=== systolic_ctrl ===
===== src/rtl/systolic_ctrl.sv =====
// Systolic array job controller: sequences the weight load, streams input
// vectors through the array, drains the pipeline and signals completion.
// Results appear PIPE_LAT cycles after the data read that produced them.
module systolic_ctrl #(
    parameter int ARRAY_SIZE = 8,
    parameter int ADDR_WIDTH = 10
) (
    input  logic                  clk,
    input  logic                  rst,
    input  logic                  start,
    input  logic                  abort,
    input  logic [ADDR_WIDTH-1:0] num_vec,
    output logic                  w_rd_en,
    output logic [ADDR_WIDTH-1:0] w_addr,
    output logic                  weight_load,
    output logic                  d_rd_en,
    output logic [ADDR_WIDTH-1:0] d_addr,
    output logic                  systolic_en,
    output logic                  out_valid,
    output logic [ADDR_WIDTH-1:0] out_addr,
    output logic                  busy,
    output logic                  done
);

    localparam int PIPE_LAT = 2 * ARRAY_SIZE;
    // One counter serves all three phases, so it must hold both the largest
    // address and the drain length.
    localparam int CNT_W = (ADDR_WIDTH > $clog2(PIPE_LAT)) ? ADDR_WIDTH : $clog2(PIPE_LAT);
    localparam logic [CNT_W-1:0] W_LAST = CNT_W'(ARRAY_SIZE - 1);
    localparam logic [CNT_W-1:0] D_LAST = CNT_W'(PIPE_LAT - 1);

    typedef enum logic [2:0] {
        S_IDLE,
        S_LOAD_W,
        S_STREAM,
        S_DRAIN,
        S_DONE
    } state_t;

    state_t                  state_q, state_d;
    logic [CNT_W-1:0]        cnt_q, cnt_d;
    logic [ADDR_WIDTH-1:0]   num_vec_q, num_vec_d;
    logic [PIPE_LAT-1:0]     pipe_q;
    logic [ADDR_WIDTH-1:0]   out_addr_q;
    logic                    weight_load_q;
    logic                    kill;
    logic                    accept;
    logic [CNT_W-1:0]        v_last;

    assign v_last = CNT_W'(num_vec_q) - CNT_W'(1);

    // State register
    always_ff @(posedge clk or posedge rst) begin
        if (rst) begin
            state_q <= S_IDLE;
        end else begin
            state_q <= state_d;
        end
    end

    // Next-state and counter logic; abort overrides every other transition
    always_comb begin
        state_d   = state_q;
        cnt_d     = cnt_q;
        num_vec_d = num_vec_q;
        kill      = 1'b0;
        accept    = 1'b0;
        if (state_q != S_IDLE && abort) begin
            state_d = S_IDLE;
            cnt_d   = '0;
            kill    = 1'b1;
        end else begin
            case (state_q)
                S_IDLE: begin
                    if (start) begin
                        accept    = 1'b1;
                        num_vec_d = num_vec;
                        cnt_d     = '0;
                        state_d   = (num_vec == '0) ? S_DONE : S_LOAD_W;
                    end
                end
                S_LOAD_W: begin
                    if (cnt_q == W_LAST) begin
                        cnt_d   = '0;
                        state_d = S_STREAM;
                    end else begin
                        cnt_d = cnt_q + CNT_W'(1);
                    end
                end
                S_STREAM: begin
                    if (cnt_q == v_last) begin
                        cnt_d   = '0;
                        state_d = S_DRAIN;
                    end else begin
                        cnt_d = cnt_q + CNT_W'(1);
                    end
                end
                S_DRAIN: begin
                    if (cnt_q == D_LAST) begin
                        cnt_d   = '0;
                        state_d = S_DONE;
                    end else begin
                        cnt_d = cnt_q + CNT_W'(1);
                    end
                end
                S_DONE: begin
                    state_d = S_IDLE;
                end
                default: begin
                    state_d = S_IDLE;
                    cnt_d   = '0;
                end
            endcase
        end
    end

    // Counters, latched job length, result pipe and weight-load delay
    always_ff @(posedge clk or posedge rst) begin
        if (rst) begin
            cnt_q         <= '0;
            num_vec_q     <= '0;
            pipe_q        <= '0;
            out_addr_q    <= '0;
            weight_load_q <= 1'b0;
        end else begin
            cnt_q     <= cnt_d;
            num_vec_q <= num_vec_d;
            if (kill) begin
                pipe_q        <= '0;
                out_addr_q    <= '0;
                weight_load_q <= 1'b0;
            end else begin
                pipe_q        <= {pipe_q[PIPE_LAT-2:0], d_rd_en};
                weight_load_q <= w_rd_en;
                if (accept) begin
                    out_addr_q <= '0;
                end else if (out_valid) begin
                    out_addr_q <= out_addr_q + ADDR_WIDTH'(1);
                end
            end
        end
    end

    // Outputs decoded from state; addresses read as zero when not strobed
    always_comb begin
        w_rd_en     = (state_q == S_LOAD_W);
        d_rd_en     = (state_q == S_STREAM);
        systolic_en = (state_q == S_STREAM) || (state_q == S_DRAIN);
        busy        = (state_q != S_IDLE);
        done        = (state_q == S_DONE);
        out_valid   = pipe_q[PIPE_LAT-1];
        weight_load = weight_load_q;
        w_addr      = w_rd_en ? cnt_q[ADDR_WIDTH-1:0] : '0;
        d_addr      = d_rd_en ? cnt_q[ADDR_WIDTH-1:0] : '0;
        out_addr    = out_valid ? out_addr_q : '0;
    end

endmodule


===== config.mk =====
export PLATFORM = sky130hd
export DESIGN_NAME = systolic_ctrl
export DESIGN_NICKNAME = d
export VERILOG_FILES = /design/src/rtl/systolic_ctrl.sv
export SDC_FILE = /design/constraint.sdc
export NUM_CORES = 1
export LEC_CHECK = 0
export ABC_AREA = 1
export CORE_MARGIN = 10
export CORE_UTILIZATION = 30
export DETAILED_ROUTE_END_ITERATION = 8
export PLACE_DENSITY_LB_ADDON = 0.15
export SYNTH_ARGS = -nofsm -noshare
export SYNTH_HDL_FRONTEND = slang
export SYNTH_SLANG_ARGS = --single-unit

===== constraint.sdc =====
create_clock -name clk -period 3.8 [get_ports clk]
set_input_delay 0.76 -clock clk [delete_from_list [all_inputs] [get_ports clk]]
set_output_delay 0.76 -clock clk [all_outputs]
set_load 0.1 [all_outputs]

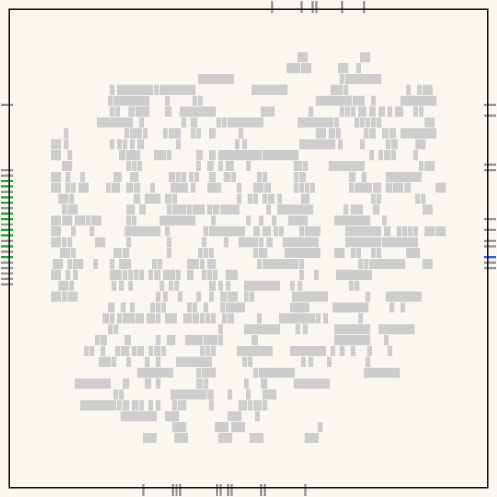
*Pin placement, systolic_ctrl*
(4 px per µm) Pins as bars across the die edge, other pins in gray.
color	port	pins	direction	edge
green	w_addr	10	output	west
blue	busy	1	output	east
die height: 119 µm
number of buffer cells added on primary ports: 50
width of the die: 119 µm

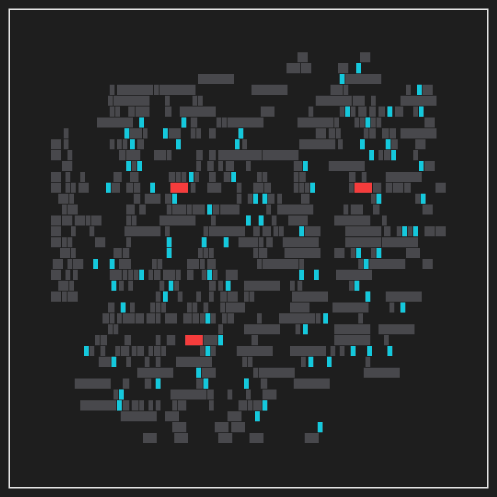
*Gate families picked out, systolic_ctrl*
(4 px per µm)
color	family	cells	most used
cyan	inverters	81	inv_1
red	adder and majority cells	3	ha_1

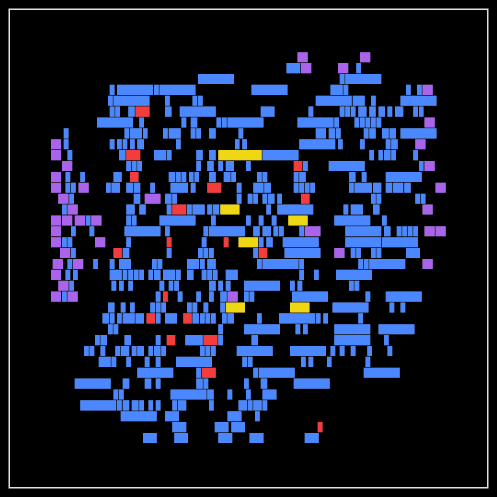
*Cells by drive strength, systolic_ctrl*
(4 px per µm)
color	size	cells
red	drive 2	18
yellow	drive 6 and up	6
blue	drive 1 or less	412
purple	drive 3 to 4	39
cell area after layout: 3610 µm²
minimum setup slack in the final design: 1.28 ns

==> reports/metrics.cfg <==
[power]
p_sw_frac=0.498

[synth]
post-synth-top-area-fraction=0.423
floorplan.nets=442
synth.cellmix.adderShare=0.0127
post_synth_inst_count=425
synth_simple_gate_area_share=0.355
yosys_warnings=0
dominant_comb_cell=simple AND/OR/NAND/NOR gates

[cells_and_area]
num-clock-buffers=6
largest_register_by_flop_count=pipe_q
comb.multi_input.count=286

[run_status]
status=finished, final reports clean

[sta]
fmax_ghz=0.397
final.setup_skew_ns=0.00854
final.period_utilization=0.663

[worst_setup_path]
worst-r2r-setup-slack_ns=1.80
crit_path_capture_type=output pin

[drt]
drt_first_pass_iters=4
wire_per_inst_um=13.1
wirelength_met1_um=3840

[clocking]
clock_path_buffers=2
cts_hold_buffers=0
clock-sinks=50

[grt]
grt_antenna_before_repair=0

==> layer usage <==
metal  vias up  GRT usage
met3         4     0.0288
met4         0     0.0237
li1       1401          -
met5         -          0
met1      1265      0.153
met2        51      0.191
==> power groups by stage <==
stage	clock network, W	logic, W	registers [W]
after floorplan	0	0.000885	0.000714
after global placement	0	0.00114	0.000714
after detailed placement	0	0.00115	0.000714
after CTS	0.000393	0.00116	0.000705
after global routing	0.000424	0.00129	0.000719
final	0.000376	0.00115	0.000705
==> synthesized netlist by cell type <==
cell type    n
nand2_1    110
inv_1       77
nor2_1      69
dfrtp_1     50
nand3_1     30
o21ai_0     14
xor2_1      10
a21oi_1      8
nand4_1      6
nor3_1       5
nor4_1       5
clkbuf_1     4
nor3_2       4
xnor2_1      4
ha_1         3
inv_2        3
nand2_2      3
nor2_2       3
clkbuf_2     2
nand2_4      2
nand3_2      2
a211oi_1     1
a221oi_1     1
a31oi_1      1
and3_1       1
buf_2        1
buf_4        1
clkinv_1     1
o211ai_1     1
o21a_1       1
o22ai_1      1
or2_2        1

=== regfile_dumper ===
### src/rtl/regdump_pkg.sv
// Shared constants and state encoding for the regfile dumper.
// Defining REGDUMP_SKIP_X0_EN makes the walk start at x1 instead of x0.
package regdump_pkg;

    typedef logic [1:0] state_t;

    localparam state_t IDLE = 2'd0;
    localparam state_t READ = 2'd1;
    localparam state_t SEND = 2'd2;
    localparam state_t DONE = 2'd3;

    localparam int NREGS_DEFAULT = 32;
    localparam int LAST_IDX      = NREGS_DEFAULT - 1;

`ifdef REGDUMP_SKIP_X0_EN
    localparam int FIRST_IDX = 1;
`else
    localparam int FIRST_IDX = 0;
`endif

endpackage

### src/rtl/regfile_dumper.sv
// Walks the regfile through read port 1 and streams {index, value} beats on a valid/ready port.
// REGDUMP_SKIP_X0_EN (see regdump_pkg) skips the hardwired-zero x0.
module regfile_dumper
    import regdump_pkg::*;
#(
    parameter int NREGS = NREGS_DEFAULT,
    parameter int AW    = $clog2(NREGS),
    parameter int DW    = 32
) (
    input  logic          clk,
    input  logic          rst,
    input  logic          start,
    output logic          busy,
    output logic          done,
    output logic [AW-1:0] ra,
    input  logic [DW-1:0] rd,
    output logic          m_valid,
    input  logic          m_ready,
    output logic [AW-1:0] m_idx,
    output logic [DW-1:0] m_data,
    output logic          m_last
);

    localparam logic [AW-1:0] FIRST = AW'(FIRST_IDX);
    localparam logic [AW-1:0] LAST  = AW'(NREGS - 1);

    state_t        state;
    logic [AW-1:0] idx;

    // The walk ends on the last beat's handshake, so idx never increments past LAST.
    always_ff @(posedge clk or posedge rst) begin
        if (rst) begin
            state   <= IDLE;
            idx     <= '0;
            m_valid <= 1'b0;
            m_idx   <= '0;
            m_data  <= '0;
            m_last  <= 1'b0;
        end else begin
            case (state)
                IDLE: begin
                    if (start) begin
                        idx   <= FIRST;
                        state <= READ;
                    end
                end
                READ: begin
                    m_data  <= rd;
                    m_idx   <= idx;
                    m_last  <= (idx == LAST);
                    m_valid <= 1'b1;
                    state   <= SEND;
                end
                SEND: begin
                    if (m_ready) begin
                        m_valid <= 1'b0;
                        if (m_last) begin
                            m_last <= 1'b0;
                            state  <= DONE;
                        end else begin
                            idx   <= idx + 1'b1;
                            state <= READ;
                        end
                    end
                end
                DONE: begin
                    state <= IDLE;
                end
                default: begin
                    state <= IDLE;
                end
            endcase
        end
    end

    assign ra   = idx;
    assign busy = (state != IDLE);
    assign done = (state == DONE);

endmodule

### config.mk
export PLATFORM = sky130hd
export DESIGN_NAME = regfile_dumper
export DESIGN_NICKNAME = d
export VERILOG_FILES = /design/src/rtl/regdump_pkg.sv /design/src/rtl/regfile_dumper.sv
export SDC_FILE = /design/constraint.sdc
export NUM_CORES = 1
export LEC_CHECK = 0
export CORE_MARGIN = 2
export CORE_UTILIZATION = 45
export DETAILED_ROUTE_END_ITERATION = 6
export PLACE_DENSITY = 0.84
export SYNTH_ARGS = -nofsm -noshare
export SYNTH_HDL_FRONTEND = slang
export SYNTH_SLANG_ARGS = --single-unit
### constraint.sdc
create_clock -name clk -period 3 [get_ports clk]
set_clock_uncertainty 0.2 [all_clocks]
set_input_delay 0.45 -clock clk [delete_from_list [all_inputs] [get_ports clk]]
set_output_delay 0.45 -clock clk [all_outputs]
set_load 0.05 [all_outputs]
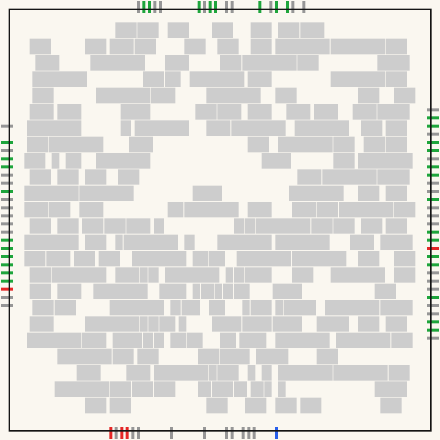
*Pin placement, regfile_dumper*
(6 px per µm) Pins as bars across the die edge, other pins in gray.
color	port	pins	direction	edge
blue	busy	1	output	south
red	m_idx	5	output	3 south, 1 west, 1 east
green	rd	32	input	14 east, 10 west, 8 north
width of the die: 70.0 µm
number of buffer cells added on primary ports: 81
die height: 70.0 µm

==> reports/metrics.cfg <==
[run_status]
status=finished, final reports clean

[drt]
drt-total-wl_um=4030
vias_per_cell=5.00
detailedRoute.firstIterationViolations=87
via_count=1364
wire_per_inst_um=14.7

[synth]
synth.cellmix.adderShare=0.0128
netlist_top_cells_area=dfrtp_1 59%, mux2_2 17%, mux2_4 6.1%
synth_area_um2=1960
synthAoiAreaFrac=0.0255
synth-seq-area-share=0.587
largest_area_cell=dfrtp_1
synth_simple_gate_area_share=0.103
dominant_comb_cell=multiplexers
post-synth-top-area-fraction=0.587

[worst_setup_path]
crit_path_capture_type=output pin
cp_num_buf_inv=1
crit_chain=or2_2, clkdlybuf4s50_1
crit_path_max_incr_delay_ns=0.71
crit_type=reg2out
cp.arrival_ns=1.83
cp_data_required_time_ns=2.35
reg2reg_from=state[0]$_DFFE_PP0P_
rr_endpoint=m_idx[1]$_DFFE_PP0P_
path_delay_family=buffers and inverters
crit_start=state[1]$_DFFE_PP0P_
worstSetupStartpointType=flop
worstSetupPathDepth=2

[worst_hold_path]
timing.hold.worst_endpoint=m_data[14]$_DFFE_PP0P_
worst_hold_start=m_data[14]$_DFFE_PP0P_
hold_class=reg2reg

[power]
static_leakage_nw=1.26
combinationalPowerShare=0.603
power.density_cell_area_nw_per_um2=1270
power_leader=combinational cells
p_sw_frac=0.467
p_seq_frac=0.293
internal_power_w=0.00195
combinationalPower_w=0.00221
seq_power_w=0.00107

[sta]
report.final.hold_viol_count=0
rsz_0062_raised_after_global_routing=no
final_tally_of_setup_violations=0
hold_ws_ns=0.308
fmax_ghz=0.403

[cells_and_area]
tally_of_non_filler_cells_in_the_final_layout=273
utilization=0.679
mostFrequentLayoutCell=clkdlybuf4s50_1
postLayoutCellArea_um2=2890

[clocking]
cts-buffers-inserted=5
cts_tree=yes
clk_transition_reported_paths_ns=0.08
post_cts_resized=0
clock_path_buffers=2

[place]
placement.cell_area_um2=2800
gpl.final_weighted_congestion=0.788
dp_worst_setup_slack_ns=0.835

[grt]
grt_start_max_net_pins=47
overflow=0
groute.usage.overall=0.175

[die]
fp_util=0.460
rows=24

[run]
max-cap-violations=0

==> sequential cells by signal (all words and copies together), names as in the netlist <==
signal	cells
m_data	32
m_idx	5
m_last	1
m_valid	1
ra	5
state	2
==> cells in the mapped netlist (all sizes together) <==
cell type and count:
and4bb 1, inv 3, nand4b 1, o21bai 1, or2 1, nand2 7, nand3 11, mux2 37
ha 2, nor2 3, dfrtp 46, buf 7, and2 1, and3 1, a21oi 1, nand3b 1
a221oi 1, a21o 1, nor2b 1, or4 1, nand2b 3, mux2i 1, and2b 1, o211ai 2
==> how the worst max path moves through the flow <==
stage                 to  slack, ns
global route        busy       0.47
CTS                 busy       0.50
finish              busy       0.52
floorplan           done       1.14
detailed placement  busy       0.83
global placement    busy       0.87
==> routing by layer <==
metal,track usage,share of wire,up-vias
met5,0,0,-
met4,0.0705,0.015,0
met3,0.0606,0.075,5
met2,0.290,0.47,57
met1,0.210,0.44,660
li1,-,-,642
==> cell type report <==
type	instances	area, µm²
Fill cell	330	1370
Sequential cell	46	1150
Timing Repair Buffer	85	841
Multi-Input combinational cell	79	734
Clock buffer	7	86.3
Tap cell	52	65.1
Inverter	3	11.3
Clock inverter	1	5.00

=== femto_io_responder ===
### Gate families picked out, femto_io_responder

(4 px per µm)
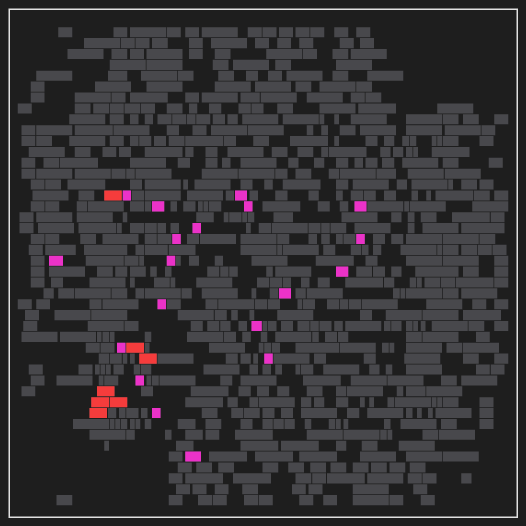
### Placed standard cells, femto_io_responder

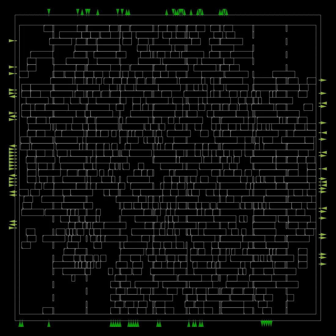
`config.mk`:
```
export PLATFORM = sky130hd
export DESIGN_NAME = femto_io_responder
export DESIGN_NICKNAME = d
export VERILOG_FILES = /design/src/rtl/femto_io_responder.sv
export SDC_FILE = /design/constraint.sdc
export NUM_CORES = 1
export LEC_CHECK = 0
export CORE_MARGIN = 1.5
export CORE_UTILIZATION = 47
export DETAILED_ROUTE_END_ITERATION = 7
export PLACE_DENSITY = 0.71
export SYNTH_ARGS = -nofsm -noshare
export SYNTH_HDL_FRONTEND = slang
export SYNTH_SLANG_ARGS = --single-unit
```
`constraint.sdc`:
```
create_clock -name clk -period 5.1 [get_ports clk]
set_clock_uncertainty 0.05 [all_clocks]
set_input_delay 0.51 -clock clk [delete_from_list [all_inputs] [get_ports clk]]
set_output_delay 0.51 -clock clk [all_outputs]
set_load 0.03 [all_outputs]
```
`src/rtl/femto_io_responder.sv`:
```
// IO-window responder for the FemtoRV32 bus: PORT_A latch, synchronised PORT_B, cycle counter with compare IRQ.
// Latency: a write commits at the accepting edge; read data is ready WAIT_STATES cycles after the accepting edge (next cycle when 0).
// Backpressure: rbusy/wbusy stay high for WAIT_STATES cycles after an access; strobes seen while busy are dropped.
//
// Ports: clk/reset (async, active-low); sel/addr/wmask/wdata/rstrb = CPU request;
//        rdata/rbusy/wbusy = CPU response; port_a = output latch; port_b = async input; irq = interrupt request.
module femto_io_responder #(
    parameter int WAIT_STATES  = 1,
    parameter int PORT_B_WIDTH = 8
) (
    input  logic                    clk,
    input  logic                    reset,
    input  logic                    sel,
    input  logic [7:0]              addr,
    input  logic [3:0]              wmask,
    input  logic [31:0]             wdata,
    input  logic                    rstrb,
    output logic [31:0]             rdata,
    output logic                    rbusy,
    output logic                    wbusy,
    output logic [7:0]              port_a,
    input  logic [PORT_B_WIDTH-1:0] port_b,
    output logic                    irq
);

    typedef enum logic [1:0] {
        IDLE       = 2'd0,
        READ_WAIT  = 2'd1,
        WRITE_WAIT = 2'd2
    } state_t;

    localparam logic [3:0] WS       = 4'(WAIT_STATES);
    localparam bit         HAS_WAIT = (WAIT_STATES != 0);

    localparam logic [5:0] REG_PORT_A  = 6'h00;
    localparam logic [5:0] REG_PORT_B  = 6'h01;
    localparam logic [5:0] REG_COUNTER = 6'h02;
    localparam logic [5:0] REG_COMPARE = 6'h03;
    localparam logic [5:0] REG_STATUS  = 6'h04;
    localparam logic [5:0] REG_ENABLE  = 6'h05;

    state_t                  state_q, state_d;
    logic [3:0]              wait_cnt_q, wait_cnt_d;
    logic [31:0]             snap_q, snap_d;
    logic [31:0]             rdata_q, rdata_d;
    logic [7:0]              port_a_q, port_a_d;
    logic [PORT_B_WIDTH-1:0] sync1_q, sync2_q;
    logic [31:0]             counter_q, counter_d;
    logic [31:0]             compare_q, compare_d;
    logic                    match_q, match_d;
    logic                    enable_q, enable_d;
    logic                    irq_q, irq_d;

    logic [5:0]  word;
    logic        wr_go;
    logic        rd_go;
    logic [31:0] rd_mux;

    // Byte offset bits [1:0] carry no meaning for word registers.
    logic addr_unused;
    assign addr_unused = &addr[1:0];

    assign word = addr[7:2];

    always_comb begin
        // Write wins over a simultaneous read strobe.
        wr_go = sel && (wmask != 4'b0000) && (state_q == IDLE);
        rd_go = sel && rstrb && (wmask == 4'b0000) && (state_q == IDLE);

        rd_mux = 32'h0;
        case (word)
            REG_PORT_A:  rd_mux = {24'h0, port_a_q};
            REG_PORT_B:  rd_mux = 32'(sync2_q);
            REG_COUNTER: rd_mux = counter_q;
            REG_COMPARE: rd_mux = compare_q;
            REG_STATUS:  rd_mux = {31'h0, match_q};
            REG_ENABLE:  rd_mux = {31'h0, enable_q};
            default:     rd_mux = 32'h0;
        endcase
    end

    // Register file updates
    always_comb begin
        port_a_d  = port_a_q;
        compare_d = compare_q;
        enable_d  = enable_q;
        match_d   = match_q;
        counter_d = counter_q + 32'd1;
        irq_d     = match_q & enable_q;

        if (wr_go) begin
            case (word)
                REG_PORT_A: if (wmask[0]) port_a_d = wdata[7:0];
                REG_COMPARE: begin
                    for (int i = 0; i < 4; i++) begin
                        if (wmask[i]) compare_d[8*i +: 8] = wdata[8*i +: 8];
                    end
                end
                REG_STATUS: if (wmask[0] && wdata[0]) match_d = 1'b0;
                REG_ENABLE: if (wmask[0]) enable_d = wdata[0];
                default: ;
            endcase
        end

        // Compare uses the pre-write COMPARE value, so a COMPARE written equal to
        // the live counter only matches after the counter wraps. Set beats clear.
        if (counter_q == compare_q) match_d = 1'b1;
    end

    // Access FSM
    always_comb begin
        state_d    = state_q;
        wait_cnt_d = wait_cnt_q;
        snap_d     = snap_q;
        rdata_d    = rdata_q;

        case (state_q)
            IDLE: begin
                if (wr_go) begin
                    if (HAS_WAIT) begin
                        state_d    = WRITE_WAIT;
                        wait_cnt_d = WS;
                    end
                end else if (rd_go) begin
                    if (HAS_WAIT) begin
                        // Snapshot now so rdata reflects the request cycle, not the response cycle.
                        state_d    = READ_WAIT;
                        wait_cnt_d = WS;
                        snap_d     = rd_mux;
                    end else begin
                        rdata_d = rd_mux;
                    end
                end
            end
            READ_WAIT: begin
                if (wait_cnt_q <= 4'd1) begin
                    state_d    = IDLE;
                    wait_cnt_d = 4'd0;
                    rdata_d    = snap_q;
                end else begin
                    wait_cnt_d = wait_cnt_q - 4'd1;
                end
            end
            WRITE_WAIT: begin
                if (wait_cnt_q <= 4'd1) begin
                    state_d    = IDLE;
                    wait_cnt_d = 4'd0;
                end else begin
                    wait_cnt_d = wait_cnt_q - 4'd1;
                end
            end
            default: begin
                state_d    = IDLE;
                wait_cnt_d = 4'd0;
            end
        endcase
    end

    always_ff @(posedge clk or negedge reset) begin
        if (!reset) begin
            state_q    <= IDLE;
            wait_cnt_q <= 4'd0;
            snap_q     <= 32'h0;
            rdata_q    <= 32'h0;
            port_a_q   <= 8'h00;
            sync1_q    <= '0;
            sync2_q    <= '0;
            counter_q  <= 32'h0;
            compare_q  <= 32'hFFFF_FFFF;
            match_q    <= 1'b0;
            enable_q   <= 1'b0;
            irq_q      <= 1'b0;
        end else begin
            state_q    <= state_d;
            wait_cnt_q <= wait_cnt_d;
            snap_q     <= snap_d;
            rdata_q    <= rdata_d;
            port_a_q   <= port_a_d;
            sync1_q    <= port_b;
            sync2_q    <= sync1_q;
            counter_q  <= counter_d;
            compare_q  <= compare_d;
            match_q    <= match_d;
            enable_q   <= enable_d;
            irq_q      <= irq_d;
        end
    end

    // Busy flags decode straight from state so reset drops them immediately.
    assign rbusy  = (state_q == READ_WAIT);
    assign wbusy  = (state_q == WRITE_WAIT);
    assign rdata  = rdata_q;
    assign port_a = port_a_q;
    assign irq    = irq_q;

endmodule

```
==> reports/metrics.cfg <==
[power]
internal_power_w=0.00240
combinationalPowerShare=0.117
design_power_total_w=0.00316
seq_power_w=0.00141
static_leakage_nw=3.82
clock_net_power_w=0.00138

[clocking]
worst_skew_pair.late_latency_ns=0.43
post_cts_resized=0
cts_root_buf=clkbuf_16
clk_transition_reported_paths_ns=0.06
cts-buffers-inserted=17
cts_hold_buffers=0

[die]
die-height_um=127
fp_util=0.489
ioPinCount=99
die_w_um=127
die_area_um2=16000

[synth]
synth.cellmix.adderShare=0.0122
synth_area_per_cell_um2=12.6
ys.flops=161
yosys_warnings=0
mux_cell_area_share=0.138
post_synth_inst_count=570
synth_area_um2=7180
synth-edff-count=0
synth-main-ff-cell=dfrtp_1
synth_simple_gate_area_share=0.102
synth.yosys.num_cells=570
synth-seq-area-share=0.567
synthAoiAreaFrac=0.0779
floorplan.nets=633
most_used_standard_cells_in_the_synthesized_netlist=129 x dfrtp_1, 73 x mux2_2, 55 x xnor2_1, 39 x nand2_1, 32 x dfstp_2
netlist_top_cells_area=dfrtp_1 45%, dfstp_2 12%, mux2_2 11%
largest_area_cell=dfrtp_1
synth_xor_xnor_area_share=0.0756

[worst_setup_path]
crit_path_max_fanout=24
timing.critical_path.to=snap_q[14]$_DFFE_PN0P_
cp_data_required_time_ns=5.39
rr_endpoint=snap_q[6]$_DFFE_PN0P_
crit_path_capture_type=flop
reg2reg_from=state_q[0]$_DFFE_PN0P_
crit_start=addr[5]
worstSetupStartpointType=primary input
worst-r2r-setup-slack_ns=2.69

[cells_and_area]
synthToLayoutAreaGrowth_pct=24.2
mostFrequentLayoutCell=dfrtp_1
final_cell_mix=129 x dfrtp_1, 95 x clkdlybuf4s50_1, 73 x mux2_2, 55 x xnor2_1, 39 x nand2_1

[sta]
final_sum_of_negative_setup_slack_ns=0
final.period_utilization=0.509
rsz_0062_raised_after_global_routing=no
final_tally_of_setup_violations=0
worstMarginPinSlew_ns=1.13
report.final.hold_viol_count=0
fmax_ghz=0.385

[grt]
grt_antenna_before_repair=0
groute.usage.overall=0.208
grt_pass1_vias=4856

[drt]
drt-total-wl_um=15400
wire_per_inst_um=18.1
detail_route.drc_violations=0
via_count=4715
vias_per_cell=5.52
ant_nets=0
drt_first_pass_iters=4
detailedRoute.firstIterationViolations=287

[place]
hpwlAfterDp_um=10900
gpl.final_weighted_congestion=0.854
io_buffers=96

[run]
max-cap-violations=0

[run_status]
status=finished, final reports clean

About 'Gate families picked out' of femto_io_responder:
color	family	cells
red	adder and majority cells	7
magenta	AND and OR gates	19

About 'Placed standard cells' of femto_io_responder:
Finished Core Util: 0.607
floorplan row count: 44
count of filler cells inserted in the layout: 1173

==> layout make-up <==
cell class / count / area (µm²)
tap: 184 / 230
clock buffer: 21 / 480
multi-input combinational: 365 / 2920
inverter: 10 / 37.5
sequential: 161 / 4070
timing repair buffer: 102 / 1010
fill: 1173 / 5780
clock inverter: 11 / 175
==> per-layer routing <==
layer	track usage	vias up	routed length (µm)
li1	-	2227	-
met1	0.283	2355	7140
met2	0.331	116	7460
met3	0.0515	17	576
met4	0.0676	0	253
met5	0	-	0
==> per-stage QoR <==
step	instance area [µm²]	hold WS (ns)	setup WS [ns]	std cells
final	8920	0.107	2.50	854
after detailed placement	8260	0.286	2.13	822
after floorplan	7180	0.164	3.11	570
after CTS	8920	0.172	2.54	854
after global placement	8260	0.283	2.17	822
after global routing	8920	0.194	2.39	854
==> sequential cells by signal, indices dropped and copies added, names as in the netlist <==
name	cells
match_q	1
irq	1
counter_q	32
sync2_q	8
port_a	8
compare_q	32
state_q	2
wait_cnt_q	4
snap_q	32
rdata	32
enable_q	1
sync1_q	8
==> critical path, stage by stage <==
cell and delay [ns]:
clkdlybuf4s50_1 0.47, nor4_4 0.40, nor3b_4 0.97, a22oi_1 0.31, o21ai_0 0.22

=== collision_detector ===
<file path="config.mk">
export PLATFORM = sky130hd
export DESIGN_NAME = collision_detector
export DESIGN_NICKNAME = d
export VERILOG_FILES = /design/src/rtl/collision_pkg.sv /design/src/rtl/aabb_overlap.sv /design/src/rtl/collision_detector.sv
export SDC_FILE = /design/constraint.sdc
export NUM_CORES = 1
export LEC_CHECK = 0
export CAP_MARGIN = 20
export CORE_MARGIN = 2
export CORE_UTILIZATION = 48
export DETAILED_ROUTE_END_ITERATION = 7
export PLACE_DENSITY_LB_ADDON = 0.12
export SYNTH_ARGS = -nofsm -noshare
export SYNTH_HDL_FRONTEND = slang
export SYNTH_SLANG_ARGS = --single-unit
</file>
<file path="constraint.sdc">
create_clock -name clk -period 3.75 [get_ports clk]
set_input_delay 0.75 -clock clk [delete_from_list [all_inputs] [get_ports clk]]
set_output_delay 0.75 -clock clk [all_outputs]
set_load 0.005 [all_outputs]
</file>
<file path="src/rtl/collision_pkg.sv">
`default_nettype none
// ============================================================================
//  Module      : collision_pkg
//  Description : Shared types and helpers for the frame-based collision
//                detector: scan FSM state encoding, default coordinate width
//                and an index-width helper (clog2 with a floor of 1).
//  Revision    : 1.0 - initial release
// ============================================================================
package collision_pkg;

    // Coordinate width used when the instantiating design does not override it.
    localparam int DEFAULT_COORD_W = 10;

    // Scan controller states, explicitly encoded in two bits.
    typedef enum logic [1:0] {
        IDLE = 2'd0,
        SCAN = 2'd1,
        DONE = 2'd2
    } state_t;

    // Bits needed to index n items. Never returns less than 1, so a
    // single-channel build still has a legal one-bit index.
    function automatic int idx_width(input int n);
        if (n <= 2) begin
            return 1;
        end
        return $clog2(n);
    endfunction

endpackage : collision_pkg
`default_nettype wire

</file>
<file path="src/rtl/aabb_overlap.sv">
`default_nettype none
// ============================================================================
//  Module      : aabb_overlap
//  Description : Combinational axis-aligned bounding-box overlap test.
//                Box A (A_W x A_H) at (i_a_x, i_a_y) and box B (B_W x B_H)
//                at (i_b_x, i_b_y), both given by their top-left corner.
//                Boxes whose edges merely touch do not overlap.
//  Ports       : i_a_x, i_a_y  - box A top-left corner
//                i_b_x, i_b_y  - box B top-left corner
//                o_overlap     - 1 when the two boxes share at least one pixel
//  Revision    : 1.0 - initial release
// ============================================================================
module aabb_overlap #(
    parameter int COORD_W = 10,
    parameter int A_W     = 8,
    parameter int A_H     = 8,
    parameter int B_W     = 16,
    parameter int B_H     = 16
) (
    input  logic [COORD_W-1:0] i_a_x,
    input  logic [COORD_W-1:0] i_a_y,
    input  logic [COORD_W-1:0] i_b_x,
    input  logic [COORD_W-1:0] i_b_y,
    output logic               o_overlap
);

    // One extra bit of headroom: a box sitting at the far screen edge has
    // its right/bottom edge beyond the coordinate range. Without the extra
    // bit that sum would wrap to a small value and produce false hits (or
    // miss real ones) near the edge.
    localparam int c_ext_w = COORD_W + 1;

    localparam logic [c_ext_w-1:0] c_a_w = c_ext_w'(A_W);
    localparam logic [c_ext_w-1:0] c_a_h = c_ext_w'(A_H);
    localparam logic [c_ext_w-1:0] c_b_w = c_ext_w'(B_W);
    localparam logic [c_ext_w-1:0] c_b_h = c_ext_w'(B_H);

    logic [c_ext_w-1:0] w_ax;
    logic [c_ext_w-1:0] w_ay;
    logic [c_ext_w-1:0] w_bx;
    logic [c_ext_w-1:0] w_by;
    logic [c_ext_w-1:0] w_ax_end;
    logic [c_ext_w-1:0] w_ay_end;
    logic [c_ext_w-1:0] w_bx_end;
    logic [c_ext_w-1:0] w_by_end;

    assign w_ax     = {1'b0, i_a_x};
    assign w_ay     = {1'b0, i_a_y};
    assign w_bx     = {1'b0, i_b_x};
    assign w_by     = {1'b0, i_b_y};

    // Exclusive end coordinates (first pixel outside the box).
    assign w_ax_end = w_ax + c_a_w;
    assign w_ay_end = w_ay + c_a_h;
    assign w_bx_end = w_bx + c_b_w;
    assign w_by_end = w_by + c_b_h;

    // Strict comparisons make touching edges a non-overlap.
    assign o_overlap = (w_ax < w_bx_end) & (w_bx < w_ax_end) &
                       (w_ay < w_by_end) & (w_by < w_ay_end);

endmodule : aabb_overlap
`default_nettype wire

</file>
<file path="src/rtl/collision_detector.sv">
`default_nettype none
// ============================================================================
//  Module      : collision_detector
//  Description : Sequential per-frame crash check. A start pulse snapshots
//                the plane box and NUM_OBJ obstacle boxes, one obstacle is
//                tested per clock, and the result is published in a single
//                DONE cycle. game_over is sticky until clear or reset.
//  Ports       : clk        - system clock
//                reset      - asynchronous active-high reset
//                start      - begin a frame check (accepted only in IDLE)
//                clear      - abort any scan, clear crash and game_over
//                plane_x/y  - plane top-left corner
//                obj_x/y    - obstacle corners, channel i at [i*COORD_W +: COORD_W]
//                obj_valid  - per-channel enable
//                busy       - high while scanning
//                done       - one-cycle pulse when a scan completes
//                crash      - hit result of the last completed scan
//                crash_idx  - lowest hit channel of the last completed scan
//                game_over  - sticky crash flag
//  Options     : CRASH_GRACE_EN - when defined, a grace counter loaded with
//                GRACE_FRAMES on clear/reset suppresses game_over for that
//                many completed scans.
//  Revision    : 1.0 - initial release
// ============================================================================
module collision_detector
    import collision_pkg::*;
#(
    parameter int NUM_OBJ      = 4,
    parameter int COORD_W      = DEFAULT_COORD_W,
    parameter int PLANE_W      = 8,
    parameter int PLANE_H      = 8,
    parameter int OBJ_W        = 16,
    parameter int OBJ_H        = 16,
    parameter int GRACE_FRAMES = 30
) (
    input  logic                           clk,
    input  logic                           reset,
    input  logic                           start,
    input  logic                           clear,
    input  logic [COORD_W-1:0]             plane_x,
    input  logic [COORD_W-1:0]             plane_y,
    input  logic [NUM_OBJ*COORD_W-1:0]     obj_x,
    input  logic [NUM_OBJ*COORD_W-1:0]     obj_y,
    input  logic [NUM_OBJ-1:0]             obj_valid,
    output logic                           busy,
    output logic                           done,
    output logic                           crash,
    output logic [idx_width(NUM_OBJ)-1:0]  crash_idx,
    output logic                           game_over
);

    localparam int                 c_idx_w = idx_width(NUM_OBJ);
    localparam logic [c_idx_w-1:0] c_last  = c_idx_w'(NUM_OBJ - 1);

    // ------------------------------------------------------------------
    // State
    // ------------------------------------------------------------------
    state_t r_state;
    state_t w_state_next;

    // Frame snapshot: the scan only ever looks at these, so the position
    // generators are free to move objects while a check is running.
    logic [COORD_W-1:0] r_plane_x;
    logic [COORD_W-1:0] r_plane_y;
    logic [COORD_W-1:0] r_obj_x [NUM_OBJ];
    logic [COORD_W-1:0] r_obj_y [NUM_OBJ];
    logic [NUM_OBJ-1:0] r_obj_valid;

    logic [c_idx_w-1:0] r_idx;
    logic               r_hit;
    logic [c_idx_w-1:0] r_hit_idx;

    logic               w_overlap;
    logic               w_take_hit;
    logic               w_allow_game_over;

    // ------------------------------------------------------------------
    // Scan datapath: one shared overlap tester, fed by the current channel
    // ------------------------------------------------------------------
    aabb_overlap #(
        .COORD_W (COORD_W),
        .A_W     (PLANE_W),
        .A_H     (PLANE_H),
        .B_W     (OBJ_W),
        .B_H     (OBJ_H)
    ) u_aabb_overlap (
        .i_a_x     (r_plane_x),
        .i_a_y     (r_plane_y),
        .i_b_x     (r_obj_x[r_idx]),
        .i_b_y     (r_obj_y[r_idx]),
        .o_overlap (w_overlap)
    );

    // Only the first valid hit is kept, which yields the lowest channel
    // index because channels are visited in ascending order.
    assign w_take_hit = (r_state == SCAN) & w_overlap & r_obj_valid[r_idx] & ~r_hit;

    assign busy = (r_state == SCAN);
    assign done = (r_state == DONE);

    // ------------------------------------------------------------------
    // Optional grace window after clear
    // ------------------------------------------------------------------
`ifdef CRASH_GRACE_EN
    localparam int                   c_grace_w = idx_width(GRACE_FRAMES + 1);
    localparam logic [c_grace_w-1:0] c_grace   = c_grace_w'(GRACE_FRAMES);

    logic [c_grace_w-1:0] r_grace_cnt;

    assign w_allow_game_over = (r_grace_cnt == '0);

    always_ff @(posedge clk or posedge reset) begin
        if (reset) begin
            r_grace_cnt <= c_grace;
        end else if (clear) begin
            r_grace_cnt <= c_grace;
        end else if ((r_state == DONE) && (r_grace_cnt != '0)) begin
            r_grace_cnt <= r_grace_cnt - c_grace_w'(1);
        end
    end
`else
    logic w_unused_grace;

    assign w_unused_grace    = (GRACE_FRAMES != 0);
    assign w_allow_game_over = 1'b1;
`endif

    // ------------------------------------------------------------------
    // FSM: state register
    // ------------------------------------------------------------------
    always_ff @(posedge clk or posedge reset) begin
        if (reset) begin
            r_state <= IDLE;
        end else begin
            r_state <= w_state_next;
        end
    end

    // ------------------------------------------------------------------
    // FSM: next-state logic. clear overrides everything, including a
    // simultaneous start.
    // ------------------------------------------------------------------
    always_comb begin
        w_state_next = r_state;
        if (clear) begin
            w_state_next = IDLE;
        end else begin
            case (r_state)
                IDLE: begin
                    if (start) begin
                        w_state_next = SCAN;
                    end
                end
                SCAN: begin
                    if (r_idx == c_last) begin
                        w_state_next = DONE;
                    end
                end
                DONE: begin
                    w_state_next = IDLE;
                end
                default: begin
                    w_state_next = IDLE;
                end
            endcase
        end
    end

    // ------------------------------------------------------------------
    // Datapath and result registers
    // ------------------------------------------------------------------
    always_ff @(posedge clk or posedge reset) begin
        if (reset) begin
            r_plane_x   <= '0;
            r_plane_y   <= '0;
            for (int i = 0; i < NUM_OBJ; i++) begin
                r_obj_x[i] <= '0;
                r_obj_y[i] <= '0;
            end
            r_obj_valid <= '0;
            r_idx       <= '0;
            r_hit       <= 1'b0;
            r_hit_idx   <= '0;
            crash       <= 1'b0;
            crash_idx   <= '0;
            game_over   <= 1'b0;
        end else if (clear) begin
            crash     <= 1'b0;
            game_over <= 1'b0;
        end else begin
            case (r_state)
                IDLE: begin
                    if (start) begin
                        r_plane_x   <= plane_x;
                        r_plane_y   <= plane_y;
                        for (int i = 0; i < NUM_OBJ; i++) begin
                            r_obj_x[i] <= obj_x[i*COORD_W +: COORD_W];
                            r_obj_y[i] <= obj_y[i*COORD_W +: COORD_W];
                        end
                        r_obj_valid <= obj_valid;
                        r_idx       <= '0;
                        r_hit       <= 1'b0;
                        r_hit_idx   <= '0;
                    end
                end
                SCAN: begin
                    if (w_take_hit) begin
                        r_hit     <= 1'b1;
                        r_hit_idx <= r_idx;
                    end
                    if (r_idx != c_last) begin
                        r_idx <= r_idx + c_idx_w'(1);
                    end
                end
                DONE: begin
                    crash     <= r_hit;
                    crash_idx <= r_hit_idx;
                    if (r_hit && w_allow_game_over) begin
                        game_over <= 1'b1;
                    end
                end
                default: begin
                end
            endcase
        end
    end

endmodule : collision_detector
`default_nettype wire

</file>
==> reports/metrics.cfg <==
[run_status]
status=finished, final reports clean

[grt]
grt_antenna_before_repair=0
grt_pass1_vias=4259
met1_usage_in_global_routing=0.291
grt_use_met3=0.0628
use_met2=0.335

[power]
switching_power_w=0.00137
combinationalPowerShare=0.297
design_power_total_w=0.00478
worst_ir_drop_vdd_mv=0.365
power_leader=clock
combinationalPower_w=0.00142
static_leakage_nw=3.38
seq_power_w=0.00165

[drt]
vias_per_cell=5.36
wire_per_inst_um=17.8
top_signal_layer_used=met4
drt-total-wl_um=13400
drt_first_pass_iters=4
wirelength_met1_um=6280

[clocking]
cts-buffers-inserted=17
post_cts_resized=0
cts_htree_levels=4
clock_path_buffers=2
cts_tree=yes
cts_post_setup_buffers_inserted=0

[cells_and_area]
nonClockInverterCount=21
num-clock-buffers=24

[synth]
ys_types=44
ys_chip_area_um2=6040
synth_area_um2=6040
synth-main-ff-cell=dfrtp_1
synth-edff-count=0
post-synth-top-area-fraction=0.476
synth_area_per_cell_um2=13.4
largest_area_cell=dfrtp_1
most_used_standard_cells_in_the_synthesized_netlist=115 x dfrtp_1, 104 x mux2_2, 41 x ha_1, 21 x inv_1, 15 x mux4_2
yosys_warnings=0
synth-seq-area-share=0.476

[sta]
rsz_0062_raised_after_global_routing=no
worstMarginPinSlew_ns=0.635
layout_min_cycle_time_ns=3.45
final.period_utilization=0.920
final_tally_of_setup_violations=0

[worst_setup_path]
cp_slowest_cell=mux4_2
rr_endpoint=r_hit_idx[1]$_DFFE_PP0P_
crit_path_max_incr_delay_ns=0.61
crit_path_max_fanout=6
cp_data_required_time_ns=4.05
worstSetupStartpointType=flop
crit_type=reg2reg

[place]
hpwlAfterDp_um=9720
gpl.final_weighted_congestion=0.814

[die]
coreArea_um2=12200
fp_util=0.497
rows=40

[worst_hold_path]
timing.hold.worst_endpoint=game_over$_DFFE_PP0P_

kinds of logic after synthesis:
kind of cell             share of synthesized area
adder cells (fa/ha/maj)                     0.0849
AND/OR/NAND/NOR                             0.0574
flip-flops                                   0.476
buffers and inverters                       0.0265
XOR/XNOR                                    0.0261
multiplexers                                 0.278
AND-OR/OR-AND                               0.0503
sequential cells by signal, indices dropped and copies added (netlist names), 2 cells and up:
| signal | cells |
|---|---|
| crash_idx | 2 |
| r_hit_idx | 2 |
| r_idx | 2 |
| r_obj_valid | 4 |
| r_obj_x | 40 |
| r_obj_y | 40 |
| r_plane_x | 10 |
| r_plane_y | 10 |
| r_state | 2 |
through the flow:
stage | worst slack (ns) | util | instances | hold WS [ns] | instance area (µm²)
global placement | 0.493 | 0.609 | 721 | 0.481 | 7410
finish | 0.299 | 0.661 | 753 | 0.494 | 8040
detailed placement | 0.310 | 0.609 | 721 | 0.488 | 7410
global route | 0.140 | 0.661 | 753 | 0.513 | 8040
CTS | 0.275 | 0.661 | 753 | 0.501 | 8040
floorplan | 0.400 | - | 451 | 0.471 | 6040
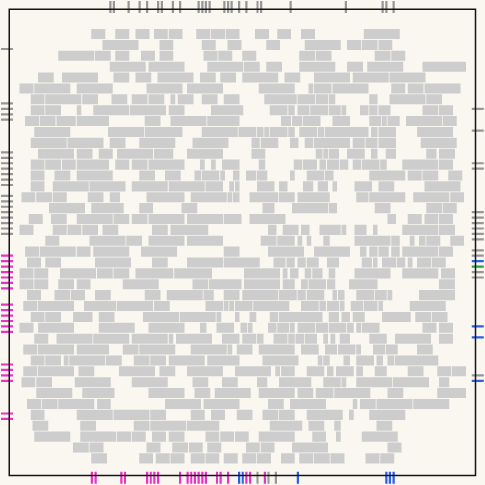
*Pin placement, collision_detector*
(4 px per µm) Pins as bars across the die edge, other pins in gray.
color	port	pins	direction	edge
green	busy	1	output	east
blue	plane_y	10	input	6 south, 4 east
magenta	obj_y	40	input	21 south, 19 west
all pins by edge	39 west, 30 south, 25 north, 20 east
width of the die: 116 µm
number of buffer cells added on primary ports: 113

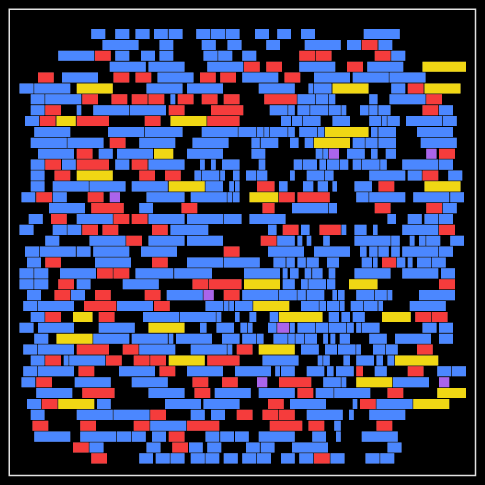
*Cells by drive strength, collision_detector*
(4 px per µm)
color	size	cells
blue	drive 1 or less	426
purple	drive 3 to 4	7
yellow	drive 6 and up	28
red	drive 2	124
Non-Clock Buffer Count: 120
cell area after layout: 8040 µm²
minimum setup slack in the final design: 0.299 ns
area added between synthesis and finish: 33.1%

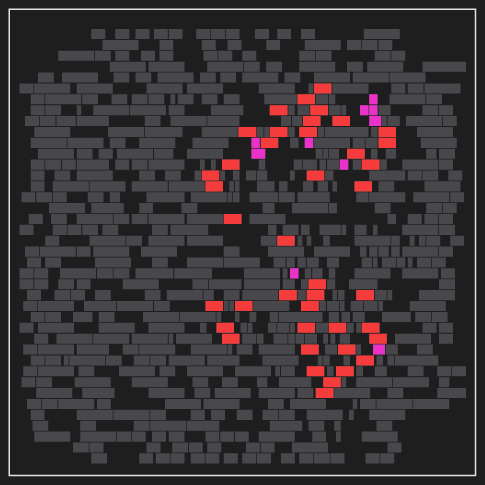
*Gate families picked out, collision_detector*
(4 px per µm)
color	family	cells	most used
magenta	AND and OR gates	10	and2_1
red	adder and majority cells	41	ha_1
combinational fraction of the cell area: 0.374
tally of non-filler cells in the final layout: 753
Top cell excl fill/tap: dfrtp_1


=== seg_scan8 ===
### Port wiring, seg_scan8

(2 px per µm)
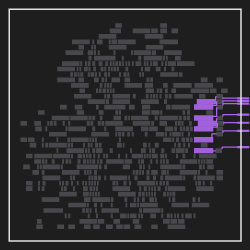
### Pin placement, seg_scan8

(4 px per µm) Pins as bars across the die edge, other pins in gray.
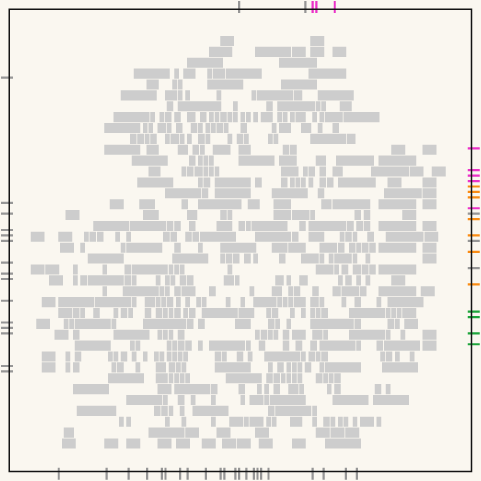
### src/rtl/seg_scan8.sv
// seg_scan8: eight-digit multiplexed BCD seven-segment scanner.
//
// Ports:
//   clk            rising-edge clock
//   rst_n          asynchronous active-low reset
//   dig0_i..dig7_i BCD digits, dig0 least significant
//   load_i         captures the digits and dp_mask_i into the hold registers
//   dp_mask_i      bit i lights the decimal point of digit i
//   blank_lz_i     enables leading-zero blanking (live input, not held)
//   an_o           active-low anode select, bit i drives digit i
//   seg_o          active-low cathodes {g,f,e,d,c,b,a}
//   dp_o           active-low decimal-point cathode
//   scan_tick_o    one-cycle pulse after the scan index wraps 7 -> 0
//
// Every output is registered from the pre-edge prescaler, index and hold
// registers, so the display trails the scan state by one cycle.
module seg_scan8 #(
    parameter int unsigned REFRESH_DIV = 100000
) (
    input  logic       clk,
    input  logic       rst_n,
    input  logic [3:0] dig0_i,
    input  logic [3:0] dig1_i,
    input  logic [3:0] dig2_i,
    input  logic [3:0] dig3_i,
    input  logic [3:0] dig4_i,
    input  logic [3:0] dig5_i,
    input  logic [3:0] dig6_i,
    input  logic [3:0] dig7_i,
    input  logic       load_i,
    input  logic [7:0] dp_mask_i,
    input  logic       blank_lz_i,
    output logic [7:0] an_o,
    output logic [6:0] seg_o,
    output logic       dp_o,
    output logic       scan_tick_o
);

    localparam int unsigned PW = (REFRESH_DIV > 2) ? $clog2(REFRESH_DIV) : 1;
    localparam logic [PW-1:0] PLast = PW'(REFRESH_DIV - 1);

    logic [PW-1:0] presc_q, presc_d;
    logic [2:0]    idx_q, idx_d;
    logic [31:0]   hold_q, hold_d;
    logic [7:0]    dpm_q, dpm_d;
    logic [7:0]    an_q, an_d;
    logic [6:0]    seg_q, seg_d;
    logic          dp_q, dp_d;
    logic          tick_q, tick_d;

    logic          last;
    logic          blank;
    logic [3:0]    cur;
    logic [6:0]    seg_dec;
    logic [7:0]    zero_from;  // bit i: held digits i..7 are all zero
    logic          run;

    always_comb begin
        last    = (presc_q == PLast);
        presc_d = last ? '0 : presc_q + PW'(1);
        idx_d   = last ? idx_q + 3'd1 : idx_q;
        hold_d  = load_i ? {dig7_i, dig6_i, dig5_i, dig4_i, dig3_i, dig2_i, dig1_i, dig0_i}
                         : hold_q;
        dpm_d   = load_i ? dp_mask_i : dpm_q;

        run       = 1'b1;
        zero_from = '0;
        for (int i = 7; i >= 0; i--) begin
            run          = run && (hold_q[4*i +: 4] == 4'd0);
            zero_from[i] = run;
        end

        cur   = hold_q[{idx_q, 2'b00} +: 4];
        blank = blank_lz_i && (idx_q != 3'd0) && zero_from[idx_q];

        seg_dec = 7'b0111111;  // dash for non-BCD codes
        case (cur)
            4'd0:    seg_dec = 7'b1000000;
            4'd1:    seg_dec = 7'b1111001;
            4'd2:    seg_dec = 7'b0100100;
            4'd3:    seg_dec = 7'b0110000;
            4'd4:    seg_dec = 7'b0011001;
            4'd5:    seg_dec = 7'b0010010;
            4'd6:    seg_dec = 7'b0000010;
            4'd7:    seg_dec = 7'b1111000;
            4'd8:    seg_dec = 7'b0000000;
            4'd9:    seg_dec = 7'b0010000;
            default: seg_dec = 7'b0111111;
        endcase

        // Last prescaler cycle of each slot is anode dead-time.
        an_d   = (last || blank) ? 8'hFF : ~(8'h01 << idx_q);
        seg_d  = blank ? 7'h7F : seg_dec;
        dp_d   = (last || blank) ? 1'b1 : ~dpm_q[idx_q];
        tick_d = last && (idx_q == 3'd7);
    end

    always_ff @(posedge clk or negedge rst_n) begin
        if (!rst_n) begin
            presc_q <= '0;
            idx_q   <= '0;
            hold_q  <= '0;
            dpm_q   <= '0;
            an_q    <= 8'hFF;
            seg_q   <= 7'h7F;
            dp_q    <= 1'b1;
            tick_q  <= 1'b0;
        end else begin
            presc_q <= presc_d;
            idx_q   <= idx_d;
            hold_q  <= hold_d;
            dpm_q   <= dpm_d;
            an_q    <= an_d;
            seg_q   <= seg_d;
            dp_q    <= dp_d;
            tick_q  <= tick_d;
        end
    end

    assign an_o        = an_q;
    assign seg_o       = seg_q;
    assign dp_o        = dp_q;
    assign scan_tick_o = tick_q;

endmodule

### config.mk
export PLATFORM = sky130hd
export DESIGN_NAME = seg_scan8
export DESIGN_NICKNAME = d
export VERILOG_FILES = /design/src/rtl/seg_scan8.sv
export SDC_FILE = /design/constraint.sdc
export NUM_CORES = 1
export LEC_CHECK = 0
export ABC_AREA = 1
export CAP_MARGIN = 20
export CORE_MARGIN = 5
export CORE_UTILIZATION = 35
export CTS_BUF_LIST = sky130_fd_sc_hd__clkbuf_4
export CTS_CLUSTER_SIZE = 30
export DETAILED_ROUTE_END_ITERATION = 8
export GPL_ROUTABILITY_DRIVEN = 0
export GPL_TIMING_DRIVEN = 0
export SLEW_MARGIN = 20
export SYNTH_ARGS = -nofsm -noshare
export SYNTH_HDL_FRONTEND = slang
export SYNTH_SLANG_ARGS = --single-unit
### constraint.sdc
create_clock -name clk -period 2.3 [get_ports clk]
set_input_delay 0.345 -clock clk [delete_from_list [all_inputs] [get_ports clk]]
set_output_delay 0.345 -clock clk [all_outputs]
set_load 0.02 [all_outputs]
==> reports/metrics.cfg <==
[run_status]
status=finished, final reports clean

[synth]
synth.cellmix.adderShare=0.0388
post_synth_inst_count=467
dominant_comb_cell=simple AND/OR/NAND/NOR gates
floorplan.nets=523

[sta]
worst_max_slew_margin_expressed_relative_to_the_limit=0.675
final_sum_of_negative_setup_slack_ns=0
layout_min_cycle_time_ns=2.02

[worst_setup_path]
cp_data_required_time_ns=2.67
reg2reg_from=idx_q[0]$_DFFE_PN0P_
cp.arrival_ns=2.39

[place]
hpwlAfterDp_um=6950
placement.cell_area_um2=4660

[cells_and_area]
utilization=0.451
count_of_filler_cells_inserted_in_the_layout=1077

[grt]
use_met2=0.223
grt_pass1_vias=3262

[drt]
drt-total-wl_um=9330
ant_nets=0

[die]
coreArea_um2=10800

[power]
static_leakage_nw=2.32

## Picture notes: 'Port wiring' of seg_scan8
color	port	bits	direction	end cells	wire
purple	seg_o	7	output	7	87.1 µm

## Picture notes: 'Pin placement' of seg_scan8
color	port	pins	direction	edge
magenta	an_o	8	output	5 east, 3 north
green	dig6_i	4	input	east
orange	seg_o	7	output	east

[state kept, by name (all words and copies together) (netlist names)]
| name | cells |
|---|---|
| scan_tick_o | 1 |
| presc_q | 17 |
| dpm_q | 8 |
| dp_o | 1 |
| idx_q | 3 |
| hold_q | 32 |
| seg_o | 7 |
| an_o | 8 |
[layout make-up]
type	count	area, µm²	area share
flip-flops and latches	77	1950	0.398
diodes	1	2.50	0.000512
plain buffers	17	100	0.0205
clock inverters	7	145	0.0297
clock buffers	9	67.6	0.0138
inverters	67	251	0.0514
repair buffers	61	626	0.128
multi-input cells	306	1570	0.322
well taps	140	175	0.0358
[critical path: stages (launching register included)]
cell and delay (ns):
dfrtp_1 0.46, inv_2 0.11, buf_6 0.16, buf_6 0.15, ha_1 0.21, nand2_1 0.10, nand3_1 0.09, nor2_1 0.09
nand3_1 0.07, nor2_1 0.12, nand2_2 0.13, buf_6 0.16, nand3_1 0.09
[power by group]
part           internal, W  total [W]  switching, W
Sequential         0.00145    0.00148     0.0000280
Combinational     0.000179   0.000402      0.000222
Clock             0.000667    0.00117      0.000504

=== rs485_rx_deframer ===
### Placed standard cells, rs485_rx_deframer

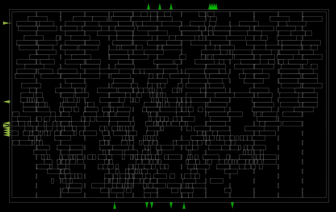
### Port wiring, rs485_rx_deframer

(2 px per µm)
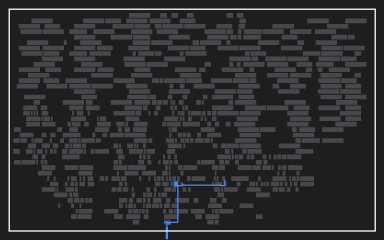
### Gate families picked out, rs485_rx_deframer

(3 px per µm)
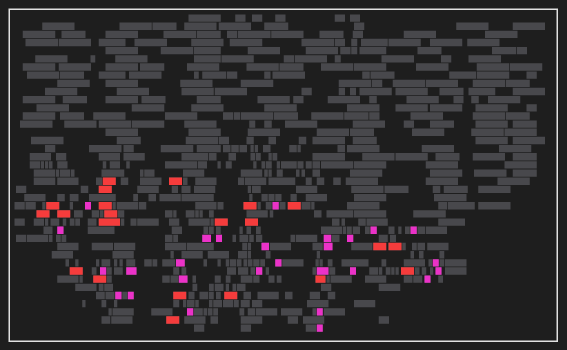
`config.mk`:
```
export PLATFORM = sky130hd
export DESIGN_NAME = rs485_rx_deframer
export DESIGN_NICKNAME = d
export VERILOG_FILES = /design/src/rtl/rs485_rx_deframer.sv
export SDC_FILE = /design/constraint.sdc
export NUM_CORES = 1
export LEC_CHECK = 0
export CORE_ASPECT_RATIO = 0.6
export CORE_UTILIZATION = 40
export DETAILED_ROUTE_END_ITERATION = 16
export PLACE_DENSITY_LB_ADDON = 0.12
export SYNTH_ARGS = -nofsm -noshare
export SYNTH_HDL_FRONTEND = slang
export SYNTH_SLANG_ARGS = --single-unit
```
`constraint.sdc`:
```
create_clock -name clk25 -period 3.65 [get_ports clk25]
set_clock_uncertainty 0.05 [all_clocks]
set_input_delay 0.73 -clock clk25 [delete_from_list [all_inputs] [get_ports clk25]]
set_output_delay 0.73 -clock clk25 [all_outputs]
set_load 0.02 [all_outputs]
```
`src/rtl/rs485_rx_deframer.sv`:
```
// rs485_rx_deframer: oversampled 8N1 receiver with FWFT byte FIFO and idle-gap frame detection
module rs485_rx_deframer #(
  parameter int CLK_HZ     = 25000000,
  parameter int BAUD       = 9600,
  parameter int OSR        = 16,
  parameter int FIFO_DEPTH = 16,
  parameter int GAP_BITS   = 35
) (
  input  logic                        clk25,
  input  logic                        reset,
  input  logic                        rx_in,
  output logic [7:0]                  rx_data,
  output logic                        rx_valid,
  input  logic                        rx_ready,
  output logic [$clog2(FIFO_DEPTH):0] fifo_count,
  output logic                        frame_end,
  output logic                        frame_err,
  output logic                        overflow,
  output logic                        busy
);
  localparam int DIV = CLK_HZ / (BAUD * OSR);
  localparam int TW  = $clog2(DIV);
  localparam int OW  = $clog2(OSR);
  localparam int AW  = $clog2(FIFO_DEPTH);
  localparam int GW  = $clog2(GAP_BITS + 1);
  localparam int MID = OSR / 2;
  typedef enum logic [2:0] {IDLE, START, DATA, STOP, WAIT_HIGH} state_t;
  state_t        state_q, state_d;
  logic          s1_q, s2_q, s3_q;
  logic [TW-1:0] tcnt_q, tcnt_d;
  logic [OW-1:0] os_q, os_d;
  logic [1:0]    smp_q, smp_d;
  logic [2:0]    bit_q, bit_d;
  logic [7:0]    sh_q, sh_d;
  logic [7:0]    mem_q [FIFO_DEPTH];
  logic [AW-1:0] wp_q, rp_q;
  logic [AW:0]   cnt_q, cnt_d;
  logic          armed_q, armed_d;
  logic [OW-1:0] gtk_q, gtk_d;
  logic [GW-1:0] gap_q, gap_d;
  logic          fend_q, fend_d, ferr_q, ferr_d, ovf_q, ovf_d;
  logic          tick, fall, dec, maj, push, pop, wr;
  assign tick       = tcnt_q == TW'(DIV - 1);
  assign fall       = s3_q & ~s2_q;
  assign dec        = tick && os_q == OW'(MID + 1);
  // majority of the samples at ticks MID-1, MID and the live line at MID+1
  assign maj        = (smp_q[1] & smp_q[0]) | (smp_q[1] & s2_q) | (smp_q[0] & s2_q);
  assign rx_valid   = cnt_q != '0;
  assign pop        = rx_valid & rx_ready;
  assign wr         = push && (cnt_q != (AW+1)'(FIFO_DEPTH) || pop);
  assign rx_data    = rx_valid ? mem_q[rp_q] : '0;
  assign fifo_count = cnt_q;
  assign frame_end  = fend_q;
  assign frame_err  = ferr_q;
  assign overflow   = ovf_q;
  assign busy       = state_q != IDLE;
  always_comb begin
    state_d = state_q;
    tcnt_d  = (tick || (state_q == IDLE && fall)) ? '0 : tcnt_q + TW'(1);
    os_d    = !tick ? os_q : os_q == OW'(OSR - 1) ? '0 : os_q + OW'(1);
    smp_d   = (tick && os_q == OW'(MID - 1)) ? {s2_q, smp_q[0]} :
              (tick && os_q == OW'(MID))     ? {smp_q[1], s2_q} : smp_q;
    bit_d   = bit_q;
    sh_d    = sh_q;
    push    = 1'b0;
    ferr_d  = 1'b0;
    case (state_q)
      IDLE: if (fall) begin
        state_d = START;
        os_d    = '0;
      end
      START: if (dec) begin
        state_d = maj ? IDLE : DATA;
        bit_d   = '0;
      end
      DATA: if (dec) begin
        sh_d    = {maj, sh_q[7:1]};
        bit_d   = bit_q + 3'd1;
        state_d = bit_q == 3'd7 ? STOP : DATA;
      end
      STOP: if (dec) begin
        push    = maj;
        ferr_d  = ~maj;
        state_d = maj ? IDLE : WAIT_HIGH;
        os_d    = '0;
      end
      WAIT_HIGH: if (tick) begin
        os_d    = s2_q ? os_q + OW'(1) : '0;
        state_d = (s2_q && os_q == OW'(OSR - 1)) ? IDLE : WAIT_HIGH;
      end
      default: state_d = IDLE;
    endcase
  end
  always_comb begin
    armed_d = armed_q;
    gtk_d   = gtk_q;
    gap_d   = gap_q;
    fend_d  = 1'b0;
    if (state_q == IDLE && fall) begin
      gtk_d = '0;
      gap_d = '0;
    end else if (armed_q && state_q == IDLE && s2_q && tick) begin
      gtk_d = gtk_q == OW'(OSR - 1) ? '0 : gtk_q + OW'(1);
      if (gtk_q == OW'(OSR - 1)) begin
        gap_d   = gap_q == GW'(GAP_BITS - 1) ? '0 : gap_q + GW'(1);
        fend_d  = gap_q == GW'(GAP_BITS - 1);
        armed_d = gap_q != GW'(GAP_BITS - 1);
      end
    end
    if (push) begin
      armed_d = 1'b1;
      gtk_d   = '0;
      gap_d   = '0;
    end
    cnt_d = cnt_q + (AW+1)'(wr) - (AW+1)'(pop);
    ovf_d = ovf_q | (push & ~wr);
  end
  always_ff @(posedge clk25) begin
    if (reset) begin
      s1_q    <= 1'b1;
      s2_q    <= 1'b1;
      s3_q    <= 1'b1;
      state_q <= IDLE;
      tcnt_q  <= '0;
      os_q    <= '0;
      smp_q   <= '0;
      bit_q   <= '0;
      sh_q    <= '0;
      wp_q    <= '0;
      rp_q    <= '0;
      cnt_q   <= '0;
      armed_q <= 1'b0;
      gtk_q   <= '0;
      gap_q   <= '0;
      fend_q  <= 1'b0;
      ferr_q  <= 1'b0;
      ovf_q   <= 1'b0;
    end else begin
      s1_q    <= rx_in;
      s2_q    <= s1_q;
      s3_q    <= s2_q;
      state_q <= state_d;
      tcnt_q  <= tcnt_d;
      os_q    <= os_d;
      smp_q   <= smp_d;
      bit_q   <= bit_d;
      sh_q    <= sh_d;
      wp_q    <= wp_q + AW'(wr);
      rp_q    <= rp_q + AW'(pop);
      cnt_q   <= cnt_d;
      armed_q <= armed_d;
      gtk_q   <= gtk_d;
      gap_q   <= gap_d;
      fend_q  <= fend_d;
      ferr_q  <= ferr_d;
      ovf_q   <= ovf_d;
    end
  end
  always_ff @(posedge clk25) begin
    if (wr) mem_q[wp_q] <= sh_q;
  end
endmodule

```
==> reports/metrics.cfg <==
[run_status]
status=finished, final reports clean

[place]
placement.cell_area_um2=8440
io_buffers=21

[worst_hold_path]
hold_class=reg2reg
worst_hold_depth=1
worst_hold_start=s1_q$_SDFF_PP1_
timing.hold.worst_endpoint=s2_q$_SDFF_PP1_

[die]
die-height_um=110

[drt]
top_signal_layer_used=met4
detailedRoute.firstIterationViolations=332
detailroute.wirelength.met3_um=967
drt_first_pass_iters=5

[worst_setup_path]
crit_path_max_incr_delay_ns=0.55
crit_type=reg2out
cp_num_buf_inv=2
crit_path_max_fanout=27
cp_data_required_time_ns=2.87
reg2reg_from=os_q[0]$_SDFF_PP0_
worst-r2r-setup-slack_ns=0.61

[synth]
ys_chip_area_um2=7790
synth_area_per_cell_um2=14.4
synth.cellmix.adderShare=0.0360
synth-main-ff-cell=edfxtp_1
yosys_warnings=0

[clocking]
cts_root_buf=clkbuf_16
post_cts_resized=0
clk_transition_reported_paths_ns=0.07
clock_path_buffers=2

[sta]
layout_min_cycle_time_ns=3.38
hold_ws_ns=0.365
final_tally_of_setup_violations=0

[cells_and_area]
synthToLayoutAreaGrowth_pct=16.3
biggestCellCategory=sequential cells
n_all_buffers=49
comb.multi_input.count=311
final_cell_mix=128 x edfxtp_1, 57 x dfxtp_1, 42 x nor2_1, 32 x mux4_2, 27 x mux2i_1
final_layout_size_suffix_gt1_frac=0.169

[grt]
met1_usage_in_global_routing=0.270
grt_use_met3=0.0450
grt_pass1_vias=4387

[run]
max-cap-violations=0

About 'Placed standard cells' of rs485_rx_deframer:
Finished Core Util: 0.476
core region area: 19000 µm²
floorplan row count: 39
register fraction of the total cell area: 0.552

About 'Port wiring' of rs485_rx_deframer:
color	port	bits	direction	end cells	wire
blue	busy	1	output	1	57.9 µm

About 'Gate families picked out' of rs485_rx_deframer:
color	family	cells	most used
magenta	AND and OR gates	27	or3_1
red	adder and majority cells	22	ha_1
combinational fraction of the cell area: 0.289
Top cell excl fill/tap: edfxtp_1
tally of non-filler cells in the final layout: 839

-- how the worst max path moves through the flow --
stage	from	end	slack, ns	cells after the start
floorplan	tcnt_q[0]$_SDFF_PP0_	fifo_count[4]$_SDFF_PP0_	0.55	12
global placement	rx_ready	fifo_count[4]$_SDFF_PP0_	0.49	11
detailed placement	rx_ready	fifo_count[4]$_SDFF_PP0_	0.39	11
CTS	rp_q[0]$_SDFF_PP0_	rx_data[0]	0.21	5
global route	rp_q[0]$_SDFF_PP0_	rx_data[0]	0.12	5
finish	rp_q[0]$_SDFF_PP0_	rx_data[0]	0.27	5
-- power by group --
| part | internal, W | switching, W |
|---|---|---|
| clock | 0.00115 | 0.000798 |
| combinational | 0.000579 | 0.000590 |
| sequential | 0.00227 | 0.0000530 |
| total | 0.00399 | 0.00144 |
-- state kept, by name, indices dropped and copies added (netlist names), 2 cells and up --
signal,cells
mem_q,128
sh_q,8
bit_q,3
tcnt_q,8
fifo_count,5
gtk_q,4
os_q,4
smp_q,2
gap_q,6
rp_q,4
state_q,3
wp_q,4
-- stage by stage --
step	power, W	instances
after global placement	0.00355	807
after CTS	0.00551	839
after global routing	0.00569	839
final	0.00544	839
after detailed placement	0.00355	807
after floorplan	0.00315	541

=== adc_decimator ===
### Gate families picked out, adc_decimator

(3 px per µm)
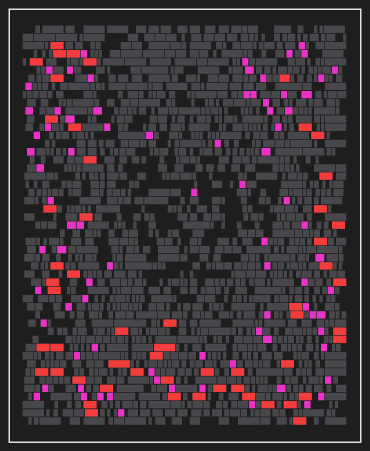
### Pin placement, adc_decimator

(3 px per µm) Pins as bars across the die edge, other pins in gray.
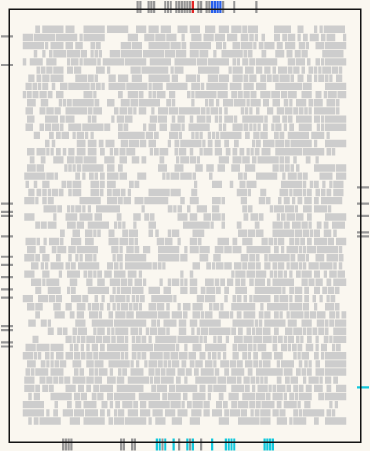
### Cells by drive strength, adc_decimator

(3 px per µm)
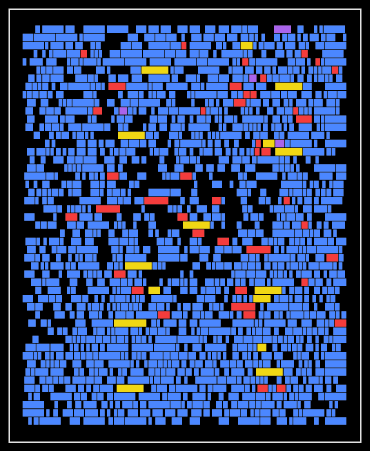
[src/rtl/adc_decimator_pkg.sv]
// Shared widths, full-scale codes and the decimation-factor clamp for the
// dual-channel ADC boxcar decimator.
package adc_decimator_pkg;

   localparam int ADC_W             = 16;
   localparam int LOG2_MAX_DEC_DFLT = 10;
   localparam int ACC_W             = ADC_W + LOG2_MAX_DEC_DFLT;

   // Full-scale codes produced by the upstream extractor (low 2 bits always 0)
   localparam logic [ADC_W-1:0] ADC_POS_FS = 16'h7FFC;
   localparam logic [ADC_W-1:0] ADC_NEG_FS = 16'h8000;

   typedef logic [3:0] k_t;

   function automatic k_t clamp_k(input k_t req, input k_t kmax);
      return (req > kmax) ? kmax : req;
   endfunction

endpackage

[src/rtl/adc_accumulator.sv]
// One channel of the decimator: running sum, shifted average register and
// full-scale code detection.
module adc_accumulator
   import adc_decimator_pkg::*;
#(
   parameter int LOG2_MAX_DEC = LOG2_MAX_DEC_DFLT
) (
   input  logic             clk_i,
   input  logic             rst_i,
   input  logic [ADC_W-1:0] sample_i,
   input  logic             enable_i,
   input  logic             last_i,
   input  k_t               k_i,
   output logic [ADC_W-1:0] avg_o,
   output logic             fs_hit_o
);

   localparam int AW = ADC_W + LOG2_MAX_DEC;

   logic signed [AW-1:0] acc_q;
   logic signed [AW-1:0] sum;

   // 2^LOG2_MAX_DEC sign-extended samples cannot overflow AW bits
   assign sum = acc_q + $signed({{LOG2_MAX_DEC{sample_i[ADC_W-1]}}, sample_i});

   assign fs_hit_o = (sample_i == ADC_POS_FS) || (sample_i == ADC_NEG_FS);

   // NOTE: sequential state uses non-blocking assignments so every register
   // samples the pre-edge values, independent of statement order.
   always_ff @(posedge clk_i) begin
      if (rst_i) begin
         acc_q <= '0;
         avg_o <= '0;
      end else if (enable_i) begin
         if (last_i) begin
            acc_q <= '0;
            // Arithmetic shift floors toward -inf; the average always fits in ADC_W
            avg_o <= ADC_W'(sum >>> k_i);
         end else begin
            acc_q <= sum;
         end
      end
   end

endmodule

[src/rtl/adc_decimator.sv]
// Dual-channel power-of-two boxcar decimator with a one-cycle valid strobe
// and a sticky full-scale clip flag.
module adc_decimator
   import adc_decimator_pkg::*;
#(
   parameter int LOG2_MAX_DEC = LOG2_MAX_DEC_DFLT
) (
   input  logic             clk_i,
   input  logic             rst_i,
   input  logic [ADC_W-1:0] adcA_i,
   input  logic [ADC_W-1:0] adcB_i,
   input  logic             enable_i,
   input  logic [3:0]       log2_dec_i,
   input  logic             clip_clr_i,
   output logic [ADC_W-1:0] avgA_o,
   output logic [ADC_W-1:0] avgB_o,
   output logic             valid_o,
   output logic             clip_o
);

   logic [LOG2_MAX_DEC-1:0] cnt_q;
   logic [LOG2_MAX_DEC-1:0] last_cnt;
   k_t                      k_q;
   k_t                      k_cur;
   logic                    last;
   logic                    hit_a;
   logic                    hit_b;

   // The first sample of a window must already use the new k, otherwise a
   // k=0 window could never close on its only sample.
   assign k_cur    = (cnt_q == '0) ? clamp_k(log2_dec_i, k_t'(LOG2_MAX_DEC)) : k_q;
   assign last_cnt = ~({LOG2_MAX_DEC{1'b1}} << k_cur);
   assign last     = enable_i && (cnt_q == last_cnt);

   always_ff @(posedge clk_i) begin
      if (rst_i) begin
         cnt_q   <= '0;
         k_q     <= '0;
         valid_o <= 1'b0;
         clip_o  <= 1'b0;
      end else begin
         valid_o <= last;
         if (enable_i) begin
            if (cnt_q == '0) k_q <= k_cur;
            cnt_q <= last ? '0 : cnt_q + 1'b1;
         end
         // A new full-scale event outranks a simultaneous clear
         if (enable_i && (hit_a || hit_b)) clip_o <= 1'b1;
         else if (clip_clr_i)              clip_o <= 1'b0;
      end
   end

   adc_accumulator #(.LOG2_MAX_DEC(LOG2_MAX_DEC)) u_acc_a (
      .clk_i    (clk_i),
      .rst_i    (rst_i),
      .sample_i (adcA_i),
      .enable_i (enable_i),
      .last_i   (last),
      .k_i      (k_cur),
      .avg_o    (avgA_o),
      .fs_hit_o (hit_a)
   );

   adc_accumulator #(.LOG2_MAX_DEC(LOG2_MAX_DEC)) u_acc_b (
      .clk_i    (clk_i),
      .rst_i    (rst_i),
      .sample_i (adcB_i),
      .enable_i (enable_i),
      .last_i   (last),
      .k_i      (k_cur),
      .avg_o    (avgB_o),
      .fs_hit_o (hit_b)
   );

endmodule

[config.mk]
export PLATFORM = sky130hd
export DESIGN_NAME = adc_decimator
export DESIGN_NICKNAME = d
export VERILOG_FILES = /design/src/rtl/adc_decimator_pkg.sv /design/src/rtl/adc_accumulator.sv /design/src/rtl/adc_decimator.sv
export SDC_FILE = /design/constraint.sdc
export NUM_CORES = 1
export LEC_CHECK = 0
export CAP_MARGIN = 20
export CORE_ASPECT_RATIO = 1.25
export CORE_MARGIN = 4
export CORE_UTILIZATION = 65
export DETAILED_ROUTE_END_ITERATION = 10
export GPL_TIMING_DRIVEN = 0
export PLACE_DENSITY_LB_ADDON = 0.3
export SETUP_SLACK_MARGIN = 0.3
export SKIP_CTS_REPAIR_TIMING = 1
export SLEW_MARGIN = 10
export SYNTH_ARGS = -nofsm -noshare
export SYNTH_HDL_FRONTEND = slang
export SYNTH_SLANG_ARGS = --single-unit
[constraint.sdc]
create_clock -name clk_i -period 9 [get_ports clk_i]
set_input_delay 1.8 -clock clk_i [delete_from_list [all_inputs] [get_ports clk_i]]
set_output_delay 1.8 -clock clk_i [all_outputs]
set_load 0.005 [all_outputs]
==> reports/metrics.cfg <==
[synth]
netlist_top_cells_area=dfxtp_1 21%, a21oi_1 7.2%, ha_1 6.8%
largest_area_cell=dfxtp_1
dominant_comb_cell=AND-OR/OR-AND gates
synth-seq-area-share=0.209
synth_xor_xnor_area_share=0.0402
ys_chip_area_um2=9590

[place]
hpwlAfterDp_um=28800
io_buffers=71

[sta]
layout_min_cycle_time_ns=5.93
rsz_0062_raised_after_global_routing=no

[cells_and_area]
num-clock-buffers=9
top_regs=u_acc_a.acc_q x26, u_acc_b.acc_q x26
final_cell_mix=138 x a21oi_1, 131 x nor2_1, 124 x nand2_1, 100 x dfxtp_1, 82 x clkbuf_1
nFlopsAndLatches=100
final_net_count=1496

[clocking]
cts_root_buf=clkbuf_16

[worst_setup_path]
path_delay_family=AND-OR/OR-AND gates
worstSetupStartpointType=primary input
crit_path_max_fanout=5

[run_status]
status=finished, final reports clean

[die]
die-height_um=144

## Picture notes: 'Gate families picked out' of adc_decimator
color	family	cells	most used	where
red	adder and majority cells	55	ha_1	widely spread
magenta	AND and OR gates	82	and3_1	widely spread
combinational fraction of the cell area: 0.655
Top cell excl fill/tap: a21oi_1
tally of non-filler cells in the final layout: 1585

## Picture notes: 'Pin placement' of adc_decimator
color	port	pins	direction	edge
blue	log2_dec_i	4	input	north
cyan	adcA_i	16	input	15 south, 1 east
red	enable_i	1	input	north

## Picture notes: 'Cells by drive strength' of adc_decimator
color	size	cells
purple	drive 3 to 4	4
red	drive 2	42
yellow	drive 6 and up	15
blue	drive 1 or less	1346

-- how the worst min path moves through the flow --
stage | startpoint | end | slack (ns) | cells after the start
after global placement | u_acc_b.avg_o[0]$_SDFFE_PP0P_ | u_acc_b.avg_o[0]$_SDFFE_PP0P_ | 0.44 | 2
after detailed placement | u_acc_b.avg_o[0]$_SDFFE_PP0P_ | u_acc_b.avg_o[0]$_SDFFE_PP0P_ | 0.45 | 2
final | u_acc_a.acc_q[23]$_SDFFE_PP0P_ | u_acc_a.acc_q[23]$_SDFFE_PP0P_ | 0.48 | 2
after CTS | u_acc_b.avg_o[12]$_SDFFE_PP0P_ | u_acc_b.avg_o[12]$_SDFFE_PP0P_ | 0.47 | 2
after global routing | u_acc_b.avg_o[12]$_SDFFE_PP0P_ | u_acc_b.avg_o[12]$_SDFFE_PP0P_ | 0.49 | 2
after floorplan | u_acc_b.acc_q[23]$_SDFFE_PP0P_ | u_acc_b.acc_q[23]$_SDFFE_PP0P_ | 0.44 | 2
-- routing by layer --
metal	wire length, µm	vias up	global-route usage	part of all wire
met5	48	-	0.00909	0.0012
met4	3770	2	0.341	0.097
met3	4790	347	0.136	0.12
met2	17300	936	0.733	0.44
met1	13100	5332	0.514	0.34
li1	-	5199	-	-

=== i2s_apb_sequencer ===
**src/rtl/ctrl_pkg.sv**
```systemverilog
// Shared types and constants for the I2S APB sequencer and its bus engine.
package ctrl_pkg;

  // Control word of the I2S core, kept opaque apart from the enable bit.
  typedef logic [31:0] OP_t;

  // Sequencer states.
  typedef enum logic [2:0] {
    ST_IDLE,
    ST_CFG,
    ST_PREFILL,
    ST_EN,
    ST_RUN,
    ST_DIS,
    ST_DONE
  } seq_state_t;

  // What the access currently on the bus is for.
  typedef enum logic [2:0] {
    ACC_NONE,
    ACC_CFG,
    ACC_TX,
    ACC_RX,
    ACC_EN,
    ACC_DIS
  } acc_kind_t;

  // Register offsets relative to the core base address.
  localparam logic [31:0] REG_CTRL = 32'h0;
  localparam logic [31:0] REG_TX   = 32'h4;
  localparam logic [31:0] REG_RX   = 32'h8;

  // Return the control word with the transmit-enable bit forced to en.
  function automatic OP_t set_en(input OP_t word, input int en_bit, input logic en);
    OP_t res;
    res = word;
    res[en_bit[4:0]] = en;
    return res;
  endfunction

endpackage

```
**src/rtl/apb_master_if.sv**
```systemverilog
// APB master engine: turns a req/addr/wr/wdata request into one SETUP plus
// one ACCESS cycle with no wait states. A new request may be accepted during
// the ACCESS cycle of the previous one, so accesses run back to back.
module apb_master_if (
  input  logic        pclk,
  input  logic        preset,
  input  logic        req,
  input  logic [31:0] addr,
  input  logic        wr,
  input  logic [31:0] wdata,
  output logic        ready,
  output logic        ack,
  output logic [31:0] rdata,
  output logic        psel,
  output logic        penable,
  output logic        pwrite,
  output logic [31:0] paddr,
  output logic [31:0] pwdata,
  input  logic [31:0] prdata
);

  logic        psel_reg;
  logic        penable_reg;
  logic        pwrite_reg;
  logic [31:0] paddr_reg;
  logic [31:0] pwdata_reg;

  // Bus idle or in its last (ACCESS) cycle: a request now becomes the next SETUP.
  assign ready = !psel_reg || penable_reg;
  // ACCESS cycle: the transfer completes at the end of this cycle.
  assign ack   = psel_reg && penable_reg;
  assign rdata = prdata;

  assign psel    = psel_reg;
  assign penable = penable_reg;
  assign pwrite  = pwrite_reg;
  assign paddr   = paddr_reg;
  assign pwdata  = pwdata_reg;

  // SETUP/ACCESS sequencing; address and data are held after the access ends.
  always_ff @(posedge pclk or negedge preset) begin
    if (!preset) begin
      psel_reg    <= 1'b0;
      penable_reg <= 1'b0;
      pwrite_reg  <= 1'b0;
      paddr_reg   <= '0;
      pwdata_reg  <= '0;
    end else if (ready && req) begin
      psel_reg    <= 1'b1;
      penable_reg <= 1'b0;
      pwrite_reg  <= wr;
      paddr_reg   <= addr;
      if (wr) begin
        pwdata_reg <= wdata;
      end
    end else if (psel_reg && !penable_reg) begin
      penable_reg <= 1'b1;
    end else begin
      psel_reg    <= 1'b0;
      penable_reg <= 1'b0;
    end
  end

endmodule

```
**src/rtl/i2s_apb_sequencer.sv**
```systemverilog
// CPU-less APB master that configures an I2S core, prefills its TX FIFO,
// enables it, then streams TX writes and RX reads round-robin until stopped.
module i2s_apb_sequencer
  import ctrl_pkg::*;
#(
  parameter logic [31:0] OFFSET  = 32'h0,
  parameter int          PREFILL = 4,
  parameter int          EN_BIT  = 0
) (
  input  logic        pclk,
  input  logic        preset,
  input  logic        start,
  input  logic        stop,
  input  logic [31:0] cfg_word,
  input  logic        tx_valid,
  input  logic [31:0] tx_data,
  output logic        tx_ready,
  input  logic        tx_full,
  input  logic        rx_empty,
  output logic        rx_valid,
  output logic [31:0] rx_data,
  output logic        running,
  output logic        done,
  output logic        psel,
  output logic        penable,
  output logic        pwrite,
  output logic [31:0] paddr,
  output logic [31:0] pwdata,
  input  logic [31:0] prdata
);

  localparam logic [3:0] PREFILL_N = 4'(PREFILL);

  seq_state_t  state_reg, state_next;
  OP_t         cfg_reg;
  logic [3:0]  cnt_reg;
  logic        rr_reg;        // 0: RX wins a tie next, 1: TX wins a tie next
  logic        stop_reg;
  logic        running_reg;
  logic        rx_valid_reg;
  logic [31:0] rx_data_reg;
  acc_kind_t   acc_reg;       // purpose of the access currently on the bus

  logic        ready, ack;
  logic [31:0] rdata;
  logic        req, req_wr;
  logic [31:0] req_addr, req_wdata;
  acc_kind_t   req_kind;

  logic        tx_ok, rx_ok, grant_rx, stop_pending, issue, ack_en, ack_dis;
  OP_t         cfg_off, cfg_on;

  assign tx_ok        = tx_valid && !tx_full;
  assign rx_ok        = !rx_empty;
  assign grant_rx     = rx_ok && (!tx_ok || !rr_reg);
  assign stop_pending = stop_reg || stop;
  assign issue        = req && ready;
  assign ack_en       = ack && (acc_reg == ACC_EN);
  assign ack_dis      = ack && (acc_reg == ACC_DIS);
  assign cfg_off      = set_en(cfg_reg, EN_BIT, 1'b0);
  assign cfg_on       = set_en(cfg_reg, EN_BIT, 1'b1);

  assign tx_ready = ack && (acc_reg == ACC_TX);
  assign running  = ack_en || (running_reg && !ack_dis);
  assign done     = (state_reg == ST_DONE);
  assign rx_valid = rx_valid_reg;
  assign rx_data  = rx_data_reg;

  apb_master_if u_apb (
    .pclk    (pclk),
    .preset  (preset),
    .req     (req),
    .addr    (req_addr),
    .wr      (req_wr),
    .wdata   (req_wdata),
    .ready   (ready),
    .ack     (ack),
    .rdata   (rdata),
    .psel    (psel),
    .penable (penable),
    .pwrite  (pwrite),
    .paddr   (paddr),
    .pwdata  (pwdata),
    .prdata  (prdata)
  );

  // State register.
  always_ff @(posedge pclk or negedge preset) begin
    if (!preset) begin
      state_reg <= ST_IDLE;
    end else begin
      state_reg <= state_next;
    end
  end

  // Next-state logic; a pending stop always diverts to the disable write.
  always_comb begin
    state_next = state_reg;
    case (state_reg)
      ST_IDLE:    if (start) state_next = ST_CFG;
      ST_CFG:     if (issue) state_next = ST_PREFILL;
      ST_PREFILL: if (stop_pending) state_next = ST_DIS;
                  else if (cnt_reg == PREFILL_N) state_next = ST_EN;
      ST_EN:      if (stop_pending) state_next = ST_DIS;
                  else if (issue) state_next = ST_RUN;
      ST_RUN:     if (stop_pending) state_next = ST_DIS;
      ST_DIS:     if (ack_dis) state_next = ST_DONE;
      ST_DONE:    state_next = ST_IDLE;
      default:    state_next = ST_IDLE;
    endcase
  end

  // Bus request for the current state, including the RUN arbiter.
  always_comb begin
    req       = 1'b0;
    req_wr    = 1'b1;
    req_addr  = OFFSET + REG_CTRL;
    req_wdata = cfg_off;
    req_kind  = ACC_NONE;
    case (state_reg)
      ST_CFG: begin
        req      = 1'b1;
        req_kind = ACC_CFG;
      end
      ST_PREFILL: if (!stop_pending && cnt_reg < PREFILL_N && tx_ok) begin
        req       = 1'b1;
        req_addr  = OFFSET + REG_TX;
        req_wdata = tx_data;
        req_kind  = ACC_TX;
      end
      ST_EN: if (!stop_pending) begin
        req       = 1'b1;
        req_wdata = cfg_on;
        req_kind  = ACC_EN;
      end
      ST_RUN: if (!stop_pending) begin
        if (grant_rx) begin
          req      = 1'b1;
          req_wr   = 1'b0;
          req_addr = OFFSET + REG_RX;
          req_kind = ACC_RX;
        end else if (tx_ok) begin
          req       = 1'b1;
          req_addr  = OFFSET + REG_TX;
          req_wdata = tx_data;
          req_kind  = ACC_TX;
        end
      end
      // Keep requesting until the disable write itself is on the bus.
      ST_DIS: if (!(psel && acc_reg == ACC_DIS)) begin
        req      = 1'b1;
        req_kind = ACC_DIS;
      end
      default: ;
    endcase
  end

  // Sequencer bookkeeping: config latch, prefill count, arbiter pointer, stop latch.
  always_ff @(posedge pclk or negedge preset) begin
    if (!preset) begin
      cfg_reg  <= '0;
      cnt_reg  <= '0;
      rr_reg   <= 1'b0;
      stop_reg <= 1'b0;
      acc_reg  <= ACC_NONE;
    end else begin
      if (state_reg == ST_IDLE && start) begin
        cfg_reg <= cfg_word;
        cnt_reg <= '0;
      end else if (state_reg == ST_PREFILL && issue) begin
        cnt_reg <= cnt_reg + 4'd1;
      end
      if (state_reg == ST_RUN && issue) begin
        rr_reg <= (req_kind == ACC_RX);
      end
      if (issue) begin
        acc_reg <= req_kind;
      end
      // Stop is only remembered once a run has been started, and is consumed by DIS.
      if (state_reg == ST_DIS) begin
        stop_reg <= 1'b0;
      end else if (state_reg == ST_IDLE) begin
        stop_reg <= start && stop;
      end else begin
        stop_reg <= stop_reg || stop;
      end
    end
  end

  // Running flag and RX capture at ACCESS completion.
  always_ff @(posedge pclk or negedge preset) begin
    if (!preset) begin
      running_reg  <= 1'b0;
      rx_valid_reg <= 1'b0;
      rx_data_reg  <= '0;
    end else begin
      if (ack_en) begin
        running_reg <= 1'b1;
      end else if (ack_dis) begin
        running_reg <= 1'b0;
      end
      rx_valid_reg <= ack && (acc_reg == ACC_RX);
      if (ack && acc_reg == ACC_RX) begin
        rx_data_reg <= rdata;
      end
    end
  end

endmodule

```
**config.mk**
```make
export PLATFORM = sky130hd
export DESIGN_NAME = i2s_apb_sequencer
export DESIGN_NICKNAME = d
export VERILOG_FILES = /design/src/rtl/ctrl_pkg.sv /design/src/rtl/apb_master_if.sv /design/src/rtl/i2s_apb_sequencer.sv
export SDC_FILE = /design/constraint.sdc
export NUM_CORES = 1
export LEC_CHECK = 0
export ABC_AREA = 1
export CAP_MARGIN = 0
export CORE_ASPECT_RATIO = 2
export CORE_UTILIZATION = 25
export DETAILED_ROUTE_END_ITERATION = 10
export HOLD_SLACK_MARGIN = 0.08
export PLACE_DENSITY = 0.55
export SETUP_SLACK_MARGIN = 0.4
export SLEW_MARGIN = 25
export SYNTH_ARGS = -nofsm -noshare
export SYNTH_HDL_FRONTEND = slang
export SYNTH_SLANG_ARGS = --single-unit
```
**constraint.sdc**
```tcl
create_clock -name pclk -period 1.69 [get_ports pclk]
set_input_delay 0.338 -clock pclk [delete_from_list [all_inputs] [get_ports pclk]]
set_output_delay 0.338 -clock pclk [all_outputs]
set_load 0.01 [all_outputs]
```
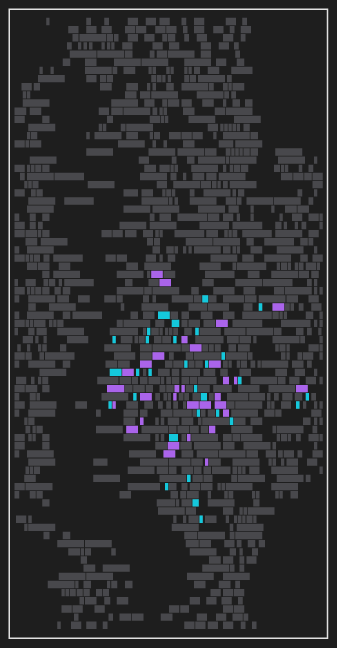
*Gate families picked out, i2s_apb_sequencer*
(3 px per µm)
color	family	cells	most used
cyan	inverters	30	inv_1
purple	NOR gates	31	nor2_4

==> reports/metrics.cfg <==
[drt]
drt-total-wl_um=20600
wirelength_met1_um=6220
detailedRoute.firstIterationViolations=142

[die]
die_w_um=106
fp_util=0.255

[worst_setup_path]
rr_endpoint=cfg_reg[13]$_DFFE_PN0P_
worstSetupPathDepth=9
timing.critical_path.to=cfg_reg[13]$_DFFE_PN0P_
crit_type=reg2reg
path_delay_family=buffers and inverters
r2r_cells=9
worstSetupStartpointType=flop
reg2reg_from=state_reg[1]$_DFFE_PN0P_

[clocking]
cts_post_setup_buffers_inserted=56
cts-buffers-inserted=17
cts_htree_levels=4
cts_root_buf=clkbuf_16

[synth]
netlist_top_cells_area=dfrtp_1 53%, nand2_1 18%, nand3_1 7.3%
post-synth-top-area-fraction=0.532
ys_chip_area_um2=5370
synth-seq-area-share=0.532

[sta]
fmax_ghz=0.551
report.final.slew_viol_count=0
final_tally_of_setup_violations=71
setup_ws_ns=-0.125

[power]
combinationalPower_w=0.00937
worst_ir_drop_vdd_mv=0.853
power_leader=combinational cells

[run]
max-cap-violations=0
count_of_warning_messages_emitted_by_the_tools=31

[cells_and_area]
synthToLayoutAreaGrowth_pct=89.3
mostFrequentLayoutCell=nand2_1
postLayoutCellArea_um2=10200
final_net_count=1051

[grt]
met1_usage_in_global_routing=0.162
grt_most_used_layer=met2
grt_start_max_net_pins=37

[run_status]
status=finished, violations left
failed_checks=setup timing

[place]
dp_worst_setup_slack_ns=-0.544

==> area by class of cell <==
| class | instances | area [µm²] |
|---|---|---|
| diodes | 2 | 5.00 |
| flip-flops and latches | 114 | 2860 |
| clock inverters | 6 | 55.1 |
| fillers | 2004 | 10900 |
| clock buffers | 24 | 492 |
| repair buffers | 327 | 3390 |
| well taps | 269 | 337 |
| inverters | 30 | 144 |
| multi-input cells | 456 | 2870 |
==> logic make-up after synthesis <==
kind of cell | after synthesis | share of synthesized area
xor+xnor | 1 | 0.00163
mux | 30 | 0.0630
flops | 114 | 0.532
simple gates | 377 | 0.291
compound gates | 16 | 0.0161
other cells | 1 | 0.000699
fa+ha+maj | 2 | 0.00466
buf+inv | 89 | 0.0914
==> cells in the mapped netlist (all sizes together) <==
| master | instances |
|---|---|
| buf | 46 |
| nand3b | 1 |
| inv | 30 |
| nor3 | 2 |
| nand2 | 266 |
| xor2 | 1 |
| a21oi | 6 |
| mux2 | 30 |
| ha | 2 |
| nor2 | 29 |
| conb | 1 |
| dfrtp | 114 |
| o21ai | 9 |
| clkbuf | 13 |
| a21boi | 1 |
| nand3 | 79 |

=== mix_col_sequencer ===
[src/rtl/aes_pkg.sv]
// Shared AES types and helpers for the MixColumns sequencer and its word datapath.
// Latency: n/a (types, constants and pure functions only).
// Backpressure: n/a.
package aes_pkg;

  // Full 128-bit AES state, column c at bits [127-32c : 96-32c]
  typedef logic [127:0] state_t;

  // One 32-bit column, row 0 in the top byte
  typedef logic [31:0] word_t;

  // Sequencer FSM states; the fourth encoding is unused and recovers to IDLE
  typedef enum logic [1:0] {
    IDLE = 2'd0,
    MIX  = 2'd1,
    DONE = 2'd2
  } seq_state_t;

  localparam int NUM_COLS = 4;
  localparam int COL_W    = 32;

  // Multiply a byte by x in GF(2^8) modulo x^8 + x^4 + x^3 + x + 1
  function automatic logic [7:0] xtime(input logic [7:0] b);
    return {b[6:0], 1'b0} ^ (b[7] ? 8'h1b : 8'h00);
  endfunction

  // Extract column c of a state, column 0 being the most significant word
  function automatic word_t get_col(input state_t s, input logic [1:0] c);
    return s[(NUM_COLS - 1 - int'(c)) * COL_W +: COL_W];
  endfunction

endpackage

[src/rtl/mixCol32.sv]
// MixColumns transform of a single 32-bit AES column.
// Latency: purely combinational, zero cycles.
// Backpressure: none; the caller samples the result when it needs it.
module mixCol32
  import aes_pkg::*;
(
  input  word_t word,
  output word_t mixed
);

  logic [7:0] a0;
  logic [7:0] a1;
  logic [7:0] a2;
  logic [7:0] a3;
  logic [7:0] b0;
  logic [7:0] b1;
  logic [7:0] b2;
  logic [7:0] b3;

  assign {a0, a1, a2, a3} = word;

  // Circulant matrix rows {2,3,1,1}; 3*a is written as xtime(a) ^ a
  always_comb begin
    b0 = xtime(a0) ^ xtime(a1) ^ a1 ^ a2 ^ a3;
    b1 = a0 ^ xtime(a1) ^ xtime(a2) ^ a2 ^ a3;
    b2 = a0 ^ a1 ^ xtime(a2) ^ xtime(a3) ^ a3;
    b3 = xtime(a0) ^ a0 ^ a1 ^ a2 ^ xtime(a3);
  end

  assign mixed = {b0, b1, b2, b3};

endmodule

[src/rtl/mix_col_sequencer.sv]
// Applies MixColumns to a 128-bit AES state one column per cycle through one shared word datapath.
// Latency: out_valid rises on the 4th edge after accept (on the accept edge itself in bypass).
// Backpressure: result is held in DONE until out_ready; no new accept until the FSM is back in IDLE.
module mix_col_sequencer
  import aes_pkg::*;
#(
  parameter bit BYPASS_EN = 1'b1
) (
  input  logic         clk,
  input  logic         rst,
  input  logic         in_valid,
  output logic         in_ready,
  input  logic [127:0] in_state,
  input  logic         in_bypass,
  output logic         out_valid,
  input  logic         out_ready,
  output logic [127:0] out_state,
  output logic         busy
);

  seq_state_t          state;
  logic [1:0]          cnt;
  logic                bypass_q;
  state_t              work;

  logic                accept;
  logic                bypass_flag;
  word_t               col_word;
  word_t               col_mixed;
  word_t               col_result;
  logic [NUM_COLS-1:0] col_we;

  // Handshake decode uses registered state only, so in_ready has no input-to-output path
  assign in_ready    = (state == IDLE);
  assign busy        = (state != IDLE);
  assign accept      = in_valid && in_ready;
  assign bypass_flag = in_bypass && BYPASS_EN;

  // The work register, not in_state, feeds the datapath so the source may change after accept
  assign col_word = get_col(work, cnt);

  mixCol32 u_mix (
    .word  (col_word),
    .mixed (col_mixed)
  );

  // A block captured with bypass never enters MIX; the mux keeps a bypassed column unmixed regardless
  assign col_result = bypass_q ? col_word : col_mixed;

  // One-hot write enable for the output column selected by the counter while mixing
  always_comb begin
    col_we = '0;
    if (state == MIX) begin
      col_we[cnt] = 1'b1;
    end
  end

  // Sequencer FSM: accept, walk four columns, hold the result until the consumer takes it
  always_ff @(posedge clk or posedge rst) begin
    if (rst) begin
      state     <= IDLE;
      cnt       <= 2'd0;
      bypass_q  <= 1'b0;
      work      <= '0;
      out_state <= '0;
      out_valid <= 1'b0;
    end else begin
      for (int c = 0; c < NUM_COLS; c++) begin
        if (col_we[c]) begin
          out_state[(NUM_COLS - 1 - c) * COL_W +: COL_W] <= col_result;
        end
      end

      case (state)
        IDLE: begin
          cnt       <= 2'd0;
          out_valid <= 1'b0;
          if (accept) begin
            work     <= in_state;
            bypass_q <= bypass_flag;
            if (bypass_flag) begin
              out_state <= in_state;
              out_valid <= 1'b1;
              state     <= DONE;
            end else begin
              state <= MIX;
            end
          end
        end

        MIX: begin
          // Counter wraps 3 -> 0 on the same edge that leaves for DONE
          cnt <= cnt + 2'd1;
          if (cnt == 2'd3) begin
            out_valid <= 1'b1;
            state     <= DONE;
          end
        end

        DONE: begin
          cnt <= 2'd0;
          if (out_ready) begin
            out_valid <= 1'b0;
            state     <= IDLE;
          end
        end

        default: begin
          cnt       <= 2'd0;
          out_valid <= 1'b0;
          state     <= IDLE;
        end
      endcase
    end
  end

endmodule

[config.mk]
export PLATFORM = sky130hd
export DESIGN_NAME = mix_col_sequencer
export DESIGN_NICKNAME = d
export VERILOG_FILES = /design/src/rtl/aes_pkg.sv /design/src/rtl/mixCol32.sv /design/src/rtl/mix_col_sequencer.sv
export SDC_FILE = /design/constraint.sdc
export NUM_CORES = 1
export LEC_CHECK = 0
export CAP_MARGIN = 20
export CORE_AREA = 3 3 148 178
export CTS_BUF_LIST = sky130_fd_sc_hd__clkbuf_4 sky130_fd_sc_hd__clkbuf_8
export CTS_CLUSTER_DIAMETER = 200
export CTS_CLUSTER_SIZE = 30
export DETAILED_ROUTE_END_ITERATION = 8
export DIE_AREA = 0 0 151 181
export PLACE_DENSITY = 0.89
export SETUP_SLACK_MARGIN = 0.1
export SYNTH_ARGS = -nofsm -noshare
export SYNTH_HDL_FRONTEND = slang
export SYNTH_SLANG_ARGS = --single-unit
[constraint.sdc]
create_clock -name clk -period 9.5 [get_ports clk]
set_input_delay 1.425 -clock clk [delete_from_list [all_inputs] [get_ports clk]]
set_output_delay 1.425 -clock clk [all_outputs]
set_load 0.02 [all_outputs]
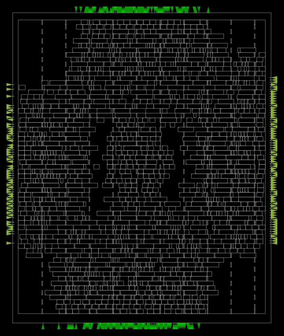
*Placed standard cells, mix_col_sequencer*
tally of non-filler cells in the final layout: 1729
number of well-tap cells placed: 325
core region area: 24800 µm²
count of filler cells inserted in the layout: 1842
number of sequential cells: 262

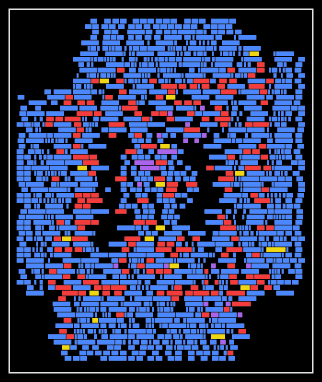
*Cells by drive strength, mix_col_sequencer*
(2 px per µm)
color	size	cells
yellow	drive 6 and up	17
red	drive 2	180
blue	drive 1 or less	1187
purple	drive 3 to 4	20

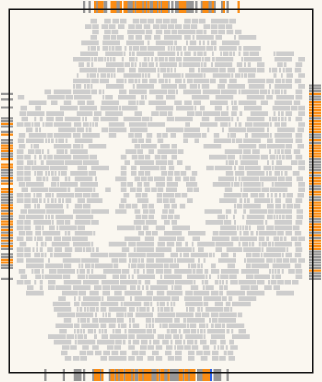
*Pin placement, mix_col_sequencer*
(2 px per µm) Pins as bars across the die edge, other pins in gray.
color	port	pins	direction	edge
blue	busy	1	output	south
orange	out_state	128	output	39 east, 34 south, 32 north, 23 west
die height: 181 µm
width of the die: 151 µm
number of buffer cells added on primary ports: 263

==> reports/metrics.cfg <==
[sta]
rsz_0062_raised_after_global_routing=no
final_tally_of_setup_violations=0

[synth]
dominant_comb_cell=multiplexers
largest_area_cell=dfrtp_1
synth.yosys.num_cells=1203
synthAoiAreaFrac=0.135
synth_area_per_cell_um2=11.0
synth.cellmix.adderShare=0.00377
synth_area_um2=13300
synth-seq-area-share=0.494
synth_simple_gate_area_share=0.0898

[worst_setup_path]
cp.arrival_ns=3.99
cp_num_buf_inv=2
cp_data_required_time_ns=9.94
crit_path_max_incr_delay_ns=0.83

[drt]
drt-total-wl_um=39800
top_signal_layer_used=met4

[run_status]
status=finished, final reports clean

[cells_and_area]
seq_area_um2=6560
seq_share=0.403
num-clock-buffers=14
final_net_count=1540
nonClockInverterCount=5
area_share_clock_buf_inv=0.0120
final_layout_size_suffix_gt1_frac=0.155

[die]
ioPinCount=264
rows=63

[clocking]
post_cts_resized=0
clk_transition_reported_paths_ns=0.17
worst_skew_pair.late_latency_ns=0.54
cts_htree_levels=1

[place]
placement.cell_area_um2=16000

[run]
count_of_warning_messages_emitted_by_the_tools=33

[grt]
grt_start_max_net_pins=136
groute.usage.overall=0.286

[worst_hold_path]
worst_hold_depth=1

how the worst max path moves through the flow:
stage / startpoint / endpoint / slack, ns / depth (start not counted)
after global routing: in_valid / work[28]$_DFFE_PP0P_ / 5.88 / 4
after detailed placement: in_valid / out_state[119]$_DFF_PP0_ / 5.13 / 5
after CTS: in_valid / out_state[126]$_DFF_PP0_ / 5.71 / 5
final: in_valid / work[87]$_DFFE_PP0P_ / 5.96 / 4
after global placement: in_valid / out_state[126]$_DFF_PP0_ / 5.27 / 5
after floorplan: rst / bypass_q$_DFFE_PP0P_ / 0.86 / 1
worst reg2reg max path, delay by kind of cell (launching register included):
family                 cells  cell delay [ns]
buffers and inverters      1             0.48
flip-flops                 1             0.80
multiplexers               1             0.73
XOR/XNOR                   3             0.97
AND-OR/OR-AND              1             0.21
stage by stage:
step,utilization
3_5_place_dp,0.648
2_1_floorplan,-
3_3_place_gp,0.648
6_report,0.658
4_1_cts,0.656
5_1_grt,0.658
sequential cells by signal, indices dropped and copies added (netlist names):
signal,flops
bypass_q,1
state,2
out_state,128
out_valid,1
work,128
cnt,2

=== dd_scan_ctrl ===
[config.mk]
export PLATFORM = sky130hd
export DESIGN_NAME = dd_scan_ctrl
export DESIGN_NICKNAME = d
export VERILOG_FILES = /design/src/rtl/dd_scan_ctrl.sv
export SDC_FILE = /design/constraint.sdc
export NUM_CORES = 1
export LEC_CHECK = 0
export ABC_AREA = 1
export CAP_MARGIN = 10
export CORE_MARGIN = 4
export CORE_UTILIZATION = 36
export CTS_CLUSTER_SIZE = 14
export DETAILED_ROUTE_END_ITERATION = 12
export GPL_ROUTABILITY_DRIVEN = 1
export RECOVER_POWER = 25
export SETUP_SLACK_MARGIN = 0.15
export SLEW_MARGIN = 20
export SYNTH_ARGS = -nofsm -noshare
export SYNTH_HDL_FRONTEND = slang
export SYNTH_SLANG_ARGS = --single-unit
[constraint.sdc]
create_clock -name clk -period 2.52 [get_ports clk]
set_input_delay 0.504 -clock clk [delete_from_list [all_inputs] [get_ports clk]]
set_output_delay 0.504 -clock clk [all_outputs]
set_load 0.02 [all_outputs]
[src/rtl/dd_scan_ctrl.sv]
// -----------------------------------------------------------------------------
// dd_scan_ctrl
//   Scan controller for a 4-digit multiplexed 7-segment display. The four
//   ASCII characters are time-multiplexed onto one shared segment bus and four
//   digit gates. Each digit slot starts with a dark (blanking) gap so that the
//   segment bus can settle without ghosting into the neighbouring digit.
//   CPU writes land in a shadow buffer. They are copied into the active buffer
//   only at a frame boundary, which is the last cycle of digit 3. While the
//   scan is idle, the copy happens on the next cycle instead.
//
// Ports
//   clk        in   1   system clock
//   rst        in   1   synchronous reset, active-high
//   enable     in   1   1 = scan running, 0 = display dark and controller idle
//   wrEnable   in   1   one-cycle write strobe for wrData
//   wrData     in   32  four ASCII chars, [31:24] = digit0 .. [7:0] = digit3
//   ddOut      out  8   segments {dp,g,f,e,d,c,b,a}, registered
//   ddGate     out  4   digit gates, bit i = digit i, registered
//   pending    out  1   a write was accepted but is not yet displayed
//   frameTick  out  1   one-cycle pulse: a frame began with newly committed data
// -----------------------------------------------------------------------------
module dd_scan_ctrl #(
  parameter logic [27:0] DIGIT_PERIOD = 28'h3000,
  parameter logic [27:0] BLANK_CYCLES = 28'h0100,
  parameter bit          ACTIVE_LOW   = 1'b1
) (
  input  logic        clk,
  input  logic        rst,
  input  logic        enable,
  input  logic        wrEnable,
  input  logic [31:0] wrData,
  output logic [7:0]  ddOut,
  output logic [3:0]  ddGate,
  output logic        pending,
  output logic        frameTick
);

  typedef enum logic [1:0] {
    ST_IDLE  = 2'd0,
    ST_BLANK = 2'd1,
    ST_DRIVE = 2'd2
  } state_t;

  localparam logic [31:0] SPACES   = 32'h20202020;
  localparam logic [7:0]  SEG_OFF  = ACTIVE_LOW ? 8'hFF : 8'h00;
  localparam logic [3:0]  GATE_OFF = ACTIVE_LOW ? 4'hF : 4'h0;

  // ASCII to active-high {g,f,e,d,c,b,a}. Codes without a glyph stay blank.
  function automatic logic [6:0] decodeChar(input logic [7:0] ch);
    logic [6:0] seg;
    case (ch)
      8'h30:        seg = 7'h3F; // 0
      8'h31:        seg = 7'h06; // 1
      8'h32:        seg = 7'h5B; // 2
      8'h33:        seg = 7'h4F; // 3
      8'h34:        seg = 7'h66; // 4
      8'h35:        seg = 7'h6D; // 5
      8'h36:        seg = 7'h7D; // 6
      8'h37:        seg = 7'h07; // 7
      8'h38:        seg = 7'h7F; // 8
      8'h39:        seg = 7'h6F; // 9
      8'h41, 8'h61: seg = 7'h77; // A
      8'h42, 8'h62: seg = 7'h7C; // b
      8'h43, 8'h63: seg = 7'h39; // C
      8'h44, 8'h64: seg = 7'h5E; // d
      8'h45, 8'h65: seg = 7'h79; // E
      8'h46, 8'h66: seg = 7'h71; // F
      8'h2D:        seg = 7'h40; // '-' lights only the middle bar
      default:      seg = 7'h00;
    endcase
    return seg;
  endfunction

  state_t      state_r, stateNext_s;
  logic [27:0] slotCnt_r, slotNext_s;
  logic [1:0]  digit_r, digitNext_s;
  logic [31:0] active_r;
  logic [31:0] shadow_r;
  logic [7:0]  charSel_s;
  logic [7:0]  segAct_s;
  logic [3:0]  gateAct_s;
  logic [7:0]  ddOutNext_s;
  logic [3:0]  ddGateNext_s;
  logic        frameCommit_s;
  logic        idleCommit_s;

  // Scan sequencing: next state, slot counter and digit index.
  always_comb begin
    stateNext_s = state_r;
    slotNext_s  = slotCnt_r;
    digitNext_s = digit_r;
    if (!enable) begin
      stateNext_s = ST_IDLE;
      slotNext_s  = 28'd0;
      digitNext_s = 2'd0;
    end else begin
      case (state_r)
        ST_IDLE: begin
          stateNext_s = ST_BLANK;
          slotNext_s  = 28'd0;
          digitNext_s = 2'd0;
        end
        ST_BLANK: begin
          slotNext_s = slotCnt_r + 28'd1;
          if (slotCnt_r == BLANK_CYCLES - 28'd1) begin
            stateNext_s = ST_DRIVE;
          end else begin
            stateNext_s = ST_BLANK;
          end
        end
        ST_DRIVE: begin
          if (slotCnt_r == DIGIT_PERIOD - 28'd1) begin
            stateNext_s = ST_BLANK;
            slotNext_s  = 28'd0;
            digitNext_s = digit_r + 2'd1;
          end else begin
            stateNext_s = ST_DRIVE;
            slotNext_s  = slotCnt_r + 28'd1;
          end
        end
        default: begin
          stateNext_s = ST_IDLE;
          slotNext_s  = 28'd0;
          digitNext_s = 2'd0;
        end
      endcase
    end
  end

  // Pin values for the coming cycle. They are derived from the next state so
  // that the output registers line up with the state register. A commit only
  // happens when the next state is BLANK or IDLE, so using active_r here never
  // shows stale data.
  always_comb begin
    case (digitNext_s)
      2'd0:    charSel_s = active_r[31:24];
      2'd1:    charSel_s = active_r[23:16];
      2'd2:    charSel_s = active_r[15:8];
      2'd3:    charSel_s = active_r[7:0];
      default: charSel_s = 8'h20;
    endcase
    if (stateNext_s == ST_DRIVE) begin
      gateAct_s = 4'b0001 << digitNext_s;
      segAct_s  = {1'b0, decodeChar(charSel_s)};
    end else begin
      gateAct_s = 4'b0000;
      segAct_s  = 8'h00;
    end
    if (ACTIVE_LOW) begin
      ddOutNext_s  = ~segAct_s;
      ddGateNext_s = ~gateAct_s;
    end else begin
      ddOutNext_s  = segAct_s;
      ddGateNext_s = gateAct_s;
    end
  end

  // Commit points: the last cycle of digit 3 while scanning, or any cycle in IDLE.
  always_comb begin
    frameCommit_s = enable && pending && (state_r == ST_DRIVE) &&
                    (digit_r == 2'd3) && (slotCnt_r == DIGIT_PERIOD - 28'd1);
    idleCommit_s  = pending && (state_r == ST_IDLE);
  end

  // State, buffers and registered outputs.
  always_ff @(posedge clk) begin
    if (rst) begin
      state_r   <= ST_IDLE;
      slotCnt_r <= 28'd0;
      digit_r   <= 2'd0;
      active_r  <= SPACES;
      shadow_r  <= SPACES;
      pending   <= 1'b0;
      frameTick <= 1'b0;
      ddOut     <= SEG_OFF;
      ddGate    <= GATE_OFF;
    end else begin
      state_r   <= stateNext_s;
      slotCnt_r <= slotNext_s;
      digit_r   <= digitNext_s;
      ddOut     <= ddOutNext_s;
      ddGate    <= ddGateNext_s;
      frameTick <= frameCommit_s;
      if (wrEnable) begin
        shadow_r <= wrData;
      end else begin
        shadow_r <= shadow_r;
      end
      // A write that arrives in the commit cycle bypasses the shadow buffer,
      // so the newest data is the data that gets committed.
      if (frameCommit_s || idleCommit_s) begin
        active_r <= wrEnable ? wrData : shadow_r;
        pending  <= 1'b0;
      end else if (wrEnable) begin
        active_r <= active_r;
        pending  <= 1'b1;
      end else begin
        active_r <= active_r;
        pending  <= pending;
      end
    end
  end

endmodule

==> reports/metrics.cfg <==
[synth]
most_used_standard_cells_in_the_synthesized_netlist=117 x nand2_1, 109 x dfxtp_1, 93 x nor2_1, 45 x inv_1
postSynth.asyncResetShare=0
largest_area_cell=dfxtp_1
synth.most_common_cell=nand2_1
post_synth_inst_count=674
ys_types=46
ys_chip_area_um2=5200
ys.flops=109

[cells_and_area]
final_layout_size_suffix_gt1_frac=0.264
final_net_count=830
comb.multi_input.count=482
synthToLayoutAreaGrowth_pct=35.5

[power]
seq_power_w=0.00184
design_power_total_w=0.00383

[sta]
final_sum_of_negative_setup_slack_ns=-1.50
final_tally_of_setup_violations=7
setup_ws_ns=-0.223

[worst_setup_path]
crit_chain=ha_4, nand2_4, nor2_4, nand2_4, nor2_4, nand3_4, inv_4, nand2_4, nand2_8, nand2_8, nor2_4, nand2_2, nand3_2, nand2_2, inv_2, nand2_2, nor2_4, buf_6, o21ai_2, nand2_1, nor2_2, nand2_4, nand3_2
crit_path_max_incr_delay_ns=0.35
crit_start=slotCnt_r[0]$_SDFF_PP0_
rr_endpoint=ddOut[1]$_SDFF_PP1_
cp.arrival_ns=2.98
worstSetupStartpointType=flop

[grt]
groute.usage.overall=0.164
overflow=0
grt_pass1_vias=4759
grt_antenna_before_repair=0

[clocking]
cts_htree_levels=3
clk_transition_reported_paths_ns=0.07
cts_tree=yes
cts-buffers-inserted=9

[run]
count_of_warning_messages_emitted_by_the_tools=32

[run_status]
failed_checks=setup timing
status=finished, violations left

[drt]
ant_nets=0
drt_first_pass_iters=4
wire_per_inst_um=13.0

[die]
die_area_um2=16400

[worst_hold_path]
timing.hold.worst_endpoint=shadow_r[5]$_SDFF_PP1_

## what timing repair did
action | 4_1_cts | 5_1_grt
setup endpoints to repair | 8 | 12
cloned | 1 | 0
gates resized | 20 | 34
buffers inserted | 7 | 3
pin swaps | 20 | 21
hold buffers | 0 | 0
## worst max-delay path: cells and delay by family (launching register included)
| family | cells | cell delay [ns] |
|---|---|---|
| simple gates | 18 | 1.77 |
| flops | 1 | 0.35 |
| buf+inv | 3 | 0.30 |
| fa+ha+maj | 1 | 0.15 |
| compound gates | 1 | 0.05 |
## cells by family (layout without fill, tap and decap cells)
kind of cell | Yosys count | in the layout | synth area share
AND-OR/OR-AND | 95 | 95 | 0.0976
other | 1 | 1 | 0.000721
multiplexers | 28 | 28 | 0.0539
flip-flops | 109 | 109 | 0.419
AND/OR/NAND/NOR | 345 | 346 | 0.335
adder cells (fa/ha/maj) | 6 | 6 | 0.0144
XOR/XNOR | 6 | 6 | 0.0101
buffers and inverters | 84 | 201 | 0.0688
## metal layers
layer  vias up  GRT usage
met5         -          0
li1       2447          -
met4         0     0.0680
met1      2156      0.214
met3        23     0.0283
met2        74      0.266
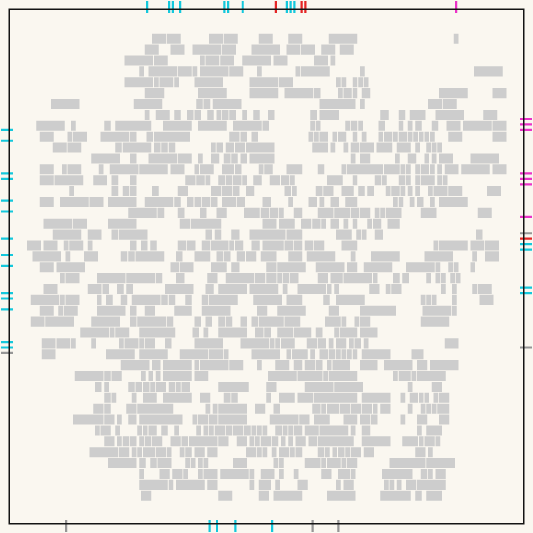
*Pin placement, dd_scan_ctrl*
(4 px per µm) Pins as bars across the die edge, other pins in gray.
color	port	pins	direction	edge
magenta	ddOut	8	output	7 east, 1 north
cyan	wrData	32	input	14 west, 10 north, 4 south, 4 east
red	ddGate	4	output	3 north, 1 east
all pins by edge	15 west, 14 north, 14 east, 7 south
number of buffer cells added on primary ports: 48
width of the die: 128 µm
die height: 128 µm

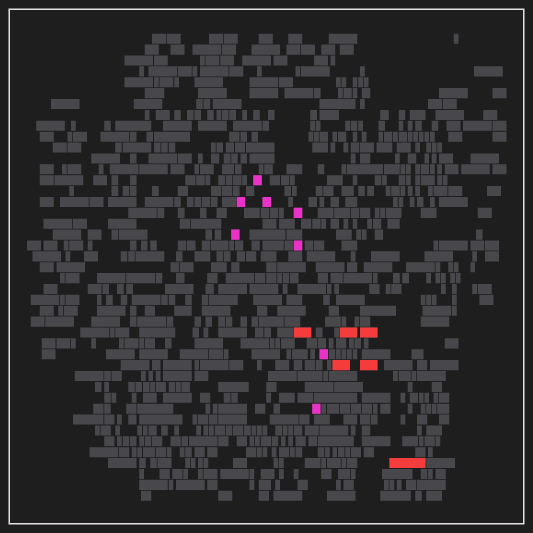
*Gate families picked out, dd_scan_ctrl*
(4 px per µm)
color	family	cells	most used
red	adder and majority cells	6	ha_1
magenta	AND and OR gates	8	or2_1
tally of non-filler cells in the final layout: 972
combinational fraction of the cell area: 0.414
Top cell excl fill/tap: dfxtp_1


=== serial_frame_tx ===
### Cells by drive strength, serial_frame_tx

(8 px per µm)
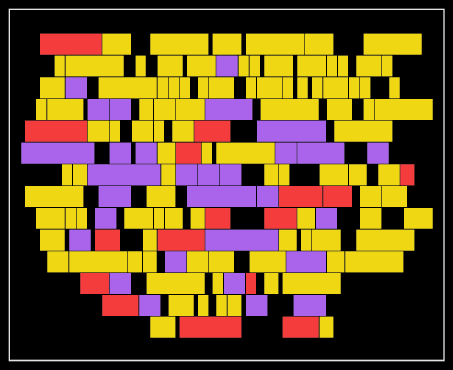
### Gate families picked out, serial_frame_tx

(8 px per µm)
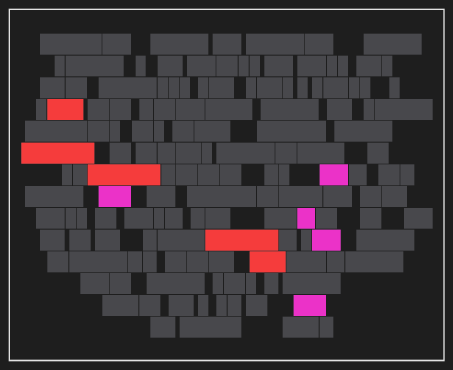
File: src/rtl/serial_pkg.sv
// Shared constants for the serial frame transmitter and detector benches.
// State encoding and default frame geometry live here so both sides agree.
package serial_pkg;

  localparam int unsigned DEFAULT_WIDTH = 8;
  localparam int unsigned DEFAULT_GAP   = 2;

  typedef enum logic [1:0] {
    StIdle   = 2'b00,
    StShift  = 2'b01,
    StParity = 2'b10,
    StGap    = 2'b11
  } state_e;

endpackage

File: src/rtl/serial_frame_tx.sv
// MSB-first parallel-to-serial framer with an optional idle gap between words.
// Define SERIAL_FRAME_TX_PARITY_EN to append an even-parity bit to each frame.
module serial_frame_tx
  import serial_pkg::*;
#(
  parameter int unsigned WIDTH = DEFAULT_WIDTH,
  parameter int unsigned GAP   = DEFAULT_GAP
) (
  input  logic             clk,
  input  logic             rst,
  input  logic [WIDTH-1:0] din,
  input  logic             din_valid,
  output logic             din_ready,
  output logic             x,
  output logic             x_valid,
  output logic             busy,
  output logic             frame_done
);

  localparam int unsigned CntW = (WIDTH > 1) ? $clog2(WIDTH) : 1;
  localparam logic [CntW-1:0] BitLast = CntW'(WIDTH - 1);
  localparam logic [CntW-1:0] BitPen  = CntW'(WIDTH - 2);
  localparam logic [3:0]      GapLast = 4'((GAP > 0) ? GAP - 1 : 0);

  state_e            state_q;
  logic [WIDTH-1:0]  sreg_q;
  logic [CntW-1:0]   bit_cnt_q;
  logic [3:0]        gap_cnt_q;
`ifdef SERIAL_FRAME_TX_PARITY_EN
  logic              par_q;
`endif

  // Outputs are registered alongside the state, so every branch sets the
  // values that will be visible in the following cycle.
  always_ff @(posedge clk) begin
    if (!rst) begin
      state_q    <= StIdle;
      sreg_q     <= '0;
      bit_cnt_q  <= '0;
      gap_cnt_q  <= '0;
`ifdef SERIAL_FRAME_TX_PARITY_EN
      par_q      <= 1'b0;
`endif
      x          <= 1'b0;
      x_valid    <= 1'b0;
      din_ready  <= 1'b1;
      busy       <= 1'b0;
      frame_done <= 1'b0;
    end else begin
      unique case (state_q)
        StIdle: begin
          if (din_valid) begin
            state_q    <= StShift;
            sreg_q     <= din;
            bit_cnt_q  <= '0;
`ifdef SERIAL_FRAME_TX_PARITY_EN
            par_q      <= ^din;
`endif
            x          <= din[WIDTH-1];
            x_valid    <= 1'b1;
            din_ready  <= 1'b0;
            busy       <= 1'b1;
            frame_done <= 1'b0;
          end
        end

        StShift: begin
          sreg_q <= sreg_q << 1;
          if (bit_cnt_q == BitLast) begin
            bit_cnt_q <= '0;
`ifdef SERIAL_FRAME_TX_PARITY_EN
            state_q    <= StParity;
            x          <= par_q;
            x_valid    <= 1'b1;
            din_ready  <= 1'b0;
            busy       <= 1'b1;
            frame_done <= 1'b1;
`else
            if (GAP > 0) begin
              state_q    <= StGap;
              gap_cnt_q  <= '0;
              x          <= 1'b0;
              x_valid    <= 1'b0;
              din_ready  <= 1'b0;
              busy       <= 1'b1;
              frame_done <= 1'b0;
            end else begin
              state_q    <= StIdle;
              x          <= 1'b0;
              x_valid    <= 1'b0;
              din_ready  <= 1'b1;
              busy       <= 1'b0;
              frame_done <= 1'b0;
            end
`endif
          end else begin
            bit_cnt_q <= bit_cnt_q + 1'b1;
            x         <= sreg_q[WIDTH-2];
`ifdef SERIAL_FRAME_TX_PARITY_EN
            frame_done <= 1'b0;
`else
            frame_done <= (bit_cnt_q == BitPen);
`endif
          end
        end

        StGap: begin
          if (gap_cnt_q == GapLast) begin
            state_q    <= StIdle;
            gap_cnt_q  <= '0;
            x          <= 1'b0;
            x_valid    <= 1'b0;
            din_ready  <= 1'b1;
            busy       <= 1'b0;
            frame_done <= 1'b0;
          end else begin
            gap_cnt_q <= gap_cnt_q + 4'd1;
          end
        end

        default: begin
`ifdef SERIAL_FRAME_TX_PARITY_EN
          // Parity cycle: one bit, then the optional gap.
          if (GAP > 0) begin
            state_q    <= StGap;
            gap_cnt_q  <= '0;
            x          <= 1'b0;
            x_valid    <= 1'b0;
            din_ready  <= 1'b0;
            busy       <= 1'b1;
            frame_done <= 1'b0;
          end else begin
            state_q    <= StIdle;
            x          <= 1'b0;
            x_valid    <= 1'b0;
            din_ready  <= 1'b1;
            busy       <= 1'b0;
            frame_done <= 1'b0;
          end
`else
          state_q    <= StIdle;
          x          <= 1'b0;
          x_valid    <= 1'b0;
          din_ready  <= 1'b1;
          busy       <= 1'b0;
          frame_done <= 1'b0;
`endif
        end
      endcase
    end
  end

endmodule

File: config.mk
export PLATFORM = sky130hd
export DESIGN_NAME = serial_frame_tx
export DESIGN_NICKNAME = d
export VERILOG_FILES = /design/src/rtl/serial_pkg.sv /design/src/rtl/serial_frame_tx.sv
export SDC_FILE = /design/constraint.sdc
export NUM_CORES = 1
export LEC_CHECK = 0
export CAP_MARGIN = 10
export CORE_ASPECT_RATIO = 0.8
export CORE_MARGIN = 1
export CORE_UTILIZATION = 46
export CTS_CLUSTER_DIAMETER = 40
export DETAILED_ROUTE_END_ITERATION = 10
export PLACE_DENSITY = 0.83
export SLEW_MARGIN = 20
export SYNTH_ARGS = -nofsm -noshare
export SYNTH_HDL_FRONTEND = slang
export SYNTH_SLANG_ARGS = --single-unit
File: constraint.sdc
create_clock -name clk -period 1.4 [get_ports clk]
set_clock_uncertainty 0.1 [all_clocks]
set_input_delay 0.14 -clock clk [delete_from_list [all_inputs] [get_ports clk]]
set_output_delay 0.14 -clock clk [all_outputs]
set_load 0.03 [all_outputs]
==> reports/metrics.cfg <==
[synth]
synth_area_per_cell_um2=8.34
post_synth_inst_count=120
most_used_standard_cells_in_the_synthesized_netlist=20 x dfxtp_1, 18 x nand2_1, 11 x nor2_1, 8 x a21oi_1, 7 x a311oi_1
ys.flops=20
yosys_warnings=0
post-synth-top-area-fraction=0.400
synth.most_common_cell=dfxtp_1
ys_types=32
largest_area_cell=dfxtp_1
postSynth.asyncResetShare=0
synth.cellmix.adderShare=0.0625
synthAoiAreaFrac=0.211

[power]
power.density_cell_area_nw_per_um2=765
seq_power_w=0.000621
power_leader=registers
combinationalPowerShare=0.178
p_sw_frac=0.265
p_seq_frac=0.575
switching_power_w=0.000286
internal_power_w=0.000794

[sta]
rsz_0062_raised_after_global_routing=yes
final_tally_of_setup_violations=5
worstMarginPinSlew_ns=0.351
hold_ws_ns=0.312
setup_ws_ns=-0.0743
report.final.slew_viol_count=0
final.period_utilization=1.05
final_sum_of_negative_setup_slack_ns=-0.196

[drt]
wirelength_met1_um=1060
detail_route.drc_violations=0
drt-total-wl_um=2380
vias_per_cell=5.76
detailroute.wirelength.met3_um=169

[clocking]
clk_transition_reported_paths_ns=0.10
cts-buffers-inserted=3
clock-sinks=20
clock_path_buffers=2
worst_skew_pair.late_latency_ns=0.30
cts_tree=yes
cts_root_buf=clkbuf_4
post_cts_resized=14
cts_hold_buffers=0

[run]
count_of_warning_messages_emitted_by_the_tools=31

[grt]
grt_pass1_vias=906
groute.usage.overall=0.228
grt_use_met3=0.0632
met1_usage_in_global_routing=0.292
use_met2=0.378
grt_most_used_layer=met2
grt_first_pass_wirelength_um=3850

[run_status]
status=finished, violations left
failed_checks=setup timing

[place]
gpl.final_weighted_congestion=0.800
placement.cell_area_um2=1280
hpwlAfterDp_um=1670
place.detailed.instances=166

[worst_setup_path]
cp_data_required_time_ns=1.51
cp.arrival_ns=1.58
worstSetupStartpointType=flop
crit_path_capture_type=flop
crit_path_max_fanout=9

[cells_and_area]
insertedDiodeCount=0
postLayoutCellArea_um2=1410

[die]
ioPinCount=16
die-height_um=43.7
die_w_um=54.2

About 'Cells by drive strength' of serial_frame_tx:
color	size	cells
red	drive 2	16
yellow	drive 1 or less	100
purple	drive 3 to 4	30
area added between synthesis and finish: 41.0%
minimum setup slack in the final design: -0.0743 ns
Non-Clock Buffer Count: 32

About 'Gate families picked out' of serial_frame_tx:
color	family	cells	most used
red	adder and majority cells	5	ha_4
magenta	AND and OR gates	5	or4b_1
Top cell excl fill/tap: nand2_1
combinational fraction of the cell area: 0.471
tally of non-filler cells in the final layout: 170

[area by class of cell]
class | instances | area (µm²) | share of cell area
multi-input cells | 87 | 664 | 0.471
flip-flops and latches | 20 | 412 | 0.292
repair buffers | 32 | 268 | 0.190
well taps | 24 | 30.0 | 0.0213
clock buffers | 3 | 22.5 | 0.0160
inverters | 4 | 15.0 | 0.0106
[worst max-delay path, stage by stage, from the launching register on]
cell      delay (ns)
dfxtp_1         0.54
and2_1          0.19
buf_4           0.19
a31oi_1         0.12
a311oi_2        0.25
[path summary, 6_finish.rpt]
check,startpoint,endpoint,slack [ns],cells after the start
hold reg to reg,frame_done$_SDFFE_PN0P_,frame_done$_SDFFE_PN0P_,0.37,2
setup reg to reg,state_q[1]$_SDFFE_PN0P_,gap_cnt_q[2]$_SDFFE_PN0P_,-0.07,4
hold / removal,din[5],sreg_q[5]$_SDFFE_PN0P_,0.31,3
setup / recovery,state_q[1]$_SDFFE_PN0P_,gap_cnt_q[2]$_SDFFE_PN0P_,-0.07,4
[state kept, by name, summed over array words and instances (netlist names)]
signal      cells
din_ready       1
gap_cnt_q       4
frame_done      1
x               1
state_q         1
busy            1
sreg_q          7
x_valid         1
bit_cnt_q       3

=== uart_rx_deframer_flat ===
**src/rtl/uart_rx_deframer_pkg.sv**
```systemverilog
// Shared definitions for the UART receive deframer.
// Provides the frame width, parity codes and FSM state encodings, plus a helper
// that decides whether a latched parity_type reserves a parity slot.
package uart_rx_deframer_pkg;

  localparam int DATA_BITS = 8;

  localparam logic [1:0] PAR_ODD  = 2'b01;
  localparam logic [1:0] PAR_EVEN = 2'b10;

  localparam logic [2:0] ST_IDLE   = 3'd0;
  localparam logic [2:0] ST_START  = 3'd1;
  localparam logic [2:0] ST_DATA   = 3'd2;
  localparam logic [2:0] ST_PARITY = 3'd3;
  localparam logic [2:0] ST_STOP   = 3'd4;

  // 00 and 11 both mean "no parity slot on the line".
  function automatic logic has_parity(input logic [1:0] ptype);
    return (ptype == PAR_ODD) || (ptype == PAR_EVEN);
  endfunction

endpackage

```
**src/rtl/uart_rx_deframer_if.sv**
```systemverilog
// Bus between a UART line source / frame consumer and uart_rx_deframer.
// Signals:
//   rx_serial   line input (idles high)
//   parity_type 01 odd, 10 even, 00/11 none
//   raw_data    received data, bit0 = first bit on the line
//   parity_bit  sampled parity slot (0 when no parity)
//   start_bit   sampled start slot (0 = valid)
//   stop_bit    sampled stop slot (1 = valid)
//   rx_flag     one-cycle pulse, frame fields valid
//   rx_busy     frame reception in progress
// Modports: master = line driver / consumer, slave = deframer.
interface uart_rx_deframer_if;
  import uart_rx_deframer_pkg::*;

  logic                 rx_serial;
  logic [1:0]           parity_type;
  logic [DATA_BITS-1:0] raw_data;
  logic                 parity_bit;
  logic                 start_bit;
  logic                 stop_bit;
  logic                 rx_flag;
  logic                 rx_busy;

  modport master (
    output rx_serial, parity_type,
    input  raw_data, parity_bit, start_bit, stop_bit, rx_flag, rx_busy
  );

  modport slave (
    input  rx_serial, parity_type,
    output raw_data, parity_bit, start_bit, stop_bit, rx_flag, rx_busy
  );

endinterface

```
**src/rtl/uart_rx_deframer_sync.sv**
```systemverilog
// Two-flop synchroniser for the asynchronous UART line.
// Both flops reset to 1 so a reset never looks like a start edge.
// Ports: clk, reset (sync, active-high), d (async input), q (synchronised).
module uart_rx_sync (
  input  logic clk,
  input  logic reset,
  input  logic d,
  output logic q
);

  logic meta_q;
  logic sync_q;

  always_ff @(posedge clk) begin
    if (reset) begin
      meta_q <= 1'b1;
      sync_q <= 1'b1;
    end else begin
      meta_q <= d;
      sync_q <= meta_q;
    end
  end

  assign q = sync_q;

endmodule

```
**src/rtl/uart_rx_deframer.sv**
```systemverilog
// UART receive deframer: synchronises the line, detects the start edge,
// samples start/data/parity/stop at mid-bit and presents each frame with a
// one-cycle rx_flag pulse. 8 data bits LSB first, optional parity, 1 stop bit.
// Ports:
//   clk    system clock
//   reset  synchronous, active-high; aborts any frame in progress
//   rx_if  uart_rx_deframer_if.slave (line, parity_type, frame outputs)
// Parameters:
//   CLKS_PER_BIT  clock cycles per bit, >= 4
// Configuration macro:
//   UART_RX_GLITCH_REJECT_EN  when defined, a start slot sampled high aborts
//                             the frame silently; otherwise the frame runs and
//                             start_bit=1 is reported.
module uart_rx_deframer
  import uart_rx_deframer_pkg::*;
#(
  parameter int CLKS_PER_BIT = 434
) (
  input  logic               clk,
  input  logic               reset,
  uart_rx_deframer_if.slave  rx_if
);

  localparam int CNT_W = $clog2(CLKS_PER_BIT);
  localparam int IDX_W = $clog2(DATA_BITS);
  localparam logic [CNT_W-1:0] BIT_END  = CNT_W'(CLKS_PER_BIT - 1);
  localparam logic [CNT_W-1:0] HALF_END = CNT_W'(CLKS_PER_BIT / 2 - 1);
  localparam logic [IDX_W-1:0] IDX_LAST = IDX_W'(DATA_BITS - 1);

  logic rx_s;
  logic rx_prev_q;

  logic [2:0]           state_q,    state_d;
  logic [CNT_W-1:0]     cnt_q,      cnt_d;
  logic [IDX_W-1:0]     idx_q,      idx_d;
  logic [1:0]           ptype_q,    ptype_d;
  logic [DATA_BITS-1:0] data_sh_q,  data_sh_d;
  logic                 par_sh_q,   par_sh_d;
  logic                 start_sh_q, start_sh_d;
  logic                 busy_q,     busy_d;

  logic [DATA_BITS-1:0] raw_q,      raw_d;
  logic                 par_q,      par_d;
  logic                 start_q,    start_d;
  logic                 stop_q,     stop_d;
  logic                 flag_q,     flag_d;

  uart_rx_sync u_sync (
    .clk   (clk),
    .reset (reset),
    .d     (rx_if.rx_serial),
    .q     (rx_s)
  );

  always_comb begin
    state_d    = state_q;
    cnt_d      = cnt_q;
    idx_d      = idx_q;
    ptype_d    = ptype_q;
    data_sh_d  = data_sh_q;
    par_sh_d   = par_sh_q;
    start_sh_d = start_sh_q;
    busy_d     = busy_q;
    raw_d      = raw_q;
    par_d      = par_q;
    start_d    = start_q;
    stop_d     = stop_q;
    flag_d     = 1'b0;

    case (state_q)
      ST_IDLE: begin
        // Edge, not level: a line stuck low after a framing error must be
        // seen high once before another frame can start.
        if (!rx_s && rx_prev_q) begin
          state_d  = ST_START;
          cnt_d    = '0;
          idx_d    = '0;
          ptype_d  = rx_if.parity_type;
          par_sh_d = 1'b0;
          busy_d   = 1'b1;
        end
      end

      ST_START: begin
        if (cnt_q == HALF_END) begin
          cnt_d      = '0;
          start_sh_d = rx_s;
`ifdef UART_RX_GLITCH_REJECT_EN
          if (rx_s) begin
            state_d = ST_IDLE;
            busy_d  = 1'b0;
          end else begin
            state_d = ST_DATA;
          end
`else
          state_d = ST_DATA;
`endif
        end else begin
          cnt_d = cnt_q + 1'b1;
        end
      end

      ST_DATA: begin
        if (cnt_q == BIT_END) begin
          cnt_d            = '0;
          data_sh_d[idx_q] = rx_s;
          if (idx_q == IDX_LAST) begin
            state_d = has_parity(ptype_q) ? ST_PARITY : ST_STOP;
          end else begin
            idx_d = idx_q + 1'b1;
          end
        end else begin
          cnt_d = cnt_q + 1'b1;
        end
      end

      ST_PARITY: begin
        if (cnt_q == BIT_END) begin
          cnt_d    = '0;
          par_sh_d = rx_s;
          state_d  = ST_STOP;
        end else begin
          cnt_d = cnt_q + 1'b1;
        end
      end

      ST_STOP: begin
        // Leave at mid-stop so a back-to-back start edge is caught in time.
        if (cnt_q == BIT_END) begin
          cnt_d   = '0;
          raw_d   = data_sh_q;
          par_d   = par_sh_q;
          start_d = start_sh_q;
          stop_d  = rx_s;
          flag_d  = 1'b1;
          state_d = ST_IDLE;
          busy_d  = 1'b0;
        end else begin
          cnt_d = cnt_q + 1'b1;
        end
      end

      default: begin
        state_d = ST_IDLE;
        cnt_d   = '0;
        busy_d  = 1'b0;
      end
    endcase
  end

  always_ff @(posedge clk) begin
    if (reset) begin
      rx_prev_q  <= 1'b1;
      state_q    <= ST_IDLE;
      cnt_q      <= '0;
      idx_q      <= '0;
      ptype_q    <= '0;
      data_sh_q  <= '0;
      par_sh_q   <= 1'b0;
      start_sh_q <= 1'b0;
      busy_q     <= 1'b0;
      raw_q      <= '0;
      par_q      <= 1'b0;
      start_q    <= 1'b0;
      stop_q     <= 1'b0;
      flag_q     <= 1'b0;
    end else begin
      rx_prev_q  <= rx_s;
      state_q    <= state_d;
      cnt_q      <= cnt_d;
      idx_q      <= idx_d;
      ptype_q    <= ptype_d;
      data_sh_q  <= data_sh_d;
      par_sh_q   <= par_sh_d;
      start_sh_q <= start_sh_d;
      busy_q     <= busy_d;
      raw_q      <= raw_d;
      par_q      <= par_d;
      start_q    <= start_d;
      stop_q     <= stop_d;
      flag_q     <= flag_d;
    end
  end

  assign rx_if.raw_data   = raw_q;
  assign rx_if.parity_bit = par_q;
  assign rx_if.start_bit  = start_q;
  assign rx_if.stop_bit   = stop_q;
  assign rx_if.rx_flag    = flag_q;
  assign rx_if.rx_busy    = busy_q;

endmodule

```
**src/flat_wrapper.sv**
```systemverilog
// flat-port wrapper written by rule: the top's interface ports become plain ports
module uart_rx_deframer_flat import uart_rx_deframer_pkg::*;
#(
  parameter int CLKS_PER_BIT = 434
)
  (clk, reset, rx_if_rx_serial, rx_if_parity_type, rx_if_raw_data, rx_if_parity_bit, rx_if_start_bit, rx_if_stop_bit, rx_if_rx_flag, rx_if_rx_busy);
  uart_rx_deframer_if rx_if_i ();
  input  logic clk;
  input  logic reset;
  input wire logic [$bits(rx_if_i.rx_serial)-1:0] rx_if_rx_serial;
  input wire logic [$bits(rx_if_i.parity_type)-1:0] rx_if_parity_type;
  output wire logic [$bits(rx_if_i.raw_data)-1:0] rx_if_raw_data;
  output wire logic [$bits(rx_if_i.parity_bit)-1:0] rx_if_parity_bit;
  output wire logic [$bits(rx_if_i.start_bit)-1:0] rx_if_start_bit;
  output wire logic [$bits(rx_if_i.stop_bit)-1:0] rx_if_stop_bit;
  output wire logic [$bits(rx_if_i.rx_flag)-1:0] rx_if_rx_flag;
  output wire logic [$bits(rx_if_i.rx_busy)-1:0] rx_if_rx_busy;
  assign rx_if_i.rx_serial = rx_if_rx_serial;
  assign rx_if_i.parity_type = rx_if_parity_type;
  assign rx_if_raw_data = rx_if_i.raw_data;
  assign rx_if_parity_bit = rx_if_i.parity_bit;
  assign rx_if_start_bit = rx_if_i.start_bit;
  assign rx_if_stop_bit = rx_if_i.stop_bit;
  assign rx_if_rx_flag = rx_if_i.rx_flag;
  assign rx_if_rx_busy = rx_if_i.rx_busy;
  uart_rx_deframer #(.CLKS_PER_BIT(CLKS_PER_BIT)) u_core (.clk(clk), .reset(reset), .rx_if(rx_if_i));
endmodule
```
**config.mk**
```make
export PLATFORM = sky130hd
export DESIGN_NAME = uart_rx_deframer_flat
export DESIGN_NICKNAME = d
export VERILOG_FILES = /design/src/rtl/uart_rx_deframer_pkg.sv /design/src/rtl/uart_rx_deframer_if.sv /design/src/rtl/uart_rx_deframer_sync.sv /design/src/rtl/uart_rx_deframer.sv /design/src/flat_wrapper.sv
export SDC_FILE = /design/constraint.sdc
export NUM_CORES = 1
export LEC_CHECK = 0
export CORE_UTILIZATION = 51
export DETAILED_ROUTE_END_ITERATION = 12
export GPL_TIMING_DRIVEN = 0
export MAX_ROUTING_LAYER = met4
export PLACE_DENSITY = 0.86
export SETUP_SLACK_MARGIN = 0.2
export SYNTH_ARGS = -nofsm -noshare
export SYNTH_HDL_FRONTEND = slang
export SYNTH_HIERARCHICAL = 1
export SYNTH_SLANG_ARGS = --single-unit
```
**constraint.sdc**
```tcl
create_clock -name clk -period 1.55 [get_ports clk]
set_input_delay 0.31 -clock clk [delete_from_list [all_inputs] [get_ports clk]]
set_output_delay 0.31 -clock clk [all_outputs]
set_load 0.005 [all_outputs]
```
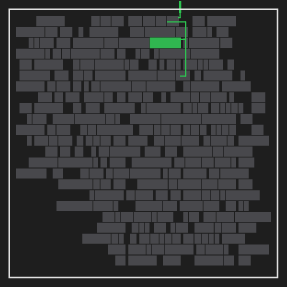
*Port wiring, uart_rx_deframer_flat*
(4 px per µm)
color	port	bits	direction	end cells	wire
green	rx_if_stop_bit	1	output	1	23.4 µm

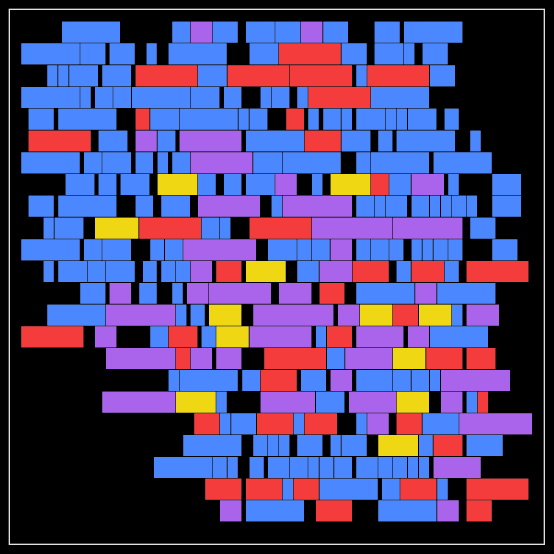
*Cells by drive strength, uart_rx_deframer_flat*
(8 px per µm)
color	size	cells
red	drive 2	40
yellow	drive 6 and up	12
purple	drive 3 to 4	43
blue	drive 1 or less	182
minimum setup slack in the final design: -0.0676 ns
area added between synthesis and finish: 36.3%
cell area after layout: 2910 µm²
Non-Clock Buffer Count: 43

==> reports/metrics.cfg <==
[worst_hold_path]
worst_hold_depth=1
timing.hold.worst_endpoint=u_core/u_sync/q$_SDFF_PP1_
hold_class=reg2reg

[die]
coreArea_um2=4000
fp_util=0.534
ioPinCount=18

[cells_and_area]
seq_share=0.305
final_layout_size_suffix_gt1_frac=0.343
nFlopsAndLatches=43
biggestCellCategory=combinational gates
bufAreaShareNonClock=0.128
final_net_count=286
tally_of_non_filler_cells_in_the_final_layout=327
nonClockInverterCount=4
num-clock-buffers=6
comb_area_share=0.511
mostFrequentLayoutCell=dfxtp_1

[synth]
dominant_comb_cell=simple AND/OR/NAND/NOR gates
floorplan.nets=249
largest_area_cell=dfxtp_1
synth_xor_xnor_area_share=0.00410
ys_chip_area_um2=2130
synth.most_common_cell=dfxtp_1
synth-seq-area-share=0.403
post-synth-top-area-fraction=0.403
synth-edff-count=0

[power]
worst_ir_drop_vdd_mv=0.529
switching_power_w=0.00105
power_leader=registers
power_frac_clock=0.236
p_seq_frac=0.417

[worst_setup_path]
crit_type=reg2reg
crit_start=u_core/cnt_q[0]$_SDFFE_PP0P_
worstSetupPathDepth=6
cp_num_buf_inv=1
reg2reg_from=u_core/cnt_q[0]$_SDFFE_PP0P_
cp_data_required_time_ns=1.74
r2r_cells=6
worst-r2r-setup-slack_ns=-0.07

[grt]
met1_usage_in_global_routing=0.322
grt_pass1_vias=1790
grt_first_pass_wirelength_um=8220
grt_use_met3=0.0582
grt_start_max_net_pins=14

[clocking]
clk_transition_reported_paths_ns=0.08
cts_hold_buffers=0
clock-sinks=43
worst_skew_pair.late_latency_ns=0.30
clock_path_buffers=2
cts_htree_levels=2

[sta]
setup_ws_ns=-0.0676
report.final.slew_viol_count=0
worst_max_slew_margin_expressed_relative_to_the_limit=0.714
final_tally_of_setup_violations=13
fmax_ghz=0.618
worstMarginPinSlew_ns=0.425

[drt]
detailedRoute.firstIterationViolations=159
detail_route.drc_violations=0
detailroute.wirelength.met3_um=277
ant_nets=0

[run]
max-cap-violations=0

[place]
hpwlAfterDp_um=3120
io_buffers=17
place.detailed.instances=306

[run_status]
failed_checks=setup timing
status=finished, violations left

==> through the flow <==
| stage | util | total power (W) | setup WS (ns) | setup TNS (ns) | instance area (µm²) |
|---|---|---|---|---|---|
| detailed placement | 0.612 | 0.00187 | -0.592 | -16.25 | 2450 |
| finish | 0.728 | 0.00293 | -0.0676 | -0.363 | 2910 |
| global route | 0.728 | 0.00307 | -0.0997 | -1.63 | 2910 |
| global placement | 0.612 | 0.00186 | -0.502 | -14.16 | 2450 |
| floorplan | - | 0.00172 | 0.0377 | 0 | 2210 |
| CTS | 0.689 | 0.00272 | -0.00524 | -0.00996 | 2760 |
==> flip-flops by register name, indices dropped and copies added (netlist names) <==
signal	cells
u_core/rx_if.start_bit	1
u_core/start_sh_q	1
u_core/cnt_q	9
u_core/data_sh_q	8
u_core/rx_if.rx_busy	1
u_core/ptype_q	2
u_core/rx_prev_q	1
u_core/state_q	3
u_core/rx_if.parity_bit	1
u_core/rx_if.stop_bit	1
u_core/rx_if.raw_data	8
u_core/u_sync/meta_q	1
u_core/rx_if.rx_flag	1
u_core/idx_q	3
u_core/par_sh_q	1
u_core/u_sync/q	1

=== commutator_sched ===
<file path="src/rtl/commutator_sched.sv">
// Round-robin allocator of three commutator channels among five level requesters,
// with hold-time revocation of long-held channels when others are starved.
module commutator_sched #(
  parameter int N_SRC      = 5,
  parameter int N_CH       = 3,
  parameter int HOLD_LIMIT = 8,
  parameter int CNT_W      = 4
) (
  input  logic             clk,
  input  logic             rst,
  input  logic [N_SRC-1:0] req,
  output logic [N_SRC-1:0] grant,
  output logic [2:0]       sel0,
  output logic [2:0]       sel1,
  output logic [2:0]       sel2,
  output logic [N_CH-1:0]  busy,
  output logic [N_SRC-1:0] revoked
);

  localparam logic [2:0]       IDLE  = 3'b111;
  localparam logic [CNT_W-1:0] LIMIT = CNT_W'(HOLD_LIMIT);

  logic [N_SRC-1:0] grant_q, grant_d, revoked_q, revoked_d, pending;
  logic [N_CH-1:0]  busy_q, busy_d;
  logic [2:0]       rr_q, rr_d;
  logic [2:0]       sel_q [N_CH];
  logic [2:0]       sel_d [N_CH];
  logic [CNT_W-1:0] cnt_q [N_CH];
  logic [CNT_W-1:0] cnt_d [N_CH];

  logic       win_vld, free_vld, rv_vld;
  logic [2:0] win;
  logic [1:0] free_ch, rv_ch;

  function automatic logic [2:0] next_src(input logic [2:0] s);
    return (s == 3'(N_SRC - 1)) ? 3'd0 : s + 3'd1;
  endfunction

  assign pending = req & ~grant_q;

  // Descending scans so the last hit is the first in search order.
  always_comb begin
    int k;
    win_vld  = 1'b0;
    win      = '0;
    free_vld = 1'b0;
    free_ch  = '0;
    rv_vld   = 1'b0;
    rv_ch    = '0;
    for (int j = N_SRC - 1; j >= 0; j--) begin
      k = (int'(rr_q) + j) % N_SRC;
      if (pending[k]) begin
        win_vld = 1'b1;
        win     = 3'(k);
      end
    end
    for (int c = N_CH - 1; c >= 0; c--) begin
      if (!busy_q[c]) begin
        free_vld = 1'b1;
        free_ch  = 2'(c);
      end
      if (busy_q[c] && cnt_q[c] == LIMIT) begin
        rv_vld = 1'b1;
        rv_ch  = 2'(c);
      end
    end
  end

  always_comb begin
    grant_d   = grant_q;
    busy_d    = busy_q;
    rr_d      = rr_q;
    revoked_d = '0;
    sel_d     = sel_q;
    cnt_d     = cnt_q;

    for (int c = 0; c < N_CH; c++) begin
      if (busy_q[c] && cnt_q[c] != LIMIT) cnt_d[c] = cnt_q[c] + 1'b1;
      if (busy_q[c] && !req[sel_q[c]]) begin
        busy_d[c]           = 1'b0;
        sel_d[c]            = IDLE;
        grant_d[sel_q[c]]   = 1'b0;
        cnt_d[c]            = '0;
      end
    end

    if (pending != '0 && free_vld && win_vld) begin
      busy_d[free_ch] = 1'b1;
      sel_d[free_ch]  = win;
      grant_d[win]    = 1'b1;
      cnt_d[free_ch]  = '0;
      rr_d            = next_src(win);
    end else if (HOLD_LIMIT != 0 && (&busy_q) && pending != '0 && rv_vld
                 && req[sel_q[rv_ch]]) begin
      // A channel whose owner is releasing this edge is simply released, not revoked.
      busy_d[rv_ch]            = 1'b0;
      sel_d[rv_ch]             = IDLE;
      grant_d[sel_q[rv_ch]]    = 1'b0;
      revoked_d[sel_q[rv_ch]]  = 1'b1;
      cnt_d[rv_ch]             = '0;
      rr_d                     = next_src(sel_q[rv_ch]);
    end
  end

  always_ff @(posedge clk or posedge rst) begin
    if (rst) begin
      grant_q   <= '0;
      busy_q    <= '0;
      revoked_q <= '0;
      rr_q      <= '0;
      for (int c = 0; c < N_CH; c++) begin
        sel_q[c] <= IDLE;
        cnt_q[c] <= '0;
      end
    end else begin
      grant_q   <= grant_d;
      busy_q    <= busy_d;
      revoked_q <= revoked_d;
      rr_q      <= rr_d;
      sel_q     <= sel_d;
      cnt_q     <= cnt_d;
    end
  end

  assign grant   = grant_q;
  assign busy    = busy_q;
  assign revoked = revoked_q;
  assign sel0    = sel_q[0];
  assign sel1    = sel_q[1];
  assign sel2    = sel_q[2];

endmodule

</file>
<file path="config.mk">
export PLATFORM = sky130hd
export DESIGN_NAME = commutator_sched
export DESIGN_NICKNAME = d
export VERILOG_FILES = /design/src/rtl/commutator_sched.sv
export SDC_FILE = /design/constraint.sdc
export NUM_CORES = 1
export LEC_CHECK = 0
export ABC_AREA = 1
export CORE_UTILIZATION = 65
export DETAILED_ROUTE_END_ITERATION = 8
export PLACE_DENSITY = 0.92
export SYNTH_ARGS = -nofsm -noshare
export SYNTH_HDL_FRONTEND = slang
export SYNTH_SLANG_ARGS = --single-unit
</file>
<file path="constraint.sdc">
create_clock -name clk -period 6.7 [get_ports clk]
set_input_delay 1.005 -clock clk [delete_from_list [all_inputs] [get_ports clk]]
set_output_delay 1.005 -clock clk [all_outputs]
set_load 0.05 [all_outputs]
</file>
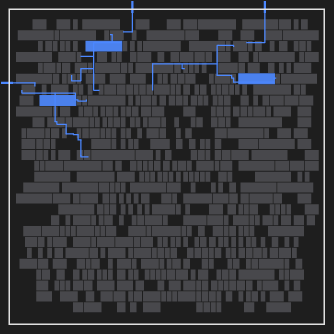
*Port wiring, commutator_sched*
(4 px per µm)
color	port	bits	direction	end cells	wire
blue	busy	3	output	3	159 µm
number of buffer cells added on primary ports: 28
I/O pin cnt: 29

==> reports/metrics.cfg <==
[clocking]
worst_skew_pair.late_latency_ns=0.29
cts-buffers-inserted=5
cts_htree_levels=2
clock-sinks=37
clock_path_buffers=2

[cells_and_area]
final_net_count=606
insertedDiodeCount=0
seq_area_um2=937

[worst_setup_path]
r2r_cells=23
worst-r2r-setup-slack_ns=2.59
crit_path_capture_type=flop
crit_type=reg2reg
timing.critical_path.to=grant[0]$_DFF_PP0_
cp_data_required_time_ns=6.86
cp_slowest_cell=dfrtp_1

[synth]
floorplan.nets=574
netlist_top_cells_area=dfrtp_1 18%, nand2_1 10%, ha_1 9.6%
ys.flops=37
synth.most_common_cell=nand2_1
largest_area_cell=dfrtp_1
most_used_standard_cells_in_the_synthesized_netlist=103 x nand2_1, 71 x inv_1, 67 x nor2_1, 54 x nand3_1, 29 x ha_1
post-synth-top-area-fraction=0.185
yosys_warnings=0

[die]
rows=27
die-height_um=78.4
die_area_um2=6150

[sta]
final.period_utilization=0.613

[worst_hold_path]
timing.hold.worst_endpoint=sel0[2]$_DFF_PP1_

[grt]
grt_start_max_net_pins=38
overflow=0

[run_status]
status=finished, final reports clean

[drt]
detailedRoute.firstIterationViolations=467

## through the flow
step	hold WS (ns)	util
final	0.582	0.769
after global routing	0.608	0.769
after CTS	0.583	0.769
after detailed placement	0.574	0.745
after global placement	0.568	0.745
after floorplan	0.542	-
## registers in the layout (all words and copies together) (netlist names)
name	flops
sel2	3
cnt_q	12
revoked	5
busy	3
rr_q	3
grant	5
sel0	3
sel1	3
## metal layers
metal  up-vias  share of wire  wire length, µm
met4         0          0.031              316
met5         -              0                0
met2       233           0.45             4570
met3        35          0.097              991
li1       1836              -                -
met1      1772           0.42             4320
## cell families (layout without fill, tap and decap cells)
group / count (synthesis) / count (layout) / share of synthesized area
adder cells (fa/ha/maj): 30 / 30 / 0.101
AND/OR/NAND/NOR: 300 / 300 / 0.405
buffers and inverters: 85 / 118 / 0.0844
AND-OR/OR-AND: 74 / 74 / 0.133
flip-flops: 37 / 37 / 0.247
XOR/XNOR: 11 / 11 / 0.0294
## layout make-up
cell class / instances / area share
Timing Repair Buffer: 29 / 0.0671
Sequential cell: 37 / 0.218
Clock inverter: 3 / 0.0152
Multi-Input combinational cell: 415 / 0.591
Tap cell: 72 / 0.0210
Inverter: 81 / 0.0709
Clock buffer: 5 / 0.0160

=== logic_trainer_sweep ===
### Pin placement, logic_trainer_sweep

(6 px per µm) Pins as bars across the die edge, other pins in gray.
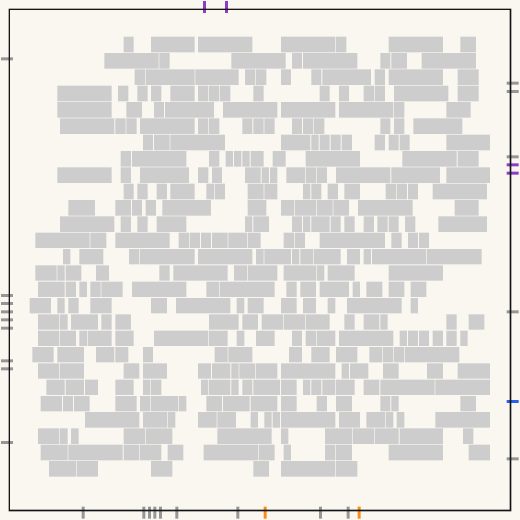
**src/rtl/logic_trainer_sweep.sv**
```systemverilog
// Gate trainer: manual W-bit bitwise gate evaluation plus an automatic sweep
// over all 8 gate codes x 4 (a,b) combinations that records a 32-bit truth table.
// Optional start debouncer is enabled by defining TRAINER_DEBOUNCE_EN.
module logic_trainer_sweep #(
    parameter int unsigned W           = 4,
    parameter int unsigned STEP_CYCLES = 4,
    parameter int unsigned DEB_CYCLES  = 16
) (
    input  logic         clk,
    input  logic         rst_n,
    input  logic         ena,
    input  logic [W-1:0] a,
    input  logic [W-1:0] b,
    input  logic [2:0]   sel,
    input  logic         start,
    input  logic [2:0]   tbl_sel,
    output logic [W-1:0] y,
    output logic [1:0]   sweep_ab,
    output logic         busy,
    output logic         done,
    output logic [3:0]   tbl_out
);

    localparam int unsigned PreW = (STEP_CYCLES > 1) ? $clog2(STEP_CYCLES) : 1;
    localparam logic [PreW-1:0] PreLast = PreW'(STEP_CYCLES - 1);

    typedef enum logic [1:0] {StIdle, StRun, StDone} state_e;

    // Single-bit gate truth function shared by manual mode and the sweep.
    function automatic logic gate_bit(input logic [2:0] code, input logic x, input logic z);
        logic r;
        case (code)
            3'b000:  r = x & z;
            3'b001:  r = x | z;
            3'b010:  r = ~x;
            3'b011:  r = ~(x & z);
            3'b100:  r = ~(x | z);
            3'b101:  r = x ^ z;
            3'b110:  r = ~(x ^ z);
            default: r = 1'b0;
        endcase
        return r;
    endfunction

    function automatic logic [W-1:0] gate_vec(input logic [2:0] code, input logic [W-1:0] x,
                                              input logic [W-1:0] z);
        logic [W-1:0] r;
        for (int i = 0; i < int'(W); i++) begin
            r[i] = gate_bit(code, x[i], z[i]);
        end
        return r;
    endfunction

    // ------------------------------------------------------------------
    // Start conditioning
    // ------------------------------------------------------------------
    logic start_f;
    logic start_f_q;

`ifdef TRAINER_DEBOUNCE_EN
    localparam int unsigned DebW = (DEB_CYCLES > 1) ? $clog2(DEB_CYCLES) : 1;
    localparam logic [DebW-1:0] DebLast = DebW'(DEB_CYCLES - 1);

    logic            sync1_q, sync2_q;
    logic            filt_q, filt_d;
    logic [DebW-1:0] deb_cnt_q, deb_cnt_d;

    // Filtered level follows the synchronised level after DEB_CYCLES stable cycles.
    always_comb begin
        filt_d    = filt_q;
        deb_cnt_d = '0;
        if (sync2_q != filt_q) begin
            if (deb_cnt_q == DebLast) begin
                filt_d = sync2_q;
            end else begin
                deb_cnt_d = deb_cnt_q + 1'b1;
            end
        end
    end

    // Two-flop synchroniser and debounce state.
    always_ff @(posedge clk or negedge rst_n) begin
        if (!rst_n) begin
            sync1_q   <= 1'b0;
            sync2_q   <= 1'b0;
            filt_q    <= 1'b0;
            deb_cnt_q <= '0;
        end else begin
            sync1_q   <= start;
            sync2_q   <= sync1_q;
            filt_q    <= filt_d;
            deb_cnt_q <= deb_cnt_d;
        end
    end

    assign start_f = filt_q;
`else
    logic start_s_q;

    // DEB_CYCLES only matters when the debouncer is built in.
    logic [31:0] unused_deb_cycles;
    assign unused_deb_cycles = 32'(DEB_CYCLES);

    // Single register stage on the raw button level.
    always_ff @(posedge clk or negedge rst_n) begin
        if (!rst_n) begin
            start_s_q <= 1'b0;
        end else begin
            start_s_q <= start;
        end
    end

    assign start_f = start_s_q;
`endif

    // Delayed copy of the conditioned level for rising-edge detection.
    always_ff @(posedge clk or negedge rst_n) begin
        if (!rst_n) begin
            start_f_q <= 1'b0;
        end else begin
            start_f_q <= start_f;
        end
    end

    // ------------------------------------------------------------------
    // Sweep FSM and registered outputs
    // ------------------------------------------------------------------
    state_e          state_q, state_d;
    logic [4:0]      idx_q, idx_d;
    logic [PreW-1:0] pre_q, pre_d;
    logic [31:0]     tbl_q, tbl_d;
    logic [W-1:0]    y_q, y_d;
    logic [1:0]      sweep_ab_q, sweep_ab_d;
    logic            busy_q, busy_d;
    logic            done_q, done_d;
    logic            start_rise;
    logic            step_bit;

    assign start_rise = start_f & ~start_f_q;

    // Next-state logic; y and sweep_ab track the step that will be held next cycle.
    always_comb begin
        state_d    = state_q;
        idx_d      = idx_q;
        pre_d      = pre_q;
        tbl_d      = tbl_q;
        busy_d     = busy_q;
        done_d     = done_q;
        y_d        = '0;
        sweep_ab_d = 2'b00;
        step_bit   = gate_bit(idx_q[4:2], idx_q[0], idx_q[1]);

        case (state_q)
            StIdle, StDone: begin
                // ena low blocks a coincident start edge.
                if (ena && start_rise) begin
                    tbl_d   = '0;
                    idx_d   = '0;
                    pre_d   = '0;
                    done_d  = 1'b0;
                    busy_d  = 1'b1;
                    state_d = StRun;
                end
            end
            StRun: begin
                if (!ena) begin
                    // Abort keeps the partially captured table.
                    state_d = StIdle;
                    busy_d  = 1'b0;
                    done_d  = 1'b0;
                end else if (pre_q == PreLast) begin
                    tbl_d[idx_q] = step_bit;
                    pre_d        = '0;
                    if (idx_q == 5'd31) begin
                        state_d = StDone;
                        busy_d  = 1'b0;
                        done_d  = 1'b1;
                    end else begin
                        idx_d = idx_q + 5'd1;
                    end
                end else begin
                    pre_d = pre_q + 1'b1;
                end
            end
            default: begin
                state_d = StIdle;
                busy_d  = 1'b0;
                done_d  = 1'b0;
            end
        endcase

        if (state_d == StRun) begin
            y_d[0]     = gate_bit(idx_d[4:2], idx_d[0], idx_d[1]);
            sweep_ab_d = idx_d[1:0];
        end else if (ena) begin
            y_d = gate_vec(sel, a, b);
        end
    end

    // State and output registers.
    always_ff @(posedge clk or negedge rst_n) begin
        if (!rst_n) begin
            state_q    <= StIdle;
            idx_q      <= '0;
            pre_q      <= '0;
            tbl_q      <= '0;
            y_q        <= '0;
            sweep_ab_q <= 2'b00;
            busy_q     <= 1'b0;
            done_q     <= 1'b0;
        end else begin
            state_q    <= state_d;
            idx_q      <= idx_d;
            pre_q      <= pre_d;
            tbl_q      <= tbl_d;
            y_q        <= y_d;
            sweep_ab_q <= sweep_ab_d;
            busy_q     <= busy_d;
            done_q     <= done_d;
        end
    end

    assign y        = y_q;
    assign sweep_ab = sweep_ab_q;
    assign busy     = busy_q;
    assign done     = done_q;
    assign tbl_out  = tbl_q[4*tbl_sel +: 4];

endmodule

```
**config.mk**
```make
export PLATFORM = sky130hd
export DESIGN_NAME = logic_trainer_sweep
export DESIGN_NICKNAME = d
export VERILOG_FILES = /design/src/rtl/logic_trainer_sweep.sv
export SDC_FILE = /design/constraint.sdc
export NUM_CORES = 1
export LEC_CHECK = 0
export CAP_MARGIN = 40
export CORE_MARGIN = 3
export CORE_UTILIZATION = 52
export DETAILED_ROUTE_END_ITERATION = 6
export PLACE_DENSITY_LB_ADDON = 0.1
export SYNTH_ARGS = -nofsm -noshare
export SYNTH_HDL_FRONTEND = slang
export SYNTH_SLANG_ARGS = --single-unit
```
**constraint.sdc**
```tcl
create_clock -name clk -period 2.6 [get_ports clk]
set_input_delay 0.26 -clock clk [delete_from_list [all_inputs] [get_ports clk]]
set_output_delay 0.26 -clock clk [all_outputs]
set_load 0.1 [all_outputs]
```
==> reports/metrics.cfg <==
[power]
seq_power_w=0.000839
power_frac_clock=0.315
internal_power_w=0.00125
combinationalPowerShare=0.216
p_seq_frac=0.469

[clocking]
cts_post_setup_buffers_inserted=0
cts_root_buf=clkbuf_8
clock_path_buffers=2

[cells_and_area]
tally_of_non_filler_cells_in_the_final_layout=429
insertedDiodeCount=0
seq_area_um2=1280
num-clock-buffers=5
bufAreaShareNonClock=0.126
final_layout_size_suffix_gt1_frac=0.193
final_cell_mix=51 x dfrtp_1, 50 x o21ai_0, 39 x a21oi_1, 25 x buf_4
multiInputGateArea_um2=1670

[drt]
met2_wirelength_um=3610
top_signal_layer_used=met4
detailedRoute.firstIterationViolations=314
wire_per_inst_um=17.5
vias_per_cell=6.14
wirelength_met1_um=3420
ant_nets=0
detail_route.drc_violations=8

[grt]
groute.usage.overall=0.228
grt_use_met3=0.0377
grt_most_used_layer=met2
grt_start_max_net_pins=31

[worst_setup_path]
worstSetupPathDepth=9
path_delay_family=AND-OR/OR-AND gates
worst-r2r-setup-slack_ns=0.17
crit_path_capture_type=flop
crit_chain=ha_2, and4_2, o31a_1, o22ai_2, ha_1, nor4_2, a311oi_1, a32o_1, a31o_1
crit_path_max_fanout=4

[sta]
fmax_ghz=0.411
hold_ws_ns=0.429
final_tally_of_setup_violations=0
report.final.slew_viol_count=0

[synth]
largest_area_cell=dfrtp_1
synth-main-ff-cell=dfrtp_1
ys_chip_area_um2=3110
synth_area_per_cell_um2=9.47
post-synth-top-area-fraction=0.411

[place]
place.detailed.instances=419
placement.cell_area_um2=3530
gpl.final_weighted_congestion=0.888

[run_status]
status=finished, violations left
failed_checks=DRC

[worst_hold_path]
timing.hold.worst_endpoint=start_f$_DFF_PN0_
hold_class=in2reg

[run]
max-cap-violations=0

[die]
coreArea_um2=5640
rows=27

## Picture notes: 'Pin placement' of logic_trainer_sweep
color	port	pins	direction	edge
blue	busy	1	output	east
purple	tbl_out	4	output	2 north, 2 east
orange	sweep_ab	2	output	south
all pins by edge	11 south, 9 west, 8 east, 2 north

## logic make-up after synthesis
logic type | share of synthesized area
AND-OR/OR-AND | 0.231
adder cells (fa/ha/maj) | 0.0604
buffers and inverters | 0.0592
flip-flops | 0.411
multiplexers | 0.110
AND/OR/NAND/NOR | 0.128
## flip-flops by register name, summed over array words and instances, names as in the netlist
signal     cells
start_f_q      1
pre_q          2
y              4
busy           1
sweep_ab       2
state_q        2
tbl_q         32
start_f        1
done           1
idx_q          5
## worst max-delay path by stage
| stage | from | end |
|---|---|---|
| 2_1_floorplan | idx_q[0]$_DFF_PN0_ | y[0]$_DFF_PN0_ |
| 3_3_place_gp | ena | y[0]$_DFF_PN0_ |
| 3_5_place_dp | ena | y[0]$_DFF_PN0_ |
| 4_1_cts | idx_q[1]$_DFF_PN0_ | y[0]$_DFF_PN0_ |
| 5_1_grt | idx_q[1]$_DFF_PN0_ | y[0]$_DFF_PN0_ |
| 6_report | idx_q[1]$_DFF_PN0_ | y[0]$_DFF_PN0_ |

=== noc_input_port ===
### Port wiring, noc_input_port

(1.5 px per µm)
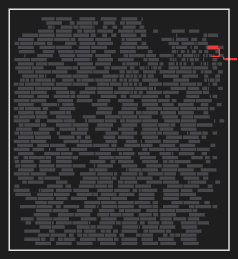
### Cells by drive strength, noc_input_port

(3 px per µm)
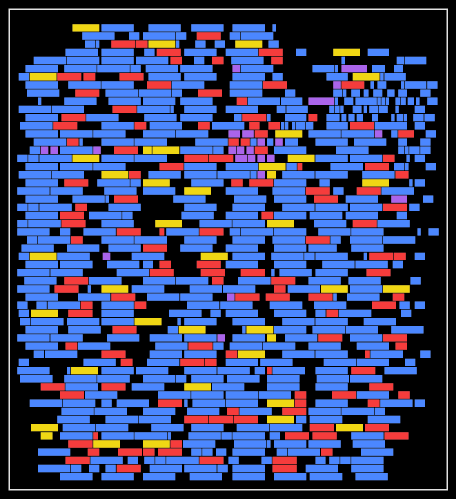
===== src/rtl/noc_input_port.sv =====
// rtl/noc_input_port.sv - router input port: FWFT flit FIFO with XY route decode of the head flit
// rst_n is synchronous and active-high; the name is kept for port-list compatibility.
module noc_input_port #(
   parameter int DEPTH    = 8,
   parameter int WIDTH    = 3,
   parameter int DATASIZE = 40,
   parameter int LOCAL_X  = 0,
   parameter int LOCAL_Y  = 0
) (
   input  logic                clk,
   input  logic                rst_n,
   input  logic [DATASIZE-1:0] data_in,
   input  logic                data_valid,
   output logic                full,
   output logic [3:0]          label,
   output logic [DATASIZE-1:0] data_out,
   input  logic                ready,
   output logic [WIDTH:0]      count,
   output logic                overflow
);

   localparam logic [WIDTH:0] DEPTH_C = DEPTH[WIDTH:0];
   localparam logic [1:0]     LX      = LOCAL_X[1:0];
   localparam logic [1:0]     LY      = LOCAL_Y[1:0];

   localparam logic [3:0] LBL_NONE = 4'd0;
   localparam logic [3:0] LBL_L    = 4'd1;
   localparam logic [3:0] LBL_N    = 4'd2;
   localparam logic [3:0] LBL_E    = 4'd3;
   localparam logic [3:0] LBL_S    = 4'd4;
   localparam logic [3:0] LBL_W    = 4'd5;

   logic [DATASIZE-1:0] mem_q [DEPTH];
   logic [WIDTH-1:0]    wr_ptr_q, wr_ptr_d;
   logic [WIDTH-1:0]    rd_ptr_q, rd_ptr_d;
   logic [WIDTH:0]      count_q, count_d;
   logic                overflow_q, overflow_d;

   logic                empty;
   logic                push;
   logic                pop;
   logic [1:0]          dx;
   logic [1:0]          dy;

   assign empty    = (count_q == '0);
   assign full     = (count_q == DEPTH_C);
   assign pop      = ready && !empty;
   // A full FIFO still accepts a flit in the cycle it pops its head.
   assign push     = data_valid && (!full || pop);

   assign data_out = mem_q[rd_ptr_q];
   assign count    = count_q;
   assign overflow = overflow_q;

   always_comb begin
      wr_ptr_d   = wr_ptr_q;
      rd_ptr_d   = rd_ptr_q;
      count_d    = count_q;
      overflow_d = overflow_q;
      if (push) wr_ptr_d = wr_ptr_q + 1'b1;
      if (pop)  rd_ptr_d = rd_ptr_q + 1'b1;
      case ({push, pop})
         2'b10:   count_d = count_q + 1'b1;
         2'b01:   count_d = count_q - 1'b1;
         default: count_d = count_q;
      endcase
      if (data_valid && full && !pop) overflow_d = 1'b1;
   end

   always_ff @(posedge clk) begin
      if (rst_n) begin
         wr_ptr_q   <= '0;
         rd_ptr_q   <= '0;
         count_q    <= '0;
         overflow_q <= 1'b0;
      end else begin
         wr_ptr_q   <= wr_ptr_d;
         rd_ptr_q   <= rd_ptr_d;
         count_q    <= count_d;
         overflow_q <= overflow_d;
      end
   end

   // Storage is not cleared; flits are simply forgotten by resetting the pointers.
   always_ff @(posedge clk) begin
      if (push && !rst_n) mem_q[wr_ptr_q] <= data_in;
   end

   assign dx = data_out[35:34];
   assign dy = data_out[33:32];

   always_comb begin
      label = LBL_NONE;
      if (!empty) begin
         if (dx > LX)      label = LBL_E;
         else if (dx < LX) label = LBL_W;
         else if (dy > LY) label = LBL_S;
         else if (dy < LY) label = LBL_N;
         else              label = LBL_L;
      end
   end

endmodule


===== config.mk =====
export PLATFORM = sky130hd
export DESIGN_NAME = noc_input_port
export DESIGN_NICKNAME = d
export VERILOG_FILES = /design/src/rtl/noc_input_port.sv
export SDC_FILE = /design/constraint.sdc
export NUM_CORES = 1
export LEC_CHECK = 0
export CORE_ASPECT_RATIO = 1.1
export CORE_MARGIN = 2
export CORE_UTILIZATION = 58
export DETAILED_ROUTE_END_ITERATION = 6
export PLACE_DENSITY = 0.79
export REMOVE_ABC_BUFFERS = 1
export SYNTH_ARGS = -nofsm -noshare
export SYNTH_HDL_FRONTEND = slang
export SYNTH_SLANG_ARGS = --single-unit
export TNS_END_PERCENT = 100

===== constraint.sdc =====
create_clock -name clk -period 7.5 [get_ports clk]
set_clock_uncertainty 0.2 [all_clocks]
set_input_delay 1.5 -clock clk [delete_from_list [all_inputs] [get_ports clk]]
set_output_delay 1.5 -clock clk [all_outputs]
set_load 0.05 [all_outputs]

==> reports/metrics.cfg <==
[cells_and_area]
mostFrequentLayoutCell=edfxtp_1
nFlopsAndLatches=334
final_net_count=719
final_layout_size_suffix_gt1_frac=0.278
bufAreaShareNonClock=0.0680

[sta]
worst_max_slew_margin_expressed_relative_to_the_limit=0.249
final_sum_of_negative_setup_slack_ns=0
hold_ws_ns=0.280
layout_min_cycle_time_ns=5.51

[place]
place.detailed.instances=925

[worst_setup_path]
cp.arrival_ns=3.81
crit_type=reg2out
worstSetupStartpointType=flop
reg2reg_from=count[1]$_SDFFE_PP0P_
crit_path_capture_type=output pin

[power]
power_frac_clock=0.335

[run_status]
status=finished, final reports clean

[synth]
dominant_comb_cell=multiplexers
post_synth_inst_count=558

[clocking]
post_cts_resized=0

[drt]
via_count=5941

[die]
rows=56

[grt]
grt_antenna_before_repair=1
grt_use_met3=0.0386

Notes on 'Port wiring' of noc_input_port above:
color	port	bits	direction	end cells	wire
red	overflow	1	output	1	15.5 µm

Notes on 'Cells by drive strength' of noc_input_port above:
color	size	cells
red	drive 2	131
blue	drive 1 or less	505
yellow	drive 6 and up	39
purple	drive 3 to 4	24
Non-Clock Buffer Count: 106
area added between synthesis and finish: 18.2%
cell area after layout: 15100 µm²

-- worst max-delay path: stages, from the launching register on --
cell and delay [ns]:
dfxtp_4 1.01, buf_4 0.64, mux4_2 0.59, mux2_2 0.31, clkdlybuf4s50_1 0.71
-- power by group through the flow --
stage | registers [W] | clock network, W | logic [W]
after floorplan | 0.00223 | 0 | 0.000619
after global placement | 0.00222 | 0 | 0.000853
after detailed placement | 0.00223 | 0 | 0.000867
after CTS | 0.00219 | 0.00157 | 0.000874
after global routing | 0.00220 | 0.00163 | 0.000909
final | 0.00218 | 0.00153 | 0.000865
-- final timing paths --
check                                end  slack [ns]  cells after the start
setup / recovery             data_out[4]        1.99                      4
hold / removal     overflow$_SDFFE_PP0P_        0.28                      2
setup reg to reg  mem_q[3][17]$_DFFE_PP_        4.49                      5
hold reg to reg    overflow$_SDFFE_PP0P_        0.28                      2
-- flip-flops by register name, indices dropped and copies added, names as in the netlist, named ones only --
name	cells
rd_ptr_q	3
wr_ptr_q	3
count	4
mem_q	320
overflow	1

=== svga_timing_gen ===
### Port wiring, svga_timing_gen

(4 px per µm)
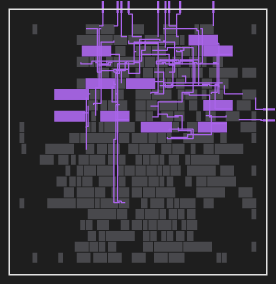
### Pin placement, svga_timing_gen

(8 px per µm) Pins as bars across the die edge, other pins in gray.
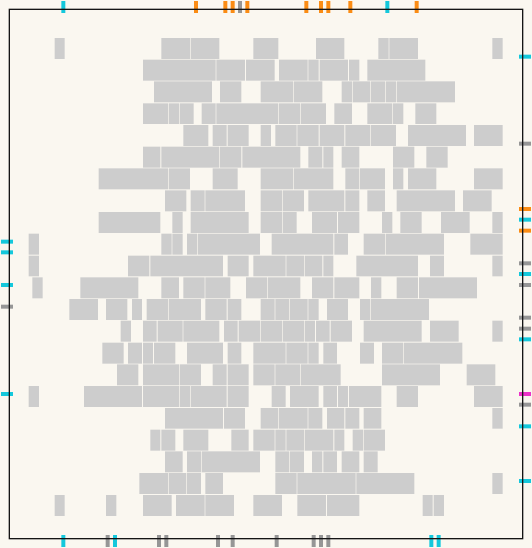
### Placed standard cells, svga_timing_gen

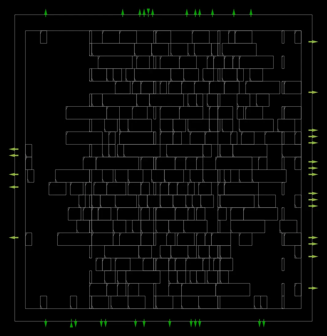
===== src/rtl/svga_timing_gen.sv =====
// svga_timing_gen: SVGA 800x600@56 Hz raster generator on the 36 MHz pixel clock.
// Produces pixel coordinates, line/frame/end-of-active strobes and sync/active-video
// flags delayed by SYNC_DELAY cycles to line up with registered renderer output.
// Optional feature macro: SVGA_FRAME_CNT_EN enables the 16-bit frame counter;
// without it frame_cnt is tied to zero but the port remains.
module svga_timing_gen #(
  parameter int H_ACTIVE   = 800,
  parameter int H_FP       = 24,
  parameter int H_SYNC     = 72,
  parameter int H_BP       = 128,
  parameter int V_ACTIVE   = 600,
  parameter int V_FP       = 1,
  parameter int V_SYNC     = 2,
  parameter int V_BP       = 22,
  parameter bit SYNC_POL   = 1'b1,
  parameter int SYNC_DELAY = 1
) (
  input  logic        pixel_clk,
  input  logic        rst_n,
  output logic [10:0] h_coord,
  output logic [9:0]  v_coord,
  output logic        hsync,
  output logic        vsync,
  output logic        display_on,
  output logic        line_start,
  output logic        frame_start,
  output logic        end_of_active,
  output logic [15:0] frame_cnt
);

  localparam int H_TOTAL = H_ACTIVE + H_FP + H_SYNC + H_BP;
  localparam int V_TOTAL = V_ACTIVE + V_FP + V_SYNC + V_BP;

  // All decode constants are sized to the counter widths so every compare is 11/10-bit.
  localparam logic [10:0] H_LAST       = 11'(H_TOTAL - 1);
  localparam logic [10:0] H_ACT        = 11'(H_ACTIVE);
  localparam logic [10:0] H_ACT_LAST   = 11'(H_ACTIVE - 1);
  localparam logic [10:0] H_SYNC_FIRST = 11'(H_ACTIVE + H_FP);
  localparam logic [10:0] H_SYNC_LAST  = 11'(H_ACTIVE + H_FP + H_SYNC - 1);
  localparam logic [9:0]  V_LAST       = 10'(V_TOTAL - 1);
  localparam logic [9:0]  V_ACT        = 10'(V_ACTIVE);
  localparam logic [9:0]  V_ACT_LAST   = 10'(V_ACTIVE - 1);
  localparam logic [9:0]  V_SYNC_FIRST = 10'(V_ACTIVE + V_FP);
  localparam logic [9:0]  V_SYNC_LAST  = 10'(V_ACTIVE + V_FP + V_SYNC - 1);

  // Refuse to elaborate with timings that overflow the coordinate widths.
  if (H_TOTAL > 2048 || H_TOTAL < 1) begin : g_bad_h_total
    $error("svga_timing_gen: H_TOTAL must be 1..2048");
  end
  if (V_TOTAL > 1024 || V_TOTAL < 1) begin : g_bad_v_total
    $error("svga_timing_gen: V_TOTAL must be 1..1024");
  end
  if (SYNC_DELAY < 0 || SYNC_DELAY > 4) begin : g_bad_delay
    $error("svga_timing_gen: SYNC_DELAY must be 0..4");
  end

  logic [10:0] h_q, h_d;
  logic [9:0]  v_q, v_d;

  // Next-state for the raster counters: h wraps every line, v advances on the h wrap.
  always_comb begin
    h_d = h_q + 11'd1;
    v_d = v_q;
    if (h_q == H_LAST) begin
      h_d = '0;
      if (v_q == V_LAST) begin
        v_d = '0;
      end else begin
        v_d = v_q + 10'd1;
      end
    end
  end

  // Raster counter registers; reset parks them at the top-left pixel.
  always_ff @(posedge pixel_clk) begin
    if (!rst_n) begin
      h_q <= '0;
      v_q <= '0;
    end else begin
      h_q <= h_d;
      v_q <= v_d;
    end
  end

  assign h_coord = h_q;
  assign v_coord = v_q;

  logic hs_raw, vs_raw, de_raw;
  logic [2:0] raw_vec;
  logic [2:0] out_vec;

  // Undelayed decode; gated by rst_n so the zero-delay build is inactive during reset.
  always_comb begin
    hs_raw  = rst_n && (h_q >= H_SYNC_FIRST) && (h_q <= H_SYNC_LAST);
    vs_raw  = rst_n && (v_q >= V_SYNC_FIRST) && (v_q <= V_SYNC_LAST);
    de_raw  = rst_n && (h_q < H_ACT) && (v_q < V_ACT);
    raw_vec = {hs_raw, vs_raw, de_raw};
  end

  if (SYNC_DELAY == 0) begin : g_no_delay
    assign out_vec = raw_vec;
  end else begin : g_delay
    logic [2:0] pipe_q [SYNC_DELAY];
    logic [2:0] pipe_d [SYNC_DELAY];

    // Shift the raw flags one stage per cycle; stage 0 takes the fresh decode.
    always_comb begin
      pipe_d[0] = raw_vec;
      for (int i = 1; i < SYNC_DELAY; i++) begin
        pipe_d[i] = pipe_q[i-1];
      end
    end

    // Every stage clears to the inactive value so no stale pulse survives a reset.
    always_ff @(posedge pixel_clk) begin
      if (!rst_n) begin
        for (int i = 0; i < SYNC_DELAY; i++) begin
          pipe_q[i] <= '0;
        end
      end else begin
        for (int i = 0; i < SYNC_DELAY; i++) begin
          pipe_q[i] <= pipe_d[i];
        end
      end
    end

    assign out_vec = pipe_q[SYNC_DELAY-1];
  end

  // Map the active-high internal flags to the configured sync polarity.
  always_comb begin
    hsync      = ~(out_vec[2] ^ SYNC_POL);
    vsync      = ~(out_vec[1] ^ SYNC_POL);
    display_on = out_vec[0];
  end

  // Strobes track the live counters and are suppressed while reset is held.
  always_comb begin
    line_start    = rst_n && (h_q == 11'd0);
    frame_start   = rst_n && (h_q == 11'd0) && (v_q == 10'd0);
    end_of_active = rst_n && (h_q == H_ACT_LAST) && (v_q == V_ACT_LAST);
  end

`ifdef SVGA_FRAME_CNT_EN
  logic [15:0] frame_cnt_q, frame_cnt_d;
  logic        armed_q, armed_d;

  // Count frame starts, skipping the one that immediately follows reset release.
  always_comb begin
    frame_cnt_d = frame_cnt_q;
    armed_d     = armed_q;
    if (frame_start) begin
      armed_d = 1'b1;
      if (armed_q) begin
        frame_cnt_d = frame_cnt_q + 16'd1;
      end
    end
  end

  // Frame counter registers; wraps naturally at 16 bits.
  always_ff @(posedge pixel_clk) begin
    if (!rst_n) begin
      frame_cnt_q <= '0;
      armed_q     <= 1'b0;
    end else begin
      frame_cnt_q <= frame_cnt_d;
      armed_q     <= armed_d;
    end
  end

  assign frame_cnt = frame_cnt_q;
`else
  assign frame_cnt = 16'd0;
`endif

endmodule


===== config.mk =====
export PLATFORM = sky130hd
export DESIGN_NAME = svga_timing_gen
export DESIGN_NICKNAME = d
export VERILOG_FILES = /design/src/rtl/svga_timing_gen.sv
export SDC_FILE = /design/constraint.sdc
export NUM_CORES = 1
export LEC_CHECK = 0
export CAP_MARGIN = 20
export CORE_AREA = 2 2 62 64
export DETAILED_ROUTE_END_ITERATION = 10
export DIE_AREA = 0 0 64 66
export PLACE_DENSITY = 0.74
export SETUP_SLACK_MARGIN = 0.02
export SLEW_MARGIN = 5
export SYNTH_ARGS = -nofsm -noshare
export SYNTH_HDL_FRONTEND = slang
export SYNTH_SLANG_ARGS = --single-unit

===== constraint.sdc =====
create_clock -name pixel_clk -period 2 [get_ports pixel_clk]
set_clock_uncertainty 0.05 [all_clocks]
set_input_delay 0.4 -clock pixel_clk [delete_from_list [all_inputs] [get_ports pixel_clk]]
set_output_delay 0.4 -clock pixel_clk [all_outputs]
set_load 0.01 [all_outputs]

==> reports/metrics.cfg <==
[place]
hpwlAfterDp_um=2650
gpl.final_weighted_congestion=0.882

[grt]
met1_usage_in_global_routing=0.224
overflow=0
grt_first_pass_wirelength_um=5550
use_met2=0.281

[worst_setup_path]
crit_path_max_incr_delay_ns=0.47
crit_path_capture_type=output pin
worstSetupPathDepth=7
crit_path_max_fanout=2
reg2reg_from=h_coord[0]$_SDFF_PP0_
crit_start=h_coord[0]$_SDFF_PP0_
cp_slowest_cell=or4b_4
crit_type=reg2out

[sta]
final_tally_of_setup_violations=5
final.period_utilization=1.17
setup_ws_ns=-0.349
fmax_ghz=0.426

[die]
rows=22
die_area_um2=4220
fp_util=0.400

[power]
switching_power_w=0.000214
internal_power_w=0.000651
power_frac_clock=0.303
worst_ir_drop_vdd_mv=0.253
combinationalPowerShare=0.133
p_seq_frac=0.564
power.density_cell_area_nw_per_um2=421
design_power_total_w=0.000865

[synth]
post_synth_inst_count=173
synth-seq-area-share=0.338
synthAoiAreaFrac=0.113
synth.most_common_cell=dfxtp_1
netlist_top_cells_area=dfxtp_1 34%, buf_4 8.5%, ha_1 6.2%
most_used_standard_cells_in_the_synthesized_netlist=24 x dfxtp_1, 16 x buf_4, 14 x nand2_1, 13 x nand3_1, 12 x nor2_1
dominant_comb_cell=simple AND/OR/NAND/NOR gates
synth_simple_gate_area_share=0.300
synth.yosys.num_cells=173
synth_area_per_cell_um2=8.22
ys_chip_area_um2=1420

[clocking]
cts_tree=yes
worst_skew_pair.late_latency_ns=0.32
cts_htree_levels=1
clock_path_buffers=2
cts-buffers-inserted=3

[worst_hold_path]
worst_hold_depth=2
hold_class=reg2reg

[run_status]
status=finished, violations left
failed_checks=setup timing

[cells_and_area]
final_net_count=241

[drt]
detailedRoute.firstIterationViolations=33
ant_nets=0
wirelength_met1_um=1680
vias_per_cell=4.97
via_count=1386

Notes on 'Port wiring' of svga_timing_gen above:
color	port	bits	direction	end cells	wire
purple	h_coord	11	output	11	665 µm
I/O pin cnt: 45
number of buffer cells added on primary ports: 28

Notes on 'Pin placement' of svga_timing_gen above:
color	port	pins	direction	edge
cyan	frame_cnt	16	output	6 east, 4 west, 4 south, 2 north
magenta	vsync	1	output	east
orange	h_coord	11	output	9 north, 2 east
all pins by edge	15 east, 13 south, 12 north, 5 west
die height: 66 µm
width of the die: 64 µm

Notes on 'Placed standard cells' of svga_timing_gen above:
count of filler cells inserted in the layout: 313
tally of non-filler cells in the final layout: 279
number of sequential cells: 24
register fraction of the total cell area: 0.237
core region area: 3550 µm²

==> cell type report <==
| cell class | instances | area, µm² |
|---|---|---|
| Tap cell | 48 | 60.1 |
| Inverter | 6 | 25.0 |
| Fill cell | 313 | 1490 |
| Sequential cell | 24 | 488 |
| Multi-Input combinational cell | 134 | 905 |
| Clock buffer | 4 | 36.3 |
| Timing Repair Buffer | 63 | 543 |
==> registers in the layout (all words and copies together) (netlist names) <==
register / flops
g_delay.pipe_q: 3
h_coord: 11
v_coord: 10
==> power by group through the flow <==
stage          clock network [W]  registers (W)   logic, W
3_3_place_gp                   0       0.000498   0.000102
6_report                0.000262       0.000488   0.000115
5_1_grt                 0.000289       0.000489   0.000125
4_1_cts                 0.000263       0.000488   0.000114
3_5_place_dp                   0       0.000498   0.000103
2_1_floorplan                  0       0.000506  0.0000764
==> final timing paths <==
path	to	slack [ns]
max	frame_start	-0.35
max reg2reg	v_coord[9]$_SDFFE_PN0P_	-0.08
min reg2reg	g_delay.pipe_q[0][1]$_SDFF_PN0_	0.51
min	g_delay.pipe_q[0][1]$_SDFF_PN0_	0.51

=== fifo_stream_adapter_flat ===
### Placed standard cells, fifo_stream_adapter_flat

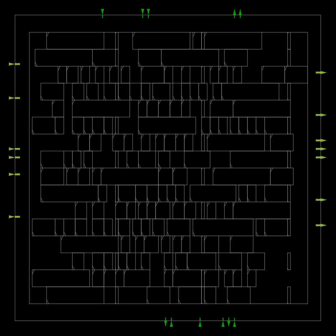
### Gate families picked out, fifo_stream_adapter_flat

(10 px per µm)
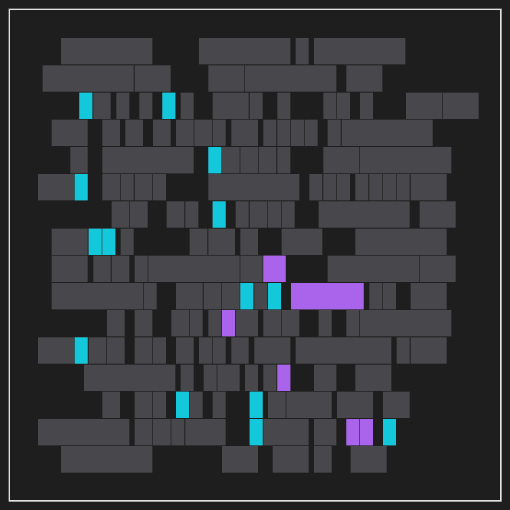
--- src/rtl/fifo_stream_adapter_if.sv ---
// Stream side of the FIFO-to-stream adapter: valid/ready handshake.
// master drives m_valid/m_data, slave drives m_ready.
interface fifo_stream_adapter_if #(
   parameter int WIDTH = 8
);
   logic             m_valid;
   logic             m_ready;
   logic [WIDTH-1:0] m_data;

   modport master (
      output m_valid,
      output m_data,
      input  m_ready
   );

   modport slave (
      input  m_valid,
      input  m_data,
      output m_ready
   );
endinterface

--- src/rtl/fifo_stream_adapter.sv ---
// Turns a FIFO rd_en/empty read port into a valid/ready stream via a
// 2-entry skid buffer.
// Ports: clk, rst (async, high), clr (sync flush);
//   FIFO side fifo_rd_en, fifo_rd_data, fifo_empty, fifo_clr;
//   stream side m (m_valid, m_ready, m_data).
module fifo_stream_adapter #(
   parameter int WIDTH  = 8,
   parameter int REGOUT = 1
) (
   input  logic             clk,
   input  logic             rst,
   input  logic             clr,
   output logic             fifo_rd_en,
   input  logic [WIDTH-1:0] fifo_rd_data,
   input  logic             fifo_empty,
   output logic             fifo_clr,
   fifo_stream_adapter_if.master m
);

   localparam logic REG_RD = (REGOUT != 0);

   logic [1:0]       occ;
   logic             inflight;
   logic [WIDTH-1:0] buf0;
   logic [WIDTH-1:0] buf1;

   logic       xfer;
   logic       cap;
   logic       room;
   logic [2:0] pend;

   assign xfer = m.m_valid & m.m_ready;

   // Words already owned: buffered plus the one the FIFO is returning.
   assign pend = {1'b0, occ} + {2'b00, inflight};

   // Room exists if, after this cycle's transfer, fewer than two remain.
   assign room = pend < (3'd2 + {2'b00, xfer});

   assign fifo_rd_en = !fifo_empty & !clr & !rst & room;
   assign fifo_clr   = clr;

   // Registered FIFO returns data one cycle after the strobe.
   assign cap = REG_RD ? inflight : fifo_rd_en;

   assign m.m_valid = (occ != 2'd0);
   assign m.m_data  = buf0;

   always_ff @(posedge clk or posedge rst) begin
      if (rst) begin
         occ      <= 2'd0;
         inflight <= 1'b0;
         buf0     <= '0;
         buf1     <= '0;
      end else if (clr) begin
         occ      <= 2'd0;
         inflight <= 1'b0;
         buf0     <= '0;
         buf1     <= '0;
      end else begin
         inflight <= REG_RD & fifo_rd_en;
         unique case (1'b1)
            cap && !xfer: begin
               if (occ == 2'd0)
                  buf0 <= fifo_rd_data;
               else
                  buf1 <= fifo_rd_data;
               occ <= occ + 2'd1;
            end
            !cap && xfer: begin
               // Head only moves when a second word exists, so m_data
               // keeps its last value once the buffer drains.
               if (occ == 2'd2)
                  buf0 <= buf1;
               occ <= occ - 2'd1;
            end
            cap && xfer: begin
               if (occ == 2'd2) begin
                  buf0 <= buf1;
                  buf1 <= fifo_rd_data;
               end else begin
                  buf0 <= fifo_rd_data;
               end
            end
            default: ;
         endcase
      end
   end

endmodule

--- src/flat_wrapper.sv ---
// flat-port wrapper written by rule: the top's interface ports become plain ports
module fifo_stream_adapter_flat 
#(
   parameter int WIDTH  = 8,
   parameter int REGOUT = 1
)
  (clk, rst, clr, fifo_rd_en, fifo_rd_data, fifo_empty, fifo_clr, m_m_valid, m_m_data, m_m_ready);
  fifo_stream_adapter_if #(.WIDTH(WIDTH)) m_i ();
  input  logic clk;
  input  logic rst;
  input  logic clr;
  output logic fifo_rd_en;
  input  logic [WIDTH-1:0] fifo_rd_data;
  input  logic fifo_empty;
  output logic fifo_clr;
  output wire logic [$bits(m_i.m_valid)-1:0] m_m_valid;
  output wire logic [$bits(m_i.m_data)-1:0] m_m_data;
  input wire logic [$bits(m_i.m_ready)-1:0] m_m_ready;
  assign m_m_valid = m_i.m_valid;
  assign m_m_data = m_i.m_data;
  assign m_i.m_ready = m_m_ready;
  fifo_stream_adapter #(.WIDTH(WIDTH), .REGOUT(REGOUT)) u_core (.clk(clk), .rst(rst), .clr(clr), .fifo_rd_en(fifo_rd_en), .fifo_rd_data(fifo_rd_data), .fifo_empty(fifo_empty), .fifo_clr(fifo_clr), .m(m_i));
endmodule
--- config.mk ---
export PLATFORM = sky130hd
export DESIGN_NAME = fifo_stream_adapter_flat
export DESIGN_NICKNAME = d
export VERILOG_FILES = /design/src/rtl/fifo_stream_adapter_if.sv /design/src/rtl/fifo_stream_adapter.sv /design/src/flat_wrapper.sv
export SDC_FILE = /design/constraint.sdc
export NUM_CORES = 1
export LEC_CHECK = 0
export ABC_AREA = 1
export CAP_MARGIN = 15
export CORE_MARGIN = 2
export CORE_UTILIZATION = 52
export CTS_CLUSTER_SIZE = 10
export DETAILED_ROUTE_END_ITERATION = 16
export GPL_ROUTABILITY_DRIVEN = 0
export PLACE_DENSITY = 0.82
export SETUP_SLACK_MARGIN = 0.5
export SYNTH_ARGS = -nofsm -noshare
export SYNTH_HDL_FRONTEND = slang
export SYNTH_SLANG_ARGS = --single-unit
--- constraint.sdc ---
create_clock -name clk -period 2.8 [get_ports clk]
set_input_delay 0.42 -clock clk [delete_from_list [all_inputs] [get_ports clk]]
set_output_delay 0.42 -clock clk [all_outputs]
set_load 0.02 [all_outputs]
==> reports/metrics.cfg <==
[run_status]
status=finished, final reports clean

[place]
place.detailed.instances=187

[cells_and_area]
final_net_count=180
tally_of_non_filler_cells_in_the_final_layout=191

[sta]
rsz_0062_raised_after_global_routing=no

[worst_setup_path]
worst-r2r-setup-slack_ns=1.20
cp.arrival_ns=1.68
crit_chain=ha_1, ha_1, o21ai_0, and3_1, clkbuf_2
cp_slowest_cell=dfrtp_2
critPathMostFrequentCell=ha_1

[worst_hold_path]
worst_hold_depth=2

[clocking]
cts_post_setup_buffers_inserted=0
cts_htree_levels=1
clock-sinks=19

[grt]
grt_pass1_vias=819

[power]
power_frac_clock=0.164
combinationalPower_w=0.000381
power_leader=combinational cells
clock_net_power_w=0.000145

[synth]
postSynth.asyncResetShare=1.00
mux_cell_area_share=0
synth-seq-area-share=0.451

[drt]
drt-total-wl_um=2300
ant_nets=0
wire_per_inst_um=12.1

About 'Placed standard cells' of fifo_stream_adapter_flat:
core region area: 1940 µm²
number of sequential cells: 19
floorplan row count: 16
register fraction of the total cell area: 0.360

About 'Gate families picked out' of fifo_stream_adapter_flat:
color	family	cells	most used
cyan	inverters	14	inv_1
purple	NOR gates	6	nor2_1
combinational fraction of the cell area: 0.379
Top cell excl fill/tap: nand2_1

cell usage after synthesis, types with 2 or more instances:
library cell,number,area share
nand3_1,24,0.11
inv_1,12,0.043
nand2_2,2,0.012
nand2_4,2,0.021
nand2_1,51,0.18
ha_1,2,0.024
dfrtp_1,19,0.45
and3_1,2,0.012
nor2_1,4,0.014
inv_2,2,0.0071
o21ai_0,10,0.048
how the worst max path moves through the flow:
stage                  to  slack [ns]  cells after the start
2_1_floorplan  fifo_rd_en        1.14                      4
3_3_place_gp   fifo_rd_en        0.43                      5
3_5_place_dp   fifo_rd_en        0.37                      5
4_1_cts        fifo_rd_en        0.52                      5
5_1_grt        fifo_rd_en        0.60                      5
6_report       fifo_rd_en        0.70                      5
final cells by class:
class                           instances  area, µm²
Fill cell                             184        617
Multi-Input combinational cell        103        502
Sequential cell                        19        477
Timing Repair Buffer                   24        233
Inverter                               14       52.6
Tap cell                               27       33.8
Clock buffer                            3       22.5
Clock inverter                          1       5.00
layer usage:
metal  vias up  GRT usage  wire (µm)
li1        498          -          -
met1       456      0.286       1020
met2        38      0.331       1130
met3         5     0.0276        123
met4         0     0.0714         30
met5         -          0          0

=== system_command_controller ===
==> config.mk <==
export PLATFORM = sky130hd
export DESIGN_NAME = system_command_controller
export DESIGN_NICKNAME = d
export VERILOG_FILES = /design/src/rtl/system_command_controller.sv
export SDC_FILE = /design/constraint.sdc
export NUM_CORES = 1
export LEC_CHECK = 0
export ABC_CLOCK_PERIOD_IN_PS = 1500
export CAP_MARGIN = 15
export CORE_MARGIN = 1
export CORE_UTILIZATION = 35
export DETAILED_ROUTE_END_ITERATION = 8
export DONT_BUFFER_PORTS = 1
export GPL_TIMING_DRIVEN = 0
export SLEW_MARGIN = 30
export SYNTH_ARGS = -nofsm -noshare
export SYNTH_HDL_FRONTEND = slang
export SYNTH_SLANG_ARGS = --single-unit
==> constraint.sdc <==
create_clock -name reference_clk -period 1.5 [get_ports reference_clk]
set_input_delay 0.15 -clock reference_clk [delete_from_list [all_inputs] [get_ports reference_clk]]
set_output_delay 0.15 -clock reference_clk [all_outputs]
set_load 0.05 [all_outputs]
==> src/rtl/system_command_controller.sv <==
// Host command-frame decoder: drives register-file / ALU control strobes and
// sequences read or ALU result bytes into the transmit FIFO.
module system_command_controller #(
    parameter int DATA_WIDTH         = 8,
    parameter int ADDRESS_WIDTH      = 4,
    parameter int ALU_FUNCTION_WIDTH = 4,
    parameter int OPERAND_A_ADDRESS  = 0,
    parameter int OPERAND_B_ADDRESS  = 1
) (
    input  logic                          reference_clk,
    input  logic                          reset,
    input  logic [DATA_WIDTH-1:0]         rx_data,
    input  logic                          rx_data_valid,
    input  logic [DATA_WIDTH-1:0]         register_file_read_data,
    input  logic                          register_file_read_data_valid,
    input  logic [2*DATA_WIDTH-1:0]       alu_result,
    input  logic                          alu_result_valid,
    input  logic                          fifo_full,
    output logic [ADDRESS_WIDTH-1:0]      register_file_address,
    output logic                          register_file_write_enable,
    output logic                          register_file_read_enable,
    output logic [DATA_WIDTH-1:0]         register_file_write_data,
    output logic [ALU_FUNCTION_WIDTH-1:0] alu_function,
    output logic                          alu_enable,
    output logic                          clock_gate_enable,
    output logic [DATA_WIDTH-1:0]         fifo_write_data,
    output logic                          fifo_write_enable,
    output logic                          command_error
);

    localparam logic [DATA_WIDTH-1:0] CMD_WRITE   = DATA_WIDTH'(8'hAA);
    localparam logic [DATA_WIDTH-1:0] CMD_READ    = DATA_WIDTH'(8'hBB);
    localparam logic [DATA_WIDTH-1:0] CMD_ALU_OP  = DATA_WIDTH'(8'hCC);
    localparam logic [DATA_WIDTH-1:0] CMD_ALU_NOP = DATA_WIDTH'(8'hDD);

    typedef enum logic [3:0] {
        IDLE, WR_ADDR, WR_DATA, RD_ADDR, RD_WAIT, OP_A, OP_B,
        ALU_FUNC, ALU_WAIT, SEND_RD, SEND_LO, SEND_HI
    } state_t;

    state_t                state;
    logic [DATA_WIDTH-1:0] result_hi;

    always_ff @(posedge reference_clk or negedge reset) begin
        if (!reset) begin
            state                      <= IDLE;
            result_hi                  <= '0;
            register_file_address      <= '0;
            register_file_write_enable <= 1'b0;
            register_file_read_enable  <= 1'b0;
            register_file_write_data   <= '0;
            alu_function               <= '0;
            alu_enable                 <= 1'b0;
            clock_gate_enable          <= 1'b0;
            fifo_write_data            <= '0;
            fifo_write_enable          <= 1'b0;
            command_error              <= 1'b0;
        end else begin
            register_file_write_enable <= 1'b0;
            register_file_read_enable  <= 1'b0;
            alu_enable                 <= 1'b0;
            fifo_write_enable          <= 1'b0;
            command_error              <= 1'b0;
            case (state)
                IDLE: if (rx_data_valid) begin
                    case (rx_data)
                        CMD_WRITE:   state <= WR_ADDR;
                        CMD_READ:    state <= RD_ADDR;
                        CMD_ALU_OP:  state <= OP_A;
                        CMD_ALU_NOP: begin
                            state             <= ALU_FUNC;
                            clock_gate_enable <= 1'b1;
                        end
                        default:     command_error <= 1'b1;
                    endcase
                end
                WR_ADDR: if (rx_data_valid) begin
                    register_file_address <= rx_data[ADDRESS_WIDTH-1:0];
                    state                 <= WR_DATA;
                end
                WR_DATA: if (rx_data_valid) begin
                    register_file_write_data   <= rx_data;
                    register_file_write_enable <= 1'b1;
                    state                      <= IDLE;
                end
                RD_ADDR: if (rx_data_valid) begin
                    register_file_address     <= rx_data[ADDRESS_WIDTH-1:0];
                    register_file_read_enable <= 1'b1;
                    state                     <= RD_WAIT;
                end
                RD_WAIT: if (register_file_read_data_valid) begin
                    fifo_write_data <= register_file_read_data;
                    state           <= SEND_RD;
                end
                OP_A: if (rx_data_valid) begin
                    register_file_address      <= ADDRESS_WIDTH'(OPERAND_A_ADDRESS);
                    register_file_write_data   <= rx_data;
                    register_file_write_enable <= 1'b1;
                    state                      <= OP_B;
                end
                OP_B: if (rx_data_valid) begin
                    register_file_address      <= ADDRESS_WIDTH'(OPERAND_B_ADDRESS);
                    register_file_write_data   <= rx_data;
                    register_file_write_enable <= 1'b1;
                    clock_gate_enable          <= 1'b1;
                    state                      <= ALU_FUNC;
                end
                ALU_FUNC: if (rx_data_valid) begin
                    alu_function <= rx_data[ALU_FUNCTION_WIDTH-1:0];
                    alu_enable   <= 1'b1;
                    state        <= ALU_WAIT;
                end
                ALU_WAIT: if (alu_result_valid) begin
                    fifo_write_data   <= alu_result[DATA_WIDTH-1:0];
                    result_hi         <= alu_result[2*DATA_WIDTH-1:DATA_WIDTH];
                    clock_gate_enable <= 1'b0;
                    state             <= SEND_LO;
                end
                SEND_RD: if (!fifo_full) begin
                    fifo_write_enable <= 1'b1;
                    state             <= IDLE;
                end
                SEND_LO: if (!fifo_full) begin
                    fifo_write_enable <= 1'b1;
                    state             <= SEND_HI;
                end
                // high byte is presented on entry so it stays put through any stall
                SEND_HI: begin
                    fifo_write_data <= result_hi;
                    if (!fifo_full) begin
                        fifo_write_enable <= 1'b1;
                        state             <= IDLE;
                    end
                end
                default: state <= IDLE;
            endcase
        end
    end

endmodule

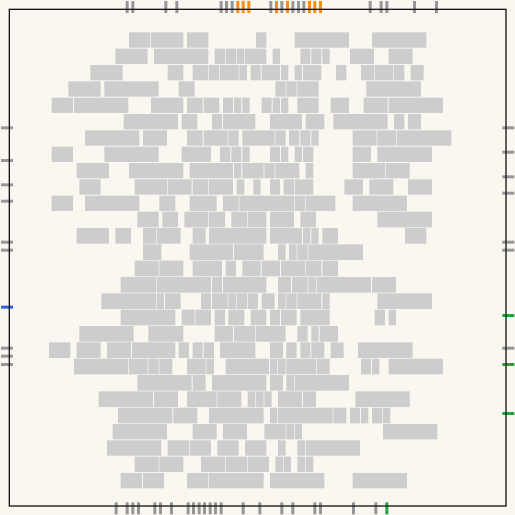
*Pin placement, system_command_controller*
(6 px per µm) Pins as bars across the die edge, other pins in gray.
color	port	pins	direction	edge
blue	clock_gate_enable	1	output	west
green	register_file_address	4	output	3 east, 1 south
orange	register_file_read_data	8	input	north
number of buffer cells added on primary ports: 0
width of the die: 82.5 µm

==> reports/metrics.cfg <==
[synth]
synth-main-ff-cell=dfrtp_1
synth_area_um2=2270
synth_xor_xnor_area_share=0.0116
ys_chip_area_um2=2270
ys_types=42
synth-edff-count=0
synth.cellmix.adderShare=0
dominant_comb_cell=simple AND/OR/NAND/NOR gates
netlist_top_cells_area=dfrtp_1 46%, a21oi_1 4.4%, mux2_1 4.0%
synth-seq-area-share=0.463
post_synth_inst_count=236

[cells_and_area]
multiInputGateArea_um2=1290
tally_of_non_filler_cells_in_the_final_layout=359
comb_area_share=0.413
top_regs=fifo_write_data x8, register_file_write_data x8, result_hi x8
synthToLayoutAreaGrowth_pct=37.4
postLayoutCellArea_um2=3120
seq_share=0.337
comb.multi_input.count=167
seq_area_um2=1050
utilization=0.512
bufAreaShareNonClock=0.175

[clocking]
post_cts_resized=23
cts_post_setup_buffers_inserted=14
clock-sinks=42
clk_transition_reported_paths_ns=0.08

[drt]
detail_route.drc_violations=0
drt-total-wl_um=6090
wire_per_inst_um=17.0
via_count=1936
vias_per_cell=5.39

[sta]
setup_ws_ns=-0.142
final_tally_of_setup_violations=28
report.final.hold_viol_count=1
hold_ws_ns=-0.00121

[worst_setup_path]
cp.arrival_ns=1.83
crit_path_max_fanout=7
crit_type=reg2reg

[worst_hold_path]
hold_class=in2reg

[grt]
grt_start_max_net_pins=43

[run_status]
failed_checks=hold timing, setup timing
status=finished, violations left

[place]
gpl.final_weighted_congestion=0.865

[run]
count_of_warning_messages_emitted_by_the_tools=29
max-cap-violations=0

[die]
rows=28
tap-cell-count=75
fp_util=0.372
coreArea_um2=6100

[power]
power_leader=registers
seq_power_w=0.00324
static_leakage_nw=1.28
power.density_cell_area_nw_per_um2=2240
power_frac_clock=0.110
worst_ir_drop_vdd_mv=0.808

-- worst max-delay path, cell delays in order, from the launching register on --
cell      delay [ns]
dfrtp_1         0.42
buf_6           0.16
and2b_4         0.19
a311oi_4        0.33
nand2_2         0.12
mux2_4          0.31
-- path summary, 6_finish.rpt --
path | from | to | slack [ns] | cells after the start
worst min-delay path | rx_data[1] | register_file_address[1]$_DFFE_PN0P_ | -0.001 | 2
worst max register to register | state[3]$_DFFE_PN0P_ | state[0]$_DFFE_PN0P_ | -0.14 | 5
worst min register to register | result_hi[2]$_DFFE_PN0P_ | result_hi[2]$_DFFE_PN0P_ | 0.52 | 1
min in group asynchronous | reset | register_file_write_data[4]$_DFFE_PN0P_ | 0.33 | 2
worst max-delay path | state[3]$_DFFE_PN0P_ | state[0]$_DFFE_PN0P_ | -0.14 | 5
max in group asynchronous | reset | result_hi[2]$_DFFE_PN0P_ | 0.96 | 2
-- layer usage --
layer	GRT usage	vias up
li1	-	926
met1	0.255	943
met2	0.278	57
met3	0.0407	10
met4	0.0810	0
met5	0	-

=== state_queue_ctrl ===
### Cells by drive strength, state_queue_ctrl

(4 px per µm)
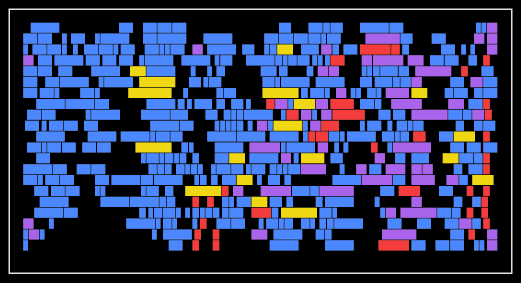
### Gate families picked out, state_queue_ctrl

(4 px per µm)
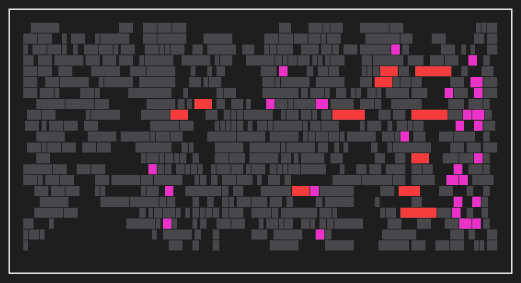
### Pin placement, state_queue_ctrl

(4 px per µm) Pins as bars across the die edge, other pins in gray.
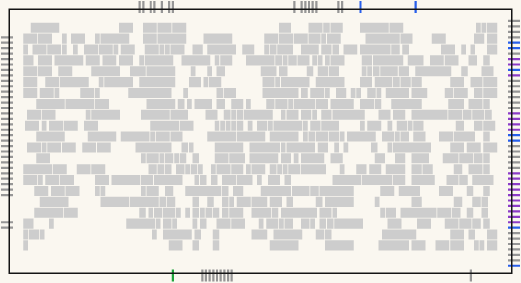
$ cat src/rtl/state_queue_ctrl.sv
// Circular-FIFO controller that owns the single-port state memory and presents it as a
// push/pop queue; sweeps the memory to zero after reset or flush before accepting traffic.
module state_queue_ctrl #(
  parameter int unsigned DATA_W = 17,
  parameter int unsigned ADDR_W = 17,
  parameter int unsigned DEPTH  = 256,
  parameter int unsigned PTR_W  = 8
) (
  input  logic              clk,
  input  logic              rst,
  input  logic              flush,
  input  logic              push_valid,
  input  logic [DATA_W-1:0] push_data,
  output logic              push_ready,
  input  logic              pop_req,
  output logic              pop_ready,
  output logic              pop_valid,
  output logic [DATA_W-1:0] pop_data,
  output logic [PTR_W:0]    count,
  output logic              empty,
  output logic              full,
  output logic              busy,
  output logic [ADDR_W-1:0] mem_addr,
  output logic [DATA_W-1:0] mem_wdata,
  output logic              mem_we,
  input  logic [DATA_W-1:0] mem_rdata
);

  typedef enum logic [0:0] {StClear, StRun} state_e;

  state_e            state_q, state_d;
  logic [PTR_W-1:0]  clr_ptr_q, clr_ptr_d;
  logic [PTR_W-1:0]  head_q, head_d;
  logic [PTR_W-1:0]  tail_q, tail_d;
  logic [PTR_W:0]    count_q, count_d;
  logic              pop_valid_q, pop_valid_d;
  logic [DATA_W-1:0] pop_data_q, pop_data_d;
  logic              last_pop_q, last_pop_d;
  logic              push_can, pop_can, push_grant, pop_grant;

  assign count     = count_q;
  assign empty     = (count_q == '0);
  assign full      = (count_q == (PTR_W+1)'(DEPTH));
  assign pop_valid = pop_valid_q;
  assign pop_data  = pop_data_q;

  always_comb begin
    state_d     = state_q;
    clr_ptr_d   = clr_ptr_q;
    head_d      = head_q;
    tail_d      = tail_q;
    count_d     = count_q;
    pop_valid_d = 1'b0;
    pop_data_d  = pop_data_q;
    last_pop_d  = last_pop_q;
    push_ready  = 1'b0;
    pop_ready   = 1'b0;
    busy        = 1'b0;
    mem_we      = 1'b0;
    mem_addr    = ADDR_W'(head_q);
    mem_wdata   = '0;
    push_can    = push_valid && !full;
    pop_can     = pop_req && !empty;
    push_grant  = 1'b0;
    pop_grant   = 1'b0;

    unique case (state_q)
      StClear: begin
        busy      = 1'b1;
        mem_we    = 1'b1;
        mem_addr  = ADDR_W'(clr_ptr_q);
        clr_ptr_d = clr_ptr_q + 1'b1;
        if (clr_ptr_q == PTR_W'(DEPTH - 1)) state_d = StRun;
      end
      StRun: begin
        if (!flush) begin
          // On a tie the side that did not fire last time wins.
          push_grant = push_can && (!pop_can || last_pop_q);
          pop_grant  = pop_can && (!push_can || !last_pop_q);
          push_ready = !full && !pop_grant;
          pop_ready  = !empty && !push_grant;
          if (push_grant) begin
            mem_we     = 1'b1;
            mem_addr   = ADDR_W'(tail_q);
            mem_wdata  = push_data;
            tail_d     = tail_q + 1'b1;
            count_d    = count_q + 1'b1;
            last_pop_d = 1'b0;
          end else if (pop_grant) begin
            pop_data_d  = mem_rdata;
            pop_valid_d = 1'b1;
            head_d      = head_q + 1'b1;
            count_d     = count_q - 1'b1;
            last_pop_d  = 1'b1;
          end
        end
      end
      default: ;
    endcase

    if (flush) begin
      state_d     = StClear;
      clr_ptr_d   = '0;
      head_d      = '0;
      tail_d      = '0;
      count_d     = '0;
      pop_valid_d = 1'b0;
    end

    if (rst) mem_we = 1'b0;
  end

  always_ff @(posedge clk) begin
    if (rst) begin
      state_q     <= StClear;
      clr_ptr_q   <= '0;
      head_q      <= '0;
      tail_q      <= '0;
      count_q     <= '0;
      pop_valid_q <= 1'b0;
      pop_data_q  <= '0;
      last_pop_q  <= 1'b1;
    end else begin
      state_q     <= state_d;
      clr_ptr_q   <= clr_ptr_d;
      head_q      <= head_d;
      tail_q      <= tail_d;
      count_q     <= count_d;
      pop_valid_q <= pop_valid_d;
      pop_data_q  <= pop_data_d;
      last_pop_q  <= last_pop_d;
    end
  end

endmodule

$ cat config.mk
export PLATFORM = sky130hd
export DESIGN_NAME = state_queue_ctrl
export DESIGN_NICKNAME = d
export VERILOG_FILES = /design/src/rtl/state_queue_ctrl.sv
export SDC_FILE = /design/constraint.sdc
export NUM_CORES = 1
export LEC_CHECK = 0
export CORE_ASPECT_RATIO = 0.5
export CORE_MARGIN = 3
export CORE_UTILIZATION = 41
export DETAILED_ROUTE_END_ITERATION = 8
export GPL_TIMING_DRIVEN = 0
export PLACE_DENSITY_LB_ADDON = 0.1
export SLEW_MARGIN = 0
export SYNTH_ARGS = -nofsm -noshare
export SYNTH_HDL_FRONTEND = slang
export SYNTH_SLANG_ARGS = --single-unit
$ cat constraint.sdc
create_clock -name clk -period 2.71 [get_ports clk]
set_input_delay 0.542 -clock clk [delete_from_list [all_inputs] [get_ports clk]]
set_output_delay 0.542 -clock clk [all_outputs]
set_load 0.005 [all_outputs]
==> reports/metrics.cfg <==
[sta]
final.setup_skew_ns=0.00727
final_tally_of_setup_violations=7
rsz_0062_raised_after_global_routing=yes
report.final.hold_viol_count=0
worst_max_slew_margin_expressed_relative_to_the_limit=0.511
fmax_ghz=0.359
setup_ws_ns=-0.0761
worstMarginPinSlew_ns=0.733

[synth]
synth_simple_gate_area_share=0.250
mux_cell_area_share=0.106
synth-seq-area-share=0.364
synth-main-ff-cell=dfxtp_1
dominant_comb_cell=simple AND/OR/NAND/NOR gates
synth.yosys.num_cells=332
most_used_standard_cells_in_the_synthesized_netlist=55 x nor2_1, 53 x dfxtp_1, 31 x mux2i_1, 19 x a21oi_1, 19 x and2_1
post_synth_inst_count=332
largest_area_cell=dfxtp_1

[cells_and_area]
count_of_filler_cells_inserted_in_the_layout=571
comb_area_share=0.416
bufAreaShareNonClock=0.269
comb.multi_input.count=255
area_share_clock_buf_inv=0.0381
seq_area_um2=1070
mostFrequentLayoutCell=clkdlybuf4s50_1
final_cell_mix=66 x clkdlybuf4s50_1, 55 x nor2_1, 48 x dfxtp_1, 30 x mux2i_1, 28 x buf_4
postLayoutCellArea_um2=4500
final_layout_size_suffix_gt1_frac=0.232
seq_share=0.239
nonClockInverterCount=11
insertedDiodeCount=0

[worst_setup_path]
crit_path_max_fanout=11
crit_start=count[5]$_SDFFE_PP0P_
rr_endpoint=count[8]$_SDFFE_PP0P_
cp.arrival_ns=2.97
worst-r2r-setup-slack_ns=-0.08

[die]
die_w_um=125
rows=21
die-height_um=65.6
die_area_um2=8220
tap-cell-count=92

[drt]
drt_first_pass_iters=4
wirelength_met1_um=3560
wire_per_inst_um=14.7
detailroute.wirelength.met3_um=661
detailedRoute.firstIterationViolations=107
drt-total-wl_um=8270
vias_per_cell=4.97

[power]
switching_power_w=0.000361
worst_ir_drop_vdd_mv=0.371
power.density_cell_area_nw_per_um2=371
p_sw_frac=0.216
p_seq_frac=0.466

[clocking]
cts_root_buf=clkbuf_16
clock_path_buffers=2
clock-sinks=53
cts_htree_levels=2

[run_status]
status=finished, violations left
failed_checks=setup timing

[grt]
grt_start_max_net_pins=18
grt_first_pass_wirelength_um=13300
groute.usage.overall=0.198

[run]
max-cap-violations=0

[worst_hold_path]
hold_class=reg2reg
worst_hold_start=pop_data[5]$_SDFFE_PP0P_

[place]
gpl.final_weighted_congestion=0.831
hpwlAfterDp_um=5980

About 'Cells by drive strength' of state_queue_ctrl:
color	size	cells
yellow	drive 6 and up	18
blue	drive 1 or less	361
purple	drive 3 to 4	54
red	drive 2	37

About 'Gate families picked out' of state_queue_ctrl:
color	family	cells	most used
magenta	AND and OR gates	27	and2_1
red	adder and majority cells	11	ha_1

About 'Pin placement' of state_queue_ctrl:
color	port	pins	direction	edge
blue	count	9	output	7 east, 2 north
green	busy	1	output	south
purple	mem_wdata	17	output	east

power groups by stage:
stage               Clock [W]  Combinational, W  Sequential (W)
detailed placement          0          0.000134        0.000799
floorplan                   0         0.0000597        0.000799
finish               0.000727          0.000165        0.000778
global placement            0          0.000131        0.000799
CTS                  0.000747          0.000151        0.000780
global route         0.000783          0.000177        0.000778
worst max-delay path, stage by stage (launching register included):
cell	delay (ns)
dfxtp_4	0.36
nor4_4	0.32
buf_4	0.17
nand3_2	0.08
o311a_1	0.14
buf_6	0.14
inv_12	0.11
ha_1	0.26
or2_2	0.33
a21oi_4	0.18
a31oi_4	0.05
xnor2_2	0.16
buf_4	0.13
a31o_2	0.22
registers in the layout, indices dropped and copies added (netlist names):
| name | flops |
|---|---|
| pop_data | 17 |
| pop_valid | 1 |
| tail_q | 8 |
| last_pop_q | 1 |
| state_q | 1 |
| count | 9 |
| head_q | 8 |
| clr_ptr_q | 8 |
metal layers:
layer  GRT usage  vias up
li1            -     1393
met1       0.220     1286
met2       0.368      106
met3      0.0633        8
met4      0.0568        0
met5           0        -
repair_timing:
item,in CTS,in global routing
setup endpoints to repair,33,28
cloned,3,0
resized,85,58
pin swaps,20,14
buffers inserted,17,6

=== push_key_scanner ===
### Gate families picked out, push_key_scanner

(4 px per µm)
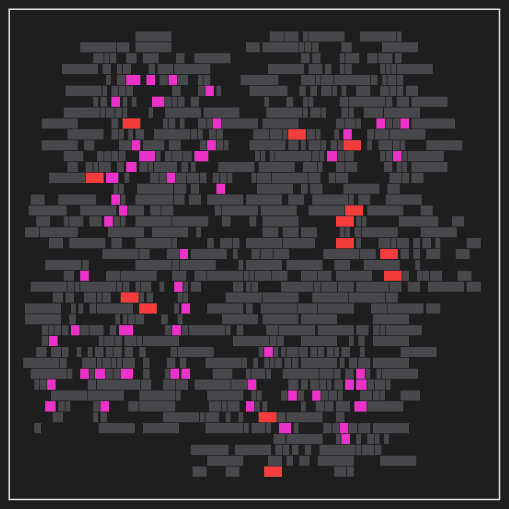
### Port wiring, push_key_scanner

(2 px per µm)
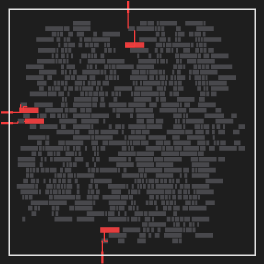
## src/rtl/push_key_scanner.sv

```systemverilog
// Push-button scanner: synchronize, debounce, and queue press/release events.
// Ports: CLK/RST, PUSH raw active-low keys, KEY_STATE debounced levels,
//   EVT_* show-ahead event FIFO head with VALID/READY, EVT_OVF sticky drop
//   flag cleared by OVF_CLR. Define KEY_REPEAT_EN for held-key auto-repeat.
module push_key_scanner #(
  parameter int NUM_KEYS      = 4,
  parameter int KEY_W         = 2,
  parameter int DB_CYCLES     = 500000,
  parameter int CNT_W         = 19,
  parameter int FIFO_AW       = 2,
  parameter int REPEAT_CYCLES = 25000000
) (
  input  logic                CLK,
  input  logic                RST,
  input  logic [NUM_KEYS-1:0] PUSH,
  output logic [NUM_KEYS-1:0] KEY_STATE,
  output logic                EVT_VALID,
  input  logic                EVT_READY,
  output logic [KEY_W-1:0]    EVT_KEY,
  output logic                EVT_PRESS,
  output logic                EVT_OVF,
  input  logic                OVF_CLR
);

  localparam int DEPTH = 1 << FIFO_AW;
  localparam logic [CNT_W-1:0] DB_MAX = CNT_W'(DB_CYCLES);

  if ((1 << KEY_W) < NUM_KEYS) begin : g_bad_key_w
    $error("KEY_W too small for NUM_KEYS");
  end
  if (DB_CYCLES < 2 * NUM_KEYS) begin : g_bad_db
    $error("DB_CYCLES must be >= 2*NUM_KEYS");
  end
  if ((64'd1 << CNT_W) <= 64'(DB_CYCLES)) begin : g_bad_cnt_w
    $error("CNT_W too small for DB_CYCLES");
  end
  if (REPEAT_CYCLES < 1) begin : g_bad_rep
    $error("REPEAT_CYCLES must be positive");
  end

  typedef enum logic {STABLE, QUALIFY} db_t;

  logic [NUM_KEYS-1:0] sync1;
  logic [NUM_KEYS-1:0] sync2;
  logic [NUM_KEYS-1:0] sync_n;
  db_t                 state [NUM_KEYS];
  logic [CNT_W-1:0]    cnt [NUM_KEYS];
  logic [NUM_KEYS-1:0] qual;
  logic [NUM_KEYS-1:0] rep;
  logic [NUM_KEYS-1:0] pending;
  logic [NUM_KEYS-1:0] pend_type;
  logic [NUM_KEYS-1:0] clr;
  logic                wr;
  logic [KEY_W-1:0]    wr_idx;
  logic                wr_type;

  logic [FIFO_AW:0]    wptr;
  logic [FIFO_AW:0]    rptr;
  logic [KEY_W:0]      mem [DEPTH];
  logic                empty;
  logic                full;
  logic                pop;
  logic                push;
  logic                drop;

  always_ff @(posedge CLK or posedge RST) begin
    if (RST) begin
      sync1 <= '1;
      sync2 <= '1;
    end else begin
      sync1 <= PUSH;
      sync2 <= sync1;
    end
  end

  assign sync_n = ~sync2;

  // Final qualifying cycle of a key: still disagreeing at full count.
  always_comb begin
    qual = '0;
    for (int i = 0; i < NUM_KEYS; i++) begin
      qual[i] = (state[i] == QUALIFY) &&
                (sync_n[i] != KEY_STATE[i]) &&
                (cnt[i] == DB_MAX);
    end
  end

  always_ff @(posedge CLK or posedge RST) begin
    if (RST) begin
      for (int i = 0; i < NUM_KEYS; i++) begin
        state[i] <= STABLE;
        cnt[i]   <= '0;
      end
      KEY_STATE <= '0;
    end else begin
      for (int i = 0; i < NUM_KEYS; i++) begin
        unique case (state[i])
          STABLE: begin
            if (sync_n[i] != KEY_STATE[i]) begin
              state[i] <= QUALIFY;
              cnt[i]   <= CNT_W'(1);
            end
          end
          QUALIFY: begin
            if (sync_n[i] == KEY_STATE[i]) begin
              state[i] <= STABLE;
              cnt[i]   <= '0;
            end else if (qual[i]) begin
              KEY_STATE[i] <= sync_n[i];
              state[i]     <= STABLE;
              cnt[i]       <= '0;
            end else begin
              cnt[i] <= cnt[i] + 1'b1;
            end
          end
        endcase
      end
    end
  end

`ifdef KEY_REPEAT_EN
  localparam int RW = $clog2(REPEAT_CYCLES + 1);
  localparam logic [RW-1:0] REP_MAX = RW'(REPEAT_CYCLES - 1);

  logic [RW-1:0] rcnt [NUM_KEYS];

  always_comb begin
    rep = '0;
    for (int i = 0; i < NUM_KEYS; i++) begin
      rep[i] = KEY_STATE[i] && !qual[i] && (rcnt[i] == REP_MAX);
    end
  end

  always_ff @(posedge CLK or posedge RST) begin
    if (RST) begin
      for (int i = 0; i < NUM_KEYS; i++) rcnt[i] <= '0;
    end else begin
      for (int i = 0; i < NUM_KEYS; i++) begin
        if (!KEY_STATE[i] || qual[i] || rep[i]) begin
          rcnt[i] <= '0;
        end else begin
          rcnt[i] <= rcnt[i] + 1'b1;
        end
      end
    end
  end
`else
  assign rep = '0;
`endif

  // Lowest-index pending key wins the single write slot.
  always_comb begin
    wr      = 1'b0;
    wr_idx  = '0;
    wr_type = 1'b0;
    clr     = '0;
    for (int i = NUM_KEYS - 1; i >= 0; i--) begin
      if (pending[i]) begin
        wr      = 1'b1;
        wr_idx  = KEY_W'(i);
        wr_type = pend_type[i];
        clr     = '0;
        clr[i]  = 1'b1;
      end
    end
  end

  assign empty = (wptr == rptr);
  assign full  = (wptr[FIFO_AW] != rptr[FIFO_AW]) &&
                 (wptr[FIFO_AW-1:0] == rptr[FIFO_AW-1:0]);
  assign pop   = !empty && EVT_READY;
  assign push  = wr && (!full || pop);
  assign drop  = wr && full && !pop;

  always_ff @(posedge CLK or posedge RST) begin
    if (RST) begin
      wptr      <= '0;
      rptr      <= '0;
      pending   <= '0;
      pend_type <= '0;
      EVT_OVF   <= 1'b0;
      for (int i = 0; i < DEPTH; i++) mem[i] <= '0;
    end else begin
      if (push) begin
        mem[wptr[FIFO_AW-1:0]] <= {wr_idx, wr_type};
        wptr <= wptr + 1'b1;
      end
      if (pop) rptr <= rptr + 1'b1;
      // A repeat hitting an undrained bit simply merges into it.
      pending <= (pending & ~clr) | qual | rep;
      for (int i = 0; i < NUM_KEYS; i++) begin
        if (qual[i]) begin
          pend_type[i] <= sync_n[i];
        end else if (rep[i]) begin
          pend_type[i] <= 1'b1;
        end
      end
      if (drop) begin
        EVT_OVF <= 1'b1;
      end else if (OVF_CLR) begin
        EVT_OVF <= 1'b0;
      end
    end
  end

  assign EVT_VALID            = !empty;
  assign {EVT_KEY, EVT_PRESS} = mem[rptr[FIFO_AW-1:0]];

endmodule

```

## config.mk

```make
export PLATFORM = sky130hd
export DESIGN_NAME = push_key_scanner
export DESIGN_NICKNAME = d
export VERILOG_FILES = /design/src/rtl/push_key_scanner.sv
export SDC_FILE = /design/constraint.sdc
export NUM_CORES = 1
export LEC_CHECK = 0
export CAP_MARGIN = 5
export CORE_MARGIN = 3
export CORE_UTILIZATION = 45
export DETAILED_ROUTE_END_ITERATION = 7
export GPL_TIMING_DRIVEN = 0
export PLACE_DENSITY_LB_ADDON = 0.3
export SLEW_MARGIN = 20
export SYNTH_ARGS = -nofsm -noshare
export SYNTH_HDL_FRONTEND = slang
export SYNTH_SLANG_ARGS = --single-unit
```

## constraint.sdc

```tcl
create_clock -name CLK -period 4.65 [get_ports CLK]
set_input_delay 0.465 -clock CLK [delete_from_list [all_inputs] [get_ports CLK]]
set_output_delay 0.465 -clock CLK [all_outputs]
set_load 0.02 [all_outputs]
```

==> reports/metrics.cfg <==
[clocking]
clk_transition_reported_paths_ns=0.05
post_cts_resized=0
cts-buffers-inserted=17
cts_hold_buffers=0

[die]
die_w_um=122
rows=41
die_area_um2=14900
ioPinCount=17
coreArea_um2=12900

[place]
placement.cell_area_um2=6480
hpwlAfterDp_um=8870
dp_worst_setup_slack_ns=2.20

[synth]
synth-seq-area-share=0.475
synth.yosys.num_cells=628
floorplan.nets=649
largest_area_cell=dfrtp_1
postSynth.asyncResetShare=1.00
dominant_comb_cell=simple AND/OR/NAND/NOR gates
ys.flops=115
synth-edff-count=0
ys_types=57
ys_chip_area_um2=6080
netlist_top_cells_area=dfrtp_1 44%, nand3_1 4.2%, nand2_1 4.1%

[run]
max-cap-violations=0

[cells_and_area]
final_cell_mix=107 x dfrtp_1, 67 x nand2_1, 51 x nand3_1, 37 x o21ai_0, 33 x inv_1
final_layout_size_suffix_gt1_frac=0.103
utilization=0.547

[sta]
report.final.slew_viol_count=0
worstMarginPinSlew_ns=0.952
final_sum_of_negative_setup_slack_ns=0
final.setup_skew_ns=0.00697
fmax_ghz=0.391
hold_ws_ns=0.353
final_tally_of_setup_violations=0

[drt]
ant_nets=0
via_count=4954
vias_per_cell=5.84

[grt]
overflow=0
grt_start_max_net_pins=75
groute.usage.overall=0.192

[worst_setup_path]
crit_path_max_incr_delay_ns=0.56
timing.critical_path.to=EVT_PRESS
cp_data_required_time_ns=4.18
crit_path_capture_type=output pin
worst-r2r-setup-slack_ns=2.12
cp_slowest_cell=mux4_2
reg2reg_from=cnt[19]$_DFFE_PP0P_
path_delay_family=buffers and inverters

[power]
combinationalPowerShare=0.048
switching_power_w=0.000523
combinationalPower_w=0.000116
design_power_total_w=0.00244
clock_net_power_w=0.00129
power.density_cell_area_nw_per_um2=345
worst_ir_drop_vdd_mv=0.254
seq_power_w=0.00104

[run_status]
status=finished, final reports clean

[worst_hold_path]
worst_hold_start=sync1[0]$_DFF_PP1_

Notes on 'Gate families picked out' of push_key_scanner above:
color	family	cells	most used
magenta	AND and OR gates	51	or3_1
red	adder and majority cells	13	ha_1
combinational fraction of the cell area: 0.420
Top cell excl fill/tap: dfrtp_1
tally of non-filler cells in the final layout: 849

Notes on 'Port wiring' of push_key_scanner above:
color	port	bits	direction	end cells	wire
red	PUSH	4	input	4	56.6 µm

[metal layers]
metal | part of all wire | GRT usage | vias up
met2 | 0.48 | 0.305 | 140
li1 | - | - | 2369
met5 | 0 | 0 | -
met3 | 0.054 | 0.0525 | 14
met4 | 0.012 | 0.0721 | 0
met1 | 0.46 | 0.252 | 2431
[area by class of cell]
cell class / count / area (µm²) / area share
clock inverter: 5 / 75.1 / 0.0106
clock buffer: 27 / 513 / 0.0725
inverter: 34 / 133 / 0.0188
sequential: 115 / 2890 / 0.408
timing repair buffer: 17 / 188 / 0.0265
tap: 172 / 215 / 0.0304
multi-input combinational: 460 / 2970 / 0.420
buffer: 19 / 87.6 / 0.0124
[worst reg2reg max path, delay by kind of cell, from the launching register on]
family          cells  cell delay (ns)
buf+inv             3             0.72
compound gates      2             0.67
simple gates        2             0.48
flops               1             0.39
fa+ha+maj           1             0.16
[sequential cells by signal (all words and copies together) (netlist names)]
name       cells
mem           12
wptr           3
rptr           3
cnt           76
KEY_STATE      4
sync1          4
sync2          4
pending        4
EVT_OVF        1
state          4

=== tx_scheduler ===
### Port wiring, tx_scheduler

(4 px per µm)
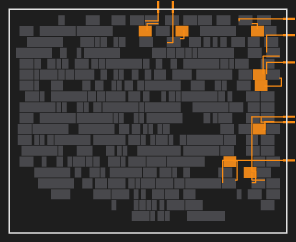
### Pin placement, tx_scheduler

(6 px per µm) Pins as bars across the die edge, other pins in gray.
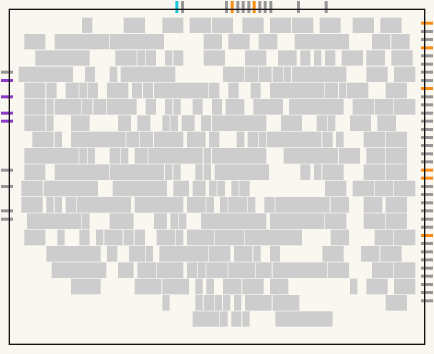
[config.mk]
export PLATFORM = sky130hd
export DESIGN_NAME = tx_scheduler
export DESIGN_NICKNAME = d
export VERILOG_FILES = /design/src/rtl/tx_sched_pkg.sv /design/src/rtl/tx_scheduler_rr_arb4.sv /design/src/rtl/tx_scheduler.sv
export SDC_FILE = /design/constraint.sdc
export NUM_CORES = 1
export LEC_CHECK = 0
export ABC_CLOCK_PERIOD_IN_PS = 7200
export CAP_MARGIN = 25
export CORE_ASPECT_RATIO = 0.8
export CORE_UTILIZATION = 49
export DETAILED_ROUTE_END_ITERATION = 12
export PLACE_DENSITY = 0.82
export RECOVER_POWER = 50
export SYNTH_ARGS = -nofsm -noshare
export SYNTH_HDL_FRONTEND = slang
export SYNTH_SLANG_ARGS = --single-unit
[constraint.sdc]
create_clock -name sysclk -period 7.2 [get_ports sysclk]
set_clock_uncertainty 0.05 [all_clocks]
set_input_delay 1.44 -clock sysclk [delete_from_list [all_inputs] [get_ports sysclk]]
set_output_delay 1.44 -clock sysclk [all_outputs]
set_load 0.005 [all_outputs]
[src/rtl/tx_sched_pkg.sv]
// Shared types and constants for the four-source message transmit scheduler.
package tx_sched_pkg;

   localparam int         NUM_SRC           = 4;
   localparam logic [7:0] TERM_BYTE_DEFAULT = 8'h00;

   typedef enum logic [2:0] {
      IDLE,
      ARB,
      FETCH,
      SEND,
      WAIT,
      NEXT,
      DONE
   } state_t;

   // Index of the set bit in a one-hot source vector (0 when none is set).
   function automatic logic [1:0] onehot_to_idx(input logic [NUM_SRC-1:0] oh);
      logic [1:0] idx;
      idx = '0;
      for (int i = 0; i < NUM_SRC; i++) begin
         if (oh[i]) idx = 2'(i);
      end
      return idx;
   endfunction

endpackage

[src/rtl/tx_scheduler_rr_arb4.sv]
// Combinational round-robin picker: first pending source after last_grant, wrapping mod 4.
module rr_arb4
   import tx_sched_pkg::*;
(
   input  logic [NUM_SRC-1:0] pending_i,
   input  logic [1:0]         last_grant_i,
   output logic [NUM_SRC-1:0] gnt_o
);

   logic [1:0] idx;
   logic       found;

   // Offset NUM_SRC wraps back onto last_grant itself, so it is considered last.
   always_comb begin
      gnt_o = '0;
      found = 1'b0;
      idx   = '0;
      for (int k = 1; k <= NUM_SRC; k++) begin
         idx = last_grant_i + 2'(k);
         if (!found && pending_i[idx]) begin
            gnt_o[idx] = 1'b1;
            found      = 1'b1;
         end
      end
   end

endmodule

[src/rtl/tx_scheduler.sv]
// Queues per-source message requests and streams each granted ROM message byte by byte
// to a serial transmitter using a start/busy handshake.
module tx_scheduler
   import tx_sched_pkg::*;
#(
   parameter int         MSG_LEN   = 16,
   parameter logic [7:0] TERM_BYTE = TERM_BYTE_DEFAULT
) (
   input  logic       sysclk,
   input  logic       rst_n,
   input  logic [3:0] req,
   input  logic [7:0] rom_data0,
   input  logic [7:0] rom_data1,
   input  logic [7:0] rom_data2,
   input  logic [7:0] rom_data3,
   output logic [3:0] rom_addr,
   output logic [7:0] tx_data,
   output logic       tx_start,
   input  logic       tx_busy,
   output logic [3:0] grant,
   output logic       done
);

   localparam logic [3:0] LAST_ADDR = 4'(MSG_LEN - 1);

   state_t             state_q;
   logic [NUM_SRC-1:0] req_q;
   logic [NUM_SRC-1:0] pending_q;
   logic [NUM_SRC-1:0] pending_d;
   logic [1:0]         last_grant_q;
   logic [3:0]         rom_addr_q;
   logic [3:0]         rom_addr_d;
   logic [7:0]         tx_data_q;
   logic               tx_start_q;
   logic [NUM_SRC-1:0] grant_q;
   logic               done_q;

   logic [NUM_SRC-1:0] req_rise;
   logic [NUM_SRC-1:0] pend_clr;
   logic [NUM_SRC-1:0] arb_gnt;
   logic [7:0]         rom_bus [NUM_SRC];
   logic [7:0]         rom_byte;

   assign req_rise   = req & ~req_q;
   assign pend_clr   = (state_q == DONE) ? grant_q : '0;
   assign rom_addr_d = rom_addr_q + 4'd1;

   // A fresh edge wins over the DONE clear so a re-request is never lost.
   generate
      for (genvar gi = 0; gi < NUM_SRC; gi++) begin : g_pend
         assign pending_d[gi] = req_rise[gi] | (pending_q[gi] & ~pend_clr[gi]);
      end
   endgenerate

   assign rom_bus[0] = rom_data0;
   assign rom_bus[1] = rom_data1;
   assign rom_bus[2] = rom_data2;
   assign rom_bus[3] = rom_data3;

   always_comb begin
      rom_byte = '0;
      for (int i = 0; i < NUM_SRC; i++) begin
         if (grant_q[i]) rom_byte = rom_byte | rom_bus[i];
      end
   end

   rr_arb4 u_arb (
      .pending_i   (pending_q),
      .last_grant_i(last_grant_q),
      .gnt_o       (arb_gnt)
   );

   always_ff @(posedge sysclk or negedge rst_n) begin
      if (!rst_n) begin
         state_q      <= IDLE;
         req_q        <= '0;
         pending_q    <= '0;
         last_grant_q <= 2'd3;
         rom_addr_q   <= '0;
         tx_data_q    <= '0;
         tx_start_q   <= 1'b0;
         grant_q      <= '0;
         done_q       <= 1'b0;
      end else begin
         req_q     <= req;
         pending_q <= pending_d;
         done_q    <= 1'b0;
         case (state_q)
            IDLE: begin
               if (|pending_q) state_q <= ARB;
            end
            ARB: begin
               grant_q      <= arb_gnt;
               rom_addr_q   <= '0;
               last_grant_q <= onehot_to_idx(arb_gnt);
               state_q      <= FETCH;
            end
            FETCH: begin
               tx_data_q <= rom_byte;
               if (rom_byte == TERM_BYTE) begin
                  done_q  <= 1'b1;
                  state_q <= DONE;
               end else begin
                  tx_start_q <= 1'b1;
                  state_q    <= SEND;
               end
            end
            SEND: begin
               if (tx_busy) begin
                  tx_start_q <= 1'b0;
                  state_q    <= WAIT;
               end
            end
            WAIT: begin
               if (!tx_busy) state_q <= NEXT;
            end
            NEXT: begin
               if (rom_addr_q == LAST_ADDR) begin
                  done_q  <= 1'b1;
                  state_q <= DONE;
               end else begin
                  rom_addr_q <= rom_addr_d;
                  state_q    <= FETCH;
               end
            end
            DONE: begin
               grant_q <= '0;
               state_q <= IDLE;
            end
            default: state_q <= IDLE;
         endcase
      end
   end

   assign rom_addr = rom_addr_q;
   assign tx_data  = tx_data_q;
   assign tx_start = tx_start_q;
   assign grant    = grant_q;
   assign done     = done_q;

endmodule
==> reports/metrics.cfg <==
[run_status]
status=finished, violations left
failed_checks=capacitance limit, slew limit

[drt]
wire_per_inst_um=15.0
via_count=1647
top_signal_layer_used=met4
detail_route.drc_violations=0
drt_first_pass_iters=4
detailroute.wirelength.met3_um=441
vias_per_cell=5.78

[cells_and_area]
bufAreaShareNonClock=0.232
area_share_clock_buf_inv=0.0422
postLayoutCellArea_um2=2430
nonClockInverterCount=11
final_layout_size_suffix_gt1_frac=0.0576
final_net_count=289
count_of_filler_cells_inserted_in_the_layout=288
n_all_buffers=57
tally_of_non_filler_cells_in_the_final_layout=285
nFlopsAndLatches=31
mostFrequentLayoutCell=clkdlybuf4s50_1

[synth]
ys_types=38
netlist_top_cells_area=dfrtp_1 41%, a221oi_1 5.0%, a22o_1 5.0%
ys.flops=31
largest_area_cell=dfrtp_1
synth_area_um2=1760
postSynth.asyncResetShare=1.00
floorplan.nets=235

[grt]
groute.usage.overall=0.246
overflow=0

[power]
static_leakage_nw=1.02
power_frac_clock=0.183
p_sw_frac=0.384
internal_power_w=0.000540

[place]
dp_worst_setup_slack_ns=3.77
hpwlAfterDp_um=3140
placement.cell_area_um2=2330
gpl.final_weighted_congestion=0.803
io_buffers=56
place.detailed.instances=278

[worst_setup_path]
worstSetupPathDepth=7
cp.arrival_ns=3.24
reg2reg_from=last_grant_q[0]$_DFFE_PN1P_
crit_start=rom_data0[6]
cp_data_required_time_ns=7.31
crit_chain=clkdlybuf4s50_1, a22o_1, a221oi_1, nand4_1, or2_2, o221ai_1, nand3_1
rr_endpoint=grant[3]$_DFFE_PN0P_

[worst_hold_path]
timing.hold.worst_endpoint=pending_q[0]$_DFF_PN0_
hold_class=reg2reg
worst_hold_depth=1

[die]
coreArea_um2=3420
die_area_um2=3840

[sta]
hold_ws_ns=0.365
rsz_0062_raised_after_global_routing=no
final_sum_of_negative_setup_slack_ns=0
final_tally_of_setup_violations=0
report.final.slew_viol_count=32
worst_max_slew_margin_expressed_relative_to_the_limit=-0.0456
final.period_utilization=0.435

[clocking]
clock_path_buffers=2
cts-buffers-inserted=5
post_cts_resized=0
cts_post_setup_buffers_inserted=0
cts_hold_buffers=0
cts_root_buf=clkbuf_8

[run]
max-cap-violations=1

## Picture notes: 'Port wiring' of tx_scheduler
color	port	bits	direction	end cells	wire
orange	rom_data0	8	input	8	138 µm

## Picture notes: 'Pin placement' of tx_scheduler
color	port	pins	direction	edge
orange	rom_data0	8	input	6 east, 2 north
cyan	done	1	output	north
purple	rom_addr	4	output	west

## cell families (layout without fill, tap and decap cells)
group                    count (synthesis)  in the layout  synth area share
AND/OR/NAND/NOR                         66             66             0.176
AND-OR/OR-AND                           60             60             0.245
flip-flops                              31             31             0.442
buffers and inverters                   21             75            0.0505
adder cells (fa/ha/maj)                  7              7            0.0498
multiplexers                             3              3            0.0313
XOR/XNOR                                 1              1           0.00498
## power groups by stage
stage          logic, W  clock network (W)  registers [W]
6_report       0.000392           0.000160       0.000325
5_1_grt        0.000440           0.000169       0.000338
4_1_cts        0.000393           0.000163       0.000325
3_5_place_dp   0.000388                  0       0.000327
3_3_place_gp   0.000380                  0       0.000327
2_1_floorplan  0.000283                  0       0.000278
## Yosys cell counts, types with 3 or more instances
cell type / n
nand2_1: 23
ha_1: 7
dfrtp_1: 29
nand3_1: 5
a21oi_1: 15
inv_1: 11
a22o_1: 10
nor2b_1: 4
a221oi_1: 10
clkbuf_1: 7
nand4_1: 3
o21ai_0: 14
nor2_1: 18
a221o_1: 3
## state kept, by name, indices dropped and copies added (netlist names)
register	cells
req_q	4
rom_addr	4
tx_start	1
pending_q	4
done	1
state_q	3
grant	4
last_grant_q	2
tx_data	8

=== fetch_buffer ===
**src/rtl/fetch_buffer.sv**
```systemverilog
// -----------------------------------------------------------------------------
// fetch_buffer
//
// Dual-issue instruction queue between fetch and decode. Up to two fetched
// instructions per cycle, each with its PC and predicted-taken bit, are
// written into a circular buffer. The two oldest entries are presented to the
// decoder pair in program order. A flush discards the whole buffer.
//
// Parameters:
//   DEPTH            number of single-instruction entries (power of two, >= 4)
//
// Ports:
//   clk_i            clock, all state updates on the rising edge
//   rst_n_i          asynchronous active-low reset
//   flush_i          discard all entries (priority over enqueue/dequeue)
//   stall_i          decode cannot accept, no dequeue this cycle
//   fetch_valid*_i   fetch slot 0/1 carries an instruction
//   fetch_inst*_i    fetch slot instruction words
//   fetch_pc*_i      fetch slot PCs
//   fetch_pred*_i    fetch slot predicted-taken bits
//   fetch_ready_o    buffer can accept two instructions this cycle
//   inst*_o          oldest / second-oldest instruction (NOP when invalid)
//   pc*_o            matching PCs (0 when invalid)
//   pred_taken_*_o   matching prediction bits (0 when invalid)
//   valid*_o         decode slot holds a real instruction
//   count_o          current occupancy, 0..DEPTH
// -----------------------------------------------------------------------------
module fetch_buffer #(
    parameter int DEPTH = 8
) (
    input  logic                     clk_i,
    input  logic                     rst_n_i,
    input  logic                     flush_i,
    input  logic                     stall_i,
    input  logic                     fetch_valid0_i,
    input  logic                     fetch_valid1_i,
    input  logic [31:0]              fetch_inst0_i,
    input  logic [31:0]              fetch_inst1_i,
    input  logic [31:0]              fetch_pc0_i,
    input  logic [31:0]              fetch_pc1_i,
    input  logic                     fetch_pred0_i,
    input  logic                     fetch_pred1_i,
    output logic                     fetch_ready_o,
    output logic [31:0]              inst0_o,
    output logic [31:0]              inst1_o,
    output logic [31:0]              pc0_o,
    output logic [31:0]              pc1_o,
    output logic                     pred_taken_0_o,
    output logic                     pred_taken_1_o,
    output logic                     valid0_o,
    output logic                     valid1_o,
    output logic [$clog2(DEPTH):0]   count_o
);

    localparam int PW = $clog2(DEPTH);
    localparam int CW = PW + 1;
    localparam logic [31:0] NOP_INST = 32'h0000_0013;

    // Storage (not reset: validity is tracked by count only)
    logic [31:0] inst_mem_r [DEPTH];
    logic [31:0] pc_mem_r   [DEPTH];
    logic        pred_mem_r [DEPTH];

    // Pointers and occupancy
    logic [PW-1:0] head_r;
    logic [PW-1:0] tail_r;
    logic [CW-1:0] count_r;

    // Enqueue / dequeue control
    logic          ready_s;
    logic          enq_ok_s;
    logic [1:0]    n_enq_s;
    logic [1:0]    n_deq_s;
    logic [PW-1:0] tail_plus1_s;
    logic [PW-1:0] head_plus1_s;
    logic [CW-1:0] count_next_s;

    // Compacted write data: wr0 goes to tail, wr1 goes to tail+1
    logic [31:0]   wr0_inst_s;
    logic [31:0]   wr0_pc_s;
    logic          wr0_pred_s;
    logic [31:0]   wr1_inst_s;
    logic [31:0]   wr1_pc_s;
    logic          wr1_pred_s;

    // Read-side validity
    logic          rd0_valid_s;
    logic          rd1_valid_s;

    // Ready depends on registered count only, never on the same-cycle dequeue
    always_comb begin
        ready_s      = (count_r <= CW'(DEPTH - 2));
        enq_ok_s     = ready_s && !flush_i;
        tail_plus1_s = tail_r + PW'(1);
        head_plus1_s = head_r + PW'(1);
    end

    // Enqueue compaction: pack valid fetch slots into consecutive entries and
    // drop slot 1 when slot 0 is predicted taken (slot 1 is then wrong-path)
    always_comb begin
        n_enq_s    = 2'd0;
        wr0_inst_s = fetch_inst0_i;
        wr0_pc_s   = fetch_pc0_i;
        wr0_pred_s = fetch_pred0_i;
        wr1_inst_s = fetch_inst1_i;
        wr1_pc_s   = fetch_pc1_i;
        wr1_pred_s = fetch_pred1_i;
        if (enq_ok_s) begin
            case ({fetch_valid0_i, fetch_valid1_i})
                2'b10: begin
                    n_enq_s = 2'd1;
                end
                2'b01: begin
                    n_enq_s    = 2'd1;
                    wr0_inst_s = fetch_inst1_i;
                    wr0_pc_s   = fetch_pc1_i;
                    wr0_pred_s = fetch_pred1_i;
                end
                2'b11: begin
                    if (fetch_pred0_i) begin
                        n_enq_s = 2'd1;
                    end else begin
                        n_enq_s = 2'd2;
                    end
                end
                default: begin
                    n_enq_s = 2'd0;
                end
            endcase
        end else begin
            n_enq_s = 2'd0;
        end
    end

    // Dequeue up to two entries unless stalled; count is 0 or 1 below two
    always_comb begin
        n_deq_s = 2'd0;
        if (stall_i) begin
            n_deq_s = 2'd0;
        end else if (count_r >= CW'(2)) begin
            n_deq_s = 2'd2;
        end else begin
            n_deq_s = {1'b0, count_r[0]};
        end
        count_next_s = count_r + CW'(n_enq_s) - CW'(n_deq_s);
    end

    // Pointer and occupancy registers; flush wins over enqueue and dequeue
    always_ff @(posedge clk_i or negedge rst_n_i) begin
        if (!rst_n_i) begin
            head_r  <= {PW{1'b0}};
            tail_r  <= {PW{1'b0}};
            count_r <= {CW{1'b0}};
        end else if (flush_i) begin
            head_r  <= {PW{1'b0}};
            tail_r  <= {PW{1'b0}};
            count_r <= {CW{1'b0}};
        end else begin
            head_r  <= head_r + PW'(n_deq_s);
            tail_r  <= tail_r + PW'(n_enq_s);
            count_r <= count_next_s;
        end
    end

    // Entry storage writes at tail and tail+1
    always_ff @(posedge clk_i) begin
        if (n_enq_s != 2'd0) begin
            inst_mem_r[tail_r] <= wr0_inst_s;
            pc_mem_r[tail_r]   <= wr0_pc_s;
            pred_mem_r[tail_r] <= wr0_pred_s;
        end
        if (n_enq_s == 2'd2) begin
            inst_mem_r[tail_plus1_s] <= wr1_inst_s;
            pc_mem_r[tail_plus1_s]   <= wr1_pc_s;
            pred_mem_r[tail_plus1_s] <= wr1_pred_s;
        end
    end

    // Decode-side view: reads of head/head+1 gated by registered count, so
    // the outputs depend on state only and invalid slots show NOP/0/0
    always_comb begin
        rd0_valid_s = (count_r != {CW{1'b0}});
        rd1_valid_s = (count_r >= CW'(2));

        valid0_o       = rd0_valid_s;
        valid1_o       = rd1_valid_s;
        inst0_o        = NOP_INST;
        pc0_o          = 32'h0000_0000;
        pred_taken_0_o = 1'b0;
        inst1_o        = NOP_INST;
        pc1_o          = 32'h0000_0000;
        pred_taken_1_o = 1'b0;

        if (rd0_valid_s) begin
            inst0_o        = inst_mem_r[head_r];
            pc0_o          = pc_mem_r[head_r];
            pred_taken_0_o = pred_mem_r[head_r];
        end else begin
            inst0_o        = NOP_INST;
            pc0_o          = 32'h0000_0000;
            pred_taken_0_o = 1'b0;
        end

        if (rd1_valid_s) begin
            inst1_o        = inst_mem_r[head_plus1_s];
            pc1_o          = pc_mem_r[head_plus1_s];
            pred_taken_1_o = pred_mem_r[head_plus1_s];
        end else begin
            inst1_o        = NOP_INST;
            pc1_o          = 32'h0000_0000;
            pred_taken_1_o = 1'b0;
        end

        fetch_ready_o = ready_s;
        count_o       = count_r;
    end

endmodule
```
**config.mk**
```make
export PLATFORM = sky130hd
export DESIGN_NAME = fetch_buffer
export DESIGN_NICKNAME = d
export VERILOG_FILES = /design/src/rtl/fetch_buffer.sv
export SDC_FILE = /design/constraint.sdc
export NUM_CORES = 1
export LEC_CHECK = 0
export CAP_MARGIN = 20
export CORE_ASPECT_RATIO = 0.6
export CORE_UTILIZATION = 59
export CTS_CLUSTER_DIAMETER = 120
export DETAILED_ROUTE_END_ITERATION = 16
export HOLD_SLACK_MARGIN = 0.08
export PLACE_DENSITY = 0.82
export SYNTH_ARGS = -nofsm -noshare
export SYNTH_HDL_FRONTEND = slang
export SYNTH_SLANG_ARGS = --single-unit
```
**constraint.sdc**
```tcl
create_clock -name clk_i -period 9.5 [get_ports clk_i]
set_clock_uncertainty 0.05 [all_clocks]
set_input_delay 1.9 -clock clk_i [delete_from_list [all_inputs] [get_ports clk_i]]
set_output_delay 1.9 -clock clk_i [all_outputs]
set_load 0.02 [all_outputs]
```
==> reports/metrics.cfg <==
[clocking]
cts-buffers-inserted=51
cts_post_setup_buffers_inserted=0
clk_transition_reported_paths_ns=0.07
worst_skew_pair.late_latency_ns=0.59

[sta]
setup_ws_ns=2.95
layout_min_cycle_time_ns=6.55
hold_ws_ns=0.690
worstMarginPinSlew_ns=1.14
report.final.hold_viol_count=0
worst_max_slew_margin_expressed_relative_to_the_limit=0.238
final.period_utilization=0.690

[synth]
synth-seq-area-share=0.489
synth_area_per_cell_um2=16.5
ys_types=42
synth_area_um2=32400
mux_cell_area_share=0.425
floorplan.nets=2113
synth-main-ff-cell=edfxtp_1
synthAoiAreaFrac=0.0125
synth.cellmix.adderShare=0.00748
synth.yosys.num_cells=1960
largest_area_cell=edfxtp_1

[worst_setup_path]
crit_path_capture_type=output pin
crit_path_max_fanout=79
cp_data_required_time_ns=7.55
reg2reg_from=count_o[3]$_DFF_PN0_
rr_endpoint=inst_mem_r[0][9]$_DFFE_PP_

[die]
tap-cell-count=714
coreArea_um2=54300
die_area_um2=55900
die-height_um=184
rows=66
fp_util=0.598

[run]
count_of_warning_messages_emitted_by_the_tools=31
max-cap-violations=0

[grt]
groute.usage.overall=0.310
use_met2=0.510
overflow=0
grt_start_max_net_pins=146
met1_usage_in_global_routing=0.426

[power]
power.density_cell_area_nw_per_um2=233
static_leakage_nw=12.4

[drt]
ant_nets=0
detailroute.wirelength.met3_um=8090
wire_per_inst_um=29.8
drt_first_pass_iters=7

[place]
hpwlAfterDp_um=50300
placement.cell_area_um2=35600

[cells_and_area]
final_net_count=2315
num-clock-buffers=65
comb.multi_input.count=1254
nFlopsAndLatches=530
postLayoutCellArea_um2=37200
seq_area_um2=15900

[run_status]
status=finished, final reports clean

[worst_hold_path]
worst_hold_start=tail_r[2]$_DFF_PN0_

==> placed cells by master, fill, tap and decap left out, types with 4 or more instances in the layout <==
master           count
mux4_2             260
nor2b_1              6
diode_2              4
nand2b_1             4
ha_1                12
fa_1                 4
dfrtp_1              7
o21ai_4              4
mux2_2             400
clkbuf_16           53
clkinv_2             6
bufinv_16            4
nor2_1              68
clkdlybuf4s50_1    272
nand2_1            137
inv_1               17
buf_4               34
mux2i_1             66
mux2_1               8
clkinv_1            13
edfxtp_1           520
clkbuf_1            12
mux2_4             177
a21oi_1             65
==> state kept, by name, summed over array words and instances (netlist names) <==
| signal | flops |
|---|---|
| count_o | 4 |
| head_r | 3 |
| inst_mem_r | 256 |
| pc_mem_r | 256 |
| pred_mem_r | 8 |
| tail_r | 3 |
==> where the power goes <==
part           leakage (nW)  switching [W]  internal (W)
Combinational          6.78        0.00202       0.00181
Clock                 0.772       0.000891       0.00112
Sequential             4.82       0.000116       0.00271
Total                  12.4        0.00302       0.00564
==> critical path, stage by stage, from the launching register on <==
cell and delay [ns]:
dfrtp_4 1.06, ha_4 0.86, buf_12 0.59, mux4_2 0.58, nand2_1 0.08, a21oi_1 0.10, clkdlybuf4s50_1 0.65
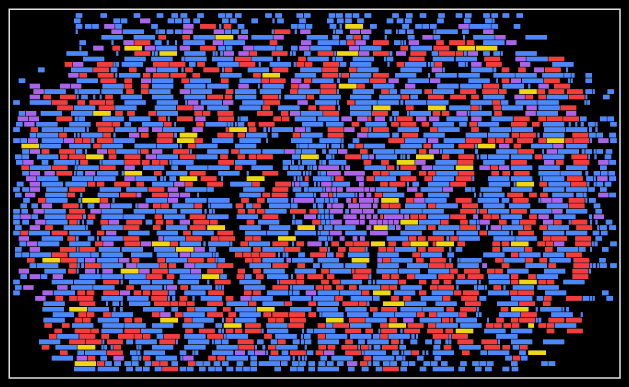
*Cells by drive strength, fetch_buffer*
(2 px per µm)
color	size	cells
yellow	drive 6 and up	60
red	drive 2	673
blue	drive 1 or less	1228
purple	drive 3 to 4	237

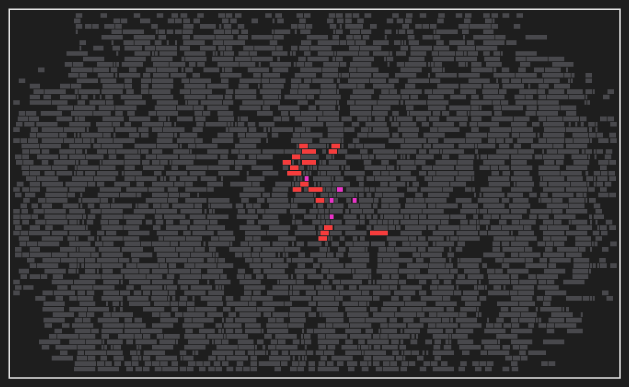
*Gate families picked out, fetch_buffer*
(2 px per µm)
color	family	cells	where
red	adder and majority cells	17	center
magenta	AND and OR gates	5	center
Top cell excl fill/tap: edfxtp_1
tally of non-filler cells in the final layout: 2916
combinational fraction of the cell area: 0.423


=== cnc_stream_engine_flat ===
File: src/rtl/cnc_stream_engine_if.sv
// CNC stream interface: driver-side sample stream in, per-frame result out.
interface cnc_stream_engine_if #(
  parameter int DATA_W = 8,
  parameter int OUT_W  = 17
);
  logic              in_en;
  logic [1:0]        mode;
  logic [DATA_W-1:0] in_data;
  logic              out_en;
  logic [OUT_W-1:0]  out_data;

  // Driver side: produces samples, consumes results.
  modport master (
    output in_en, mode, in_data,
    input  out_en, out_data
  );

  // Engine side: consumes samples, produces results.
  modport slave (
    input  in_en, mode, in_data,
    output out_en, out_data
  );
endinterface

File: src/rtl/cnc_stream_engine.sv
// CNC stream engine: reduces each contiguous in_en frame to one result
// (SUM / MAX / MIN / SAD), selected by the mode seen on the frame's first sample.
// Frames reaching MAX_LEN samples are force-closed.
module cnc_stream_engine #(
  parameter int DATA_W  = 8,
  parameter int OUT_W   = 17,
  parameter int MAX_LEN = 512
) (
  input logic                clk,
  input logic                reset,
  cnc_stream_engine_if.slave bus
);

  localparam int CNT_W = $clog2(MAX_LEN + 1);
  localparam logic [CNT_W-1:0] CNT_MAX = CNT_W'(MAX_LEN);
  localparam logic [CNT_W-1:0] CNT_ONE = {{(CNT_W-1){1'b0}}, 1'b1};

  localparam logic [0:0] ST_IDLE = 1'b0;
  localparam logic [0:0] ST_ACC  = 1'b1;

  localparam logic [1:0] MODE_SUM = 2'd0;
  localparam logic [1:0] MODE_MAX = 2'd1;
  localparam logic [1:0] MODE_MIN = 2'd2;
  localparam logic [1:0] MODE_SAD = 2'd3;

  logic [0:0]        state_r;
  logic [1:0]        mode_r;
  logic [OUT_W-1:0]  acc_r;
  logic [DATA_W-1:0] prev_r;
  logic [CNT_W-1:0]  count_r;
  logic              out_en_r;
  logic [OUT_W-1:0]  out_data_r;

  logic [OUT_W-1:0]  sample_s;
  logic [OUT_W-1:0]  acc_next_s;
  logic [OUT_W-1:0]  acc_first_s;
  logic [CNT_W-1:0]  count_next_s;
  logic              close_s;

  // Unsigned absolute difference of two samples.
  function automatic logic [DATA_W-1:0] abs_diff(input logic [DATA_W-1:0] a,
                                                 input logic [DATA_W-1:0] b);
    logic [DATA_W-1:0] d;
    if (a >= b) begin
      d = a - b;
    end else begin
      d = b - a;
    end
    return d;
  endfunction

  assign sample_s     = OUT_W'(bus.in_data);
  assign count_next_s = count_r + CNT_ONE;
  assign close_s      = (count_next_s == CNT_MAX);

  // Accumulator update for a continuing sample, per the latched mode.
  always_comb begin
    acc_next_s = acc_r;
    case (mode_r)
      MODE_SUM: acc_next_s = acc_r + sample_s;
      MODE_MAX: begin
        if (sample_s > acc_r) begin
          acc_next_s = sample_s;
        end else begin
          acc_next_s = acc_r;
        end
      end
      MODE_MIN: begin
        if (sample_s < acc_r) begin
          acc_next_s = sample_s;
        end else begin
          acc_next_s = acc_r;
        end
      end
      MODE_SAD: acc_next_s = acc_r + OUT_W'(abs_diff(bus.in_data, prev_r));
      default:  acc_next_s = acc_r;
    endcase
  end

  // Accumulator seed for a frame's first sample; SAD has no difference yet.
  always_comb begin
    acc_first_s = sample_s;
    if (bus.mode == MODE_SAD) begin
      acc_first_s = {OUT_W{1'b0}};
    end else begin
      acc_first_s = sample_s;
    end
  end

  // Frame FSM, accumulator state and registered result strobe.
  always_ff @(posedge clk or negedge reset) begin
    if (!reset) begin
      state_r    <= ST_IDLE;
      mode_r     <= 2'd0;
      acc_r      <= {OUT_W{1'b0}};
      prev_r     <= {DATA_W{1'b0}};
      count_r    <= {CNT_W{1'b0}};
      out_en_r   <= 1'b0;
      out_data_r <= {OUT_W{1'b0}};
    end else begin
      out_en_r <= 1'b0;
      case (state_r)
        ST_IDLE: begin
          if (bus.in_en) begin
            mode_r  <= bus.mode;
            prev_r  <= bus.in_data;
            count_r <= CNT_ONE;
            acc_r   <= acc_first_s;
            state_r <= ST_ACC;
          end
        end
        ST_ACC: begin
          if (bus.in_en) begin
            acc_r   <= acc_next_s;
            prev_r  <= bus.in_data;
            count_r <= count_next_s;
            if (close_s) begin
              // Frame is full: emit the result including this sample.
              out_data_r <= acc_next_s;
              out_en_r   <= 1'b1;
              state_r    <= ST_IDLE;
            end
          end else begin
            out_data_r <= acc_r;
            out_en_r   <= 1'b1;
            state_r    <= ST_IDLE;
          end
        end
        default: state_r <= ST_IDLE;
      endcase
    end
  end

  assign bus.out_en   = out_en_r;
  assign bus.out_data = out_data_r;

endmodule

File: src/flat_wrapper.sv
// flat-port wrapper written by rule: the top's interface ports become plain ports
module cnc_stream_engine_flat 
#(
  parameter int DATA_W  = 8,
  parameter int OUT_W   = 17,
  parameter int MAX_LEN = 512
)
  (clk, reset, bus_in_en, bus_mode, bus_in_data, bus_out_en, bus_out_data);
  cnc_stream_engine_if #(.DATA_W(DATA_W), .OUT_W(OUT_W)) bus_i ();
  input logic clk;
  input logic reset;
  input wire logic [$bits(bus_i.in_en)-1:0] bus_in_en;
  input wire logic [$bits(bus_i.mode)-1:0] bus_mode;
  input wire logic [$bits(bus_i.in_data)-1:0] bus_in_data;
  output wire logic [$bits(bus_i.out_en)-1:0] bus_out_en;
  output wire logic [$bits(bus_i.out_data)-1:0] bus_out_data;
  assign bus_i.in_en = bus_in_en;
  assign bus_i.mode = bus_mode;
  assign bus_i.in_data = bus_in_data;
  assign bus_out_en = bus_i.out_en;
  assign bus_out_data = bus_i.out_data;
  cnc_stream_engine #(.DATA_W(DATA_W), .OUT_W(OUT_W), .MAX_LEN(MAX_LEN)) u_core (.clk(clk), .reset(reset), .bus(bus_i));
endmodule
File: config.mk
export PLATFORM = sky130hd
export DESIGN_NAME = cnc_stream_engine_flat
export DESIGN_NICKNAME = d
export VERILOG_FILES = /design/src/rtl/cnc_stream_engine_if.sv /design/src/rtl/cnc_stream_engine.sv /design/src/flat_wrapper.sv
export SDC_FILE = /design/constraint.sdc
export NUM_CORES = 1
export LEC_CHECK = 0
export ABC_AREA = 1
export CORE_ASPECT_RATIO = 1.5
export CORE_MARGIN = 2
export CORE_UTILIZATION = 40
export CTS_CLUSTER_SIZE = 16
export DETAILED_ROUTE_END_ITERATION = 10
export GPL_TIMING_DRIVEN = 1
export MAX_ROUTING_LAYER = met4
export PLACE_DENSITY = 0.61
export REMOVE_ABC_BUFFERS = 1
export SETUP_SLACK_MARGIN = 0.05
export SYNTH_ARGS = -nofsm -noshare
export SYNTH_HDL_FRONTEND = slang
export SYNTH_SLANG_ARGS = --single-unit
File: constraint.sdc
create_clock -name clk -period 4.5 [get_ports clk]
set_clock_uncertainty 0.15 [all_clocks]
set_input_delay 1.125 -clock clk [delete_from_list [all_inputs] [get_ports clk]]
set_output_delay 1.125 -clock clk [all_outputs]
set_load 0.02 [all_outputs]
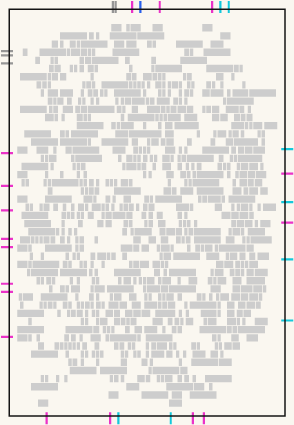
*Pin placement, cnc_stream_engine_flat*
(3 px per µm) Pins as bars across the die edge, other pins in gray.
color	port	pins	direction	edge
magenta	bus_out_data	17	output	8 west, 4 south, 3 north, 2 east
cyan	bus_in_data	8	input	4 east, 2 north, 2 south
blue	bus_out_en	1	output	north
all pins by edge	11 west, 8 north, 6 east, 6 south
die height: 135 µm
width of the die: 91.4 µm
number of buffer cells added on primary ports: 30

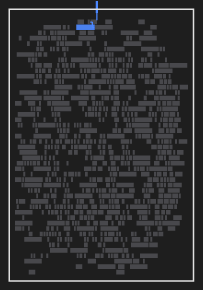
*Port wiring, cnc_stream_engine_flat*
(2 px per µm)
color	port	bits	direction	end cells	wire
blue	bus_out_en	1	output	1	9.40 µm
I/O pin cnt: 31

==> reports/metrics.cfg <==
[run_status]
status=finished, final reports clean

[drt]
vias_per_cell=5.10
detailroute.wirelength.met3_um=401
wire_per_inst_um=14.8
drt_first_pass_iters=4

[grt]
overflow=0
use_met2=0.437
grt_pass1_vias=4800
grt_most_used_layer=met2
grt_first_pass_wirelength_um=22300

[cells_and_area]
count_of_filler_cells_inserted_in_the_layout=1050
num-clock-buffers=5
comb_area_share=0.514
final_layout_size_suffix_gt1_frac=0.208
seq_area_um2=1400
bufAreaShareNonClock=0.137
n_all_buffers=96
synthToLayoutAreaGrowth_pct=31.7
comb.multi_input.count=522
seq_share=0.232
multiInputGateArea_um2=3100

[worst_setup_path]
cp.arrival_ns=4.28
crit_chain=clkdlybuf4s15_1, inv_1, ha_1, inv_1, fa_2, inv_2, o21ai_2, nand2_1, nand3_4, inv_4, buf_4, o21ai_1, nand3_1, o21ai_2, ha_4, buf_4, nand3_2, buf_4, or2_2, nand2_1, xnor2_1, nand2_1, nand3_1, nand2_1
crit_path_max_fanout=4
worstSetupStartpointType=primary input
crit_path_capture_type=flop
critPathMostFrequentCell=nand2_1
r2r_cells=26
worstSetupPathDepth=24
path_delay_family=simple AND/OR/NAND/NOR gates

[clocking]
clock-sinks=56
clk_transition_reported_paths_ns=0.08
clock_path_buffers=2
worst_skew_pair.late_latency_ns=0.30

[synth]
synthAoiAreaFrac=0.105
postSynth.asyncResetShare=1.00
synth_area_um2=4580
ys_types=39
post_synth_inst_count=686
synth_xor_xnor_area_share=0.0344
synth_simple_gate_area_share=0.350

[place]
dp_worst_setup_slack_ns=-0.663

[sta]
hold_ws_ns=0.338
layout_min_cycle_time_ns=4.24
final_tally_of_setup_violations=0
final_sum_of_negative_setup_slack_ns=0
report.final.hold_viol_count=0

[power]
design_power_total_w=0.00268
p_sw_frac=0.432
combinationalPower_w=0.00152
internal_power_w=0.00152
static_leakage_nw=3.07
seq_power_w=0.000693
power_leader=combinational cells
clock_net_power_w=0.000462

[run]
max-cap-violations=0

[die]
rows=47
die_area_um2=12400
coreArea_um2=11100

[worst_hold_path]
worst_hold_depth=2
worst_hold_start=u_core.bus.out_data[9]$_DFFE_PN0P_

[placed cells by master, fill, tap and decap left out, types with 6 or more instances in the layout]
master and n:
xor2_1 13, o21ai_2 9, a21oi_1 20, dfrtp_1 56, o21ai_0 21, nand2_1 204, o21ai_1 10, buf_4 62
inv_2 11, a31oi_1 8, ha_4 12, nand4_1 12, nand2_2 12, clkdlybuf4s50_1 20, nand3_1 65, ha_1 22
nor2_2 6, nand3_2 8, inv_1 77, dlymetal6s2s_1 7, nor2_1 50
[flip-flops by register name, summed over array words and instances, names as in the netlist]
| name | cells |
|---|---|
| u_core.state_r | 1 |
| u_core.acc_r | 17 |
| u_core.bus.out_data | 17 |
| u_core.prev_r | 8 |
| u_core.bus.out_en | 1 |
| u_core.mode_r | 2 |
| u_core.count_r | 10 |
[what timing repair did]
| item | CTS | global route |
|---|---|---|
| pin swaps | 14 | 24 |
| gates resized | 39 | 69 |
| hold buffers | 0 | 0 |
| setup endpoints to repair | 24 | 25 |
| setup buffers | 5 | 3 |
[stage by stage]
stage	cell area (µm²)	utilization	std cells
after floorplan	4500	-	669
after global placement	5410	0.487	904
after detailed placement	5410	0.487	904
after CTS	5750	0.518	917
after global routing	6040	0.543	920
final	6040	0.543	920


==> screenshots <==
Gate families picked out.
Plate I
(4 px per µm)
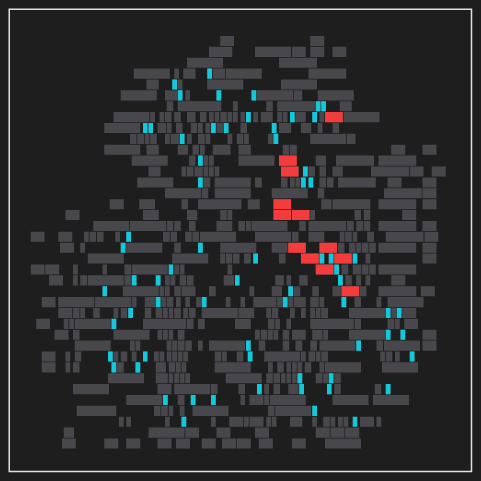
Plate II
(2 px per µm)
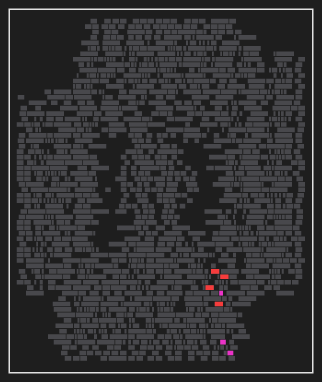
Plate III
(6 px per µm)
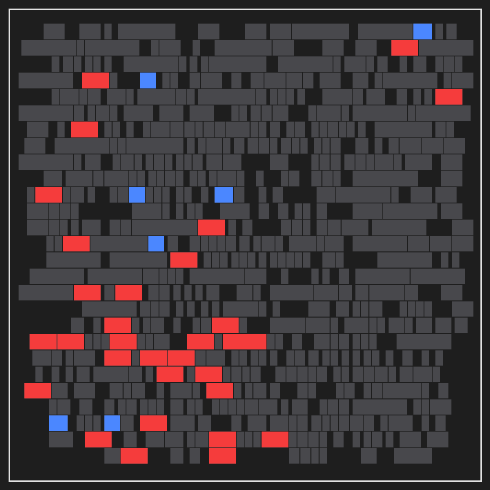
Plate IV
(8 px per µm)
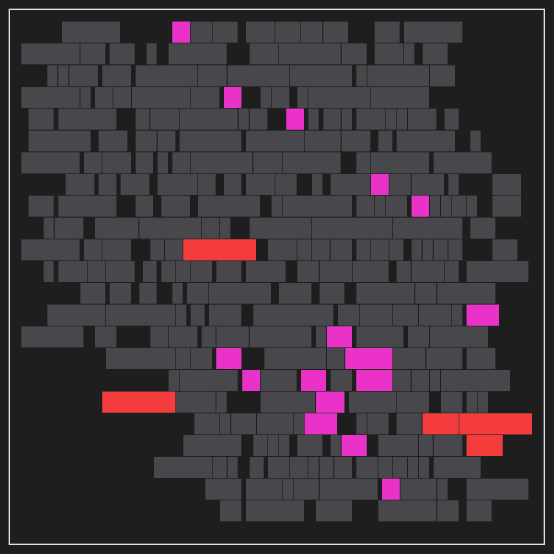
Plate V
(8 px per µm)
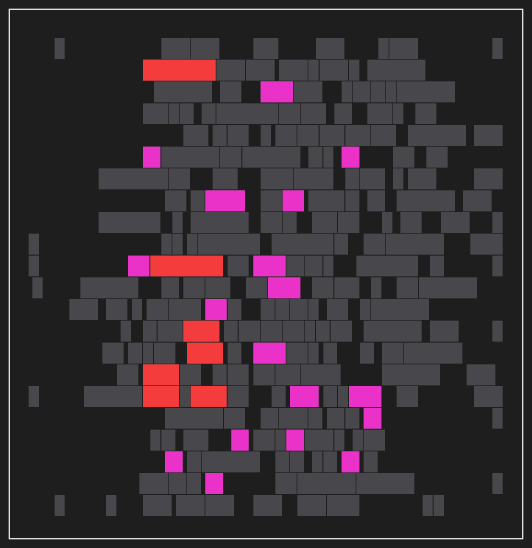
Plate VI
(6 px per µm)
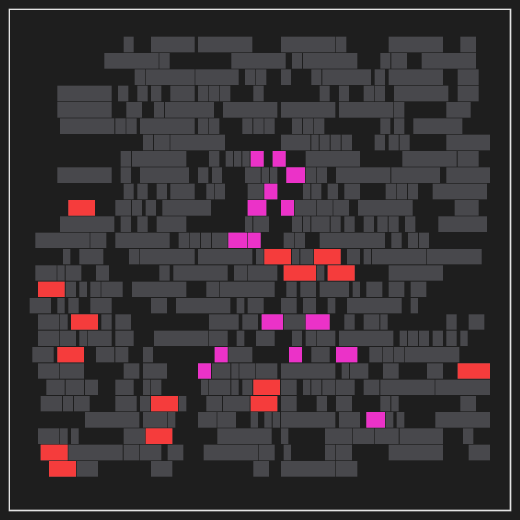
commutator_sched -> Plate III
seg_scan8 -> Plate I
uart_rx_deframer_flat -> Plate IV
svga_timing_gen -> Plate V
mix_col_sequencer -> Plate II
logic_trainer_sweep -> Plate VI
- largest die: Plate II


==> gallery <==
Gate families picked out.
shot_01.png
(6 px per µm)
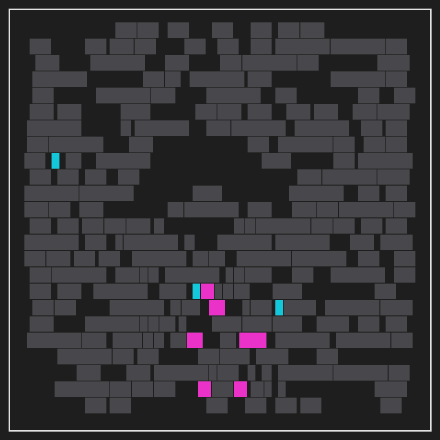
shot_02.png
(6 px per µm)
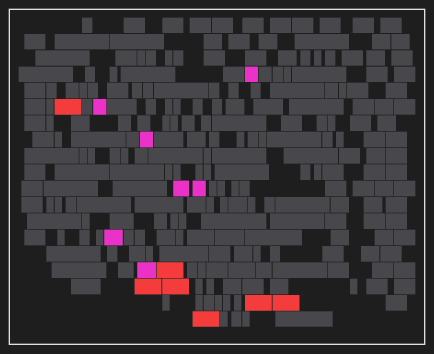
shot_03.png
(3 px per µm)
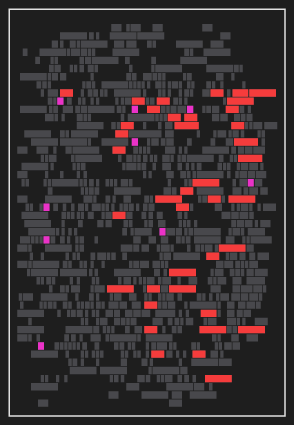
shot_04.png
(3 px per µm)
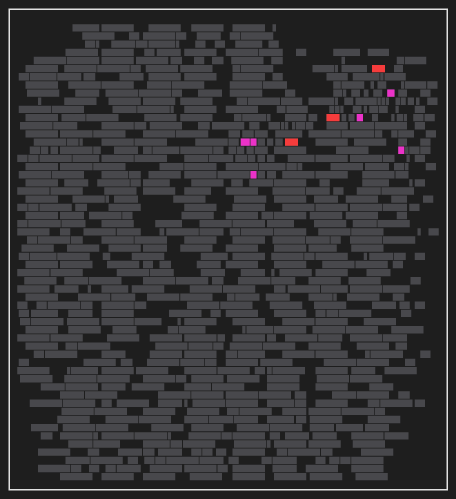
shot_05.png
(6 px per µm)
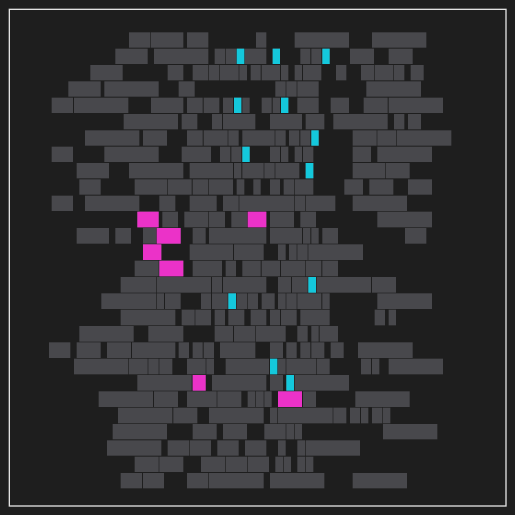
| picture | from |
|---|---|
| shot_03.png | cnc_stream_engine_flat |
| shot_05.png | system_command_controller |
| shot_01.png | regfile_dumper |
| shot_04.png | noc_input_port |
| shot_02.png | tx_scheduler |
- largest die: shot_04.png
- smallest die: shot_02.png

No activity file was given, so power comes from the tool's default toggle rates.
